=== alu_operand_pipe ===
Figure 1. The metal 2 layer (alu_operand_pipe).
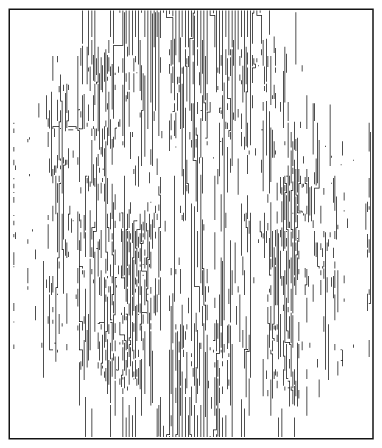

File: src/rtl/alu_operand_pipe.sv
// alu_operand_pipe: EX-entry operand stage.
// Decodes the ALU control bundle, resolves forwarded operands from NUM_FWD
// producers (index 0 = youngest, highest priority), formats immediates for
// LW/SW, LLB/LHB and PCS, and registers {alu_a, alu_b, alu_op} into a single
// valid/ready slot. Unresolved forwarding hazards hold off acceptance and are
// counted in a saturating stall counter.
module alu_operand_pipe #(
  parameter int DATA_W  = 16,
  parameter int NUM_FWD = 2,
  parameter int CNT_W   = 16
) (
  input  logic                      clk,
  input  logic                      rst,
  input  logic                      in_valid,
  output logic                      in_ready,
  input  logic [15:0]               instr,
  input  logic [DATA_W-1:0]         reg_data1,
  input  logic [DATA_W-1:0]         reg_data2,
  input  logic [DATA_W-1:0]         pcs,
  input  logic                      ld_byte,
  input  logic                      mem_op,
  input  logic [NUM_FWD-1:0]        fwd_hit_a,
  input  logic [NUM_FWD-1:0]        fwd_hit_b,
  input  logic [NUM_FWD-1:0]        fwd_vld,
  input  logic [NUM_FWD*DATA_W-1:0] fwd_data,
  input  logic                      flush,
  output logic                      out_valid,
  input  logic                      out_ready,
  output logic [DATA_W-1:0]         alu_a,
  output logic [DATA_W-1:0]         alu_b,
  output logic [6:0]                alu_op,
  output logic [CNT_W-1:0]          stall_cnt
);

  // Opcode bits, named after the ABCD decode equations.
  logic op_a_s;
  logic op_b_s;
  logic op_c_s;
  logic op_d_s;

  // Decoded controls.
  logic       sat_s;
  logic       red_s;
  logic       sub_s;
  logic [1:0] outsel_s;
  logic       use_imm_s;
  logic       bytesel_s;
  logic       pcs_sel_s;
  logic [6:0] alu_op_s;

  // Forwarding resolution.
  logic              fwd_a_found_s;
  logic              fwd_a_vld_s;
  logic [DATA_W-1:0] fwd_a_data_s;
  logic              fwd_b_found_s;
  logic              fwd_b_vld_s;
  logic [DATA_W-1:0] fwd_b_data_s;

  // Operand formatting.
  logic [DATA_W-1:0] opnd_a_s;
  logic [DATA_W-1:0] imm_s;
  logic [4:0]        imm5_s;
  logic [DATA_W-1:0] reg_b_s;
  logic [DATA_W-1:0] opnd_b_s;

  // Handshake.
  logic hazard_s;
  logic slot_free_s;
  logic accept_s;
  logic stall_inc_s;

  // Registered slot.
  logic              out_valid_r;
  logic [DATA_W-1:0] alu_a_r;
  logic [DATA_W-1:0] alu_b_r;
  logic [6:0]        alu_op_r;
  logic [CNT_W-1:0]  stall_cnt_r;

  // Register-specifier bits are consumed upstream; only the opcode, byte and
  // nibble immediates are needed here.
  logic unused_instr_s;
  assign unused_instr_s = ^instr[11:8];

  assign op_a_s = instr[15];
  assign op_b_s = instr[14];
  assign op_c_s = instr[13];
  assign op_d_s = instr[12];

  // Combinational ALU control decode from the opcode nibble.
  always_comb begin
    sat_s       = ~op_a_s & op_b_s;
    red_s       = ~op_a_s & ~op_b_s & op_c_s;
    sub_s       = ~op_a_s & ~op_b_s & op_d_s;
    outsel_s[1] = ~op_a_s & op_b_s & (~op_c_s | ~op_d_s);
    outsel_s[0] = ~op_a_s & ~op_b_s & op_c_s & op_d_s;
    use_imm_s   = (op_a_s & ~op_b_s) | (op_b_s & ~op_c_s) | (~op_a_s & op_b_s & ~op_d_s);
    // LLB (opcode 1010) takes the low-byte path, LHB (1011) the high-byte path.
    bytesel_s   = ~op_d_s;
    pcs_sel_s   = op_a_s & op_b_s;
    alu_op_s    = {outsel_s, sat_s, red_s, sub_s, instr[1:0]};
  end

  // Priority forwarding select: scan oldest to youngest so the lowest index wins.
  always_comb begin
    fwd_a_found_s = 1'b0;
    fwd_a_vld_s   = 1'b0;
    fwd_a_data_s  = reg_data1;
    fwd_b_found_s = 1'b0;
    fwd_b_vld_s   = 1'b0;
    fwd_b_data_s  = reg_data2;
    for (int i = NUM_FWD - 1; i >= 0; i--) begin
      if (fwd_hit_a[i]) begin
        fwd_a_found_s = 1'b1;
        fwd_a_vld_s   = fwd_vld[i];
        fwd_a_data_s  = fwd_data[i*DATA_W +: DATA_W];
      end else begin
        fwd_a_found_s = fwd_a_found_s;
      end
      if (fwd_hit_b[i]) begin
        fwd_b_found_s = 1'b1;
        fwd_b_vld_s   = fwd_vld[i];
        fwd_b_data_s  = fwd_data[i*DATA_W +: DATA_W];
      end else begin
        fwd_b_found_s = fwd_b_found_s;
      end
    end
  end

  // Operand A: PCS forces zero; LLB keeps the high byte, LHB keeps the low byte.
  always_comb begin
    opnd_a_s = fwd_a_data_s;
    if (pcs_sel_s) begin
      opnd_a_s = {DATA_W{1'b0}};
    end else if (ld_byte) begin
      if (bytesel_s) begin
        opnd_a_s = {fwd_a_data_s[DATA_W-1:8], 8'h00};
      end else begin
        opnd_a_s = {{(DATA_W-8){1'b0}}, fwd_a_data_s[7:0]};
      end
    end else begin
      opnd_a_s = fwd_a_data_s;
    end
  end

  // Immediate builder: byte loads place instr[7:0], memory ops use a
  // halfword-scaled offset, everything else a sign-extended nibble.
  always_comb begin
    imm_s  = {DATA_W{1'b0}};
    imm5_s = 5'b0_0000;
    if (ld_byte) begin
      if (bytesel_s) begin
        imm_s[7:0] = instr[7:0];
      end else begin
        imm_s[15:8] = instr[7:0];
      end
    end else if (mem_op) begin
      imm5_s = {instr[3:0], 1'b0};
      imm_s  = {{(DATA_W-5){imm5_s[4]}}, imm5_s};
    end else begin
      imm_s = {{(DATA_W-4){instr[3]}}, instr[3:0]};
    end
  end

  // Operand B: PCS value, immediate, or (possibly inverted) register operand.
  always_comb begin
    reg_b_s  = fwd_b_data_s;
    opnd_b_s = fwd_b_data_s;
    if (sub_s) begin
      reg_b_s = ~fwd_b_data_s;
    end else begin
      reg_b_s = fwd_b_data_s;
    end
    if (pcs_sel_s) begin
      opnd_b_s = pcs;
    end else if (use_imm_s) begin
      opnd_b_s = imm_s;
    end else begin
      opnd_b_s = reg_b_s;
    end
  end

  // A hit on a producer without data stalls, even for an operand the op ignores.
  assign hazard_s    = in_valid & ((fwd_a_found_s & ~fwd_a_vld_s) | (fwd_b_found_s & ~fwd_b_vld_s));
  assign slot_free_s = ~out_valid_r | out_ready;
  assign in_ready    = ~rst & ~flush & ~hazard_s & slot_free_s;
  assign accept_s    = in_valid & in_ready;
  assign stall_inc_s = hazard_s & ~flush & slot_free_s;

  // Slot valid: flush clears, accept sets, consume-without-accept clears.
  always_ff @(posedge clk or posedge rst) begin
    if (rst) begin
      out_valid_r <= 1'b0;
    end else if (flush) begin
      out_valid_r <= 1'b0;
    end else if (accept_s) begin
      out_valid_r <= 1'b1;
    end else if (out_ready) begin
      out_valid_r <= 1'b0;
    end else begin
      out_valid_r <= out_valid_r;
    end
  end

  // Slot payload: loads only on accept, otherwise holds (including on flush).
  always_ff @(posedge clk or posedge rst) begin
    if (rst) begin
      alu_a_r  <= {DATA_W{1'b0}};
      alu_b_r  <= {DATA_W{1'b0}};
      alu_op_r <= 7'b000_0000;
    end else if (accept_s) begin
      alu_a_r  <= opnd_a_s;
      alu_b_r  <= opnd_b_s;
      alu_op_r <= alu_op_s;
    end else begin
      alu_a_r  <= alu_a_r;
      alu_b_r  <= alu_b_r;
      alu_op_r <= alu_op_r;
    end
  end

  // Saturating count of cycles lost to forwarding hazards.
  always_ff @(posedge clk or posedge rst) begin
    if (rst) begin
      stall_cnt_r <= {CNT_W{1'b0}};
    end else if (stall_inc_s && (stall_cnt_r != {CNT_W{1'b1}})) begin
      stall_cnt_r <= stall_cnt_r + {{(CNT_W-1){1'b0}}, 1'b1};
    end else begin
      stall_cnt_r <= stall_cnt_r;
    end
  end

  assign out_valid = out_valid_r;
  assign alu_a     = alu_a_r;
  assign alu_b     = alu_b_r;
  assign alu_op    = alu_op_r;
  assign stall_cnt = stall_cnt_r;

endmodule

File: config.mk
export PLATFORM = sky130hd
export DESIGN_NAME = alu_operand_pipe
export DESIGN_NICKNAME = d
export VERILOG_FILES = /design/src/rtl/alu_operand_pipe.sv
export SDC_FILE = /design/constraint.sdc
export NUM_CORES = 1
export LEC_CHECK = 0
export CAP_MARGIN = 10
export CORE_ASPECT_RATIO = 1.2
export CORE_MARGIN = 5
export CORE_UTILIZATION = 34
export DETAILED_ROUTE_END_ITERATION = 16
export GPL_ROUTABILITY_DRIVEN = 0
export PLACE_DENSITY_LB_ADDON = 0.12
export SYNTH_ARGS = -nofsm -noshare
export SYNTH_HDL_FRONTEND = slang
export SYNTH_SLANG_ARGS = --single-unit
File: constraint.sdc
create_clock -name clk -period 2.4 [get_ports clk]
set_clock_uncertainty 0.15 [all_clocks]
set_input_delay 0.36 -clock clk [delete_from_list [all_inputs] [get_ports clk]]
set_output_delay 0.36 -clock clk [all_outputs]
set_load 0.005 [all_outputs]
=== ieu_rs ===
[src/rtl/procyon_constants.svh]
// Shared Procyon core macros: opcode width, RS index width, IEU RS entry layout.
// Latency: n/a (definitions only).
// Backpressure: n/a (definitions only).
`ifndef PROCYON_CONSTANTS_SVH
`define PROCYON_CONSTANTS_SVH

`define PCYN_OPCODE_WIDTH 8

// Index width for an RS of the given depth; never narrower than one bit.
`define PCYN_RS_IDX_WIDTH(depth) (((depth) > 1) ? $clog2(depth) : 1)

// Entry layout depends on the instantiating module's widths, so the typedef
// is expanded inside that module with its own parameters.
`define PCYN_IEU_RS_ENTRY_T(dw, aw, tw) \
    typedef struct packed { \
        logic                          valid; \
        logic [`PCYN_OPCODE_WIDTH-1:0] opcode; \
        logic [(aw)-1:0]               iaddr; \
        logic [(dw)-1:0]               insn; \
        logic [(tw)-1:0]               dst_tag; \
        logic                          src_a_rdy; \
        logic [(tw)-1:0]               src_a_tag; \
        logic [(dw)-1:0]               src_a_data; \
        logic                          src_b_rdy; \
        logic [(tw)-1:0]               src_b_tag; \
        logic [(dw)-1:0]               src_b_data; \
    } ieu_rs_entry_t;

`endif

[src/rtl/ieu_rs_pkg.sv]
// Defaults and bit-vector helpers for the IEU reservation station.
// Latency: n/a (pure functions).
// Backpressure: n/a.
package ieu_rs_pkg;

    localparam int RS_DATA_WIDTH_DFLT    = 32;
    localparam int RS_ADDR_WIDTH_DFLT    = 32;
    localparam int RS_ROB_IDX_WIDTH_DFLT = 5;
    localparam int RS_DEPTH_DFLT         = 4;

    // Helpers operate on a fixed maximum width; callers zero-extend.
    localparam int RS_MAX_DEPTH  = 32;
    localparam int RS_MAX_IDX_W  = $clog2(RS_MAX_DEPTH);

    // One-hot of the lowest set bit (zero if none set).
    function automatic logic [RS_MAX_DEPTH-1:0] lowest_set(input logic [RS_MAX_DEPTH-1:0] v);
        return v & (~v + 32'd1);
    endfunction

    // Binary index of a one-hot vector (zero if none set).
    function automatic logic [RS_MAX_IDX_W-1:0] oh_to_idx(input logic [RS_MAX_DEPTH-1:0] oh);
        logic [RS_MAX_IDX_W-1:0] idx;
        idx = '0;
        for (int i = 0; i < RS_MAX_DEPTH; i++) begin
            if (oh[i]) idx = idx | RS_MAX_IDX_W'(i);
        end
        return idx;
    endfunction

endpackage

[src/rtl/ieu_rs_age_matrix.sv]
// Age matrix picking the oldest ready RS entry as a one-hot grant.
// Latency: grant is combinational from ready and registered age state.
// Backpressure: none; a grant is produced whenever any entry is ready.
//
// Ports: clk; dispatch_oh (slot written this edge); valid, ready (per entry);
//        grant (one-hot oldest ready entry, zero if none ready).
module ieu_rs_age_matrix
    import ieu_rs_pkg::*;
#(
    parameter int OPTN_RS_DEPTH = RS_DEPTH_DFLT
) (
    input  logic                     clk,
    input  logic [OPTN_RS_DEPTH-1:0] dispatch_oh,
    input  logic [OPTN_RS_DEPTH-1:0] valid,
    input  logic [OPTN_RS_DEPTH-1:0] ready,
    output logic [OPTN_RS_DEPTH-1:0] grant
);

    // age_q[i][j] = 1 means entry i is older than entry j. Not reset: a row is
    // rewritten whenever its slot is dispatched, and only valid rows are read.
    logic [OPTN_RS_DEPTH-1:0] age_q [OPTN_RS_DEPTH];

    always_ff @(posedge clk) begin
        for (int i = 0; i < OPTN_RS_DEPTH; i++) begin
            if (dispatch_oh[i]) begin
                age_q[i] <= '0;
            end else if (valid[i]) begin
                age_q[i] <= age_q[i] | dispatch_oh;
            end
        end
    end

    // An entry wins if it is ready and no other ready entry is older than it.
    always_comb begin
        grant = '0;
        for (int i = 0; i < OPTN_RS_DEPTH; i++) begin
            grant[i] = ready[i];
            for (int j = 0; j < OPTN_RS_DEPTH; j++) begin
                if ((j != i) && ready[j] && age_q[j][i]) grant[i] = 1'b0;
            end
        end
    end

endmodule

[src/rtl/ieu_rs.sv]
// Integer reservation station: holds renamed ops until operands arrive via CDB, issues oldest ready.
// Latency: dispatch-to-issue 2 edges minimum; CDB wakeup-to-issue 2 edges.
// Backpressure: o_rs_stall while every entry is valid; no backpressure from the IEU.
//
// Ports: clk/rst (sync, active high); i_flush; dispatch i_rs_* with o_rs_stall;
//        CDB snoop i_cdb_*; issued op o_opcode/o_iaddr/o_insn/o_src_a/o_src_b/o_tag + o_valid.
`include "procyon_constants.svh"

module ieu_rs
    import ieu_rs_pkg::*;
#(
    parameter int OPTN_DATA_WIDTH    = RS_DATA_WIDTH_DFLT,
    parameter int OPTN_ADDR_WIDTH    = RS_ADDR_WIDTH_DFLT,
    parameter int OPTN_ROB_IDX_WIDTH = RS_ROB_IDX_WIDTH_DFLT,
    parameter int OPTN_RS_DEPTH      = RS_DEPTH_DFLT
) (
    input  logic                          clk,
    input  logic                          rst,
    input  logic                          i_flush,

    input  logic                          i_rs_en,
    input  logic [`PCYN_OPCODE_WIDTH-1:0] i_rs_opcode,
    input  logic [OPTN_ADDR_WIDTH-1:0]    i_rs_iaddr,
    input  logic [OPTN_DATA_WIDTH-1:0]    i_rs_insn,
    input  logic [OPTN_DATA_WIDTH-1:0]    i_rs_src_a_data,
    input  logic [OPTN_DATA_WIDTH-1:0]    i_rs_src_b_data,
    input  logic [OPTN_ROB_IDX_WIDTH-1:0] i_rs_src_a_tag,
    input  logic [OPTN_ROB_IDX_WIDTH-1:0] i_rs_src_b_tag,
    input  logic                          i_rs_src_a_rdy,
    input  logic                          i_rs_src_b_rdy,
    input  logic [OPTN_ROB_IDX_WIDTH-1:0] i_rs_dst_tag,
    output logic                          o_rs_stall,

    input  logic                          i_cdb_en,
    input  logic [OPTN_ROB_IDX_WIDTH-1:0] i_cdb_tag,
    input  logic [OPTN_DATA_WIDTH-1:0]    i_cdb_data,

    output logic [`PCYN_OPCODE_WIDTH-1:0] o_opcode,
    output logic [OPTN_ADDR_WIDTH-1:0]    o_iaddr,
    output logic [OPTN_DATA_WIDTH-1:0]    o_insn,
    output logic [OPTN_DATA_WIDTH-1:0]    o_src_a,
    output logic [OPTN_DATA_WIDTH-1:0]    o_src_b,
    output logic [OPTN_ROB_IDX_WIDTH-1:0] o_tag,
    output logic                          o_valid
);

    localparam int RS_IDX_WIDTH = `PCYN_RS_IDX_WIDTH(OPTN_RS_DEPTH);

    `PCYN_IEU_RS_ENTRY_T(OPTN_DATA_WIDTH, OPTN_ADDR_WIDTH, OPTN_ROB_IDX_WIDTH)

    ieu_rs_entry_t               entries [OPTN_RS_DEPTH];
    ieu_rs_entry_t               new_entry;
    logic [OPTN_RS_DEPTH-1:0]    valid_vec;
    logic [OPTN_RS_DEPTH-1:0]    ready_vec;
    logic [OPTN_RS_DEPTH-1:0]    free_vec;
    logic [OPTN_RS_DEPTH-1:0]    disp_slot;
    logic [OPTN_RS_DEPTH-1:0]    disp_oh;
    logic [OPTN_RS_DEPTH-1:0]    grant;
    logic [RS_IDX_WIDTH-1:0]     sel_idx;
    logic                        disp_fire;

    // Readiness looks only at registered state, so a CDB wakeup becomes
    // eligible for select one cycle after the broadcast.
    always_comb begin
        valid_vec = '0;
        ready_vec = '0;
        for (int i = 0; i < OPTN_RS_DEPTH; i++) begin
            valid_vec[i] = entries[i].valid;
            ready_vec[i] = entries[i].valid & entries[i].src_a_rdy & entries[i].src_b_rdy;
        end
    end

    // Conservative full: a same-cycle issue does not free a slot for dispatch.
    assign o_rs_stall = &valid_vec;

    // Dispatch is dropped in a reset/flush cycle so the age matrix stays clean.
    assign disp_fire = i_rs_en & ~o_rs_stall & ~i_flush & ~rst;
    assign free_vec  = ~valid_vec;
    assign disp_slot = OPTN_RS_DEPTH'(lowest_set(RS_MAX_DEPTH'(free_vec)));
    assign disp_oh   = disp_fire ? disp_slot : '0;
    assign sel_idx   = RS_IDX_WIDTH'(oh_to_idx(RS_MAX_DEPTH'(grant)));

    // Incoming op, with a same-cycle CDB bypass for sources still waiting.
    always_comb begin
        new_entry            = '0;
        new_entry.valid      = 1'b1;
        new_entry.opcode     = i_rs_opcode;
        new_entry.iaddr      = i_rs_iaddr;
        new_entry.insn       = i_rs_insn;
        new_entry.dst_tag    = i_rs_dst_tag;
        new_entry.src_a_tag  = i_rs_src_a_tag;
        new_entry.src_b_tag  = i_rs_src_b_tag;
        new_entry.src_a_rdy  = i_rs_src_a_rdy;
        new_entry.src_b_rdy  = i_rs_src_b_rdy;
        new_entry.src_a_data = i_rs_src_a_data;
        new_entry.src_b_data = i_rs_src_b_data;
        if (!i_rs_src_a_rdy && i_cdb_en && (i_rs_src_a_tag == i_cdb_tag)) begin
            new_entry.src_a_rdy  = 1'b1;
            new_entry.src_a_data = i_cdb_data;
        end
        if (!i_rs_src_b_rdy && i_cdb_en && (i_rs_src_b_tag == i_cdb_tag)) begin
            new_entry.src_b_rdy  = 1'b1;
            new_entry.src_b_data = i_cdb_data;
        end
    end

    ieu_rs_age_matrix #(
        .OPTN_RS_DEPTH (OPTN_RS_DEPTH)
    ) u_age_matrix (
        .clk         (clk),
        .dispatch_oh (disp_oh),
        .valid       (valid_vec),
        .ready       (ready_vec),
        .grant       (grant)
    );

    // Only valid bits and o_valid are cleared on reset/flush; payload and the
    // issued op fields are don't-care while their valid is low.
    always_ff @(posedge clk) begin
        if (rst || i_flush) begin
            for (int i = 0; i < OPTN_RS_DEPTH; i++) entries[i].valid <= 1'b0;
            o_valid <= 1'b0;
        end else begin
            for (int i = 0; i < OPTN_RS_DEPTH; i++) begin
                if (disp_oh[i]) begin
                    entries[i] <= new_entry;
                end else begin
                    if (entries[i].valid && !entries[i].src_a_rdy && i_cdb_en &&
                        (entries[i].src_a_tag == i_cdb_tag)) begin
                        entries[i].src_a_rdy  <= 1'b1;
                        entries[i].src_a_data <= i_cdb_data;
                    end
                    if (entries[i].valid && !entries[i].src_b_rdy && i_cdb_en &&
                        (entries[i].src_b_tag == i_cdb_tag)) begin
                        entries[i].src_b_rdy  <= 1'b1;
                        entries[i].src_b_data <= i_cdb_data;
                    end
                    if (grant[i]) entries[i].valid <= 1'b0;
                end
            end

            o_valid <= |grant;
            if (|grant) begin
                o_opcode <= entries[sel_idx].opcode;
                o_iaddr  <= entries[sel_idx].iaddr;
                o_insn   <= entries[sel_idx].insn;
                o_src_a  <= entries[sel_idx].src_a_data;
                o_src_b  <= entries[sel_idx].src_b_data;
                o_tag    <= entries[sel_idx].dst_tag;
            end
        end
    end

endmodule

[config.mk]
export PLATFORM = sky130hd
export DESIGN_NAME = ieu_rs
export DESIGN_NICKNAME = d
export VERILOG_FILES = /design/src/rtl/ieu_rs_pkg.sv /design/src/rtl/ieu_rs_age_matrix.sv /design/src/rtl/ieu_rs.sv
export VERILOG_INCLUDE_DIRS = /design/src /design/src/rtl
export SDC_FILE = /design/constraint.sdc
export NUM_CORES = 1
export LEC_CHECK = 0
export CAP_MARGIN = 20
export CORE_MARGIN = 2
export CORE_UTILIZATION = 57
export CTS_CLUSTER_SIZE = 12
export DETAILED_ROUTE_END_ITERATION = 8
export MAX_ROUTING_LAYER = met4
export PLACE_DENSITY = 0.8
export SLEW_MARGIN = 0
export SYNTH_ARGS = -nofsm -noshare
export SYNTH_HDL_FRONTEND = slang
export SYNTH_SLANG_ARGS = --single-unit
[constraint.sdc]
create_clock -name clk -period 17.5 [get_ports clk]
set_input_delay 4.375 -clock clk [delete_from_list [all_inputs] [get_ports clk]]
set_output_delay 4.375 -clock clk [all_outputs]
set_load 0.03 [all_outputs]
Figure 2. Metal 1 (alu_operand_pipe).
Supply wires on this layer in gray.
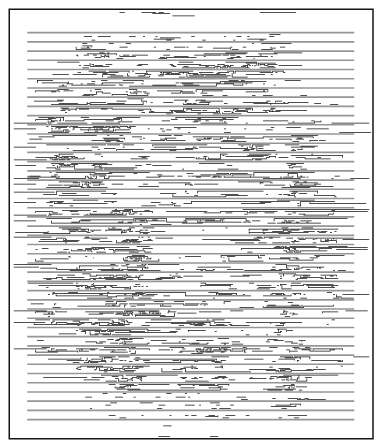
share of all routed wire: 41%
nets with wire on the layer: 663
main direction: horizontal
wire length on this layer: 5660 um

About Figure 1:
longest straight run: 70.0 um
share of all routed wire: 52%
main direction: vertical
Post-Route WL: 13700 um
via total after detailed routing: 4108
global-route met2 utilization: 36.5%

==> reports/qor.csv, alu_operand_pipe <==
stage;metric;value;unit
worst_setup_path;reg2regPathDepth;6;
pwr;clock_power_share;23.1;%
worst_setup_path;cp_max_fo;10;
drt;drtIter0Drc;161;
worst_setup_path;critical-path-top-delay-family;buffers and inverters;
placement;dp_worst_setup_slack;-247;ps
global_route;groute.usage.overall;20.3;%
cts;tritoncts_clock_tree;yes;
sta;timing.final.hold_violations;0;
global_route;grt_first_pass_wirelength;22000;um
worst_setup_path;worst_setup_path_end_kind;flip-flop;
drt;met3_length;767;um
finish;antenna_cells;0;
pwr;power_sequential;1.28;mW
global_route;grt_use_met3;4.42;%
cts;htreeDepth;2;
sta;setup-violations-final;0;
sta;finalSetupTns;0;ps
synth;common_cells;a21oi_1 (61), dfrtp_1 (56), nand2_1 (56);
worst_setup_path;rr_endpoint;stall_cnt[14];
global_route;groute.layer.met1.usage;24.4;%
outcome;run_status;completed;
die;chipArea;13500;um^2
drt;drt_pass1_iterations;4;
worst_setup_path;data_arrival_at_the_endpoint_of_the_critical_path;2380;ps
synth;ys_sh_mux;13.9;%
worst_setup_path;critical_path.startpoint_type;input pin;
## alu_operand_pipe: metrics by stage
stage                     util (%)  instance area, um^2  total power [mW]
after detailed placement      53.1                 5860              2.52
after CTS                     54.4                 6000              3.30
final                         54.6                 6020              3.25
after floorplan                  -                 3840              1.73
after global routing          54.6                 6020              3.46
after global placement        53.1                 5860              2.49
## alu_operand_pipe: area by class of cell
cell class,count,share of cell area (%)
repair buffers,204,33.2
multi-input cells,361,37.8
flip-flops and latches,56,23.3
well taps,132,2.74
clock inverters,3,0.374
inverters,10,0.623
clock buffers,5,2.08
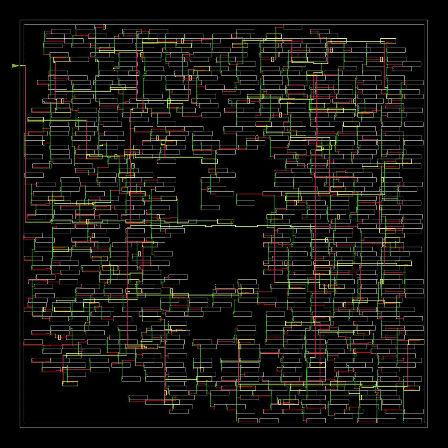
Figure 3: ieu_rs, clock wiring as the flow saved it.
clock insertion delay at the later pin of the skew report: 620 ps
clock buffer count in the final layout: 104
number of flip-flops and latches: 770
total clock buffers created by CTS: 79

==> reports/qor.csv, ieu_rs <==
stage;metric;value;unit
finish;final_layout_top_logic_cell;edfxtp_1;
drt;drtIter0Drc;1404;
outcome;run_status;completed;
cts;tritoncts_clock_tree;yes;
global_route;grt.met2_usage;45.5;%
placement;gp_routability_congestion;0.852;
worst_setup_path;worstSetupEndpoint;entries[2][99];
finish;nFillCells;3622;
cts;cts.clk_slew.worst_paths;60;ps
cts;cts_max_path_buffers;3;
pwr;netSwitchingPower;783;uW
global_route;grt_busiest_layer;met2;
placement;dp_worst_setup_slack;9740;ps
pwr;maxPowerGroup;sequential cells;
worst_setup_path;critical-path-top-delay-family;buffers and inverters;
synth;sequential_area_share_after_synthesis;73.2;%
die;boundaryPins;338;
hold_path;worst_hold_path.num_cells;2;
cts;htreeDepth;3;
synth;flop_cell;edfxtp_1;
global_route;groute.usage.overall;27.6;%
pwr;cellInternalPower;2.99;mW
die;chipArea;57300;um^2
placement;detailed_place_hpwl;42000;um
global_route;grt_use_met3;6.78;%
die;core_area;55000;um^2
drt;routed.top_layer;met4;
synth;synth.net_count;2224;
sta;setup-violations-final;0;
pwr;total_power;3.78;mW
placement;port_bufs;337;
finish;design_area;37700;um^2
synth;ys_sh_mux;9.13;%
worst_setup_path;required;17730;ps
synth;ys.flops;770;
synth;ys_sh_simple;5.06;%
worst_setup_path;cp_max_fo;66;
-- ieu_rs: area by class of cell --
class	count	area, um^2	share of cell area, %
multi-input cells	1123	7780	20.6
well taps	748	936	2.48
clock buffers	104	2090	5.54
diodes	19	47.5	0.126
flip-flops and latches	770	23100	61.2
repair buffers	358	3560	9.44
inverters	9	38.8	0.103
clock inverters	26	171	0.454
-- ieu_rs: sequential cells by signal (all words and copies together), names as in the netlist --
signal,flops
entries,616
o_iaddr,32
o_insn,32
o_src_a,32
o_src_b,32
u_age_matrix.age_q,12
o_opcode,8
o_tag,5
o_valid,1

==> layout pictures side by side <==
The metal 3 layer.
picture 1
Scale bar: 50 um. Cells faint in the background.
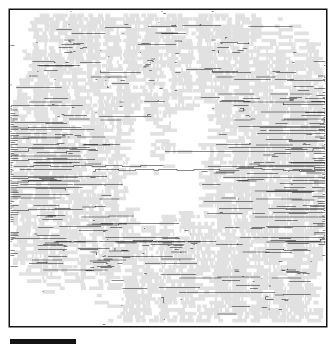
picture 2
Scale bar: 20 um. Cells faint in the background.
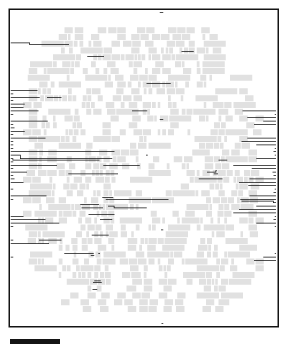
picture 2 -> alu_operand_pipe
picture 1 -> ieu_rs
The one with the largest die is picture 1.


=== divider_residual_monitor ===
==> config.mk <==
export PLATFORM = sky130hd
export DESIGN_NAME = divider_residual_monitor
export DESIGN_NICKNAME = d
export VERILOG_FILES = /design/src/rtl/divider_residual_monitor.sv
export SDC_FILE = /design/constraint.sdc
export NUM_CORES = 1
export LEC_CHECK = 0
export ABC_AREA = 1
export CAP_MARGIN = 20
export CORE_MARGIN = 3
export CORE_UTILIZATION = 49
export DETAILED_ROUTE_END_ITERATION = 6
export PLACE_DENSITY_LB_ADDON = 0.08
export SYNTH_ARGS = -nofsm -noshare
export SYNTH_HDL_FRONTEND = slang
export SYNTH_SLANG_ARGS = --single-unit
==> constraint.sdc <==
create_clock -name clk -period 12.9 [get_ports clk]
set_input_delay 1.935 -clock clk [delete_from_list [all_inputs] [get_ports clk]]
set_output_delay 1.935 -clock clk [all_outputs]
set_load 0.02 [all_outputs]
==> src/rtl/divider_residual_monitor.sv <==
// Checks each (n,d,q,r) tuple from the approximate divider array by computing the
// residual n-(q*d+r) and accumulates per-window error statistics for reporting.
module divider_residual_monitor #(
  parameter int unsigned WIN_LOG2 = 8,
  localparam int unsigned SUM_W = 17 + WIN_LOG2
) (
  input  logic                clk,
  input  logic                rst_n,
  input  logic                in_valid,
  output logic                in_ready,
  input  logic [15:0]         in_n,
  input  logic [7:0]          in_d,
  input  logic [7:0]          in_q,
  input  logic [7:0]          in_r,
  input  logic                flush,
  output logic                rpt_valid,
  input  logic                rpt_ready,
  output logic [SUM_W-1:0]    rpt_sum,
  output logic [16:0]         rpt_max,
  output logic [WIN_LOG2:0]   rpt_errs,
  output logic [WIN_LOG2:0]   rpt_excl,
  output logic [WIN_LOG2:0]   rpt_cnt
);

  localparam int unsigned CNT_W = WIN_LOG2 + 1;
  localparam logic [CNT_W-1:0] LAST_CNT = CNT_W'((1 << WIN_LOG2) - 1);

  typedef enum logic [1:0] {COLLECT, DRAIN, REPORT} state_t;

  state_t             state;
  logic               accept;

  logic               s1_v;
  logic [15:0]        s1_n;
  logic [7:0]         s1_d;
  logic [7:0]         s1_q;
  logic [7:0]         s1_r;

  logic [16:0]        prod;
  logic signed [17:0] resid;
  logic [16:0]        resid_abs;
  logic               excl;

  logic               s2_v;
  logic [16:0]        s2_abs;
  logic               s2_excl;

  logic [CNT_W-1:0]   cnt;
  logic [SUM_W-1:0]   sum_acc;
  logic [16:0]        max_acc;
  logic [CNT_W-1:0]   errs_acc;
  logic [CNT_W-1:0]   excl_acc;

  assign accept = in_valid & in_ready;

  // S2 arithmetic: reconstruction residual and quotient-overflow exclusion
  always_comb begin
    prod      = 17'(s1_q) * 17'(s1_d) + 17'(s1_r);
    resid     = $signed({2'b00, s1_n}) - $signed({1'b0, prod});
    resid_abs = resid[17] ? 17'(-resid) : 17'(resid);
    excl      = (s1_d == 8'd0) || (s1_n[15:8] >= s1_d);
  end

  // S1 capture and S2 register
  always_ff @(posedge clk or negedge rst_n) begin
    if (!rst_n) begin
      s1_v    <= 1'b0;
      s1_n    <= '0;
      s1_d    <= '0;
      s1_q    <= '0;
      s1_r    <= '0;
      s2_v    <= 1'b0;
      s2_abs  <= '0;
      s2_excl <= 1'b0;
    end else begin
      s1_v <= accept;
      if (accept) begin
        s1_n <= in_n;
        s1_d <= in_d;
        s1_q <= in_q;
        s1_r <= in_r;
      end
      s2_v <= s1_v;
      if (s1_v) begin
        s2_abs  <= resid_abs;
        s2_excl <= excl;
      end
    end
  end

  // Window FSM, S3 accumulators and report registers
  always_ff @(posedge clk or negedge rst_n) begin
    if (!rst_n) begin
      state     <= COLLECT;
      in_ready  <= 1'b1;
      rpt_valid <= 1'b0;
      rpt_sum   <= '0;
      rpt_max   <= '0;
      rpt_errs  <= '0;
      rpt_excl  <= '0;
      rpt_cnt   <= '0;
      cnt       <= '0;
      sum_acc   <= '0;
      max_acc   <= '0;
      errs_acc  <= '0;
      excl_acc  <= '0;
    end else begin
      if (s2_v) begin
        if (s2_excl) begin
          excl_acc <= excl_acc + CNT_W'(1);
        end else begin
          sum_acc  <= sum_acc + SUM_W'(s2_abs);
          errs_acc <= errs_acc + CNT_W'(s2_abs != 17'd0);
          if (s2_abs > max_acc) max_acc <= s2_abs;
        end
      end

      case (state)
        COLLECT: begin
          if (accept) cnt <= cnt + CNT_W'(1);
          if ((accept && cnt == LAST_CNT) ||
              (flush && (cnt != '0 || accept))) begin
            state    <= DRAIN;
            in_ready <= 1'b0;
          end
        end
        DRAIN: begin
          // Pipeline empty means the last accepted sample has reached the accumulators
          if (!s1_v && !s2_v) begin
            rpt_sum   <= sum_acc;
            rpt_max   <= max_acc;
            rpt_errs  <= errs_acc;
            rpt_excl  <= excl_acc;
            rpt_cnt   <= cnt;
            sum_acc   <= '0;
            max_acc   <= '0;
            errs_acc  <= '0;
            excl_acc  <= '0;
            cnt       <= '0;
            rpt_valid <= 1'b1;
            state     <= REPORT;
          end
        end
        REPORT: begin
          if (rpt_ready) begin
            rpt_valid <= 1'b0;
            in_ready  <= 1'b1;
            state     <= COLLECT;
          end
        end
        default: begin
          state     <= COLLECT;
          in_ready  <= 1'b1;
          rpt_valid <= 1'b0;
        end
      endcase
    end
  end

endmodule
=== serial_adder ===
==> src/rtl/serial_adder.sv <==
// serial_adder: bit-serial LSB-first unsigned adder, one bit per clock,
// publishing {cout, sum} with a single-cycle done pulse.
module serial_adder #(
  parameter int WIDTH = 8
) (
  input  logic             clk,
  input  logic             rst,
  input  logic             start,
  input  logic [WIDTH-1:0] a,
  input  logic [WIDTH-1:0] b,
  output logic             busy,
  output logic             done,
  output logic [WIDTH-1:0] sum,
  output logic             cout
);
  localparam int CW = $clog2(WIDTH);
  typedef enum logic [1:0] {IDLE, RUN, DONE} state_t;
  state_t           r_state, w_next;
  logic [WIDTH-1:0] r_sa, r_sb, r_res, w_res;
  logic [CW-1:0]    r_cnt;
  logic             r_carry, w_hs, w_hc, w_s, w_c, w_last;
  assign w_hs   = r_sa[0] ^ r_sb[0];
  assign w_hc   = r_sa[0] & r_sb[0];
  assign w_s    = w_hs ^ r_carry;
  assign w_c    = w_hc | (w_hs & r_carry);
  assign w_res  = {w_s, r_res[WIDTH-1:1]};
  assign w_last = r_cnt == CW'(WIDTH - 1);
  assign busy   = r_state != IDLE;
  assign done   = r_state == DONE;
  always_comb begin
    w_next = IDLE;
    w_next = (r_state == IDLE) ? (start ? RUN : IDLE) :
             (r_state == RUN)  ? (w_last ? DONE : RUN) : IDLE;
  end
  always_ff @(posedge clk or posedge rst) begin
    if (rst) r_state <= IDLE;
    else     r_state <= w_next;
  end
  // sum/cout are only published on the final RUN edge; r_res stays internal
  always_ff @(posedge clk or posedge rst) begin
    if (rst) begin
      r_sa    <= '0;
      r_sb    <= '0;
      r_res   <= '0;
      r_cnt   <= '0;
      r_carry <= 1'b0;
      sum     <= '0;
      cout    <= 1'b0;
    end else if (r_state == IDLE && start) begin
      r_sa    <= a;
      r_sb    <= b;
      r_res   <= '0;
      r_cnt   <= '0;
      r_carry <= 1'b0;
    end else if (r_state == RUN) begin
      r_sa    <= {1'b0, r_sa[WIDTH-1:1]};
      r_sb    <= {1'b0, r_sb[WIDTH-1:1]};
      r_res   <= w_res;
      r_carry <= w_c;
      r_cnt   <= r_cnt + 1'b1;
      if (w_last) begin
        sum  <= w_res;
        cout <= w_c;
      end
    end
  end
endmodule

==> config.mk <==
export PLATFORM = sky130hd
export DESIGN_NAME = serial_adder
export DESIGN_NICKNAME = d
export VERILOG_FILES = /design/src/rtl/serial_adder.sv
export SDC_FILE = /design/constraint.sdc
export NUM_CORES = 1
export LEC_CHECK = 0
export CORE_MARGIN = 5
export CORE_UTILIZATION = 35
export CTS_CLUSTER_SIZE = 40
export DETAILED_ROUTE_END_ITERATION = 8
export PLACE_DENSITY_LB_ADDON = 0.15
export SLEW_MARGIN = 10
export SYNTH_ARGS = -nofsm -noshare
export SYNTH_HDL_FRONTEND = slang
export SYNTH_SLANG_ARGS = --single-unit
==> constraint.sdc <==
create_clock -name clk -period 2.71 [get_ports clk]
set_input_delay 0.271 -clock clk [delete_from_list [all_inputs] [get_ports clk]]
set_output_delay 0.271 -clock clk [all_outputs]
set_load 0.01 [all_outputs]
=== z80_sram_arbiter ===
**src/rtl/z80_sram_arbiter.sv**
```systemverilog
// Shares one external SRAM between the Z80 CPU bus and the video fetch engine.
// Optional build macro VIDEO_PRIORITY_EN: video wins every tie instead of round-robin.
module z80_sram_arbiter #(
  parameter int ADDR_W    = 16,
  parameter int DATA_W    = 8,
  parameter int SRAM_WAIT = 2
) (
  input  logic              CLK50MHZ,
  input  logic              RESET,
  input  logic              CPU_REQ,
  input  logic              CPU_WE,
  input  logic [ADDR_W-1:0] CPU_ADDR,
  input  logic [DATA_W-1:0] CPU_DOUT,
  output logic [DATA_W-1:0] CPU_DIN,
  output logic              CPU_ACK,
  output logic              CPU_WAIT_N,
  input  logic              VID_REQ,
  input  logic [ADDR_W-1:0] VID_ADDR,
  output logic [DATA_W-1:0] VID_DIN,
  output logic              VID_ACK,
  output logic [ADDR_W-1:0] SRAM_ADDR,
  output logic [DATA_W-1:0] SRAM_DQ_O,
  output logic              SRAM_DQ_OE,
  input  logic [DATA_W-1:0] SRAM_DQ_I,
  output logic              SRAM_CE_N,
  output logic              SRAM_OE_N,
  output logic              SRAM_WE_N
);

  localparam logic [1:0] ST_IDLE   = 2'd0;
  localparam logic [1:0] ST_ACCESS = 2'd1;
  localparam logic [1:0] ST_DONE   = 2'd2;

  localparam logic OWN_CPU = 1'b0;
  localparam logic OWN_VID = 1'b1;

  localparam logic [3:0] WAIT_LOAD = 4'(SRAM_WAIT - 1);

  logic [1:0]        state_q, state_d;
  logic [3:0]        cnt_q, cnt_d;
  logic              owner_q, owner_d;
  logic              last_grant_q, last_grant_d;
  logic              we_q, we_d;
  logic [ADDR_W-1:0] addr_q, addr_d;
  logic [DATA_W-1:0] wdata_q, wdata_d;
  logic [DATA_W-1:0] cpu_din_q, cpu_din_d;
  logic [DATA_W-1:0] vid_din_q, vid_din_d;
  logic              cpu_ack_q, cpu_ack_d;
  logic              vid_ack_q, vid_ack_d;
  logic              ce_n_q, ce_n_d;
  logic              oe_n_q, oe_n_d;
  logic              we_n_q, we_n_d;
  logic              dq_oe_q, dq_oe_d;
  logic              grant_vid;

  // Tie-break between simultaneous requests.
  always_comb begin
    if (CPU_REQ && VID_REQ) begin
`ifdef VIDEO_PRIORITY_EN
      grant_vid = 1'b1;
`else
      grant_vid = (last_grant_q == OWN_CPU);
`endif
    end else begin
      grant_vid = VID_REQ;
    end
  end

  always_comb begin
    // NOTE: every signal gets a default before the case so no latch is inferred.
    state_d      = state_q;
    cnt_d        = cnt_q;
    owner_d      = owner_q;
    last_grant_d = last_grant_q;
    we_d         = we_q;
    addr_d       = addr_q;
    wdata_d      = wdata_q;
    cpu_din_d    = cpu_din_q;
    vid_din_d    = vid_din_q;
    cpu_ack_d    = 1'b0;
    vid_ack_d    = 1'b0;
    ce_n_d       = ce_n_q;
    oe_n_d       = oe_n_q;
    we_n_d       = we_n_q;
    dq_oe_d      = dq_oe_q;

    case (state_q)
      ST_IDLE: begin
        if (CPU_REQ || VID_REQ) begin
          owner_d      = grant_vid ? OWN_VID : OWN_CPU;
          last_grant_d = owner_d;
          // Video is read-only, so a video grant never drives write strobes.
          we_d         = !grant_vid && CPU_WE;
          addr_d       = grant_vid ? VID_ADDR : CPU_ADDR;
          if (!grant_vid) wdata_d = CPU_DOUT;
          cnt_d        = WAIT_LOAD;
          ce_n_d       = 1'b0;
          oe_n_d       = we_d;
          we_n_d       = !we_d;
          dq_oe_d      = we_d;
          state_d      = ST_ACCESS;
        end
      end

      ST_ACCESS: begin
        if (cnt_q == 4'd0) begin
          if (!we_q) begin
            if (owner_q == OWN_VID) vid_din_d = SRAM_DQ_I;
            else                    cpu_din_d = SRAM_DQ_I;
          end
          cpu_ack_d = (owner_q == OWN_CPU);
          vid_ack_d = (owner_q == OWN_VID);
          ce_n_d    = 1'b1;
          oe_n_d    = 1'b1;
          we_n_d    = 1'b1;
          dq_oe_d   = 1'b0;
          state_d   = ST_DONE;
        end else begin
          cnt_d = cnt_q - 4'd1;
        end
      end

      ST_DONE: state_d = ST_IDLE;

      default: state_d = ST_IDLE;
    endcase
  end

  // Reset deasserts the strobes asynchronously and drops any access in flight.
  always_ff @(posedge CLK50MHZ or posedge RESET) begin
    if (RESET) begin
      state_q      <= ST_IDLE;
      cnt_q        <= '0;
      owner_q      <= OWN_CPU;
      last_grant_q <= OWN_VID;
      we_q         <= 1'b0;
      addr_q       <= '0;
      wdata_q      <= '0;
      cpu_din_q    <= '0;
      vid_din_q    <= '0;
      cpu_ack_q    <= 1'b0;
      vid_ack_q    <= 1'b0;
      ce_n_q       <= 1'b1;
      oe_n_q       <= 1'b1;
      we_n_q       <= 1'b1;
      dq_oe_q      <= 1'b0;
    end else begin
      // NOTE: sequential state uses non-blocking assignments only.
      state_q      <= state_d;
      cnt_q        <= cnt_d;
      owner_q      <= owner_d;
      last_grant_q <= last_grant_d;
      we_q         <= we_d;
      addr_q       <= addr_d;
      wdata_q      <= wdata_d;
      cpu_din_q    <= cpu_din_d;
      vid_din_q    <= vid_din_d;
      cpu_ack_q    <= cpu_ack_d;
      vid_ack_q    <= vid_ack_d;
      ce_n_q       <= ce_n_d;
      oe_n_q       <= oe_n_d;
      we_n_q       <= we_n_d;
      dq_oe_q      <= dq_oe_d;
    end
  end

  assign CPU_DIN    = cpu_din_q;
  assign CPU_ACK    = cpu_ack_q;
  assign CPU_WAIT_N = !(CPU_REQ && !cpu_ack_q);
  assign VID_DIN    = vid_din_q;
  assign VID_ACK    = vid_ack_q;
  assign SRAM_ADDR  = addr_q;
  assign SRAM_DQ_O  = wdata_q;
  assign SRAM_DQ_OE = dq_oe_q;
  assign SRAM_CE_N  = ce_n_q;
  assign SRAM_OE_N  = oe_n_q;
  assign SRAM_WE_N  = we_n_q;

endmodule

```
**config.mk**
```make
export PLATFORM = sky130hd
export DESIGN_NAME = z80_sram_arbiter
export DESIGN_NICKNAME = d
export VERILOG_FILES = /design/src/rtl/z80_sram_arbiter.sv
export SDC_FILE = /design/constraint.sdc
export NUM_CORES = 1
export LEC_CHECK = 0
export CORE_ASPECT_RATIO = 2
export CORE_MARGIN = 4
export CORE_UTILIZATION = 42
export CTS_CLUSTER_SIZE = 30
export DETAILED_ROUTE_END_ITERATION = 8
export PLACE_DENSITY = 0.9
export SLEW_MARGIN = 20
export SYNTH_ARGS = -nofsm -noshare
export SYNTH_HDL_FRONTEND = slang
export SYNTH_SLANG_ARGS = --single-unit
export TNS_END_PERCENT = 1
```
**constraint.sdc**
```tcl
create_clock -name CLK50MHZ -period 2.4 [get_ports CLK50MHZ]
set_input_delay 0.48 -clock CLK50MHZ [delete_from_list [all_inputs] [get_ports CLK50MHZ]]
set_output_delay 0.48 -clock CLK50MHZ [all_outputs]
set_load 0.1 [all_outputs]
```

==> gallery <==
Clock wiring as the flow saved it.
shot_01.png
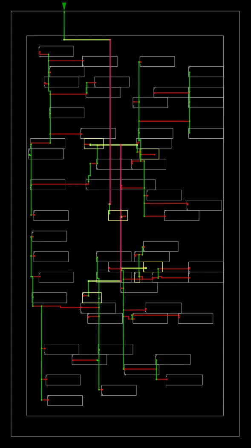
shot_02.png
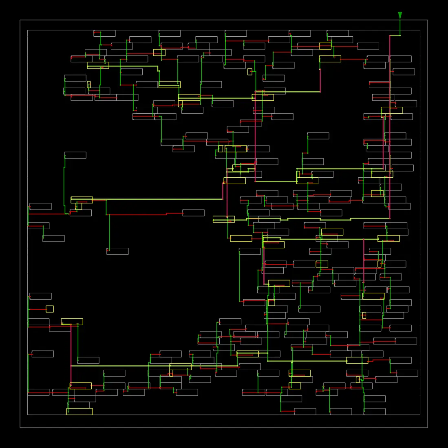
shot_03.png
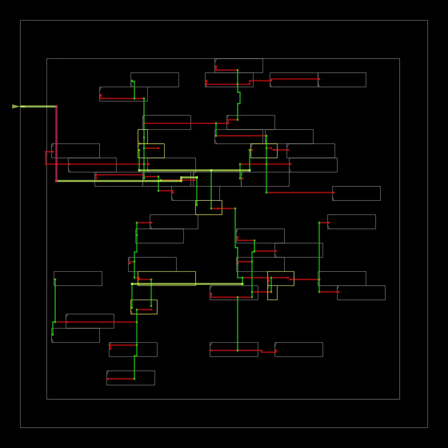
serial_adder is shot_03.png.
divider_residual_monitor is shot_02.png.
z80_sram_arbiter is shot_01.png.

Figure 4. Metal 1 (divider_residual_monitor).
Supply wires on this layer in gray.
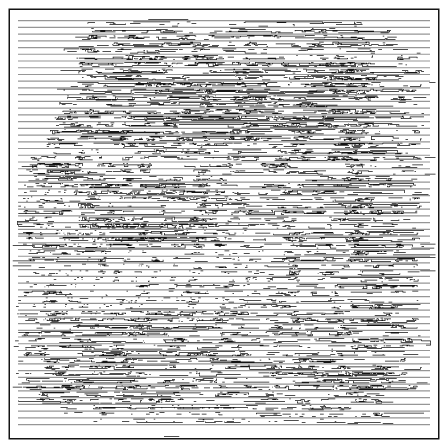
nets with wire on the layer: 1905
share of all routed wire: 47%
wire length on this layer: 14800 um

==> reports/qor.csv, divider_residual_monitor <==
stage;metric;value;unit
outcome;run_status;completed;
finish;flop_area;5060;um^2
synth;synth_largest_type_area_fraction;36.8;%
worst_setup_path;worstReg2RegStart;s1_d[4];
finish;top_regs;rpt_sum (25), sum_acc (25);
global_route;grt-ovfl-total;0;
finish;num-nonclk-buffers;123;
worst_setup_path;timing.critical_path.depth;22;
worst_setup_path;rr_endpoint;s2_abs[11];
die;floorplanUtilization;50.2;%
placement;port_bufs;115;
sta;grt_setup_unrepaired;no;
worst_setup_path;setup.reg_to_reg.worst_slack;7560;ps
drt;drtIter0Drc;618;
worst_setup_path;data_arrival_at_the_endpoint_of_the_critical_path;5740;ps
drt;drt_pass1_iterations;5;
synth;synth.cellmix.compoundShare;9.42;%
drt;detailroute.via_count;11100;
sta;timing.final.hold_violations;0;
finish;n_clock_buffer;36;
-- divider_residual_monitor: metal layers --
layer	GRT usage (%)	up-vias	part of all wire [%]
met5	0	-	0
met2	37.0	194	48
met3	2.81	33	4.0
met4	3.85	0	1.3
met1	29.9	5259	47
li1	-	5659	-
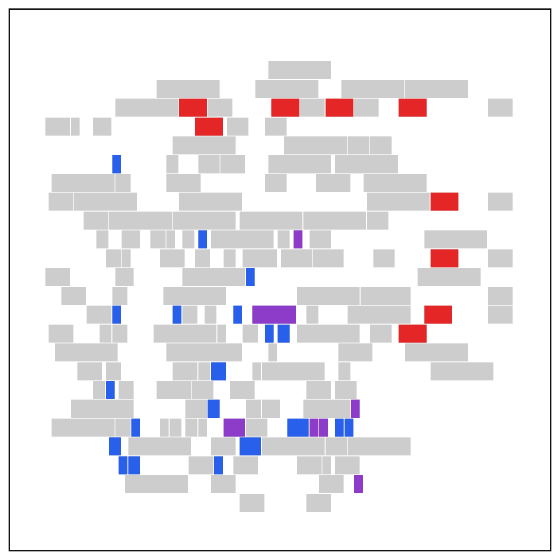
Figure 5: serial_adder, selected gate families.
[purple] nand cells | cells: 7 | most used: nand2_1 | where: bottom middle
[red] mux cells | cells: 9 | most used: mux2_2
[blue] nor cells | cells: 20 | most used: nor2_1
non-filler instance count after layout: 219
commonest non-fill, non-tap cell in the layout: dfrtp_1
multi-input gate share of the layout cell area: 29.1%

==> reports/qor.csv, serial_adder <==
stage;metric;value;unit
drt;post_route_wl;3580;um
sta;finalSetupTns;0;ps
drt;antenna_violating_nets_post_route;0;
synth;post_synthesis_instance_total;135;
cts;hold_buffers;0;
sta;layout_setup_ws;483;ps
synth;synth-warning-count;0;
sta;setup-violations-final;0;
sta;timing.final.hold_violations;0;
finish;final_util;46.5;%
synth;synthArstFlopShare;100;%
finish;flop_area;951;um^2
finish;final.signal_inverter_count;9;
global_route;groute.usage.overall;11.9;%
finish;comb_cells;82;
synth;yosys_area;1620;um^2
die;chipArea;6090;um^2
worst_setup_path;cell_breakdown_of_the_critical_path;inv_1 > nor2_1 > clkdlybuf4s50_1;
finish;non_clock_buffer_area_share;14.5;%
outcome;run_status;completed;
drt;wl_met2;1700;um
flow_run;max_cap_violations;0;
cts;htreeDepth;2;
finish;num-nonclk-buffers;30;
placement;placed_cell_count;211;
finish;area_share_clock_buf_inv;5.30;%
worst_setup_path;worst_setup_path_end_kind;primary output;
drt;drc_markers;0;
synth;post-synth-top-area-cell;dfrtp_1;
finish;comb_area;597;um^2
synth;synth_largest_type_area_fraction;58.7;%
synth;flop_cell;dfrtp_1;
flow_run;warning_count;26;
synth;synth.net_count;157;
placement;detailed_place_hpwl;2440;um
finish;antenna_cells;0;
synth;ys_sh_simple;9.34;%
die;num_rows;24;
cts;cts.clk_slew.worst_paths;80;ps
==> serial_adder: flip-flops by register name, summed over array words and instances (netlist names) <==
signal and count:
r_sa 8, r_state 2, r_res 7, sum 8, r_cnt 3, r_carry 1, r_sb 8, cout 1
==> serial_adder: worst min-delay path, cell delays in order <==
cell and delay (ps):
clkdlybuf4s50_1 390, inv_1 50, buf_4 420
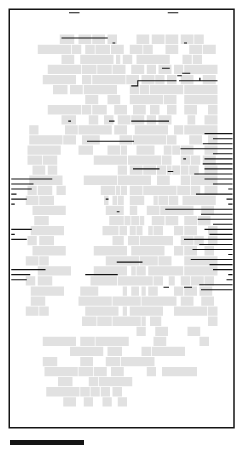
Figure 6: z80_sram_arbiter, the metal 3 layer.
Scale bar: 20 um. Cells faint in the background.
main direction: horizontal
wire length on this layer: 374 um
share of all routed wire: 6.4%
longest straight run: 17.8 um
via total after detailed routing: 1770
met3 Resource Use GR: 2.99%
Post-Route WL: 5860 um

==> reports/qor.csv, z80_sram_arbiter <==
stage;metric;value;unit
drt;routedLengthMet1;1950;um
synth;common_cells;dfrtp_1 (51), mux2_2 (26), a221o_1 (17);
cts;cts_setup_buffers;0;
worst_setup_path;worstReg2RegStart;cnt_q[0];
sta;skew;6.25;ps
finish;layout_top_cells;clkdlybuf4s50_1 (52), dfrtp_1 (51), buf_4 (49);
global_route;grt-ovfl-total;0;
finish;design_area;3330;um^2
global_route;antenna_found_initial;0;
worst_setup_path;data_arrival_at_the_endpoint_of_the_critical_path;2150;ps
global_route;groute.usage.overall;17.6;%
cts;htreeDepth;2;
placement;placed_cell_count;318;
drt;wl_met2;3310;um
drt;met3_length;373;um
cts;cts.clk_slew.worst_paths;80;ps
drt;routed.top_layer;met4;
synth;synth.cellmix.xorXnorShare;0;%
synth;sequential_area_share_after_synthesis;60.1;%
worst_setup_path;critical_path.startpoint_type;flip-flop;
die;floorplanUtilization;43.9;%
cts;cts_root_buffer;clkbuf_8;
sta;timing.fmax;0.509;GHz
worst_setup_path;cp_max_fo;8;
synth;synth_stat.cells;166;
drt;drtIter0Drc;91;
synth;synth.cellmix.compoundShare;17.4;%
placement;gp_routability_congestion;0.853;
synth;synthArstFlopShare;100;%
cts;ctsResizeCount;0;
worst_setup_path;rr_endpoint;CPU_DIN[3];
synth;yosys_area;2300;um^2
synth;synth_largest_type_area_fraction;55.5;%
synth;ys_sh_mux;13.2;%
outcome;run_status;completed;
finish;synthToLayoutAreaGrowth;45.1;%
synth;edf_count;0;
z80_sram_arbiter: layout make-up:
cell class / instances / area, um^2
fill: 407 / 1900
sequential: 55 / 1380
timing repair buffer: 103 / 928
multi-input combinational: 95 / 853
clock buffer: 6 / 72.6
tap: 58 / 72.6
inverter: 7 / 26.3
z80_sram_arbiter: worst max-delay path, stage by stage, from the launching register on:
cell	delay (ps)
dfrtp_1	420
inv_1	70
ha_1	180
nand2b_1	190
nor4_4	590
mux2_2	410

=== input_frame_conditioner ===
--- config.mk ---
export PLATFORM = sky130hd
export DESIGN_NAME = input_frame_conditioner
export DESIGN_NICKNAME = d
export VERILOG_FILES = /design/src/rtl/input_frame_conditioner.sv
export SDC_FILE = /design/constraint.sdc
export NUM_CORES = 1
export LEC_CHECK = 0
export CORE_ASPECT_RATIO = 1.1
export CORE_MARGIN = 1.5
export CORE_UTILIZATION = 30
export DETAILED_ROUTE_END_ITERATION = 6
export DONT_BUFFER_PORTS = 1
export MAX_ROUTING_LAYER = met4
export PLACE_DENSITY_LB_ADDON = 0.3
export SYNTH_ARGS = -nofsm -noshare
export SYNTH_HDL_FRONTEND = slang
export SYNTH_SLANG_ARGS = --single-unit
--- constraint.sdc ---
create_clock -name clk -period 7.4 [get_ports clk]
set_clock_uncertainty 0.2 [all_clocks]
set_input_delay 0.74 -clock clk [delete_from_list [all_inputs] [get_ports clk]]
set_output_delay 0.74 -clock clk [all_outputs]
set_load 0.005 [all_outputs]
--- src/rtl/input_frame_conditioner.sv ---
// Gamepad front end: synchronise, debounce, latch presses per frame and add
// auto-repeat on held directions; the command word changes only at frame_end.
module input_frame_conditioner #(
    parameter int DEBOUNCE_CYCLES = 1024,
    parameter int REPEAT_DELAY    = 12,
    parameter int REPEAT_RATE     = 6
) (
    input  logic       clk,
    input  logic       reset,
    input  logic [4:0] raw_buttons,
    input  logic       frame_end,
    output logic [4:0] input_data,
    output logic       input_valid,
    output logic [4:0] buttons_held
);

    localparam int CNT_W = $clog2(DEBOUNCE_CYCLES) + 1;
    localparam int RPT_MAX = (REPEAT_DELAY > REPEAT_RATE) ? REPEAT_DELAY : REPEAT_RATE;
    localparam int RPT_W = $clog2(RPT_MAX) + 1;
    localparam logic [CNT_W-1:0] DB_LAST     = CNT_W'(DEBOUNCE_CYCLES - 1);
    localparam logic [RPT_W-1:0] RPT_DELAY_C = RPT_W'(REPEAT_DELAY);
    localparam logic [RPT_W-1:0] RPT_RATE_C  = RPT_W'(REPEAT_RATE);

    logic [4:0]       r_sync1;
    logic [4:0]       r_sync2;
    logic [CNT_W-1:0] r_db_cnt [5];
    logic [4:0]       r_held;
    logic [4:0]       r_held_d;
    logic [4:0]       r_sticky;
    logic [RPT_W-1:0] r_rpt_cnt [4];
    logic [3:0]       r_rpt_on;
    logic [4:0]       r_data;
    logic             r_valid;
    logic [4:0]       w_press;
    logic [3:0]       w_fire;

    // Opposing directions cancel in the committed word only.
    function automatic logic [4:0] resolve(input logic [4:0] w);
        logic [4:0] r;
        r = w;
        if (w[0] && w[1]) r[1:0] = 2'b00;
        if (w[2] && w[3]) r[3:2] = 2'b00;
        return r;
    endfunction

    // Stage: two-flop synchroniser
    always_ff @(posedge clk or posedge reset) begin
        if (reset) begin
            r_sync1 <= '0;
            r_sync2 <= '0;
        end else begin
            r_sync1 <= raw_buttons;
            r_sync2 <= r_sync1;
        end
    end

    // Stage: debounce, level flips after DEBOUNCE_CYCLES mismatching samples
    always_ff @(posedge clk or posedge reset) begin
        if (reset) begin
            for (int i = 0; i < 5; i++) r_db_cnt[i] <= '0;
            r_held   <= '0;
            r_held_d <= '0;
        end else begin
            r_held_d <= r_held;
            for (int i = 0; i < 5; i++) begin
                if (r_sync2[i] != r_held[i]) begin
                    if (r_db_cnt[i] == DB_LAST) begin
                        r_held[i]   <= ~r_held[i];
                        r_db_cnt[i] <= '0;
                    end else begin
                        r_db_cnt[i] <= r_db_cnt[i] + 1'b1;
                    end
                end else begin
                    r_db_cnt[i] <= '0;
                end
            end
        end
    end

    assign w_press = r_held & ~r_held_d;

    // First fire waits REPEAT_DELAY frames, later fires every REPEAT_RATE frames.
    always_comb begin
        w_fire = '0;
        for (int i = 0; i < 4; i++) begin
            w_fire[i] = frame_end && r_held[i] && !w_press[i] &&
                        (r_rpt_on[i] ? (r_rpt_cnt[i] == RPT_RATE_C)
                                     : (r_rpt_cnt[i] == RPT_DELAY_C));
        end
    end

    // Stage: per-direction repeat frame counters
    always_ff @(posedge clk or posedge reset) begin
        if (reset) begin
            for (int i = 0; i < 4; i++) r_rpt_cnt[i] <= '0;
            r_rpt_on <= '0;
        end else begin
            for (int i = 0; i < 4; i++) begin
                if (!r_held[i] || w_press[i]) begin
                    r_rpt_cnt[i] <= '0;
                    r_rpt_on[i]  <= 1'b0;
                end else if (w_fire[i]) begin
                    r_rpt_cnt[i] <= RPT_W'(1);
                    r_rpt_on[i]  <= 1'b1;
                end else if (frame_end) begin
                    r_rpt_cnt[i] <= r_rpt_cnt[i] + 1'b1;
                end
            end
        end
    end

    // Stage: frame commit; presses on the commit cycle roll into the next frame
    always_ff @(posedge clk or posedge reset) begin
        if (reset) begin
            r_sticky <= '0;
            r_data   <= '0;
            r_valid  <= 1'b0;
        end else begin
            r_valid <= frame_end;
            if (frame_end) begin
                r_data   <= resolve(r_sticky | {1'b0, w_fire});
                r_sticky <= w_press;
            end else begin
                r_sticky <= r_sticky | w_press;
            end
        end
    end

    assign input_data   = r_data;
    assign input_valid  = r_valid;
    assign buttons_held = r_held;

endmodule

=== ntt_core_gf64_sign_lift ===
[config.mk]
export PLATFORM = sky130hd
export DESIGN_NAME = ntt_core_gf64_sign_lift
export DESIGN_NICKNAME = d
export VERILOG_FILES = /design/src/rtl/ntt_core_gf64_sign_lift.sv
export SDC_FILE = /design/constraint.sdc
export NUM_CORES = 1
export LEC_CHECK = 0
export CAP_MARGIN = 20
export CORE_UTILIZATION = 30
export CTS_BUF_LIST = sky130_fd_sc_hd__clkbuf_8
export DETAILED_ROUTE_END_ITERATION = 6
export PLACE_DENSITY = 0.55
export SYNTH_ARGS = -nofsm -noshare
export SYNTH_HDL_FRONTEND = slang
export SYNTH_SLANG_ARGS = --single-unit
export TNS_END_PERCENT = 30
[constraint.sdc]
create_clock -name clk -period 19.4 [get_ports clk]
set_input_delay 3.88 -clock clk [delete_from_list [all_inputs] [get_ports clk]]
set_output_delay 3.88 -clock clk [all_outputs]
set_load 0.05 [all_outputs]
[src/rtl/ntt_core_gf64_sign_lift.sv]
// Centred sign lift for GF(p), p = 2^W - 2^(W/2) + 1.
// Maps any W-bit input to the representative in [-(p-1)/2, +(p-1)/2],
// sign-extended to OUT_W bits, through a 3-stage valid/ready pipeline.
// Also keeps a saturating count of non-canonical inputs (a >= p).
module ntt_core_gf64_sign_lift #(
  parameter int         MOD_NTT_W = 64,
  parameter int         OUT_W     = MOD_NTT_W + 1,
  parameter int         IN_PIPE   = 1,
  parameter int         SIDE_W    = 0,
  parameter logic [1:0] RST_SIDE  = 2'b00,
  parameter int         CNT_W     = 16,
  localparam int        SW        = (SIDE_W > 0) ? SIDE_W : 1
) (
  input  logic                 clk,
  input  logic                 s_rst,
  input  logic [MOD_NTT_W-1:0] a,
  input  logic                 in_vld,
  output logic                 in_rdy,
  input  logic [SW-1:0]        in_side,
  output logic [OUT_W-1:0]     z,
  output logic                 out_vld,
  input  logic                 out_rdy,
  output logic [SW-1:0]        out_side,
  input  logic                 cnt_clr,
  output logic [CNT_W-1:0]     noncanon_cnt
);

  localparam int W = MOD_NTT_W;
  localparam logic [W:0]   ONE  = {{W{1'b0}}, 1'b1};
  localparam logic [W:0]   P    = (ONE << W) - (ONE << (W / 2)) + ONE;
  localparam logic [W-1:0] HALF = W'((P - ONE) >> 1);
  // Side reset: bit 0 wins (reset to 0), else bit 1 (reset to 1), else none.
  localparam bit   SIDE_RST = |RST_SIDE;
  localparam logic SIDE_RV  = ~RST_SIDE[0];

  generate
    if (MOD_NTT_W % 2 != 0) begin : g_bad_w
      $fatal(1, "MOD_NTT_W must be even");
    end
    if (OUT_W < MOD_NTT_W) begin : g_bad_out_w
      $fatal(1, "OUT_W must be >= MOD_NTT_W");
    end
  endgenerate

  // Handshake: a transfer happens on a cycle where valid & ready are both 1.
  // A stage loads when its slot is empty or its content moves on
  // (en_k = ~vld_k | en_(k+1)); in_rdy is combinational from out_rdy.
  logic en0, en1, en2;
  logic vld0, vld1, vld2;
  logic [W-1:0]  a0;
  logic [SW-1:0] side0, side1, side2;

  assign en2    = ~vld2 | out_rdy;
  assign en1    = ~vld1 | en2;
  assign in_rdy = en0;

  // ---------------- stage s0: optional input register ----------------
  generate
    if (IN_PIPE != 0) begin : g_s0
      logic          vld0_q;
      logic [W-1:0]  a0_q;
      logic [SW-1:0] side0_q;

      assign en0   = ~vld0_q | en1;
      assign vld0  = vld0_q;
      assign a0    = a0_q;
      assign side0 = side0_q;

      // s0 occupancy
      always_ff @(posedge clk) begin
        if (s_rst)    vld0_q <= 1'b0;
        else if (en0) vld0_q <= in_vld;
      end

      // s0 data capture (not reset)
      always_ff @(posedge clk) begin
        if (en0 && in_vld) a0_q <= a;
      end

      // s0 side capture, optionally reset
      always_ff @(posedge clk) begin
        if (SIDE_RST && s_rst)   side0_q <= {SW{SIDE_RV}};
        else if (en0 && in_vld) side0_q <= in_side;
      end
    end else begin : g_s0_comb
      assign en0   = en1;
      assign vld0  = in_vld;
      assign a0    = a;
      assign side0 = in_side;
    end
  endgenerate

  // ---------------- stage s1: single conditional subtract -------------
  // 2^W < 2p, so one subtraction always lands in [0, p).
  logic [W:0]   d;
  logic         ge_c;
  logic [W-1:0] r_c;
  logic [W-1:0] r1;
  logic         ge1;

  assign d    = {1'b0, a0} - P;
  assign ge_c = ~d[W];
  assign r_c  = ge_c ? d[W-1:0] : a0;

  // s1 occupancy
  always_ff @(posedge clk) begin
    if (s_rst)    vld1 <= 1'b0;
    else if (en1) vld1 <= vld0;
  end

  // s1 data capture (not reset)
  always_ff @(posedge clk) begin
    if (en1 && vld0) begin
      r1  <= r_c;
      ge1 <= ge_c;
    end
  end

  // s1 side capture, optionally reset
  always_ff @(posedge clk) begin
    if (SIDE_RST && s_rst) side1 <= {SW{SIDE_RV}};
    else if (en1 && vld0)  side1 <= side0;
  end

  // ---------------- stage s2: centring ---------------------------------
  // Upper half of [0, p) becomes r - p (negative); r = 0 stays plain zero.
  logic             neg_c;
  logic [W:0]       diff;
  logic [OUT_W-1:0] z_c;
  logic [OUT_W-1:0] z2;

  assign neg_c = r1 > HALF;
  assign diff  = {1'b0, r1} - P;
  assign z_c   = neg_c ? OUT_W'($signed(diff)) : OUT_W'(r1);

  // s2 occupancy
  always_ff @(posedge clk) begin
    if (s_rst)    vld2 <= 1'b0;
    else if (en2) vld2 <= vld1;
  end

  // s2 data capture (not reset)
  always_ff @(posedge clk) begin
    if (en2 && vld1) z2 <= z_c;
  end

  // s2 side capture, optionally reset
  always_ff @(posedge clk) begin
    if (SIDE_RST && s_rst) side2 <= {SW{SIDE_RV}};
    else if (en2 && vld1)  side2 <= side1;
  end

  // ---------------- non-canonical counter ------------------------------
  logic [CNT_W-1:0] cnt;

  // Count words with a >= p as they leave s1; clear beats increment.
  always_ff @(posedge clk) begin
    if (s_rst || cnt_clr)
      cnt <= '0;
    else if (vld1 && ge1 && en1 && (cnt != '1))
      cnt <= cnt + {{(CNT_W - 1){1'b0}}, 1'b1};
  end

  assign z            = z2;
  assign out_vld      = vld2;
  assign out_side     = side2;
  assign noncanon_cnt = cnt;

endmodule
=== switch_cfg_ctrl ===
[src/rtl/switch_cfg_ctrl.sv]
// switch_cfg_ctrl: configuration controller for one routing-switch tile.
// Accepts ID-addressed packets into a shadow register. Commits the shadow
// atomically to the four 2-bit mux selects once the datapath is idle.
// Answers readback requests with {commit_cnt, shadow, active}.
//
// Ports:
//   clk, reset         clock, asynchronous active-low reset
//   cfg_valid/ready    packet stream handshake (ready only while idle)
//   cfg_data           {target id, opcode, select payload}
//   dp_busy            datapath mid-transfer; defers a pending commit
//   sel_n/w/s/e        active mux selects
//   cfg_done           one-cycle pulse when a commit is applied
//   rsp_valid/ready    readback response handshake
//   rsp_data           {commit_cnt, shadow, active}
module switch_cfg_ctrl #(
    parameter int unsigned ID_W  = 4,
    parameter int unsigned MY_ID = 0
) (
    input  logic              clk,
    input  logic              reset,
    input  logic              cfg_valid,
    output logic              cfg_ready,
    input  logic [ID_W+9:0]   cfg_data,
    input  logic              dp_busy,
    output logic [1:0]        sel_n,
    output logic [1:0]        sel_w,
    output logic [1:0]        sel_s,
    output logic [1:0]        sel_e,
    output logic              cfg_done,
    output logic              rsp_valid,
    input  logic              rsp_ready,
    output logic [23:0]       rsp_data
);

    localparam int unsigned SEL_W = 8;
    localparam int unsigned CNT_W = 8;
    localparam int unsigned RSP_W = CNT_W + 2 * SEL_W;

    localparam logic [1:0] OP_WRITE  = 2'b00;
    localparam logic [1:0] OP_COMMIT = 2'b01;
    localparam logic [1:0] OP_READ   = 2'b10;
    localparam logic [1:0] OP_CLEAR  = 2'b11;

    typedef enum logic [1:0] {
        IDLE        = 2'd0,
        COMMIT_WAIT = 2'd1,
        RESP        = 2'd2
    } state_t;

    state_t             state_q, state_d;
    logic [SEL_W-1:0]   shadow_q, shadow_d;
    logic [SEL_W-1:0]   active_q, active_d;
    logic [CNT_W-1:0]   cnt_q, cnt_d;
    logic               done_q, done_d;
    logic               rsp_valid_q, rsp_valid_d;
    logic [RSP_W-1:0]   rsp_data_q, rsp_data_d;

    logic [ID_W-1:0]    pkt_id;
    logic [1:0]         pkt_op;
    logic [SEL_W-1:0]   pkt_payload;
    logic               pkt_hit;

    // Packet field decode
    assign pkt_id      = cfg_data[ID_W+9:10];
    assign pkt_op      = cfg_data[9:8];
    assign pkt_payload = cfg_data[7:0];
    assign pkt_hit     = (pkt_id == ID_W'(MY_ID));

    // Next-state and next-register logic
    always_comb begin
        state_d     = state_q;
        shadow_d    = shadow_q;
        active_d    = active_q;
        cnt_d       = cnt_q;
        done_d      = 1'b0;
        rsp_valid_d = rsp_valid_q;
        rsp_data_d  = rsp_data_q;

        case (state_q)
            IDLE: begin
                // Foreign-ID packets are still consumed, just without effect
                if (cfg_valid && pkt_hit) begin
                    case (pkt_op)
                        OP_WRITE:  shadow_d = pkt_payload;
                        OP_COMMIT: state_d  = COMMIT_WAIT;
                        OP_READ: begin
                            rsp_data_d  = {cnt_q, shadow_q, active_q};
                            rsp_valid_d = 1'b1;
                            state_d     = RESP;
                        end
                        OP_CLEAR: begin
                            shadow_d = '0;
                            active_d = '0;
                        end
                        default: ;
                    endcase
                end
            end
            COMMIT_WAIT: begin
                if (!dp_busy) begin
                    active_d = shadow_q;
                    done_d   = 1'b1;
                    cnt_d    = cnt_q + CNT_W'(1);
                    state_d  = IDLE;
                end
            end
            RESP: begin
                if (rsp_ready) begin
                    rsp_valid_d = 1'b0;
                    state_d     = IDLE;
                end
            end
            default: state_d = IDLE;
        endcase
    end

    // State and output registers
    always_ff @(posedge clk or negedge reset) begin
        if (!reset) begin
            state_q     <= IDLE;
            shadow_q    <= '0;
            active_q    <= '0;
            cnt_q       <= '0;
            done_q      <= 1'b0;
            rsp_valid_q <= 1'b0;
            rsp_data_q  <= '0;
        end else begin
            state_q     <= state_d;
            shadow_q    <= shadow_d;
            active_q    <= active_d;
            cnt_q       <= cnt_d;
            done_q      <= done_d;
            rsp_valid_q <= rsp_valid_d;
            rsp_data_q  <= rsp_data_d;
        end
    end

    assign cfg_ready = (state_q == IDLE);
    assign sel_n     = active_q[1:0];
    assign sel_w     = active_q[3:2];
    assign sel_s     = active_q[5:4];
    assign sel_e     = active_q[7:6];
    assign cfg_done  = done_q;
    assign rsp_valid = rsp_valid_q;
    assign rsp_data  = rsp_data_q;

endmodule

[config.mk]
export PLATFORM = sky130hd
export DESIGN_NAME = switch_cfg_ctrl
export DESIGN_NICKNAME = d
export VERILOG_FILES = /design/src/rtl/switch_cfg_ctrl.sv
export SDC_FILE = /design/constraint.sdc
export NUM_CORES = 1
export LEC_CHECK = 0
export ABC_AREA = 0
export CAP_MARGIN = 40
export CORE_ASPECT_RATIO = 1.1
export CORE_MARGIN = 2
export CORE_UTILIZATION = 49
export DETAILED_ROUTE_END_ITERATION = 8
export PLACE_DENSITY = 0.84
export SLEW_MARGIN = 20
export SYNTH_ARGS = -nofsm -noshare
export SYNTH_HDL_FRONTEND = slang
export SYNTH_SLANG_ARGS = --single-unit
export TNS_END_PERCENT = 10
[constraint.sdc]
create_clock -name clk -period 1.9 [get_ports clk]
set_input_delay 0.285 -clock clk [delete_from_list [all_inputs] [get_ports clk]]
set_output_delay 0.285 -clock clk [all_outputs]
set_load 0.005 [all_outputs]
=== load_store_unit ===
==> config.mk <==
export PLATFORM = sky130hd
export DESIGN_NAME = load_store_unit
export DESIGN_NICKNAME = d
export VERILOG_FILES = /design/src/rtl/load_store_unit_pkg.sv /design/src/rtl/lsu_extend.sv /design/src/rtl/load_store_unit.sv
export SDC_FILE = /design/constraint.sdc
export NUM_CORES = 1
export LEC_CHECK = 0
export ABC_CLOCK_PERIOD_IN_PS = 6300
export CORE_MARGIN = 4
export CORE_UTILIZATION = 28
export CTS_BUF_LIST = sky130_fd_sc_hd__clkbuf_4
export DETAILED_ROUTE_END_ITERATION = 6
export DONT_BUFFER_PORTS = 1
export GPL_ROUTABILITY_DRIVEN = 0
export HOLD_SLACK_MARGIN = 0.02
export SLEW_MARGIN = 10
export SYNTH_ARGS = -nofsm -noshare
export SYNTH_HDL_FRONTEND = slang
export SYNTH_HIERARCHICAL = 1
export SYNTH_SLANG_ARGS = --single-unit
==> constraint.sdc <==
create_clock -name clk -period 6.3 [get_ports clk]
set_clock_uncertainty 0.05 [all_clocks]
set_input_delay 0.945 -clock clk [delete_from_list [all_inputs] [get_ports clk]]
set_output_delay 0.945 -clock clk [all_outputs]
set_load 0.005 [all_outputs]
==> src/rtl/load_store_unit_pkg.sv <==
// Shared encodings for the load/store unit: mem_size codes (same as the data memory),
// FSM state type and the default core bus width.
package load_store_unit_pkg;

    localparam int BUS_WIDTH_DEFAULT = 32;

    localparam logic [1:0] BYTE      = 2'b00;
    localparam logic [1:0] HALF_WORD = 2'b01;
    localparam logic [1:0] WORD      = 2'b10;

    typedef enum logic [1:0] {
        IDLE = 2'b00,
        REQ  = 2'b01,
        DONE = 2'b10,
        ERR  = 2'b11
    } lsu_state_t;

    // Index of the final byte lane for a given access size.
    function automatic logic [1:0] last_idx(input logic [1:0] size);
        case (size)
            WORD:      return 2'd3;
            HALF_WORD: return 2'd1;
            default:   return 2'd0;
        endcase
    endfunction

endpackage

==> src/rtl/lsu_extend.sv <==
// Load result extension: sign- or zero-extends half and byte loads; words pass through.
module lsu_extend
    import load_store_unit_pkg::*;
#(
    parameter int W = BUS_WIDTH_DEFAULT
) (
    input  logic [W-1:0] raw,
    input  logic [1:0]   mem_size,
    input  logic         sz_ex,
    output logic [W-1:0] ext
);

    always_comb begin
        case (mem_size)
            HALF_WORD: ext = {{(W-16){sz_ex & raw[15]}}, raw[15:0]};
            BYTE:      ext = {{(W-8){sz_ex & raw[7]}}, raw[7:0]};
            default:   ext = raw;
        endcase
    end

endmodule

==> src/rtl/load_store_unit.sv <==
// Byte-serial load/store unit: splits core word/half/byte accesses into little-endian byte
// transfers. Build option LSU_ALIGN_CHECK_EN rejects misaligned half/word accesses.
module load_store_unit
    import load_store_unit_pkg::*;
#(
    parameter int BUS_WIDTH   = BUS_WIDTH_DEFAULT,
    parameter int ACK_TIMEOUT = 16
) (
    input  logic                 clk,
    input  logic                 rst,
    input  logic                 start,
    input  logic                 is_store,
    input  logic [BUS_WIDTH-1:0] address,
    input  logic [BUS_WIDTH-1:0] wdata,
    input  logic [1:0]           mem_size,
    input  logic                 sz_ex,
    output logic                 busy,
    output logic                 done,
    output logic                 err,
    output logic [BUS_WIDTH-1:0] rdata,
    output logic                 mem_req,
    output logic                 mem_we,
    output logic [BUS_WIDTH-1:0] mem_addr,
    output logic [7:0]           mem_wdata,
    input  logic [7:0]           mem_rdata,
    input  logic                 mem_ack,
    output lsu_state_t           state_dbg
);

    localparam int TW = $clog2(ACK_TIMEOUT + 1);
    localparam logic [TW-1:0] TMO_LAST = TW'(ACK_TIMEOUT - 1);

    lsu_state_t           state_q, state_d;
    logic [BUS_WIDTH-1:0] addr_q, wdata_q, raw_q, rdata_q;
    logic [BUS_WIDTH-1:0] raw_merged, ext_data;
    logic [1:0]           size_q, idx_q, idx_d;
    logic                 store_q, sx_q;
    logic [TW-1:0]        tmo_q, tmo_d;
    logic                 capture, load_done, misaligned, reject;

`ifdef LSU_ALIGN_CHECK_EN
    assign misaligned = ((mem_size == HALF_WORD) && address[0]) ||
                        ((mem_size == WORD) && (address[1:0] != 2'b00));
`else
    assign misaligned = 1'b0;
`endif
    assign reject = (mem_size == 2'b11) || misaligned;

    always_comb begin
        raw_merged = raw_q;
        raw_merged[{idx_q, 3'b000} +: 8] = mem_rdata;
    end

    lsu_extend #(.W(BUS_WIDTH)) u_extend (
        .raw      (raw_merged),
        .mem_size (size_q),
        .sz_ex    (sx_q),
        .ext      (ext_data)
    );

    // Memory handshake: a byte moves on any clock edge where mem_req && mem_ack; mem_req,
    // mem_addr and mem_wdata stay stable while waiting for mem_ack.
    always_comb begin
        state_d   = state_q;
        idx_d     = idx_q;
        tmo_d     = tmo_q;
        mem_req   = 1'b0;
        mem_we    = 1'b0;
        mem_addr  = '0;
        mem_wdata = '0;
        done      = 1'b0;
        err       = 1'b0;
        capture   = 1'b0;
        load_done = 1'b0;
        case (state_q)
            IDLE: begin
                if (start) begin
                    state_d = reject ? ERR : REQ;
                    idx_d   = 2'd0;
                    tmo_d   = '0;
                end
            end
            REQ: begin
                mem_req   = 1'b1;
                mem_we    = store_q;
                mem_addr  = addr_q + BUS_WIDTH'(idx_q);
                mem_wdata = wdata_q[{idx_q, 3'b000} +: 8];
                if (mem_ack) begin
                    tmo_d   = '0;
                    capture = !store_q;
                    if (idx_q == last_idx(size_q)) begin
                        state_d   = DONE;
                        load_done = !store_q;
                    end else begin
                        idx_d = idx_q + 2'd1;
                    end
                end else if (tmo_q == TMO_LAST) begin
                    state_d = ERR;
                    tmo_d   = '0;
                end else begin
                    tmo_d = tmo_q + 1'b1;
                end
            end
            DONE: begin
                done    = 1'b1;
                state_d = IDLE;
            end
            ERR: begin
                err     = 1'b1;
                state_d = IDLE;
            end
            default: state_d = IDLE;
        endcase
    end

    always_ff @(posedge clk or posedge rst) begin
        if (rst) begin
            state_q <= IDLE;
            idx_q   <= 2'd0;
            tmo_q   <= '0;
        end else begin
            state_q <= state_d;
            idx_q   <= idx_d;
            tmo_q   <= tmo_d;
        end
    end

    always_ff @(posedge clk or posedge rst) begin
        if (rst) begin
            addr_q  <= '0;
            wdata_q <= '0;
            size_q  <= BYTE;
            store_q <= 1'b0;
            sx_q    <= 1'b0;
            raw_q   <= '0;
            rdata_q <= '0;
        end else begin
            if (state_q == IDLE && start) begin
                addr_q  <= address;
                wdata_q <= wdata;
                size_q  <= mem_size;
                store_q <= is_store;
                sx_q    <= sz_ex;
                raw_q   <= '0;
            end
            if (capture)
                raw_q <= raw_merged;
            // rdata only moves when a load finishes, so errors and stores leave it intact.
            if (load_done)
                rdata_q <= ext_data;
        end
    end

    assign busy      = (state_q != IDLE);
    assign rdata     = rdata_q;
    assign state_dbg = state_q;

endmodule

Figure 7. Selected gate families (input_frame_conditioner).
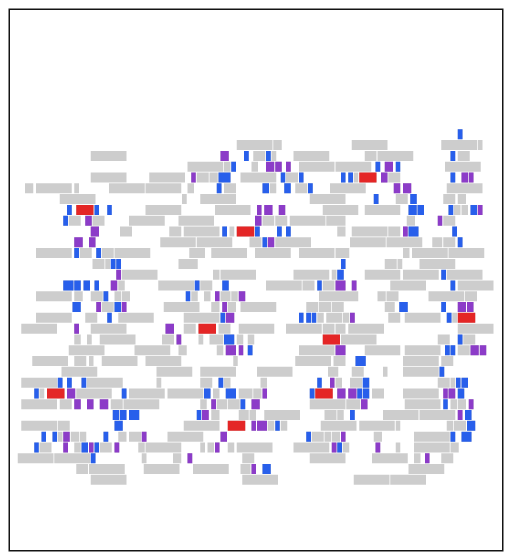
[purple] nand cells | cells: 75 | most used: nand2_1
[red] fa/ha/maj cells | cells: 9 | most used: ha_1
[blue] nor cells | cells: 108 | most used: nor2_1

==> reports/qor.csv, input_frame_conditioner <==
stage;metric;value;unit
pwr;sw_share;21.3;%
drt;detail_route.vias_per_cell;4.77;
finish;layout_top_cells;dfrtp_1 (110), nor2_1 (75), xnor2_1 (38);
sta;grt_setup_unrepaired;no;
pwr;cellInternalPower;869;uW
worst_setup_path;rr_endpoint;input_data[1];
worst_setup_path;source_of_the_critical_timing_path;r_rpt_cnt[16];
worst_setup_path;critical_path.startpoint_type;flip-flop;
drt;wl_met2;3970;um
outcome;run_status;completed;
global_route;grt.met2_usage;17.8;%
drt;routedLengthMet1;4040;um
synth;synth-warning-count;0;
worst_setup_path;cp_max_fo;5;
worst_setup_path;worstReg2RegStart;r_rpt_cnt[16];
die;boundaryPins;19;
drt;routed.top_layer;met4;
global_route;groute.layer.met1.usage;14.2;%
flow_run;warning_count;26;
global_route;antenna_found_initial;0;
drt;drtIter0Drc;182;
worst_setup_path;worst_setup_path_end_kind;flip-flop;
drt;post_route_wl;8420;um
synth;flop_cell;dfrtp_1;
cts;cts_max_path_buffers;2;
cts;ctsResizeCount;0;
finish;design_area;5320;um^2
global_route;grt_use_met3;3.48;%
synth;synthAdderAreaFrac;2.33;%
synth;ys.flops;110;
sta;setup-violations-final;0;
synth;edf_count;0;
cts;cts_setup_buffers;0;
global_route;grt_pass1_vias;3166;
synth;synth.net_count;485;
-- input_frame_conditioner: layout make-up --
| class | count | area [um^2] | share of cell area, % |
|---|---|---|---|
| flip-flops and latches | 110 | 2750 | 51.7 |
| repair buffers | 1 | 7.51 | 0.141 |
| inverters | 21 | 81.3 | 1.53 |
| clock buffers | 14 | 264 | 4.96 |
| multi-input cells | 326 | 1950 | 36.7 |
| clock inverters | 2 | 16.3 | 0.306 |
| well taps | 200 | 250 | 4.70 |
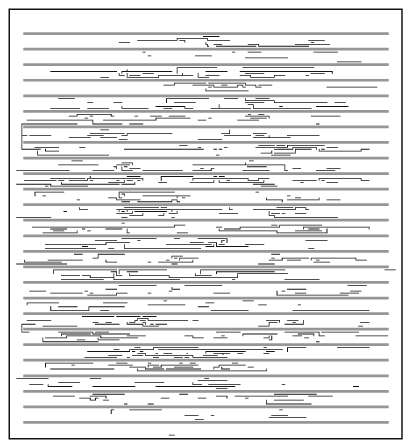
Figure 8: switch_cfg_ctrl, metal 1.
Supply wires on this layer in gray.
nets with wire on the layer: 212
share of all routed wire: 43%
longest straight run: 24.8 um
wire length on this layer: 1890 um

==> reports/qor.csv, switch_cfg_ctrl <==
stage;metric;value;unit
cts;number_of_sinks_on_the_clock_net;52;
outcome;run_status;completed;
worst_setup_path;worst_setup_path_end_kind;flip-flop;
finish;layout-drive-gt1-share;23.7;%
synth;synthArstFlopShare;100;%
pwr;pwr.group.clock;1.01;mW
placement;port_bufs;53;
placement;detailed_place_hpwl;3140;um
hold_path;hold_path_class;in2async;
global_route;grt.met2_usage;33.0;%
synth;synth-warning-count;0;
finish;final_util;69.7;%
sta;max_slew_margin;69.6;%
synth;synth_stat.cells;164;
sta;timing.fmax;0.592;GHz
finish;synthToLayoutAreaGrowth;35.5;%
drt;antenna_violating_nets_post_route;0;
sta;worst_margin_pin_slew;455;ps
pwr;p_per_area;817;nW/um^2
drt;post_route_wl;4410;um
cts;clock_insertion_delay_worst_skew;300;ps
global_route;groute.layer.met1.usage;25.0;%
synth;synth_largest_type_area_fraction;58.2;%
synth;edf_count;0;
synth;post-synth-top-area-cell;dfrtp_1;
die;num_rows;25;
global_route;groute.usage.overall;19.6;%
placement;dpl-instance-area;2860;um^2
switch_cfg_ctrl: timing repair:
action                                 in CTS  in global routing
hold buffers                                1                  0
setup buffers                               0                  0
endpoints found under the hold margin      18                  0
switch_cfg_ctrl: final cells by class:
type | count | area (um^2)
flip-flops and latches | 52 | 1300
well taps | 54 | 67.6
multi-input cells | 101 | 876
repair buffers | 62 | 608
clock inverters | 3 | 90.1
inverters | 5 | 18.8
fillers | 324 | 1320
clock buffers | 5 | 68.8
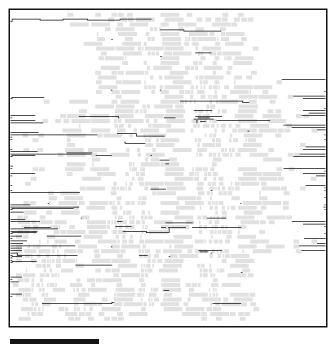
Figure 9: ntt_core_gf64_sign_lift, the metal 3 layer.
Scale bar: 50 um. Cells faint in the background.
wire length on this layer: 1510 um
longest straight run: 48.5 um
share of all routed wire: 7.5%
main direction: horizontal
nets with wire on the layer: 105
met3 Resource Use GR: 4.41%
via total after detailed routing: 5840
Post-Route WL: 20200 um

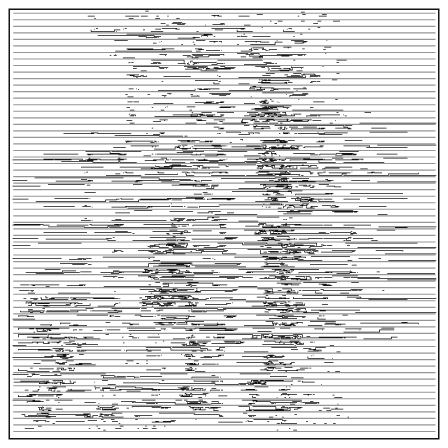
Figure 10: ntt_core_gf64_sign_lift, metal 1.
Supply wires on this layer in gray.
wire length on this layer: 9960 um
longest straight run: 36.8 um
nets with wire on the layer: 872
main direction: horizontal
share of all routed wire: 49%
met1 Usage GRT: 17.9%

==> reports/qor.csv, ntt_core_gf64_sign_lift <==
stage;metric;value;unit
outcome;run_status;completed;
drt;antenna_violating_nets_post_route;0;
synth;ys.flops;216;
finish;synthToLayoutAreaGrowth;29.0;%
synth;post-synth-top-area-cell;edfxtp_1;
drt;drt_pass1_iterations;4;
sta;layout_setup_ws;9700;ps
worst_setup_path;worstReg2RegStart;r1[0];
sta;layout_min_cycle_time;9700;ps
worst_setup_path;rr_endpoint;z[29];
sta;worst_margin_pin_slew;875;ps
pwr;power_sequential;553;uW
worst_setup_path;crit_slowest_cell;clkdlybuf4s50_1;
synth;synth_stat.cells;687;
finish;sh_comb_area;24.4;%
drt;met3_length;1510;um
placement;dp_worst_setup_slack;9680;ps
synth;logic_family;simple AND/OR/NAND/NOR gates;
worst_setup_path;reg2regPathDepth;9;
cts;cts_setup_buffers;0;
synth;common_cells;edfxtp_1 (197), xor2_1 (63), nor2_1 (57);
global_route;groute.usage.overall;12.8;%
worst_setup_path;timing.critical_path.depth;4;
finish;antenna_cells;0;
die;fp.dieW;178;um
finish;seq_cell_count;216;
worst_setup_path;critical-path-top-delay-family;buffers and inverters;
cts;htreeDepth;2;
pwr;clock_power_share;36.7;%
hold_path;whs_endpoint;side1;
die;num_rows;64;
cts;tritoncts_clock_tree;yes;
synth;ys_sh_mux;0.108;%
die;chipArea;31700;um^2
finish;sequential_fraction_of_total_cell_area;52.4;%
cts;hold_buffers;0;
cts;ctsResizeCount;0;
ntt_core_gf64_sign_lift: flip-flops by register name, indices dropped and copies added (netlist names):
signal,flops
out_vld,1
vld1,1
z,65
g_s0.vld0_q,1
a0,64
side1,1
ge1,1
noncanon_cnt,16
r1,64
g_s0.side0_q,1
out_side,1
ntt_core_gf64_sign_lift: per-stage QoR:
| stage | std cells | cell area, um^2 |
|---|---|---|
| after floorplan | 687 | 9310 |
| after global placement | 1227 | 11300 |
| after detailed placement | 1227 | 11300 |
| after CTS | 1292 | 12000 |
| after global routing | 1293 | 12000 |
| final | 1293 | 12000 |
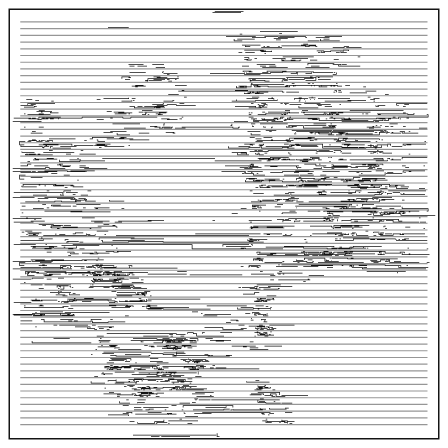
Figure 11: load_store_unit, metal 1.
Supply wires on this layer in gray.
wire length on this layer: 8100 um
nets with wire on the layer: 699
main direction: horizontal
share of all routed wire: 42%
via total after detailed routing: 5057
met1 Usage GRT: 14.9%
Post-Route WL: 19200 um

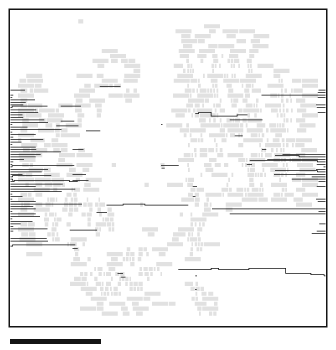
Figure 12: load_store_unit, the metal 3 layer.
Scale bar: 50 um. Cells faint in the background.
wire length on this layer: 1520 um
main direction: horizontal
longest straight run: 62.0 um
nets with wire on the layer: 96
met3 Resource Use GR: 6.24%

==> reports/qor.csv, load_store_unit <==
stage;metric;value;unit
drt;drc_markers;0;
synth;syn_area_per_cell;10.9;um^2
finish;biggestCellCategory;combinational gates;
synth;edf_count;0;
cts;number_of_sinks_on_the_clock_net;141;
cts;cts_root_buffer;clkbuf_4;
die;fp.dieW;173;um
sta;post-route-period-util;63.3;%
finish;num-nonclk-buffers;5;
placement;dp_worst_setup_slack;2800;ps
flow_run;warning_count;31;
synth;ys_sh_mux;22.7;%
synth;synth.cellmix.compoundShare;8.70;%
finish;flop_area;3530;um^2
worst_setup_path;critical_path.startpoint_type;flip-flop;
sta;timing.fmax;0.251;GHz
worst_setup_path;setup.reg_to_reg.worst_slack;2850;ps
synth;synth_stat.cells;704;
die;chipArea;30100;um^2
sta;setup-violations-final;0;
cts;clock_insertion_delay_worst_skew;550;ps
global_route;grt_first_pass_wirelength;30300;um
sta;finalSetupTns;0;ps
worst_setup_path;timing.critical_path.depth;4;
synth;logic_family;multiplexers;
cts;htreeDepth;4;
finish;design_area;8210;um^2
synth;post-synth-top-area-cell;dfrtp_1;
finish;area_share_clock_buf_inv;4.12;%
synth;ys_sh_simple;13.1;%
worst_setup_path;worst-setup-path-type;reg2out;
die;floorplanUtilization;28.5;%
synth;sequential_area_share_after_synthesis;46.0;%
die;num_tap_cells;341;
cts;cts.clk_slew.worst_paths;150;ps
finish;layout-drive-gt1-share;26.2;%
outcome;run_status;completed;
global_route;grt-ovfl-total;0;
-- load_store_unit: layer usage --
metal | vias to the layer above | wire length [um]
met2 | 127 | 9210
met3 | 27 | 1520
met4 | 14 | 260
li1 | 2413 | -
met5 | - | 94
met1 | 2476 | 8100
-- load_store_unit: report_power, final --
part           internal [mW]  switching (mW)  leakage (nW)
Combinational          0.744           0.780          1.57
Sequential              1.26           0.355          1.81
Clock                  0.297           0.406         0.182
Total                   2.30            1.54          3.55

==> notes/layouts.md <==
Pictures saved along the way, in no particular order.

The metal 2 layer.
Plate I
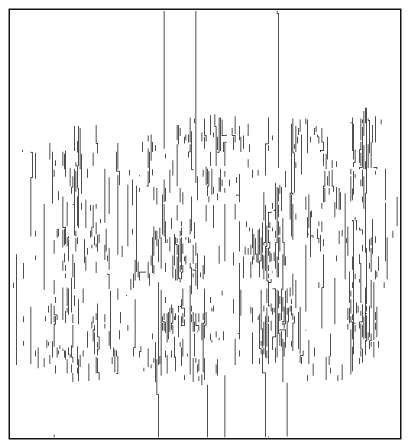
Plate II
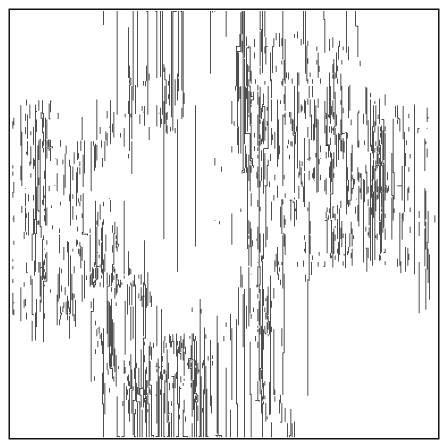
Plate III
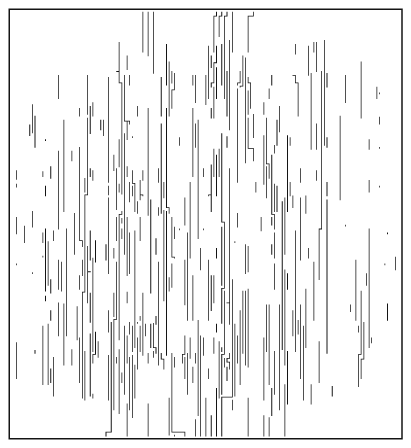
Plate IV
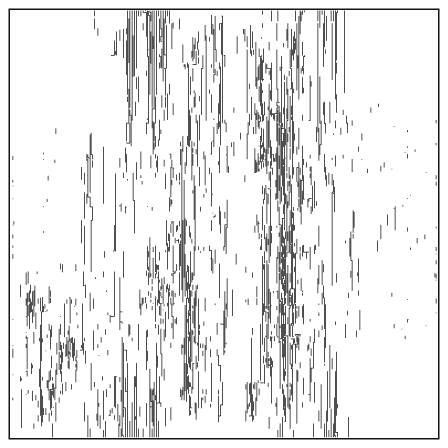
Plate IV -> ntt_core_gf64_sign_lift
Plate II -> load_store_unit
Plate III -> switch_cfg_ctrl
Plate I -> input_frame_conditioner

Key to Plate I:
nets with wire on the layer: 390
wire length on this layer: 3970 um


=== arbiter_control_flat ===
Figure 13. Metal 1 (arbiter_control_flat).
Supply wires on this layer in gray.
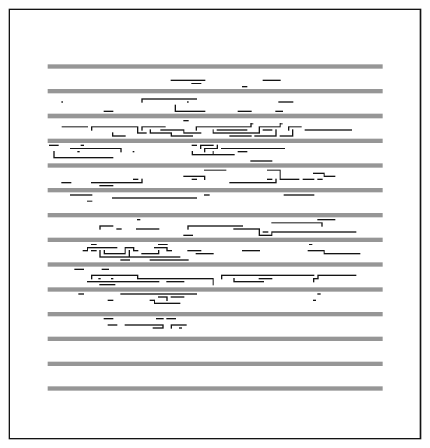

`src/rtl/arbiter_types.sv`:
```
// Shared types and select encodings for the I/D-cache to L2 arbiter slice.
// The datapath address mux and response decoder use the same select constants.
package arbiter_types;

    typedef enum logic [1:0] {
        ARB_IDLE    = 2'd0,
        ARB_SERVE_I = 2'd1,
        ARB_SERVE_D = 2'd2
    } arb_state_t;

    localparam logic ARB_SEL_ICACHE = 1'b0;
    localparam logic ARB_SEL_DCACHE = 1'b1;

    localparam int unsigned PERF_CNT_W = 32;

endpackage : arbiter_types

```
`src/rtl/arbiter_control_if.sv`:
```
// Handshake bundle between the two caches, the arbiter control and L2.
// slave  : arbiter side (takes cache strobes and L2 response, drives selects/strobes)
// master : environment side (caches + L2)
// Optional: ARBITER_PERF_EN adds icache_grant_count / dcache_grant_count.
interface arbiter_control_if;

    logic        Icache_pmem_read;
    logic        Dcache_pmem_read;
    logic        Dcache_pmem_write;
    logic        l2cache_mem_resp;
    logic        arbiter_addr_mux_sel;
    logic        decoder_sel;
    logic        l2cache_pmem_read;
    logic        l2cache_pmem_write;
`ifdef ARBITER_PERF_EN
    logic [31:0] icache_grant_count;
    logic [31:0] dcache_grant_count;
`endif

    modport slave (
        input  Icache_pmem_read,
        input  Dcache_pmem_read,
        input  Dcache_pmem_write,
        input  l2cache_mem_resp,
        output arbiter_addr_mux_sel,
        output decoder_sel,
        output l2cache_pmem_read,
        output l2cache_pmem_write
`ifdef ARBITER_PERF_EN
        ,
        output icache_grant_count,
        output dcache_grant_count
`endif
    );

    modport master (
        output Icache_pmem_read,
        output Dcache_pmem_read,
        output Dcache_pmem_write,
        output l2cache_mem_resp,
        input  arbiter_addr_mux_sel,
        input  decoder_sel,
        input  l2cache_pmem_read,
        input  l2cache_pmem_write
`ifdef ARBITER_PERF_EN
        ,
        input  icache_grant_count,
        input  dcache_grant_count
`endif
    );

endinterface : arbiter_control_if

```
`src/rtl/arbiter_starve_counter.sv`:
```
// Saturating counter of consecutive D-cache grants taken while the I-cache waits.
// Ports: clk, rst (sync, active-high), i_inc (count one D grant), i_clr (I grant),
//        o_at_limit (count has reached STARVE_LIMIT).
module arbiter_starve_counter #(
    parameter int unsigned STARVE_LIMIT = 4
) (
    input  logic clk,
    input  logic rst,
    input  logic i_inc,
    input  logic i_clr,
    output logic o_at_limit
);

    localparam int unsigned CNT_W = $clog2(STARVE_LIMIT + 1);

    logic [CNT_W-1:0] r_cnt;

    assign o_at_limit = (r_cnt == CNT_W'(STARVE_LIMIT));

    // Clear wins; increment holds at the limit instead of wrapping.
    always_ff @(posedge clk) begin
        if (rst) begin
            r_cnt <= '0;
        end else if (i_clr) begin
            r_cnt <= '0;
        end else if (i_inc && !o_at_limit) begin
            r_cnt <= r_cnt + CNT_W'(1);
        end
    end

endmodule : arbiter_starve_counter

```
`src/rtl/arbiter_control.sv`:
```
// Grants the shared L2 port to the I-cache or D-cache, one transaction at a time.
// D-cache has priority unless the I-cache has waited through STARVE_LIMIT D grants.
// Ports: clk, rst (sync, active-high), bus (arbiter_control_if.slave).
// Optional: ARBITER_PERF_EN adds 32-bit wrapping grant counters per requester.
module arbiter_control
    import arbiter_types::*;
#(
    parameter int unsigned STARVE_LIMIT = 4
) (
    input  logic               clk,
    input  logic               rst,
    arbiter_control_if.slave   bus
);

    arb_state_t r_state;
    logic       w_i_req;
    logic       w_d_req;
    logic       w_at_limit;
    logic       w_grant_i;
    logic       w_grant_d;
    logic       w_in_d;

    assign w_i_req = bus.Icache_pmem_read;
    assign w_d_req = bus.Dcache_pmem_read | bus.Dcache_pmem_write;

    // Arbitration decision, only meaningful while idle.
    assign w_grant_d = (r_state == ARB_IDLE) && w_d_req && !(w_i_req && w_at_limit);
    assign w_grant_i = (r_state == ARB_IDLE) && !w_grant_d && w_i_req;

    arbiter_starve_counter #(
        .STARVE_LIMIT (STARVE_LIMIT)
    ) u_starve (
        .clk        (clk),
        .rst        (rst),
        .i_inc      (w_grant_d && w_i_req),
        .i_clr      (w_grant_i),
        .o_at_limit (w_at_limit)
    );

    // Grant FSM: a grant ends on the L2 response or when its requester aborts.
    always_ff @(posedge clk) begin
        if (rst) begin
            r_state <= ARB_IDLE;
        end else begin
            case (r_state)
                ARB_IDLE: begin
                    if (w_grant_d) begin
                        r_state <= ARB_SERVE_D;
                    end else if (w_grant_i) begin
                        r_state <= ARB_SERVE_I;
                    end
                end
                ARB_SERVE_I: begin
                    if (bus.l2cache_mem_resp || !w_i_req) begin
                        r_state <= ARB_IDLE;
                    end
                end
                ARB_SERVE_D: begin
                    if (bus.l2cache_mem_resp || !w_d_req) begin
                        r_state <= ARB_IDLE;
                    end
                end
                default: r_state <= ARB_IDLE;
            endcase
        end
    end

    // Selects follow the state; strobes forward the granted requester live.
    assign w_in_d                   = (r_state == ARB_SERVE_D);
    assign bus.arbiter_addr_mux_sel = w_in_d ? ARB_SEL_DCACHE : ARB_SEL_ICACHE;
    assign bus.decoder_sel          = w_in_d ? ARB_SEL_DCACHE : ARB_SEL_ICACHE;
    assign bus.l2cache_pmem_read    = (r_state == ARB_SERVE_I) ? bus.Icache_pmem_read :
                                      w_in_d                   ? bus.Dcache_pmem_read : 1'b0;
    assign bus.l2cache_pmem_write   = w_in_d & bus.Dcache_pmem_write;

`ifdef ARBITER_PERF_EN
    logic [PERF_CNT_W-1:0] r_icache_grant_count;
    logic [PERF_CNT_W-1:0] r_dcache_grant_count;

    // Count entries into each serve state; natural 32-bit wrap.
    always_ff @(posedge clk) begin
        if (rst) begin
            r_icache_grant_count <= '0;
            r_dcache_grant_count <= '0;
        end else begin
            if (w_grant_i) begin
                r_icache_grant_count <= r_icache_grant_count + PERF_CNT_W'(1);
            end
            if (w_grant_d) begin
                r_dcache_grant_count <= r_dcache_grant_count + PERF_CNT_W'(1);
            end
        end
    end

    assign bus.icache_grant_count = r_icache_grant_count;
    assign bus.dcache_grant_count = r_dcache_grant_count;
`endif

endmodule : arbiter_control

```
`src/flat_wrapper.sv`:
```
// flat-port wrapper written by rule: the top's interface ports become plain ports
module arbiter_control_flat import arbiter_types::*;
#(
    parameter int unsigned STARVE_LIMIT = 4
)
  (clk, rst, bus_Icache_pmem_read, bus_Dcache_pmem_read, bus_Dcache_pmem_write, bus_l2cache_mem_resp, bus_arbiter_addr_mux_sel, bus_decoder_sel, bus_l2cache_pmem_read, bus_l2cache_pmem_write);
  arbiter_control_if bus_i ();
  input  logic clk;
  input  logic rst;
  input wire logic [$bits(bus_i.Icache_pmem_read)-1:0] bus_Icache_pmem_read;
  input wire logic [$bits(bus_i.Dcache_pmem_read)-1:0] bus_Dcache_pmem_read;
  input wire logic [$bits(bus_i.Dcache_pmem_write)-1:0] bus_Dcache_pmem_write;
  input wire logic [$bits(bus_i.l2cache_mem_resp)-1:0] bus_l2cache_mem_resp;
  output wire logic [$bits(bus_i.arbiter_addr_mux_sel)-1:0] bus_arbiter_addr_mux_sel;
  output wire logic [$bits(bus_i.decoder_sel)-1:0] bus_decoder_sel;
  output wire logic [$bits(bus_i.l2cache_pmem_read)-1:0] bus_l2cache_pmem_read;
  output wire logic [$bits(bus_i.l2cache_pmem_write)-1:0] bus_l2cache_pmem_write;
  assign bus_i.Icache_pmem_read = bus_Icache_pmem_read;
  assign bus_i.Dcache_pmem_read = bus_Dcache_pmem_read;
  assign bus_i.Dcache_pmem_write = bus_Dcache_pmem_write;
  assign bus_i.l2cache_mem_resp = bus_l2cache_mem_resp;
  assign bus_arbiter_addr_mux_sel = bus_i.arbiter_addr_mux_sel;
  assign bus_decoder_sel = bus_i.decoder_sel;
  assign bus_l2cache_pmem_read = bus_i.l2cache_pmem_read;
  assign bus_l2cache_pmem_write = bus_i.l2cache_pmem_write;
  arbiter_control #(.STARVE_LIMIT(STARVE_LIMIT)) u_core (.clk(clk), .rst(rst), .bus(bus_i));
endmodule
```
`config.mk`:
```
export PLATFORM = sky130hd
export DESIGN_NAME = arbiter_control_flat
export DESIGN_NICKNAME = d
export VERILOG_FILES = /design/src/rtl/arbiter_types.sv /design/src/rtl/arbiter_control_if.sv /design/src/rtl/arbiter_starve_counter.sv /design/src/rtl/arbiter_control.sv /design/src/flat_wrapper.sv
export SDC_FILE = /design/constraint.sdc
export NUM_CORES = 1
export LEC_CHECK = 0
export ABC_AREA = 1
export ABC_CLOCK_PERIOD_IN_PS = 2000
export CAP_MARGIN = 25
export CORE_AREA = 4 4 41 43
export CTS_CLUSTER_SIZE = 14
export DETAILED_ROUTE_END_ITERATION = 16
export DIE_AREA = 0 0 45 47
export HOLD_SLACK_MARGIN = 0.12
export PLACE_DENSITY_LB_ADDON = 0.15
export SETUP_SLACK_MARGIN = 0.02
export SYNTH_ARGS = -nofsm -noshare
export SYNTH_HDL_FRONTEND = slang
export SYNTH_SLANG_ARGS = --single-unit
```
`constraint.sdc`:
```
create_clock -name clk -period 2 [get_ports clk]
set_input_delay 0.4 -clock clk [delete_from_list [all_inputs] [get_ports clk]]
set_output_delay 0.4 -clock clk [all_outputs]
set_load 0.02 [all_outputs]
```
=== rf_alu_sequencer_flat ===
File: src/rtl/rf_alu_sequencer_if.sv
// Command and register-file bus of rf_alu_sequencer; slave is the sequencer, master the command source plus register file.
interface rf_alu_sequencer_if #(
    parameter int DATA_W = 16,
    parameter int ADDR_W = 5
);
    logic              cmd_valid;
    logic              cmd_ready;
    logic [1:0]        cmd_op;
    logic [ADDR_W-1:0] cmd_rd;
    logic [ADDR_W-1:0] cmd_rs1;
    logic [ADDR_W-1:0] cmd_rs2;
    logic [DATA_W-1:0] cmd_imm;
    logic              rf_mode;
    logic [ADDR_W-1:0] rf_write_addr;
    logic [DATA_W-1:0] rf_write_value;
    logic [ADDR_W-1:0] rf_read_addr1;
    logic [ADDR_W-1:0] rf_read_addr2;
    logic [DATA_W-1:0] rf_read_value1;
    logic [DATA_W-1:0] rf_read_value2;
    logic [DATA_W-1:0] result;
    logic              carry;
    logic              busy;
    logic              done;

    modport slave (
        input  cmd_valid, cmd_op, cmd_rd, cmd_rs1, cmd_rs2, cmd_imm,
        input  rf_read_value1, rf_read_value2,
        output cmd_ready, rf_mode, rf_write_addr, rf_write_value,
        output rf_read_addr1, rf_read_addr2, result, carry, busy, done
    );

    modport master (
        output cmd_valid, cmd_op, cmd_rd, cmd_rs1, cmd_rs2, cmd_imm,
        output rf_read_value1, rf_read_value2,
        input  cmd_ready, rf_mode, rf_write_addr, rf_write_value,
        input  rf_read_addr1, rf_read_addr2, result, carry, busy, done
    );
endinterface

File: src/rtl/rf_alu_sequencer.sv
// Sequences one register-file ADD/SUB/MOV/LDI command: read, execute, write setup, write commit (RFSEQ_ZERO_REG_EN hardwires r0 to 0).
// Latency: accept edge N, rf_mode pulse in the 4th cycle after it, done in the 5th; one command per 5 cycles.
// Backpressure: cmd_ready high only in IDLE; command inputs are latched at accept and need not be held.
module rf_alu_sequencer #(
    parameter int DATA_W = 16,
    parameter int ADDR_W = 5
) (
    input  logic               clk,
    input  logic               rst_n,
    rf_alu_sequencer_if.slave  bus
);
    typedef enum logic [2:0] {
        S_IDLE, S_READ, S_EXEC, S_WSETUP, S_WCOMMIT
    } state_t;

    localparam logic [1:0] OP_ADD = 2'd0;
    localparam logic [1:0] OP_SUB = 2'd1;
    localparam logic [1:0] OP_MOV = 2'd2;
    localparam logic [1:0] OP_LDI = 2'd3;

    state_t            r_state;
    logic [1:0]        r_op;
    logic [ADDR_W-1:0] r_rd;
    logic [DATA_W-1:0] r_imm;
    logic [DATA_W-1:0] r_op_a;
    logic [DATA_W-1:0] r_op_b;
    logic              r_cmd_ready;
    logic              r_busy;
    logic              r_done;
    logic              r_rf_mode;
    logic [ADDR_W-1:0] r_rf_write_addr;
    logic [DATA_W-1:0] r_rf_write_value;
    logic [ADDR_W-1:0] r_rf_read_addr1;
    logic [ADDR_W-1:0] r_rf_read_addr2;
    logic [DATA_W-1:0] r_result;
    logic              r_carry;

    logic [DATA_W-1:0] w_rd_val1;
    logic [DATA_W-1:0] w_rd_val2;
    logic              w_wr_en;
    logic [DATA_W-1:0] w_addend;
    logic [DATA_W:0]   w_sum;
    logic [DATA_W-1:0] w_res;
    logic              w_cy;

`ifdef RFSEQ_ZERO_REG_EN
    assign w_rd_val1 = (r_rf_read_addr1 == '0) ? '0 : bus.rf_read_value1;
    assign w_rd_val2 = (r_rf_read_addr2 == '0) ? '0 : bus.rf_read_value2;
    assign w_wr_en   = (r_rd != '0);
`else
    assign w_rd_val1 = bus.rf_read_value1;
    assign w_rd_val2 = bus.rf_read_value2;
    assign w_wr_en   = 1'b1;
`endif

    // SUB is a + ~b + 1, so the carry out doubles as the no-borrow flag.
    assign w_addend = (r_op == OP_SUB) ? ~r_op_b : r_op_b;
    assign w_sum    = {1'b0, r_op_a} + {1'b0, w_addend} + {{DATA_W{1'b0}}, (r_op == OP_SUB)};

    always_comb begin
        w_res = w_sum[DATA_W-1:0];
        w_cy  = w_sum[DATA_W];
        case (r_op)
            OP_MOV: begin
                w_res = r_op_a;
                w_cy  = 1'b0;
            end
            OP_LDI: begin
                w_res = r_imm;
                w_cy  = 1'b0;
            end
            default: ;
        endcase
    end

    always_ff @(posedge clk or negedge rst_n) begin
        if (!rst_n) begin
            r_state          <= S_IDLE;
            r_op             <= OP_ADD;
            r_rd             <= '0;
            r_imm            <= '0;
            r_op_a           <= '0;
            r_op_b           <= '0;
            r_cmd_ready      <= 1'b1;
            r_busy           <= 1'b0;
            r_done           <= 1'b0;
            r_rf_mode        <= 1'b0;
            r_rf_write_addr  <= '0;
            r_rf_write_value <= '0;
            r_rf_read_addr1  <= '0;
            r_rf_read_addr2  <= '0;
            r_result         <= '0;
            r_carry          <= 1'b0;
        end else begin
            r_done <= 1'b0;
            case (r_state)
                S_IDLE: begin
                    if (bus.cmd_valid) begin
                        r_op            <= bus.cmd_op;
                        r_rd            <= bus.cmd_rd;
                        r_imm           <= bus.cmd_imm;
                        r_rf_read_addr1 <= bus.cmd_rs1;
                        r_rf_read_addr2 <= bus.cmd_rs2;
                        r_cmd_ready     <= 1'b0;
                        r_busy          <= 1'b1;
                        r_state         <= S_READ;
                    end
                end
                S_READ: begin
                    r_op_a  <= w_rd_val1;
                    r_op_b  <= w_rd_val2;
                    r_state <= S_EXEC;
                end
                S_EXEC: begin
                    r_result         <= w_res;
                    r_carry          <= w_cy;
                    r_rf_write_addr  <= r_rd;
                    r_rf_write_value <= w_res;
                    r_state          <= S_WSETUP;
                end
                S_WSETUP: begin
                    r_rf_mode <= w_wr_en;
                    r_state   <= S_WCOMMIT;
                end
                S_WCOMMIT: begin
                    r_rf_mode   <= 1'b0;
                    r_done      <= 1'b1;
                    r_cmd_ready <= 1'b1;
                    r_busy      <= 1'b0;
                    r_state     <= S_IDLE;
                end
                default: r_state <= S_IDLE;
            endcase
        end
    end

    assign bus.cmd_ready      = r_cmd_ready;
    assign bus.busy           = r_busy;
    assign bus.done           = r_done;
    assign bus.rf_mode        = r_rf_mode;
    assign bus.rf_write_addr  = r_rf_write_addr;
    assign bus.rf_write_value = r_rf_write_value;
    assign bus.rf_read_addr1  = r_rf_read_addr1;
    assign bus.rf_read_addr2  = r_rf_read_addr2;
    assign bus.result         = r_result;
    assign bus.carry          = r_carry;
endmodule

File: src/flat_wrapper.sv
// flat-port wrapper written by rule: the top's interface ports become plain ports
module rf_alu_sequencer_flat 
#(
    parameter int DATA_W = 16,
    parameter int ADDR_W = 5
)
  (clk, rst_n, bus_cmd_valid, bus_cmd_op, bus_cmd_rd, bus_cmd_rs1, bus_cmd_rs2, bus_cmd_imm, bus_rf_read_value1, bus_rf_read_value2, bus_cmd_ready, bus_rf_mode, bus_rf_write_addr, bus_rf_write_value, bus_rf_read_addr1, bus_rf_read_addr2, bus_result, bus_carry, bus_busy, bus_done);
  rf_alu_sequencer_if #(.DATA_W(DATA_W), .ADDR_W(ADDR_W)) bus_i ();
  input  logic clk;
  input  logic rst_n;
  input wire logic [$bits(bus_i.cmd_valid)-1:0] bus_cmd_valid;
  input wire logic [$bits(bus_i.cmd_op)-1:0] bus_cmd_op;
  input wire logic [$bits(bus_i.cmd_rd)-1:0] bus_cmd_rd;
  input wire logic [$bits(bus_i.cmd_rs1)-1:0] bus_cmd_rs1;
  input wire logic [$bits(bus_i.cmd_rs2)-1:0] bus_cmd_rs2;
  input wire logic [$bits(bus_i.cmd_imm)-1:0] bus_cmd_imm;
  input wire logic [$bits(bus_i.rf_read_value1)-1:0] bus_rf_read_value1;
  input wire logic [$bits(bus_i.rf_read_value2)-1:0] bus_rf_read_value2;
  output wire logic [$bits(bus_i.cmd_ready)-1:0] bus_cmd_ready;
  output wire logic [$bits(bus_i.rf_mode)-1:0] bus_rf_mode;
  output wire logic [$bits(bus_i.rf_write_addr)-1:0] bus_rf_write_addr;
  output wire logic [$bits(bus_i.rf_write_value)-1:0] bus_rf_write_value;
  output wire logic [$bits(bus_i.rf_read_addr1)-1:0] bus_rf_read_addr1;
  output wire logic [$bits(bus_i.rf_read_addr2)-1:0] bus_rf_read_addr2;
  output wire logic [$bits(bus_i.result)-1:0] bus_result;
  output wire logic [$bits(bus_i.carry)-1:0] bus_carry;
  output wire logic [$bits(bus_i.busy)-1:0] bus_busy;
  output wire logic [$bits(bus_i.done)-1:0] bus_done;
  assign bus_i.cmd_valid = bus_cmd_valid;
  assign bus_i.cmd_op = bus_cmd_op;
  assign bus_i.cmd_rd = bus_cmd_rd;
  assign bus_i.cmd_rs1 = bus_cmd_rs1;
  assign bus_i.cmd_rs2 = bus_cmd_rs2;
  assign bus_i.cmd_imm = bus_cmd_imm;
  assign bus_i.rf_read_value1 = bus_rf_read_value1;
  assign bus_i.rf_read_value2 = bus_rf_read_value2;
  assign bus_cmd_ready = bus_i.cmd_ready;
  assign bus_rf_mode = bus_i.rf_mode;
  assign bus_rf_write_addr = bus_i.rf_write_addr;
  assign bus_rf_write_value = bus_i.rf_write_value;
  assign bus_rf_read_addr1 = bus_i.rf_read_addr1;
  assign bus_rf_read_addr2 = bus_i.rf_read_addr2;
  assign bus_result = bus_i.result;
  assign bus_carry = bus_i.carry;
  assign bus_busy = bus_i.busy;
  assign bus_done = bus_i.done;
  rf_alu_sequencer #(.DATA_W(DATA_W), .ADDR_W(ADDR_W)) u_core (.clk(clk), .rst_n(rst_n), .bus(bus_i));
endmodule
File: config.mk
export PLATFORM = sky130hd
export DESIGN_NAME = rf_alu_sequencer_flat
export DESIGN_NICKNAME = d
export VERILOG_FILES = /design/src/rtl/rf_alu_sequencer_if.sv /design/src/rtl/rf_alu_sequencer.sv /design/src/flat_wrapper.sv
export SDC_FILE = /design/constraint.sdc
export NUM_CORES = 1
export LEC_CHECK = 0
export CAP_MARGIN = 0
export CORE_MARGIN = 3
export CORE_UTILIZATION = 40
export DETAILED_ROUTE_END_ITERATION = 16
export GPL_TIMING_DRIVEN = 0
export PLACE_DENSITY_LB_ADDON = 0.3
export RECOVER_POWER = 50
export SLEW_MARGIN = 20
export SYNTH_ARGS = -nofsm -noshare
export SYNTH_HDL_FRONTEND = slang
export SYNTH_SLANG_ARGS = --single-unit
File: constraint.sdc
create_clock -name clk -period 3.9 [get_ports clk]
set_input_delay 0.585 -clock clk [delete_from_list [all_inputs] [get_ports clk]]
set_output_delay 0.585 -clock clk [all_outputs]
set_load 0.03 [all_outputs]
=== swd_frame_engine ===
## config.mk

```make
export PLATFORM = sky130hd
export DESIGN_NAME = swd_frame_engine
export DESIGN_NICKNAME = d
export VERILOG_FILES = /design/src/rtl/swd_pkg.sv /design/src/rtl/swd_clk_gen.sv /design/src/rtl/swd_frame_engine.sv
export SDC_FILE = /design/constraint.sdc
export NUM_CORES = 1
export LEC_CHECK = 0
export CAP_MARGIN = 5
export CORE_MARGIN = 8
export CORE_UTILIZATION = 44
export DETAILED_ROUTE_END_ITERATION = 7
export GPL_ROUTABILITY_DRIVEN = 0
export GPL_TIMING_DRIVEN = 0
export PLACE_DENSITY = 0.62
export SETUP_SLACK_MARGIN = 0.5
export SKIP_CTS_REPAIR_TIMING = 1
export SYNTH_ARGS = -nofsm -noshare
export SYNTH_HDL_FRONTEND = slang
export SYNTH_SLANG_ARGS = --single-unit
```

## constraint.sdc

```tcl
create_clock -name sck -period 5.25 [get_ports sck]
set_clock_uncertainty 0.2 [all_clocks]
set_input_delay 1.05 -clock sck [delete_from_list [all_inputs] [get_ports sck]]
set_output_delay 1.05 -clock sck [all_outputs]
set_load 0.01 [all_outputs]
```

## src/rtl/swd_pkg.sv

```systemverilog
// SWD frame engine shared types: FSM states, ACK codes, header builder.
// Imported by swd_clk_gen and swd_frame_engine.
package swd_pkg;

  typedef enum logic [2:0] {
    IDLE,
    HDR,
    TRN1,
    ACK,
    RDATA,
    TRN2,
    WDATA,
    POST
  } state_t;

  localparam logic [2:0] ACK_OK    = 3'b001;
  localparam logic [2:0] ACK_WAIT  = 3'b010;
  localparam logic [2:0] ACK_FAULT = 3'b100;

  // bit 0 goes on the wire first:
  // start, APnDP, RnW, A2, A3, parity, stop, park
  function automatic logic [7:0] swd_header(
    input logic       apndp,
    input logic       rnw,
    input logic [1:0] addr
  );
    logic par;
    par = apndp ^ rnw ^ addr[0] ^ addr[1];
    return {1'b1, 1'b0, par, addr[1], addr[0],
            rnw, apndp, 1'b1};
  endfunction

endpackage

```

## src/rtl/swd_clk_gen.sv

```systemverilog
// SWCLK divider: low phase then high phase, CLK_DIV sck each.
// Ports: sck, rst_n, en in; swclk, fall, rise, start strobes out.
module swd_clk_gen #(
  parameter int CLK_DIV = 2
) (
  input  logic sck,
  input  logic rst_n,
  input  logic en,
  output logic swclk,
  output logic fall,
  output logic rise,
  output logic start
);

  localparam int DW = (CLK_DIV > 1) ? $clog2(CLK_DIV) : 1;
  localparam logic [DW-1:0] LAST = DW'(CLK_DIV - 1);

  logic          run;
  logic [DW-1:0] cnt;

  // start is the first low-phase edge after enable
  always_comb begin
    start = en && !run;
    fall  = start || (en && swclk && cnt == LAST);
    rise  = en && run && !swclk && cnt == LAST;
  end

  always_ff @(posedge sck or negedge rst_n) begin
    if (!rst_n) begin
      run   <= 1'b0;
      cnt   <= '0;
      swclk <= 1'b0;
    end else if (!en) begin
      run   <= 1'b0;
      cnt   <= '0;
      swclk <= 1'b0;
    end else begin
      run <= 1'b1;
      if (fall) begin
        cnt   <= '0;
        swclk <= 1'b0;
      end else if (rise) begin
        cnt   <= '0;
        swclk <= 1'b1;
      end else begin
        cnt <= cnt + 1'b1;
      end
    end
  end

endmodule

```

## src/rtl/swd_frame_engine.sv

```systemverilog
// SWD transaction engine: request word in, full SWD frame out.
// Ports: req_* in, rsp_* out, swclk/swdio_* pins; SWD_WAIT_RETRY_EN.
module swd_frame_engine #(
  parameter int CLK_DIV      = 2,
  parameter int TRN_CYCLES   = 1,
  parameter int DATA_W       = 32,
  parameter int IDLE_CYCLES  = 8,
  parameter int WAIT_RETRIES = 8
) (
  input  logic              sck,
  input  logic              rst_n,
  input  logic              req_valid,
  output logic              req_ready,
  input  logic              req_apndp,
  input  logic              req_rnw,
  input  logic [1:0]        req_addr,
  input  logic [DATA_W-1:0] req_wdata,
  output logic              rsp_valid,
  output logic [2:0]        rsp_ack,
  output logic [DATA_W-1:0] rsp_rdata,
  output logic              rsp_perr,
  output logic [3:0]        rsp_retries,
  output logic              busy,
  output logic              swclk,
  output logic              swdio_o,
  output logic              swdio_oe,
  input  logic              swdio_i
);

  import swd_pkg::*;

`ifdef SWD_WAIT_RETRY_EN
  localparam bit RETRY_EN = 1'b1;
`else
  localparam bit RETRY_EN = 1'b0;
`endif

  localparam int CW = $clog2(DATA_W + 2);
  localparam logic [CW-1:0] DW_C   = CW'(DATA_W);
  localparam logic [CW-1:0] DW_C1  = CW'(DATA_W - 1);
  localparam logic [CW-1:0] T_LAST = CW'(TRN_CYCLES - 1);
  localparam logic [7:0]    I_LAST = 8'(IDLE_CYCLES - 1);
  localparam logic [3:0]    R_MAX  = 4'(WAIT_RETRIES);

  state_t state, state_n;

  logic [CW-1:0]     cnt, cnt_n;
  logic [7:0]        icnt, icnt_n;
  logic              o_n, oe_n;
  logic              ap_q, ap_n;
  logic              rnw_q, rnw_n;
  logic [1:0]        addr_q, addr_n;
  logic [DATA_W-1:0] wd_q, wd_n;
  logic [DATA_W-1:0] wsh, wsh_n;
  logic [2:0]        ack_sh, ack_n;
  logic [DATA_W-1:0] rsh, rsh_n;
  logic              rpar, rpar_n;
  logic [3:0]        retries, retries_n;
  logic              ready_n;
  logic              rv_n;
  logic [2:0]        rack_n;
  logic [DATA_W-1:0] rdata_n;
  logic              perr_n;
  logic [3:0]        rret_n;

  logic       fall, rise, start;
  logic [7:0] hdr;
  logic       wpar;
  logic       ack_ok;
  logic       rd_ok;
  logic       to_post, to_end;

  assign busy = (state != IDLE);

  swd_clk_gen #(
    .CLK_DIV(CLK_DIV)
  ) u_clk (
    .sck  (sck),
    .rst_n(rst_n),
    .en   (busy),
    .swclk(swclk),
    .fall (fall),
    .rise (rise),
    .start(start)
  );

  always_comb begin
    hdr    = swd_header(ap_q, rnw_q, addr_q);
    wpar   = ^wd_q;
    ack_ok = (ack_sh == ACK_OK);
    rd_ok  = ack_ok && rnw_q;
  end

  always_comb begin
    state_n   = state;
    cnt_n     = cnt;
    icnt_n    = icnt;
    o_n       = swdio_o;
    oe_n      = swdio_oe;
    ap_n      = ap_q;
    rnw_n     = rnw_q;
    addr_n    = addr_q;
    wd_n      = wd_q;
    wsh_n     = wsh;
    ack_n     = ack_sh;
    rsh_n     = rsh;
    rpar_n    = rpar;
    retries_n = retries;
    ready_n   = req_ready;
    rv_n      = 1'b0;
    rack_n    = rsp_ack;
    rdata_n   = rsp_rdata;
    perr_n    = rsp_perr;
    rret_n    = rsp_retries;
    to_post   = 1'b0;
    to_end    = 1'b0;

    // ready returns the cycle after the response pulse
    if (rsp_valid) ready_n = 1'b1;

    if (state == IDLE && req_valid && req_ready) begin
      state_n   = HDR;
      cnt_n     = '0;
      ap_n      = req_apndp;
      rnw_n     = req_rnw;
      addr_n    = req_addr;
      wd_n      = req_wdata;
      ack_n     = '0;
      retries_n = '0;
      ready_n   = 1'b0;
    end

    if (rise) begin
      if (state == ACK) begin
        ack_n[cnt[1:0]] = swdio_i;
      end else if (state == RDATA) begin
        if (cnt == DW_C) rpar_n = swdio_i;
        else rsh_n = {swdio_i, rsh[DATA_W-1:1]};
      end
    end

    if (fall) begin
      if (start) begin
        oe_n = 1'b1;
        o_n  = hdr[0];
      end else begin
        unique case (state)
          IDLE: ;
          HDR: begin
            if (cnt == CW'(7)) begin
              state_n = TRN1;
              cnt_n   = '0;
              oe_n    = 1'b0;
              o_n     = 1'b0;
            end else begin
              cnt_n = cnt + 1'b1;
              o_n   = hdr[cnt_n[2:0]];
            end
          end
          TRN1: begin
            if (cnt == T_LAST) begin
              state_n = ACK;
              cnt_n   = '0;
            end else begin
              cnt_n = cnt + 1'b1;
            end
          end
          ACK: begin
            if (cnt == CW'(2)) begin
              cnt_n   = '0;
              state_n = rd_ok ? RDATA : TRN2;
            end else begin
              cnt_n = cnt + 1'b1;
            end
          end
          RDATA: begin
            if (cnt == DW_C) begin
              state_n = TRN2;
              cnt_n   = '0;
            end else begin
              cnt_n = cnt + 1'b1;
            end
          end
          TRN2: begin
            if (cnt == T_LAST) begin
              cnt_n = '0;
              if (ack_ok && !rnw_q) begin
                state_n = WDATA;
                oe_n    = 1'b1;
                o_n     = wd_q[0];
                wsh_n   = wd_q >> 1;
              end else begin
                to_post = 1'b1;
              end
            end else begin
              cnt_n = cnt + 1'b1;
            end
          end
          WDATA: begin
            if (cnt == DW_C) begin
              to_post = 1'b1;
            end else begin
              cnt_n = cnt + 1'b1;
              if (cnt == DW_C1) begin
                o_n = wpar;
              end else begin
                o_n   = wsh[0];
                wsh_n = wsh >> 1;
              end
            end
          end
          POST: begin
            if (icnt == I_LAST) to_end = 1'b1;
            else icnt_n = icnt + 8'd1;
          end
        endcase
      end
    end

    if (to_post) begin
      if (IDLE_CYCLES == 0) begin
        to_end = 1'b1;
      end else begin
        state_n = POST;
        icnt_n  = '0;
        oe_n    = 1'b1;
        o_n     = 1'b0;
      end
    end

    if (to_end) begin
      if (RETRY_EN && ack_sh == ACK_WAIT
          && retries < R_MAX) begin
        // seamless reissue of the same header
        state_n   = HDR;
        cnt_n     = '0;
        oe_n      = 1'b1;
        o_n       = hdr[0];
        ack_n     = '0;
        retries_n = retries + 4'd1;
      end else begin
        state_n = IDLE;
        oe_n    = 1'b0;
        o_n     = 1'b0;
        rv_n    = 1'b1;
        rack_n  = ack_sh;
        rdata_n = rd_ok ? rsh : '0;
        perr_n  = rd_ok && ((^rsh) != rpar);
        rret_n  = retries;
      end
    end
  end

  always_ff @(posedge sck or negedge rst_n) begin
    if (!rst_n) begin
      state       <= IDLE;
      cnt         <= '0;
      icnt        <= '0;
      swdio_o     <= 1'b0;
      swdio_oe    <= 1'b0;
      ap_q        <= 1'b0;
      rnw_q       <= 1'b0;
      addr_q      <= '0;
      wd_q        <= '0;
      wsh         <= '0;
      ack_sh      <= '0;
      rsh         <= '0;
      rpar        <= 1'b0;
      retries     <= '0;
      req_ready   <= 1'b1;
      rsp_valid   <= 1'b0;
      rsp_ack     <= '0;
      rsp_rdata   <= '0;
      rsp_perr    <= 1'b0;
      rsp_retries <= '0;
    end else begin
      state       <= state_n;
      cnt         <= cnt_n;
      icnt        <= icnt_n;
      swdio_o     <= o_n;
      swdio_oe    <= oe_n;
      ap_q        <= ap_n;
      rnw_q       <= rnw_n;
      addr_q      <= addr_n;
      wd_q        <= wd_n;
      wsh         <= wsh_n;
      ack_sh      <= ack_n;
      rsh         <= rsh_n;
      rpar        <= rpar_n;
      retries     <= retries_n;
      req_ready   <= ready_n;
      rsp_valid   <= rv_n;
      rsp_ack     <= rack_n;
      rsp_rdata   <= rdata_n;
      rsp_perr    <= perr_n;
      rsp_retries <= rret_n;
    end
  end

endmodule

```

Figure 14. Metal 1 (rf_alu_sequencer_flat).
Supply wires on this layer in gray.
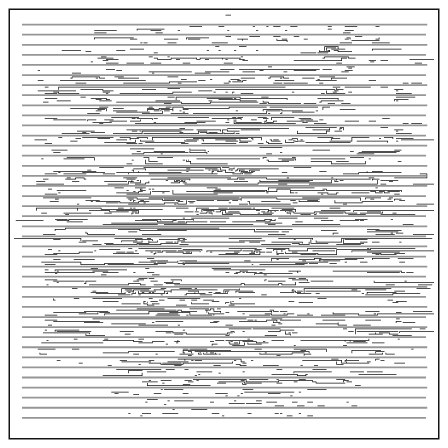
wire length on this layer: 5520 um
nets with wire on the layer: 565
main direction: horizontal

==> reports/qor.csv, rf_alu_sequencer_flat <==
stage;metric;value;unit
finish;nFillCells;1037;
worst_setup_path;timing.critical_path.depth;12;
synth;post-synth-top-area-cell;dfrtp_1;
synth;logic_family;multiplexers;
synth;mapped_cell_area;4790;um^2
global_route;grt.met2_usage;30.1;%
outcome;violations_in_the_final_reports;capacitance limit, slew limit;
pwr;netSwitchingPower;3.16;mW
global_route;grt_pass1_vias;3722;
flow_run;max_cap_violations;1;
synth;synthArstFlopShare;100;%
synth;netlist_top_cells_area;dfrtp_1 (49%), mux2_2 (15%), ha_1 (4.7%);
worst_setup_path;worst-path-buf-inv;2;
sta;layout_setup_ws;335;ps
die;die_extent_in_y;115;um
synth;synth.cellmix.xorXnorShare;4.20;%
finish;comb_cells;287;
global_route;grt_first_pass_wirelength;19100;um
die;boundaryPins;120;
pwr;power_sequential;1.85;mW
drt;post_route_wl;12000;um
sta;slew_violations;48;
outcome;run_status;finished, violations left;
[rf_alu_sequencer_flat: cell usage in the layout, fill, tap and decap left out, types with 10 or more instances in the layout]
master,synthesis,routed
a21oi_1,22,22
buf_4,18,18
clkbuf_1,9,10
clkdlybuf4s50_1,0,100
dfrtp_1,93,93
dlygate4sd3_1,0,18
ha_1,18,18
mux2_2,65,65
mux2i_1,13,13
nand2_1,42,42
nor2_1,20,20
o21ai_0,19,19
xnor2_1,22,22
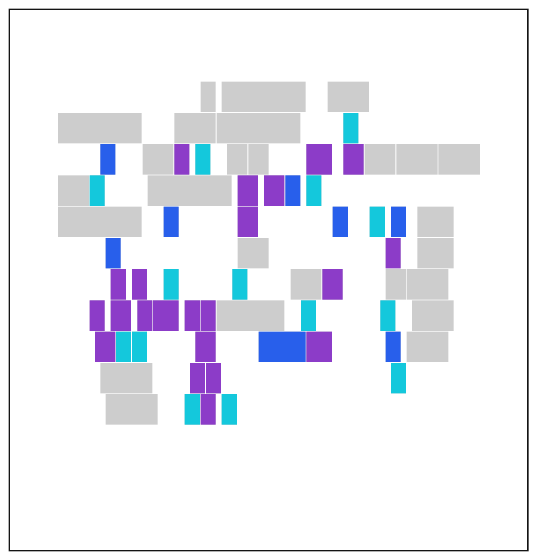
Figure 15: arbiter_control_flat, selected gate families.
[cyan] inv cells | cells: 14 | most used: inv_1
[purple] nand cells | cells: 22 | most used: nand2_1
[blue] nor cells | cells: 8 | most used: nor2_1

## Picture notes: Figure 13
wire length on this layer: 310 um
share of all routed wire: 46%
nets with wire on the layer: 65
longest straight run: 10.1 um

==> reports/qor.csv, arbiter_control_flat <==
stage;metric;value;unit
outcome;run_status;completed;
finish;sh_comb_area;39.2;%
synth;synth_stat.cells;56;
pwr;power_leakage;0.240;nW
finish;sequential_fraction_of_total_cell_area;20.3;%
hold_path;hold_path_class;reg2reg;
cts;htreeDepth;1;
finish;seq_cell_count;5;
synth;synth.net_count;64;
cts;number_of_sinks_on_the_clock_net;5;
flow_run;max_cap_violations;0;
finish;nets;79;
finish;layout-drive-gt1-share;17.1;%
sta;layout_min_cycle_time;1890;ps
drt;post_route_wl;678;um
cts;cts_max_path_buffers;2;
worst_setup_path;worst-path-buf-inv;3;
pwr;cellInternalPower;224;uW
drt;avgRoutedWirePerCell;7.98;um
drt;routedLengthMet1;310;um
finish;antenna_cells;0;
worst_setup_path;crit_slowest_cell;clkdlybuf4s50_1;
cts;hold_buffers;0;
drt;drtIter0Drc;2;
sta;slew_violations;0;
worst_setup_path;worst-setup-path-type;reg2out;
cts;cts_setup_buffers;0;
pwr;maxPowerGroup;the clock network;
sta;finalSetupTns;0;ps
synth;mapped_cell_area;354;um^2
sta;post-route-period-util;94.4;%
worst_setup_path;critical_path.startpoint_type;flip-flop;
global_route;grt_pass1_vias;302;
synth;synthArstFlopShare;0;%
synth;synth_largest_type_area_fraction;28.3;%
sta;timing.fmax;0.530;GHz
sta;layout_setup_ws;113;ps
## arbiter_control_flat: cells by family after synthesis
| logic type | after synthesis | share of synthesized area, % |
|---|---|---|
| compound gates | 4 | 8.83 |
| buf+inv | 15 | 17.0 |
| flops | 5 | 28.3 |
| simple gates | 30 | 38.9 |
| fa+ha+maj | 2 | 7.07 |
## arbiter_control_flat: tightest hold or removal path, delay by kind of cell, from the launching register on
family	cells	cell delay (ps)
flops	1	320
buf+inv	1	40
simple gates	3	150
## arbiter_control_flat: registers in the layout, summed over array words and instances, names as in the netlist
register and cells:
u_core.r_state 2, u_core.u_starve.r_cnt 3
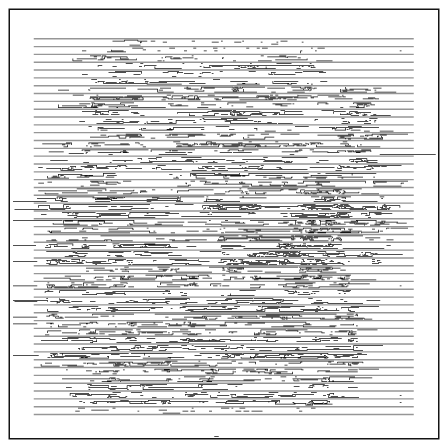
Figure 16: swd_frame_engine, metal 1.
Supply wires on this layer in gray.
share of all routed wire: 49%
longest straight run: 63.0 um
via total after detailed routing: 5790
Post-Route WL: 17100 um
met1 Usage GRT: 22.7%

==> reports/qor.csv, swd_frame_engine <==
stage;metric;value;unit
sta;timing.fmax;0.276;GHz
die;core_area;17200;um^2
sta;worst_margin_pin_slew;1000;ps
synth;ys_sh_simple;20.1;%
cts;clock_insertion_delay_worst_skew;430;ps
synth;syn_area_per_cell;9.57;um^2
sta;layout_min_cycle_time;3630;ps
sta;slew_violations;0;
synth;common_cells;nand2_1 (248), dfrtp_1 (162), xnor2_1 (62);
pwr;clock_power_share;46.1;%
synth;netlist_top_cells_area;dfrtp_1 (52%), nand2_1 (12%), xnor2_1 (7.0%);
sta;finalSetupTns;0;ps
placement;port_bufs;81;
worst_setup_path;reg2regPathDepth;11;
cts;number_of_sinks_on_the_clock_net;163;
finish;num-nonclk-buffers;129;
synth;synth_stat.cells;810;
drt;drt_pass1_iterations;4;
finish;synthToLayoutAreaGrowth;21.6;%
worst_setup_path;worstReg2RegStart;cnt[0];
worst_setup_path;cell_breakdown_of_the_critical_path;nor3_1 > inv_1 > clkdlybuf4s50_1;
outcome;run_status;completed;
hold_path;hold_start;rsp_rdata[13];
flow_run;max_cap_violations;0;
worst_setup_path;critical_path.max_stage_delay;750;ps
==> swd_frame_engine: flip-flops by register name, indices dropped and copies added (netlist names), 2 cells and up <==
register / cells
rsp_rdata: 32
cnt: 6
ack_sh: 3
state: 3
icnt: 8
rsp_ack: 3
addr_q: 2
rsh: 32
wsh: 31
wd_q: 32
==> swd_frame_engine: kinds of logic after synthesis <==
kind of cell / Yosys count
XOR/XNOR: 72
adder cells (fa/ha/maj): 5
other: 1
flip-flops: 163
AND/OR/NAND/NOR: 368
buffers and inverters: 57
AND-OR/OR-AND: 78
multiplexers: 66

==> layout pictures side by side <==
The metal 3 layer.
(a)
Scale bar: 20 um. Cells faint in the background.
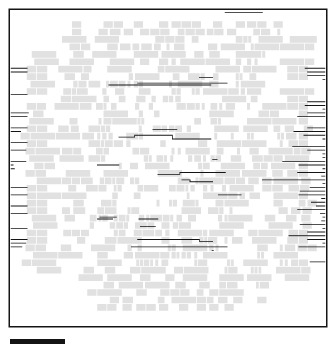
(b)
Scale bar: 50 um. Cells faint in the background.
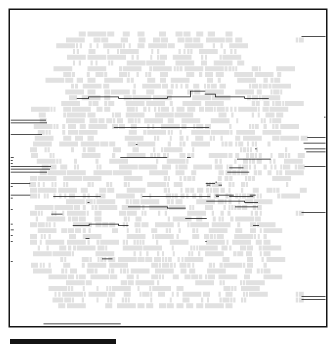
(c)
Scale bar: 10 um. Cells faint in the background.
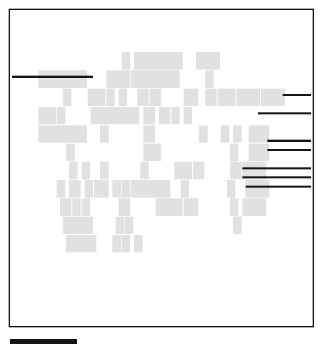
The one with the smallest die is (c).
The one with the largest die is (b).
(b) comes from swd_frame_engine.
(a) comes from rf_alu_sequencer_flat.
(c) comes from arbiter_control_flat.


=== key_expansion_flat ===
Figure 17. Metal 4 (key_expansion_flat).
Supply wires on this layer in gray. Cells faint in the background.
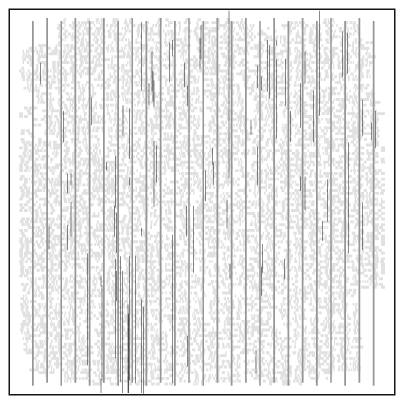

**src/rtl/key_expansion_if.sv**
```systemverilog
// Handshake and round-key bus between a key source / round-key store and key_expansion.
interface key_expansion_if;
   logic [127:0] key_in;
   logic         key_valid;
   logic         key_ready;
   logic         rk_valid;
   logic [3:0]   rk_index;
   logic [127:0] rk_out;
   logic         done;

   modport master (
      output key_in, key_valid,
      input  key_ready, rk_valid, rk_index, rk_out, done
   );

   modport slave (
      input  key_in, key_valid,
      output key_ready, rk_valid, rk_index, rk_out, done
   );
endinterface

```
**src/rtl/key_expansion.sv**
```systemverilog
// Iterative AES-128 key schedule: one round key per cycle, rounds 0..10,
// with the combinational AES S-box used for SubWord.

module sbox (
   input  logic [7:0] a,
   output logic [7:0] s
);
   function automatic logic [7:0] gf_mul(input logic [7:0] x, input logic [7:0] y);
      logic [7:0] p;
      logic [7:0] t;
      p = 8'h00;
      t = x;
      for (int i = 0; i < 8; i++) begin
         if (y[i]) p = p ^ t;
         t = {t[6:0], 1'b0} ^ (t[7] ? 8'h1b : 8'h00);
      end
      return p;
   endfunction

   logic [7:0] x2, x3, x6, x12, x14, x15, x30, x60, x120, x240, inv;

   // Multiplicative inverse as a^254 (maps 0 to 0), then the affine transform.
   always_comb begin
      x2   = gf_mul(a, a);
      x3   = gf_mul(x2, a);
      x6   = gf_mul(x3, x3);
      x12  = gf_mul(x6, x6);
      x14  = gf_mul(x12, x2);
      x15  = gf_mul(x12, x3);
      x30  = gf_mul(x15, x15);
      x60  = gf_mul(x30, x30);
      x120 = gf_mul(x60, x60);
      x240 = gf_mul(x120, x120);
      inv  = gf_mul(x240, x14);
      s    = inv ^ {inv[6:0], inv[7]} ^ {inv[5:0], inv[7:6]}
           ^ {inv[4:0], inv[7:5]} ^ {inv[3:0], inv[7:4]} ^ 8'h63;
   end
endmodule

// state  | meaning
// IDLE   | key_ready high, W cleared, waiting for a key
// EXPAND | emitting round key rk_index each cycle, 0..10
module key_expansion (
   input  logic             clk,
   input  logic             rst,
   key_expansion_if.slave   kif
);
   typedef enum logic {IDLE, EXPAND} state_t;

   state_t       state;
   logic [127:0] w;
   logic [7:0]   rcon;
   logic [3:0]   cnt;
   logic         key_ready_q;
   logic         rk_valid_q;
   logic         done_q;

   logic [31:0]  w3_rot;
   logic [31:0]  sub;
   logic [31:0]  temp;
   logic [31:0]  n0, n1, n2, n3;
   logic [7:0]   rcon_next;

   assign w3_rot = {w[23:0], w[31:24]};

   for (genvar b = 0; b < 4; b++) begin : g_sub
      sbox u_sbox (.a(w3_rot[8*b +: 8]), .s(sub[8*b +: 8]));
   end

   assign temp      = sub ^ {rcon, 24'h000000};
   assign n0        = w[127:96] ^ temp;
   assign n1        = n0 ^ w[95:64];
   assign n2        = n1 ^ w[63:32];
   assign n3        = n2 ^ w[31:0];
   assign rcon_next = {rcon[6:0], 1'b0} ^ (rcon[7] ? 8'h1b : 8'h00);

   always_ff @(posedge clk) begin
      if (rst) begin
         state       <= IDLE;
         w           <= '0;
         rcon        <= 8'h00;
         cnt         <= 4'd0;
         key_ready_q <= 1'b1;
         rk_valid_q  <= 1'b0;
         done_q      <= 1'b0;
      end else begin
         case (state)
            IDLE: begin
               if (kif.key_valid) begin
                  state       <= EXPAND;
                  w           <= kif.key_in;
                  rcon        <= 8'h01;
                  cnt         <= 4'd0;
                  key_ready_q <= 1'b0;
                  rk_valid_q  <= 1'b1;
                  done_q      <= 1'b0;
               end
            end
            EXPAND: begin
               if (cnt < 4'd10) begin
                  w      <= {n0, n1, n2, n3};
                  rcon   <= rcon_next;
                  cnt    <= cnt + 4'd1;
                  // done must coincide with round 10, so it is set on the edge that loads it.
                  done_q <= (cnt == 4'd9);
               end else begin
                  state       <= IDLE;
                  w           <= '0;
                  rcon        <= 8'h00;
                  cnt         <= 4'd0;
                  key_ready_q <= 1'b1;
                  rk_valid_q  <= 1'b0;
                  done_q      <= 1'b0;
               end
            end
            default: state <= IDLE;
         endcase
      end
   end

   assign kif.key_ready = key_ready_q;
   assign kif.rk_valid  = rk_valid_q;
   assign kif.rk_index  = cnt;
   assign kif.rk_out    = w;
   assign kif.done      = done_q;
endmodule
```
**src/flat_wrapper.sv**
```systemverilog
// flat-port wrapper written by rule: the top's interface ports become plain ports
module key_expansion_flat 
  (clk, rst, kif_key_in, kif_key_valid, kif_key_ready, kif_rk_valid, kif_rk_index, kif_rk_out, kif_done);
  key_expansion_if kif_i ();
  input  logic clk;
  input  logic rst;
  input wire logic [$bits(kif_i.key_in)-1:0] kif_key_in;
  input wire logic [$bits(kif_i.key_valid)-1:0] kif_key_valid;
  output wire logic [$bits(kif_i.key_ready)-1:0] kif_key_ready;
  output wire logic [$bits(kif_i.rk_valid)-1:0] kif_rk_valid;
  output wire logic [$bits(kif_i.rk_index)-1:0] kif_rk_index;
  output wire logic [$bits(kif_i.rk_out)-1:0] kif_rk_out;
  output wire logic [$bits(kif_i.done)-1:0] kif_done;
  assign kif_i.key_in = kif_key_in;
  assign kif_i.key_valid = kif_key_valid;
  assign kif_key_ready = kif_i.key_ready;
  assign kif_rk_valid = kif_i.rk_valid;
  assign kif_rk_index = kif_i.rk_index;
  assign kif_rk_out = kif_i.rk_out;
  assign kif_done = kif_i.done;
  key_expansion u_core (.clk(clk), .rst(rst), .kif(kif_i));
endmodule
```
**config.mk**
```make
export PLATFORM = sky130hd
export DESIGN_NAME = key_expansion_flat
export DESIGN_NICKNAME = d
export VERILOG_FILES = /design/src/rtl/key_expansion_if.sv /design/src/rtl/key_expansion.sv /design/src/flat_wrapper.sv
export SDC_FILE = /design/constraint.sdc
export NUM_CORES = 2
export LEC_CHECK = 0
export CAP_MARGIN = 5
export CELL_PAD_IN_SITES_DETAIL_PLACEMENT = 1
export CELL_PAD_IN_SITES_GLOBAL_PLACEMENT = 2
export CORE_MARGIN = 8
export CORE_UTILIZATION = 41
export DETAILED_ROUTE_END_ITERATION = 16
export PLACE_DENSITY_LB_ADDON = 0.1
export REMOVE_ABC_BUFFERS = 1
export SYNTH_ARGS = -nofsm -noshare
export SYNTH_HDL_FRONTEND = slang
export SYNTH_SLANG_ARGS = --single-unit
```
**constraint.sdc**
```tcl
create_clock -name clk -period 42.7 [get_ports clk]
set_input_delay 4.27 -clock clk [delete_from_list [all_inputs] [get_ports clk]]
set_output_delay 4.27 -clock clk [all_outputs]
set_load 0.05 [all_outputs]
```
=== noc_output_arbiter_flat ===
$ cat config.mk
export PLATFORM = sky130hd
export DESIGN_NAME = noc_output_arbiter_flat
export DESIGN_NICKNAME = d
export VERILOG_FILES = /design/src/rtl/noc_output_arbiter_if.sv /design/src/rtl/noc_output_arbiter.sv /design/src/flat_wrapper.sv
export SDC_FILE = /design/constraint.sdc
export NUM_CORES = 1
export LEC_CHECK = 0
export CELL_PAD_IN_SITES_DETAIL_PLACEMENT = 1
export CELL_PAD_IN_SITES_GLOBAL_PLACEMENT = 2
export CORE_MARGIN = 2
export CORE_UTILIZATION = 24
export DETAILED_ROUTE_END_ITERATION = 10
export GPL_TIMING_DRIVEN = 1
export PLACE_DENSITY_LB_ADDON = 0.25
export SYNTH_ARGS = -nofsm -noshare
export SYNTH_HDL_FRONTEND = slang
export SYNTH_SLANG_ARGS = --single-unit
$ cat constraint.sdc
create_clock -name clk -period 7 [get_ports clk]
set_input_delay 1.05 -clock clk [delete_from_list [all_inputs] [get_ports clk]]
set_output_delay 1.05 -clock clk [all_outputs]
set_load 0.01 [all_outputs]
$ cat src/rtl/noc_output_arbiter_if.sv
// noc_output_arbiter_if
// Handshake bundle between one router output port and its arbiter.
//   req       : per-requester "flit valid for this output"
//   tail      : per-requester "presented flit is the packet tail"
//   out_ready : downstream can take a flit this cycle
//   grant     : registered one-hot grant (mux select / ready to winner)
//   grant_id  : binary index of the granted requester, 0 when idle
//   locked    : a packet currently owns the output
//   accept    : a flit transfers this cycle
// master = arbiter side, slave = requester/output side.
interface noc_output_arbiter_if #(
  parameter int PORTS = 5
);
  localparam int ID_W = (PORTS > 1) ? $clog2(PORTS) : 1;

  logic [PORTS-1:0] req;
  logic [PORTS-1:0] tail;
  logic             out_ready;
  logic [PORTS-1:0] grant;
  logic [ID_W-1:0]  grant_id;
  logic             locked;
  logic             accept;

  modport master (
    input  req, tail, out_ready,
    output grant, grant_id, locked, accept
  );

  modport slave (
    output req, tail, out_ready,
    input  grant, grant_id, locked, accept
  );
endinterface

$ cat src/rtl/noc_output_arbiter.sv
// noc_output_arbiter
// Packet-level round-robin arbiter for one router output port. Requesters
// 0..4 are x+, x-, y+, y-, local. The grant is taken on a packet's head
// flit and held until its tail flit transfers, so packets never interleave.
// Ports:
//   clk  : clock
//   rst  : synchronous active-high reset
//   bus  : noc_output_arbiter_if.master (req, tail, out_ready in;
//          grant, grant_id, locked, accept out)
// Parameters:
//   PORTS           : number of requesters
//   AVAILABLE_PORTS : requesters with a clear bit are never granted
module noc_output_arbiter #(
  parameter int               PORTS           = 5,
  parameter logic [PORTS-1:0] AVAILABLE_PORTS = '1
) (
  input  logic                 clk,
  input  logic                 rst,
  noc_output_arbiter_if.master bus
);

  localparam int              ID_W    = (PORTS > 1) ? $clog2(PORTS) : 1;
  localparam logic [ID_W:0]   PORTS_W = (ID_W+1)'(PORTS);
  localparam logic [ID_W-1:0] LAST_ID = ID_W'(PORTS - 1);

  typedef enum logic {
    IDLE,
    LOCKED
  } state_t;

  state_t           state_q, state_d;
  logic [PORTS-1:0] grant_q, grant_d;
  logic [ID_W-1:0]  id_q, id_d;
  logic [ID_W-1:0]  ptr_q, ptr_d;

  logic [PORTS-1:0] eligible;
  logic             is_locked;
  logic             accept_w;
  logic             tail_accept;
  logic [ID_W-1:0]  next_ptr;
  logic [ID_W-1:0]  pick_idle;
  logic [ID_W-1:0]  pick_tail;

  // First eligible index searching upward from start, wrapping modulo PORTS.
  // Returns 0 when nothing is eligible; callers gate on |elig.
  function automatic logic [ID_W-1:0] rr_pick(input logic [PORTS-1:0] elig,
                                              input logic [ID_W-1:0]  start);
    logic [ID_W-1:0] pick;
    logic            found;
    logic [ID_W:0]   cand;
    pick  = '0;
    found = 1'b0;
    for (int i = 0; i < PORTS; i++) begin
      cand = {1'b0, start} + (ID_W+1)'(i);
      if (cand >= PORTS_W) cand = cand - PORTS_W;
      if (!found && elig[cand[ID_W-1:0]]) begin
        found = 1'b1;
        pick  = cand[ID_W-1:0];
      end
    end
    return pick;
  endfunction

  function automatic logic [PORTS-1:0] onehot(input logic [ID_W-1:0] idx);
    return PORTS'(1) << idx;
  endfunction

  assign eligible    = bus.req & AVAILABLE_PORTS;
  assign is_locked   = (state_q == LOCKED);
  assign accept_w    = is_locked & bus.req[id_q] & bus.out_ready;
  assign tail_accept = accept_w & bus.tail[id_q];
  assign next_ptr    = (id_q == LAST_ID) ? '0 : id_q + ID_W'(1);

  // Two searches: from the stored pointer for an idle output, and from the
  // post-tail pointer so the next packet can start with no bubble.
  assign pick_idle = rr_pick(eligible, ptr_q);
  assign pick_tail = rr_pick(eligible, next_ptr);

  assign bus.grant    = grant_q;
  assign bus.grant_id = id_q;
  assign bus.locked   = is_locked;
  assign bus.accept   = accept_w;

  always_ff @(posedge clk) begin
    if (rst) begin
      state_q <= IDLE;
      grant_q <= '0;
      id_q    <= '0;
      ptr_q   <= '0;
    end else begin
      state_q <= state_d;
      grant_q <= grant_d;
      id_q    <= id_d;
      ptr_q   <= ptr_d;
    end
  end

  // The pointer only moves on a tail transfer; a dropped req or low
  // out_ready while locked simply holds everything.
  always_comb begin
    state_d = state_q;
    grant_d = grant_q;
    id_d    = id_q;
    ptr_d   = ptr_q;
    case (state_q)
      IDLE: begin
        if (|eligible) begin
          state_d = LOCKED;
          grant_d = onehot(pick_idle);
          id_d    = pick_idle;
        end
      end
      LOCKED: begin
        if (tail_accept) begin
          ptr_d = next_ptr;
          if (|eligible) begin
            grant_d = onehot(pick_tail);
            id_d    = pick_tail;
          end else begin
            state_d = IDLE;
            grant_d = '0;
            id_d    = '0;
          end
        end
      end
      default: begin
        state_d = IDLE;
        grant_d = '0;
        id_d    = '0;
      end
    endcase
  end

endmodule

$ cat src/flat_wrapper.sv
// flat-port wrapper written by rule: the top's interface ports become plain ports
module noc_output_arbiter_flat 
#(
  parameter int               PORTS           = 5,
  parameter logic [PORTS-1:0] AVAILABLE_PORTS = '1
)
  (clk, rst, bus_req, bus_tail, bus_out_ready, bus_grant, bus_grant_id, bus_locked, bus_accept);
  noc_output_arbiter_if #(.PORTS(PORTS)) bus_i ();
  input  logic clk;
  input  logic rst;
  input wire logic [$bits(bus_i.req)-1:0] bus_req;
  input wire logic [$bits(bus_i.tail)-1:0] bus_tail;
  input wire logic [$bits(bus_i.out_ready)-1:0] bus_out_ready;
  output wire logic [$bits(bus_i.grant)-1:0] bus_grant;
  output wire logic [$bits(bus_i.grant_id)-1:0] bus_grant_id;
  output wire logic [$bits(bus_i.locked)-1:0] bus_locked;
  output wire logic [$bits(bus_i.accept)-1:0] bus_accept;
  assign bus_i.req = bus_req;
  assign bus_i.tail = bus_tail;
  assign bus_i.out_ready = bus_out_ready;
  assign bus_grant = bus_i.grant;
  assign bus_grant_id = bus_i.grant_id;
  assign bus_locked = bus_i.locked;
  assign bus_accept = bus_i.accept;
  noc_output_arbiter #(.PORTS(PORTS), .AVAILABLE_PORTS(AVAILABLE_PORTS)) u_core (.clk(clk), .rst(rst), .bus(bus_i));
endmodule
=== dac_frame_tx ===
$ cat src/rtl/dac_link_pkg.sv
// Shared definitions for the sentinel-framed serial load link: channel FSM states,
// default payload widths and the accept-to-ready frame length.
package dac_link_pkg;

  typedef enum logic [1:0] {
    ST_IDLE  = 2'd0,
    ST_START = 2'd1,
    ST_SHIFT = 2'd2,
    ST_GAP   = 2'd3
  } tx_state_e;

  localparam int VREF_W_DEF = 4;
  localparam int DATA_W_DEF = 8;

  // Cycles from the accept edge until ready is seen high again.
  function automatic int frame_cycles(input int w, input int cpb, input int gap);
    return (1 + w) * cpb + gap + 1;
  endfunction

endpackage

$ cat src/rtl/serial_frame_tx_ch.sv
// One serial link channel: start '1' then payload LSB first, then a low gap; ready only in IDLE.
// Accept-to-ready is frame_cycles(W,CLKS_PER_BIT,IDLE_GAP); valid while busy is dropped, not queued.
module serial_frame_tx_ch
  import dac_link_pkg::*;
#(
  parameter int W            = 8,
  parameter int CLKS_PER_BIT = 1,
  parameter int IDLE_GAP     = 2
) (
  input  logic         clk,
  input  logic         rst_n,
  input  logic [W-1:0] i_word,
  input  logic         i_valid,
  output logic         o_ready,
  output logic         o_sdo,
  output logic         o_done
);

  localparam int BW = $clog2(W + 1);
  localparam int DW = $clog2(CLKS_PER_BIT + 1);
  localparam int GW = $clog2(IDLE_GAP + 2);
  localparam logic [BW-1:0] BIT_LAST = BW'(W - 1);
  localparam logic [DW-1:0] DIV_LAST = DW'(CLKS_PER_BIT - 1);
  localparam logic [GW-1:0] GAP_LAST = GW'((IDLE_GAP > 0) ? IDLE_GAP - 1 : 0);

  tx_state_e     r_state, w_state_nxt;
  logic [W-1:0]  r_word, w_word_nxt;
  logic [BW-1:0] r_bit_cnt, w_bit_nxt;
  logic [DW-1:0] r_div_cnt, w_div_nxt;
  logic [GW-1:0] r_gap_cnt, w_gap_nxt;
  logic          r_sdo, w_sdo_nxt;
  logic          r_done, w_done_nxt;
  logic          w_div_end;

  always_ff @(posedge clk or negedge rst_n) begin
    if (!rst_n) begin
      r_state   <= ST_IDLE;
      r_word    <= '0;
      r_bit_cnt <= '0;
      r_div_cnt <= '0;
      r_gap_cnt <= '0;
      r_sdo     <= 1'b0;
      r_done    <= 1'b0;
    end else begin
      r_state   <= w_state_nxt;
      r_word    <= w_word_nxt;
      r_bit_cnt <= w_bit_nxt;
      r_div_cnt <= w_div_nxt;
      r_gap_cnt <= w_gap_nxt;
      r_sdo     <= w_sdo_nxt;
      r_done    <= w_done_nxt;
    end
  end

  // sdo/done are computed one state ahead so the registered line matches the state it belongs to.
  always_comb begin
    w_state_nxt = r_state;
    w_word_nxt  = r_word;
    w_bit_nxt   = r_bit_cnt;
    w_div_nxt   = r_div_cnt;
    w_gap_nxt   = r_gap_cnt;
    w_sdo_nxt   = 1'b0;
    w_done_nxt  = 1'b0;
    w_div_end   = (r_div_cnt == DIV_LAST);
    case (r_state)
      ST_IDLE: begin
        if (i_valid) begin
          w_state_nxt = ST_START;
          w_word_nxt  = i_word;
          w_div_nxt   = '0;
          w_sdo_nxt   = 1'b1;
        end
      end
      ST_START: begin
        if (w_div_end) begin
          w_state_nxt = ST_SHIFT;
          w_div_nxt   = '0;
          w_bit_nxt   = '0;
          w_sdo_nxt   = r_word[0];
          w_word_nxt  = r_word >> 1;
        end else begin
          w_div_nxt = r_div_cnt + 1'b1;
          w_sdo_nxt = 1'b1;
        end
      end
      ST_SHIFT: begin
        if (w_div_end) begin
          w_div_nxt = '0;
          if (r_bit_cnt == BIT_LAST) begin
            if (IDLE_GAP == 0) begin
              w_state_nxt = ST_IDLE;
              w_done_nxt  = 1'b1;
            end else begin
              w_state_nxt = ST_GAP;
              w_gap_nxt   = '0;
            end
          end else begin
            w_bit_nxt  = r_bit_cnt + 1'b1;
            w_sdo_nxt  = r_word[0];
            w_word_nxt = r_word >> 1;
          end
        end else begin
          w_div_nxt = r_div_cnt + 1'b1;
          w_sdo_nxt = r_sdo;
        end
      end
      ST_GAP: begin
        if (r_gap_cnt == GAP_LAST) begin
          w_state_nxt = ST_IDLE;
          w_done_nxt  = 1'b1;
        end else begin
          w_gap_nxt = r_gap_cnt + 1'b1;
        end
      end
      default: w_state_nxt = ST_IDLE;
    endcase
  end

  assign o_ready = (r_state == ST_IDLE);
  assign o_sdo   = r_sdo;
  assign o_done  = r_done;

endmodule

$ cat src/rtl/dac_frame_tx.sv
// Transmit end of the DAC load link: independent VREF and DATA serial channels plus a busy OR.
// Each channel accepts on valid&&ready and holds ready low for the whole frame and gap.
module dac_frame_tx
  import dac_link_pkg::*;
#(
  parameter int VREF_W       = VREF_W_DEF,
  parameter int DATA_W       = DATA_W_DEF,
  parameter int CLKS_PER_BIT = 1,
  parameter int IDLE_GAP     = 2
) (
  input  logic              clk,
  input  logic              rst_n,
  input  logic [VREF_W-1:0] vref_in,
  input  logic              vref_valid,
  output logic              vref_ready,
  output logic              vref_sdo,
  output logic              vref_done,
  input  logic [DATA_W-1:0] data_in,
  input  logic              data_valid,
  output logic              data_ready,
  output logic              data_sdo,
  output logic              data_done,
  output logic              busy
);

  serial_frame_tx_ch #(
    .W            (VREF_W),
    .CLKS_PER_BIT (CLKS_PER_BIT),
    .IDLE_GAP     (IDLE_GAP)
  ) u_vref_ch (
    .clk     (clk),
    .rst_n   (rst_n),
    .i_word  (vref_in),
    .i_valid (vref_valid),
    .o_ready (vref_ready),
    .o_sdo   (vref_sdo),
    .o_done  (vref_done)
  );

  serial_frame_tx_ch #(
    .W            (DATA_W),
    .CLKS_PER_BIT (CLKS_PER_BIT),
    .IDLE_GAP     (IDLE_GAP)
  ) u_data_ch (
    .clk     (clk),
    .rst_n   (rst_n),
    .i_word  (data_in),
    .i_valid (data_valid),
    .o_ready (data_ready),
    .o_sdo   (data_sdo),
    .o_done  (data_done)
  );

  assign busy = ~(vref_ready & data_ready);

endmodule

$ cat config.mk
export PLATFORM = sky130hd
export DESIGN_NAME = dac_frame_tx
export DESIGN_NICKNAME = d
export VERILOG_FILES = /design/src/rtl/dac_link_pkg.sv /design/src/rtl/serial_frame_tx_ch.sv /design/src/rtl/dac_frame_tx.sv
export SDC_FILE = /design/constraint.sdc
export NUM_CORES = 1
export LEC_CHECK = 0
export ABC_AREA = 1
export CAP_MARGIN = 20
export CORE_MARGIN = 2
export CORE_UTILIZATION = 45
export DETAILED_ROUTE_END_ITERATION = 16
export DONT_BUFFER_PORTS = 1
export GPL_TIMING_DRIVEN = 1
export PLACE_DENSITY = 0.68
export SLEW_MARGIN = 20
export SYNTH_ARGS = -nofsm -noshare
export SYNTH_HDL_FRONTEND = slang
export SYNTH_HIERARCHICAL = 1
export SYNTH_SLANG_ARGS = --single-unit
$ cat constraint.sdc
create_clock -name clk -period 1.7 [get_ports clk]
set_clock_uncertainty 0.1 [all_clocks]
set_input_delay 0.34 -clock clk [delete_from_list [all_inputs] [get_ports clk]]
set_output_delay 0.34 -clock clk [all_outputs]
set_load 0.03 [all_outputs]
=== cnt_speed_sched ===
<file path="config.mk">
export PLATFORM = sky130hd
export DESIGN_NAME = cnt_speed_sched
export DESIGN_NICKNAME = d
export VERILOG_FILES = /design/src/rtl/cnt_speed_sched.sv
export SDC_FILE = /design/constraint.sdc
export NUM_CORES = 1
export LEC_CHECK = 0
export CAP_MARGIN = 20
export CORE_ASPECT_RATIO = 0.9
export CORE_UTILIZATION = 55
export CTS_CLUSTER_SIZE = 12
export DETAILED_ROUTE_END_ITERATION = 8
export PLACE_DENSITY = 0.73
export SKIP_LAST_GASP = 1
export SLEW_MARGIN = 15
export SYNTH_ARGS = -nofsm -noshare
export SYNTH_HDL_FRONTEND = slang
export SYNTH_SLANG_ARGS = --single-unit
export TNS_END_PERCENT = 1
</file>
<file path="constraint.sdc">
create_clock -name clk_i -period 2.25 [get_ports clk_i]
set_input_delay 0.5625 -clock clk_i [delete_from_list [all_inputs] [get_ports clk_i]]
set_output_delay 0.5625 -clock clk_i [all_outputs]
set_load 0.01 [all_outputs]
</file>
<file path="src/rtl/cnt_speed_sched.sv">
// Speed scheduler: debounces up/down buttons, ramps the applied speed toward a
// target one step per RAMP_CYC cycles, and emits a count tick whose period halves per level.
module cnt_speed_sched #(
  parameter int SPEED_W       = 3,
  parameter int DEBOUNCE_CYC  = 1_000_000,
  parameter int RAMP_CYC      = 50_000_000,
  parameter int BASE_DIV_LOG2 = 26
) (
  input  logic               clk_i,
  input  logic               rst_i,
  input  logic               btn_up_i,
  input  logic               btn_dn_i,
  input  logic               pause_i,
  output logic [SPEED_W-1:0] set_speed_o,
  output logic               cnt_tick_o,
  output logic               ramping_o,
  output logic               paused_o
);

  localparam int DB_W = (DEBOUNCE_CYC > 1) ? $clog2(DEBOUNCE_CYC) : 1;
  localparam int RT_W = (RAMP_CYC > 1) ? $clog2(RAMP_CYC) : 1;
  localparam logic [DB_W-1:0]    DB_LAST   = DB_W'(DEBOUNCE_CYC - 1);
  localparam logic [RT_W-1:0]    RT_LAST   = RT_W'(RAMP_CYC - 1);
  localparam logic [SPEED_W-1:0] SPEED_MAX = '1;

  typedef enum logic [1:0] {
    HOLD  = 2'd0,
    RAMP  = 2'd1,
    PAUSE = 2'd2
  } state_t;

  state_t                     state_q, state_d;
  logic [1:0]                 raw, filt, filt_d, press;
  logic [1:0][DB_W-1:0]       db_cnt;
  logic [SPEED_W-1:0]         cur, tgt, cur_step;
  logic [RT_W-1:0]            ramp_t, ramp_d;
  logic [BASE_DIV_LOG2-1:0]   div, lim;
  logic                       step, counting;

  // bit 0 = up button, bit 1 = down button
  assign raw = {btn_dn_i, btn_up_i};

  always_ff @(posedge clk_i) begin
    if (rst_i) begin
      db_cnt <= '0;
      filt   <= '0;
      filt_d <= '0;
      press  <= '0;
    end else begin
      for (int i = 0; i < 2; i++) begin
        if (raw[i] != filt[i]) begin
          if (db_cnt[i] == DB_LAST) begin
            filt[i]   <= raw[i];
            db_cnt[i] <= '0;
          end else begin
            db_cnt[i] <= db_cnt[i] + 1'b1;
          end
        end else begin
          db_cnt[i] <= '0;
        end
      end
      filt_d <= filt;
      press  <= filt & ~filt_d;
    end
  end

  // Simultaneous up and down presses cancel out.
  always_ff @(posedge clk_i) begin
    if (rst_i) begin
      tgt <= '0;
    end else if (press[0] && !press[1] && tgt != SPEED_MAX) begin
      tgt <= tgt + 1'b1;
    end else if (press[1] && !press[0] && tgt != '0) begin
      tgt <= tgt - 1'b1;
    end
  end

  assign cur_step = (tgt > cur) ? cur + 1'b1 : cur - 1'b1;

  always_ff @(posedge clk_i) begin
    if (rst_i) state_q <= HOLD;
    else       state_q <= state_d;
  end

  // Pause wins over a ramp step; a target that meets cur without a step ends the ramp.
  always_comb begin
    state_d = state_q;
    ramp_d  = ramp_t;
    step    = 1'b0;
    case (state_q)
      HOLD: begin
        ramp_d = '0;
        if (pause_i)         state_d = PAUSE;
        else if (cur != tgt) state_d = RAMP;
      end
      RAMP: begin
        if (pause_i) begin
          state_d = PAUSE;
        end else if (cur == tgt) begin
          state_d = HOLD;
        end else if (ramp_t == RT_LAST) begin
          step   = 1'b1;
          ramp_d = '0;
          if (cur_step == tgt) state_d = HOLD;
        end else begin
          ramp_d = ramp_t + 1'b1;
        end
      end
      PAUSE: begin
        if (!pause_i) state_d = (cur != tgt) ? RAMP : HOLD;
      end
      default: state_d = HOLD;
    endcase
  end

  always_ff @(posedge clk_i) begin
    if (rst_i) begin
      ramp_t <= '0;
      cur    <= '0;
    end else begin
      ramp_t <= ramp_d;
      if (step) cur <= cur_step;
    end
  end

  assign lim      = {BASE_DIV_LOG2{1'b1}} >> cur;
  assign counting = (state_q != PAUSE);

  // A speed change restarts the divider so the new period starts cleanly.
  always_ff @(posedge clk_i) begin
    if (rst_i) begin
      div <= '0;
    end else if (step) begin
      div <= '0;
    end else if (counting) begin
      div <= (div == lim) ? '0 : div + 1'b1;
    end
  end

  assign cnt_tick_o  = counting && !step && (div == lim);
  assign set_speed_o = cur;
  assign ramping_o   = (state_q == RAMP);
  assign paused_o    = (state_q == PAUSE);

endmodule
</file>

==> screenshots <==
Clock wiring as the flow saved it.
image #1
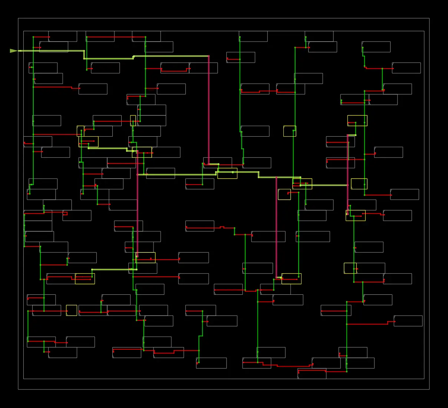
image #2
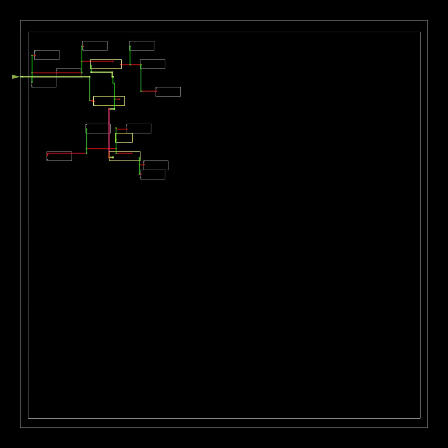
image #3
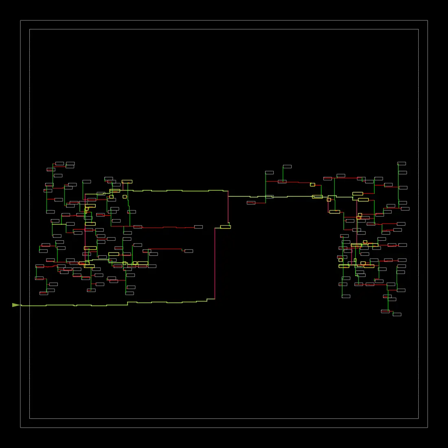
image #4
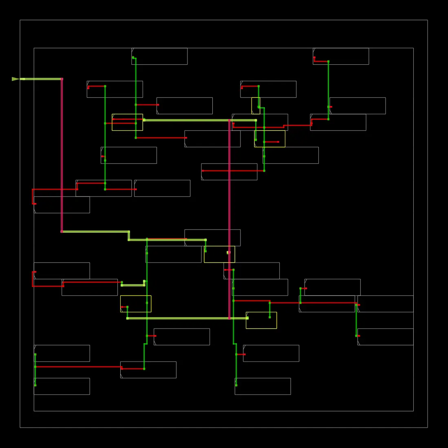
key_expansion_flat is image #3.
dac_frame_tx is image #4.
noc_output_arbiter_flat is image #2.
cnt_speed_sched is image #1.
Of these, fewest sequential cells: image #2

Figure 18. The metal 2 layer (dac_frame_tx).
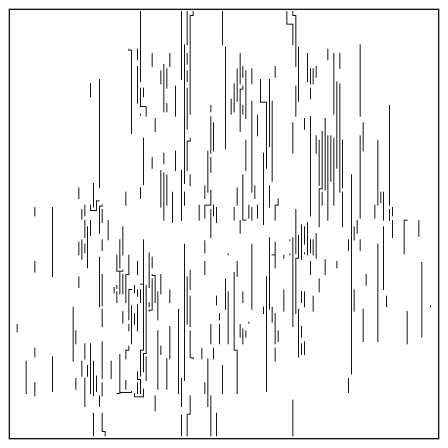
share of all routed wire: 44%
wire length on this layer: 1380 um
main direction: vertical
nets with wire on the layer: 204
longest straight run: 31.3 um
via total after detailed routing: 1368
Post-Route WL: 3140 um

==> reports/qor.csv, dac_frame_tx <==
stage;metric;value;unit
outcome;run_status;completed;
finish;sh_comb_area;44.4;%
worst_setup_path;cell_breakdown_of_the_critical_path;inv_1 > ha_4 > nand2_1 > buf_4;
sta;timing.fmax;0.623;GHz
global_route;grt-ovfl-total;0;
sta;layout_setup_ws;94.5;ps
drt;wl_met2;1380;um
placement;dpl-instance-area;1870;um^2
die;die_extent_in_y;67.2;um
synth;post-synth-top-area-cell;dfrtp_1;
sta;slew_violations;0;
drt;routed.top_layer;met4;
finish;comb_area;892;um^2
finish;sequential_fraction_of_total_cell_area;38.6;%
worst_setup_path;crit_slowest_cell;dfrtp_1;
finish;nFillCells;360;
synth;sequential_area_share_after_synthesis;43.2;%
synth;synth.cellmix.xorXnorShare;0.487;%
cts;tritoncts_clock_tree;yes;
finish;layout-drive-gt1-share;17.9;%
cts;cts_root_buffer;clkbuf_8;
finish;n_clock_buffer;6;
finish;num-nonclk-buffers;10;
finish;flop_area;776;um^2
sta;layout_min_cycle_time;1610;ps
worst_setup_path;reg2regPathDepth;8;
cts;hold_buffers;2;
die;num_tap_cells;48;
finish;design_area;2010;um^2
synth;ys_sh_mux;0;%
die;core_area;3740;um^2
finish;seq_cell_count;31;
global_route;groute.layer.met1.usage;20.6;%
drt;met3_length;150;um
drt;drtIter0Drc;46;
synth;ys.flops;31;
global_route;antenna_found_initial;0;
synth;synth.net_count;254;
==> dac_frame_tx: registers in the layout (all words and copies together) (netlist names) <==
register	flops
u_data_ch/r_word	8
u_data_ch/r_bit_cnt	4
u_vref_ch/r_word	4
u_vref_ch/r_bit_cnt	3
u_data_ch/r_gap_cnt	2
u_data_ch/r_state	2
u_vref_ch/r_gap_cnt	2
u_vref_ch/r_state	2
u_data_ch/o_done	1
u_data_ch/o_sdo	1
u_vref_ch/o_done	1
u_vref_ch/o_sdo	1
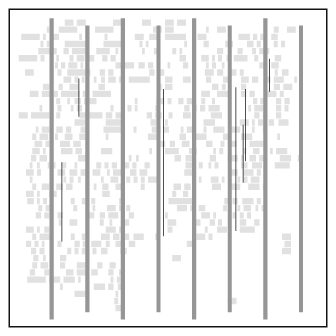
Figure 19: noc_output_arbiter_flat, metal 4.
Supply wires on this layer in gray. Cells faint in the background.
nets with wire on the layer: 6
share of all routed wire: 1.8%

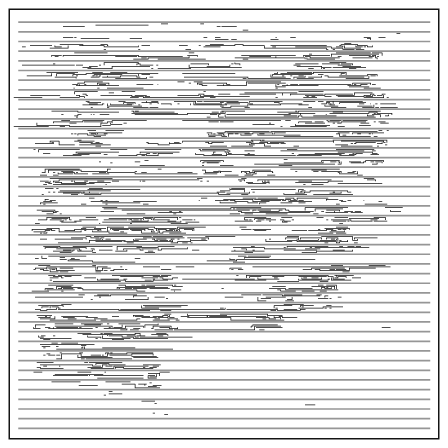
Figure 20: noc_output_arbiter_flat, metal 1.
Supply wires on this layer in gray.
share of all routed wire: 49%
longest straight run: 39.3 um
main direction: horizontal

==> reports/qor.csv, noc_output_arbiter_flat <==
stage;metric;value;unit
sta;post-route-period-util;75.3;%
die;chipArea;14500;um^2
worst_setup_path;worstReg2RegStart;u_core.bus.grant_id[1];
sta;skew;1.33;ps
worst_setup_path;setup.reg_to_reg.worst_slack;1730;ps
hold_path;worst_hold_path.num_cells;2;
finish;finish.cell_count_without_fillers;630;
worst_setup_path;critical-path-top-delay-family;AND-OR/OR-AND gates;
global_route;grt_first_pass_wirelength;19300;um
drt;drtIter0Drc;149;
cts;cts_inserted_buffers;3;
sta;grt_setup_unrepaired;no;
worst_setup_path;cp_max_fo;18;
sta;finalSetupTns;0;ps
worst_setup_path;timing.critical_path.depth;15;
placement;dp_worst_setup_slack;1780;ps
synth;synth-warning-count;0;
synth;synthAdderAreaFrac;7.54;%
finish;comb_cells;384;
synth;yosys_area;3250;um^2
hold_path;hold_start;u_core.bus.grant[4];
outcome;run_status;completed;
placement;detailed_place_hpwl;9200;um
global_route;grt.met2_usage;28.0;%
## noc_output_arbiter_flat: placed cells by master (no fill, tap or decap), drive strengths merged, types with 6 or more instances in the layout
cell,n
nand3,19
clkdlybuf4s50,22
nand2,30
a21boi,6
inv,28
dfxtp,12
nor3,8
o211ai,6
o21ai,28
a21oi,29
or2,7
a21o,6
mux2,8
and3,6
a2111oi,6
a211oi,10
a31oi,7
ha,18
a311oi,6
nor2,37
nor2b,7
mux2i,10
and2,8
or3,7
nand2b,16
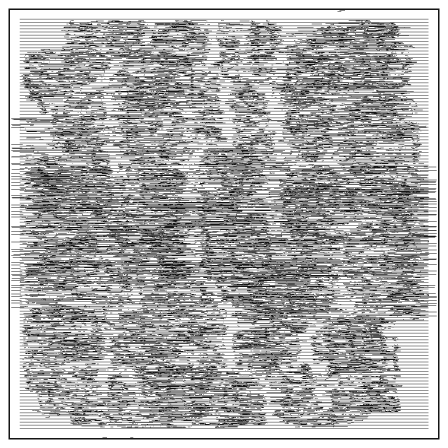
Figure 21: key_expansion_flat, metal 1.
Supply wires on this layer in gray.
longest straight run: 87.9 um
wire length on this layer: 88.4 mm
share of all routed wire: 48%
main direction: horizontal
nets with wire on the layer: 6239
Post-Route WL: 185000 um
met1 Usage GRT: 36.9%
via total after detailed routing: 47300

## Picture notes: Figure 17
longest straight run: 160 um
main direction: vertical
share of all routed wire: 1.9%
nets with wire on the layer: 73
wire length on this layer: 3590 um

==> reports/qor.csv, key_expansion_flat <==
stage;metric;value;unit
die;boundaryPins;266;
worst_setup_path;critical-path-top-delay-family;XOR/XNOR gates;
synth;synth.lib_cells_used.distinct;130;
worst_setup_path;critical_path.startpoint_type;flip-flop;
synth;synth.cellmix.xorXnorShare;47.1;%
finish;final_layout_top_logic_cell;xnor2_1;
sta;post-route-period-util;51.7;%
worst_setup_path;setup.reg_to_reg.worst_slack;20620;ps
cts;cts_inserted_buffers;17;
worst_setup_path;worstSetupEndpoint;u_core.kif.rk_out[27];
hold_path;whs_endpoint;u_core.kif.rk_out[51];
sta;timing.final.hold_violations;0;
finish;antenna_cells;3;
synth;ys.flops;144;
worst_setup_path;required;43010;ps
placement;dpl-instance-area;54900;um^2
synth;edf_count;0;
synth;flop_cell;dfxtp_1;
sta;finalSetupTns;0;ps
synth;syn_area_per_cell;7.78;um^2
finish;largest_register_ff_count;128;
finish;sh_comb_area;81.5;%
cts;cts_setup_buffers;0;
synth;synthArstFlopShare;0;%
sta;slew_violations;0;
finish;finish.cell_count_without_fillers;8211;
finish;comb_area;45200;um^2
synth;netlist_top_cells_area;xnor2_1 (21%), xnor3_1 (12%), xor2_1 (6.9%);
finish;layout_top_cells;xnor2_1 (1230), nor2_1 (772), nand2_1 (656);
global_route;antenna_found_initial;12;
worst_setup_path;rr_endpoint;u_core.kif.rk_out[27];
outcome;run_status;completed;
finish;nFillCells;15000;
synth;common_cells;xnor2_1 (1236), nor2_1 (776), nand2_1 (657);
worst_setup_path;worstReg2RegStart;u_core.kif.rk_out[18];
sta;layout_min_cycle_time;22080;ps
placement;placed_cell_count;8176;
## key_expansion_flat: layer usage
metal  share of wire (%)  vias to the layer above  GRT usage [%]
li1                    -                    22500              -
met3                 5.2                      173           3.78
met5               0.015                        -              0
met4                 1.9                        4           5.03
met2                  45                     1104           42.3
met1                  48                    23600           36.9
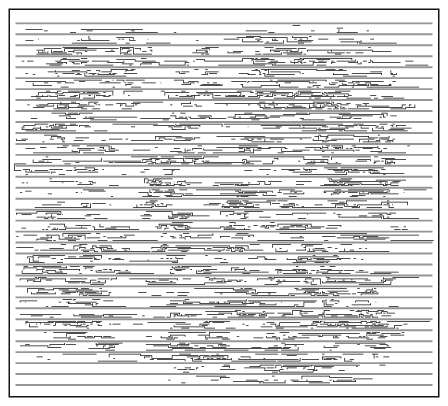
Figure 22: cnt_speed_sched, metal 1.
Supply wires on this layer in gray.
nets with wire on the layer: 704
wire length on this layer: 5530 um
main direction: horizontal
longest straight run: 29.4 um
share of all routed wire: 46%

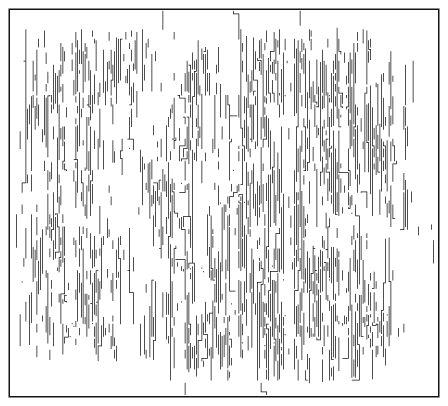
Figure 23: cnt_speed_sched, the metal 2 layer.
wire length on this layer: 5710 um
share of all routed wire: 48%
longest straight run: 38.1 um

==> reports/qor.csv, cnt_speed_sched <==
stage;metric;value;unit
sta;timing.final.hold_violations;0;
sta;setup-violations-final;11;
cts;cts_inserted_buffers;9;
outcome;violations_in_the_final_reports;setup timing;
worst_setup_path;critical-path-top-delay-family;simple AND/OR/NAND/NOR gates;
worst_setup_path;cell_breakdown_of_the_critical_path;ha_4 > nand2_2 > a211oi_2 > nand3_2 > nor4_4 > o21a_1 > buf_2;
cts;clock_insertion_delay_worst_skew;370;ps
finish;final.signal_inverter_count;14;
cts;cts_setup_buffers;9;
synth;synth_stat.cells;626;
drt;met3_length;427;um
worst_setup_path;worst-setup-path-type;reg2out;
cts;htreeDepth;3;
sta;finalSetupTns;-1030;ps
sta;layout_setup_ws;-282;ps
synth;synth-warning-count;0;
global_route;grt_busiest_layer;met2;
finish;layout_top_cells;dfxtp_1 (94), buf_4 (92), nor2_1 (86);
outcome;run_status;finished, violations left;
synth;ys_sh_simple;31.9;%
synth;edf_count;0;
## cnt_speed_sched: Yosys cell counts (4+ instances only)
cell type / n
dfxtp_1: 106
nor2_1: 88
xor2_1: 51
nand3_1: 43
nand2_1: 42
nor3_1: 40
nand4_1: 30
xnor2_1: 27
a21oi_1: 18
inv_1: 14
and3_1: 10
clkbuf_1: 10
nor2b_1: 10
o21ai_0: 10
and4_1: 9
buf_2: 9
ha_1: 7
a21o_1: 6
nor4_1: 6
nor4b_1: 6
nand4b_1: 4


==> layout pictures side by side <==
Clock wiring as the flow saved it.
panel A
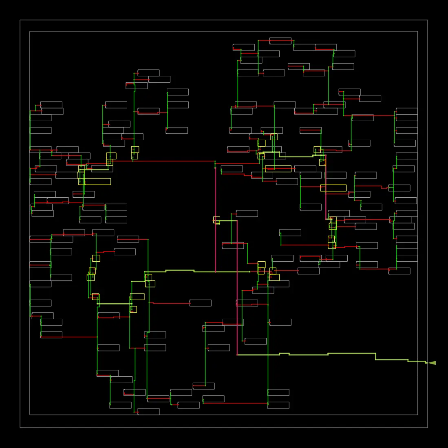
panel B
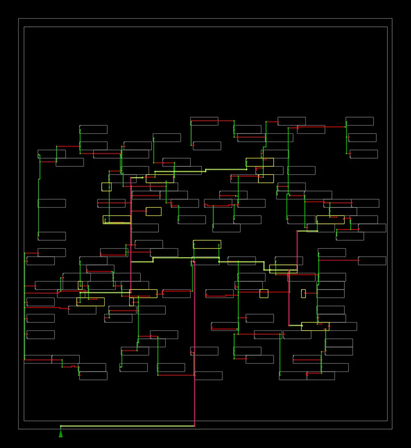
panel C
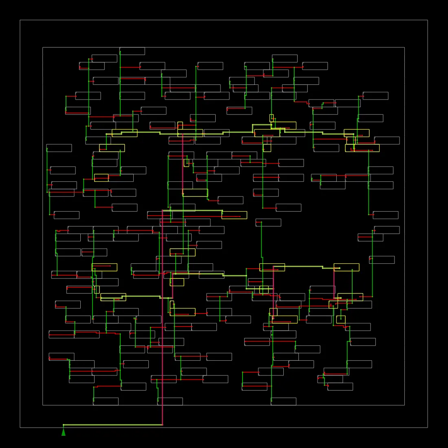
panel D
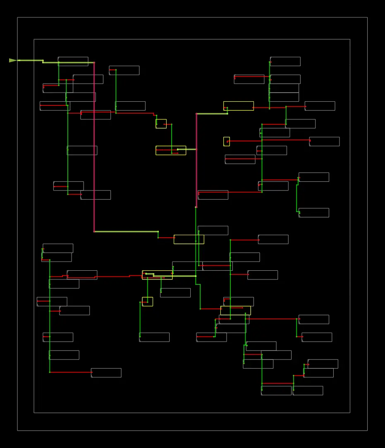
panel E
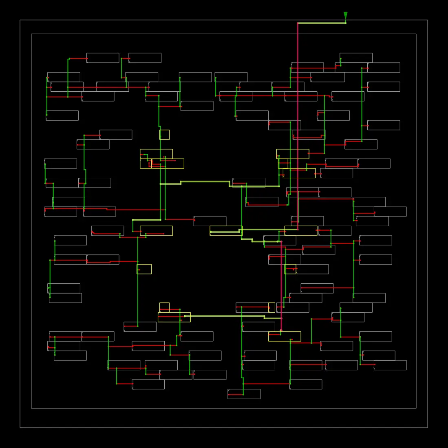
panel F
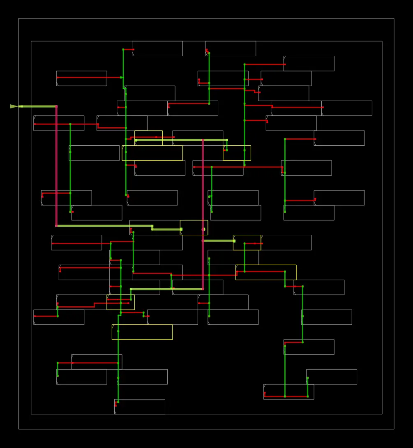
| picture | from |
|---|---|
| panel C | swd_frame_engine |
| panel D | alu_operand_pipe |
| panel E | rf_alu_sequencer_flat |
| panel A | load_store_unit |
| panel B | input_frame_conditioner |
| panel F | switch_cfg_ctrl |


==> notes/layouts.md <==
Pictures saved along the way, in no particular order.

Selected gate families.
(a)
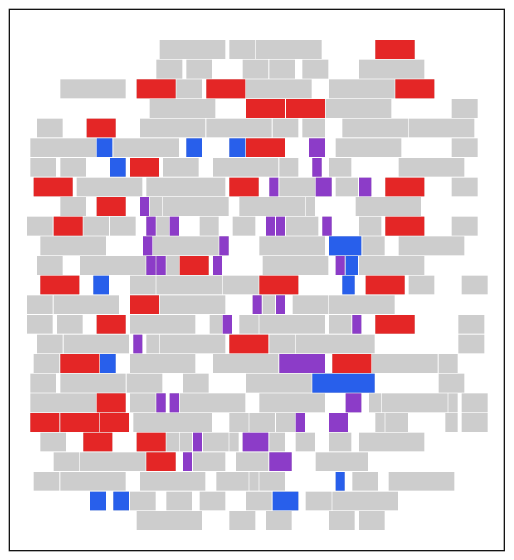
(b)
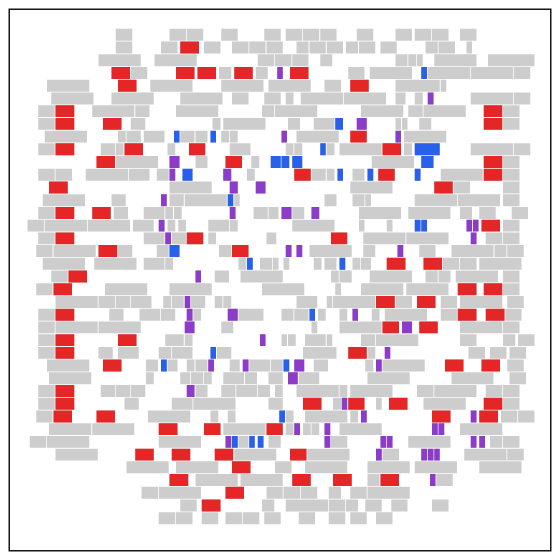
(c)
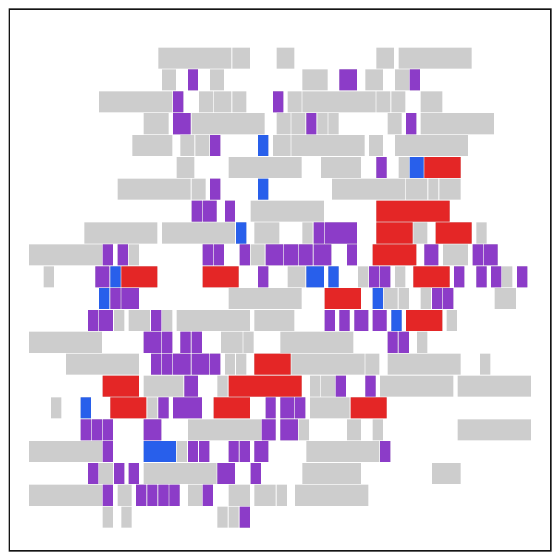
(d)
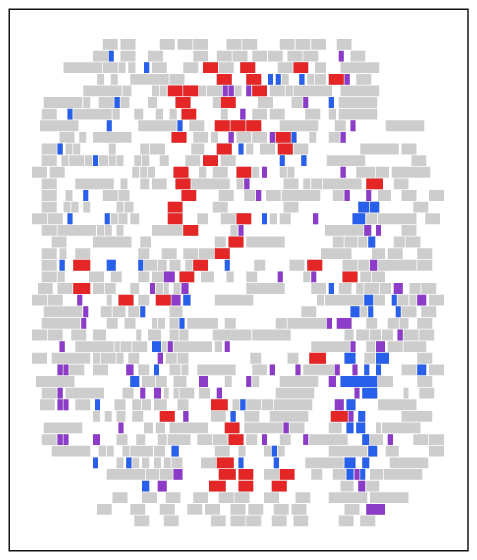
(d) is alu_operand_pipe.
(a) is switch_cfg_ctrl.
(c) is dac_frame_tx.
(b) is rf_alu_sequencer_flat.

Key to (a):
[blue] nor cells | cells: 14 | most used: nor2b_1
[red] mux cells | cells: 32 | most used: mux2_4 | where: spread over the die
[purple] nand cells | cells: 32 | most used: nand2_1

Power figures rest on the tool's default switching activity, not on a simulated workload.
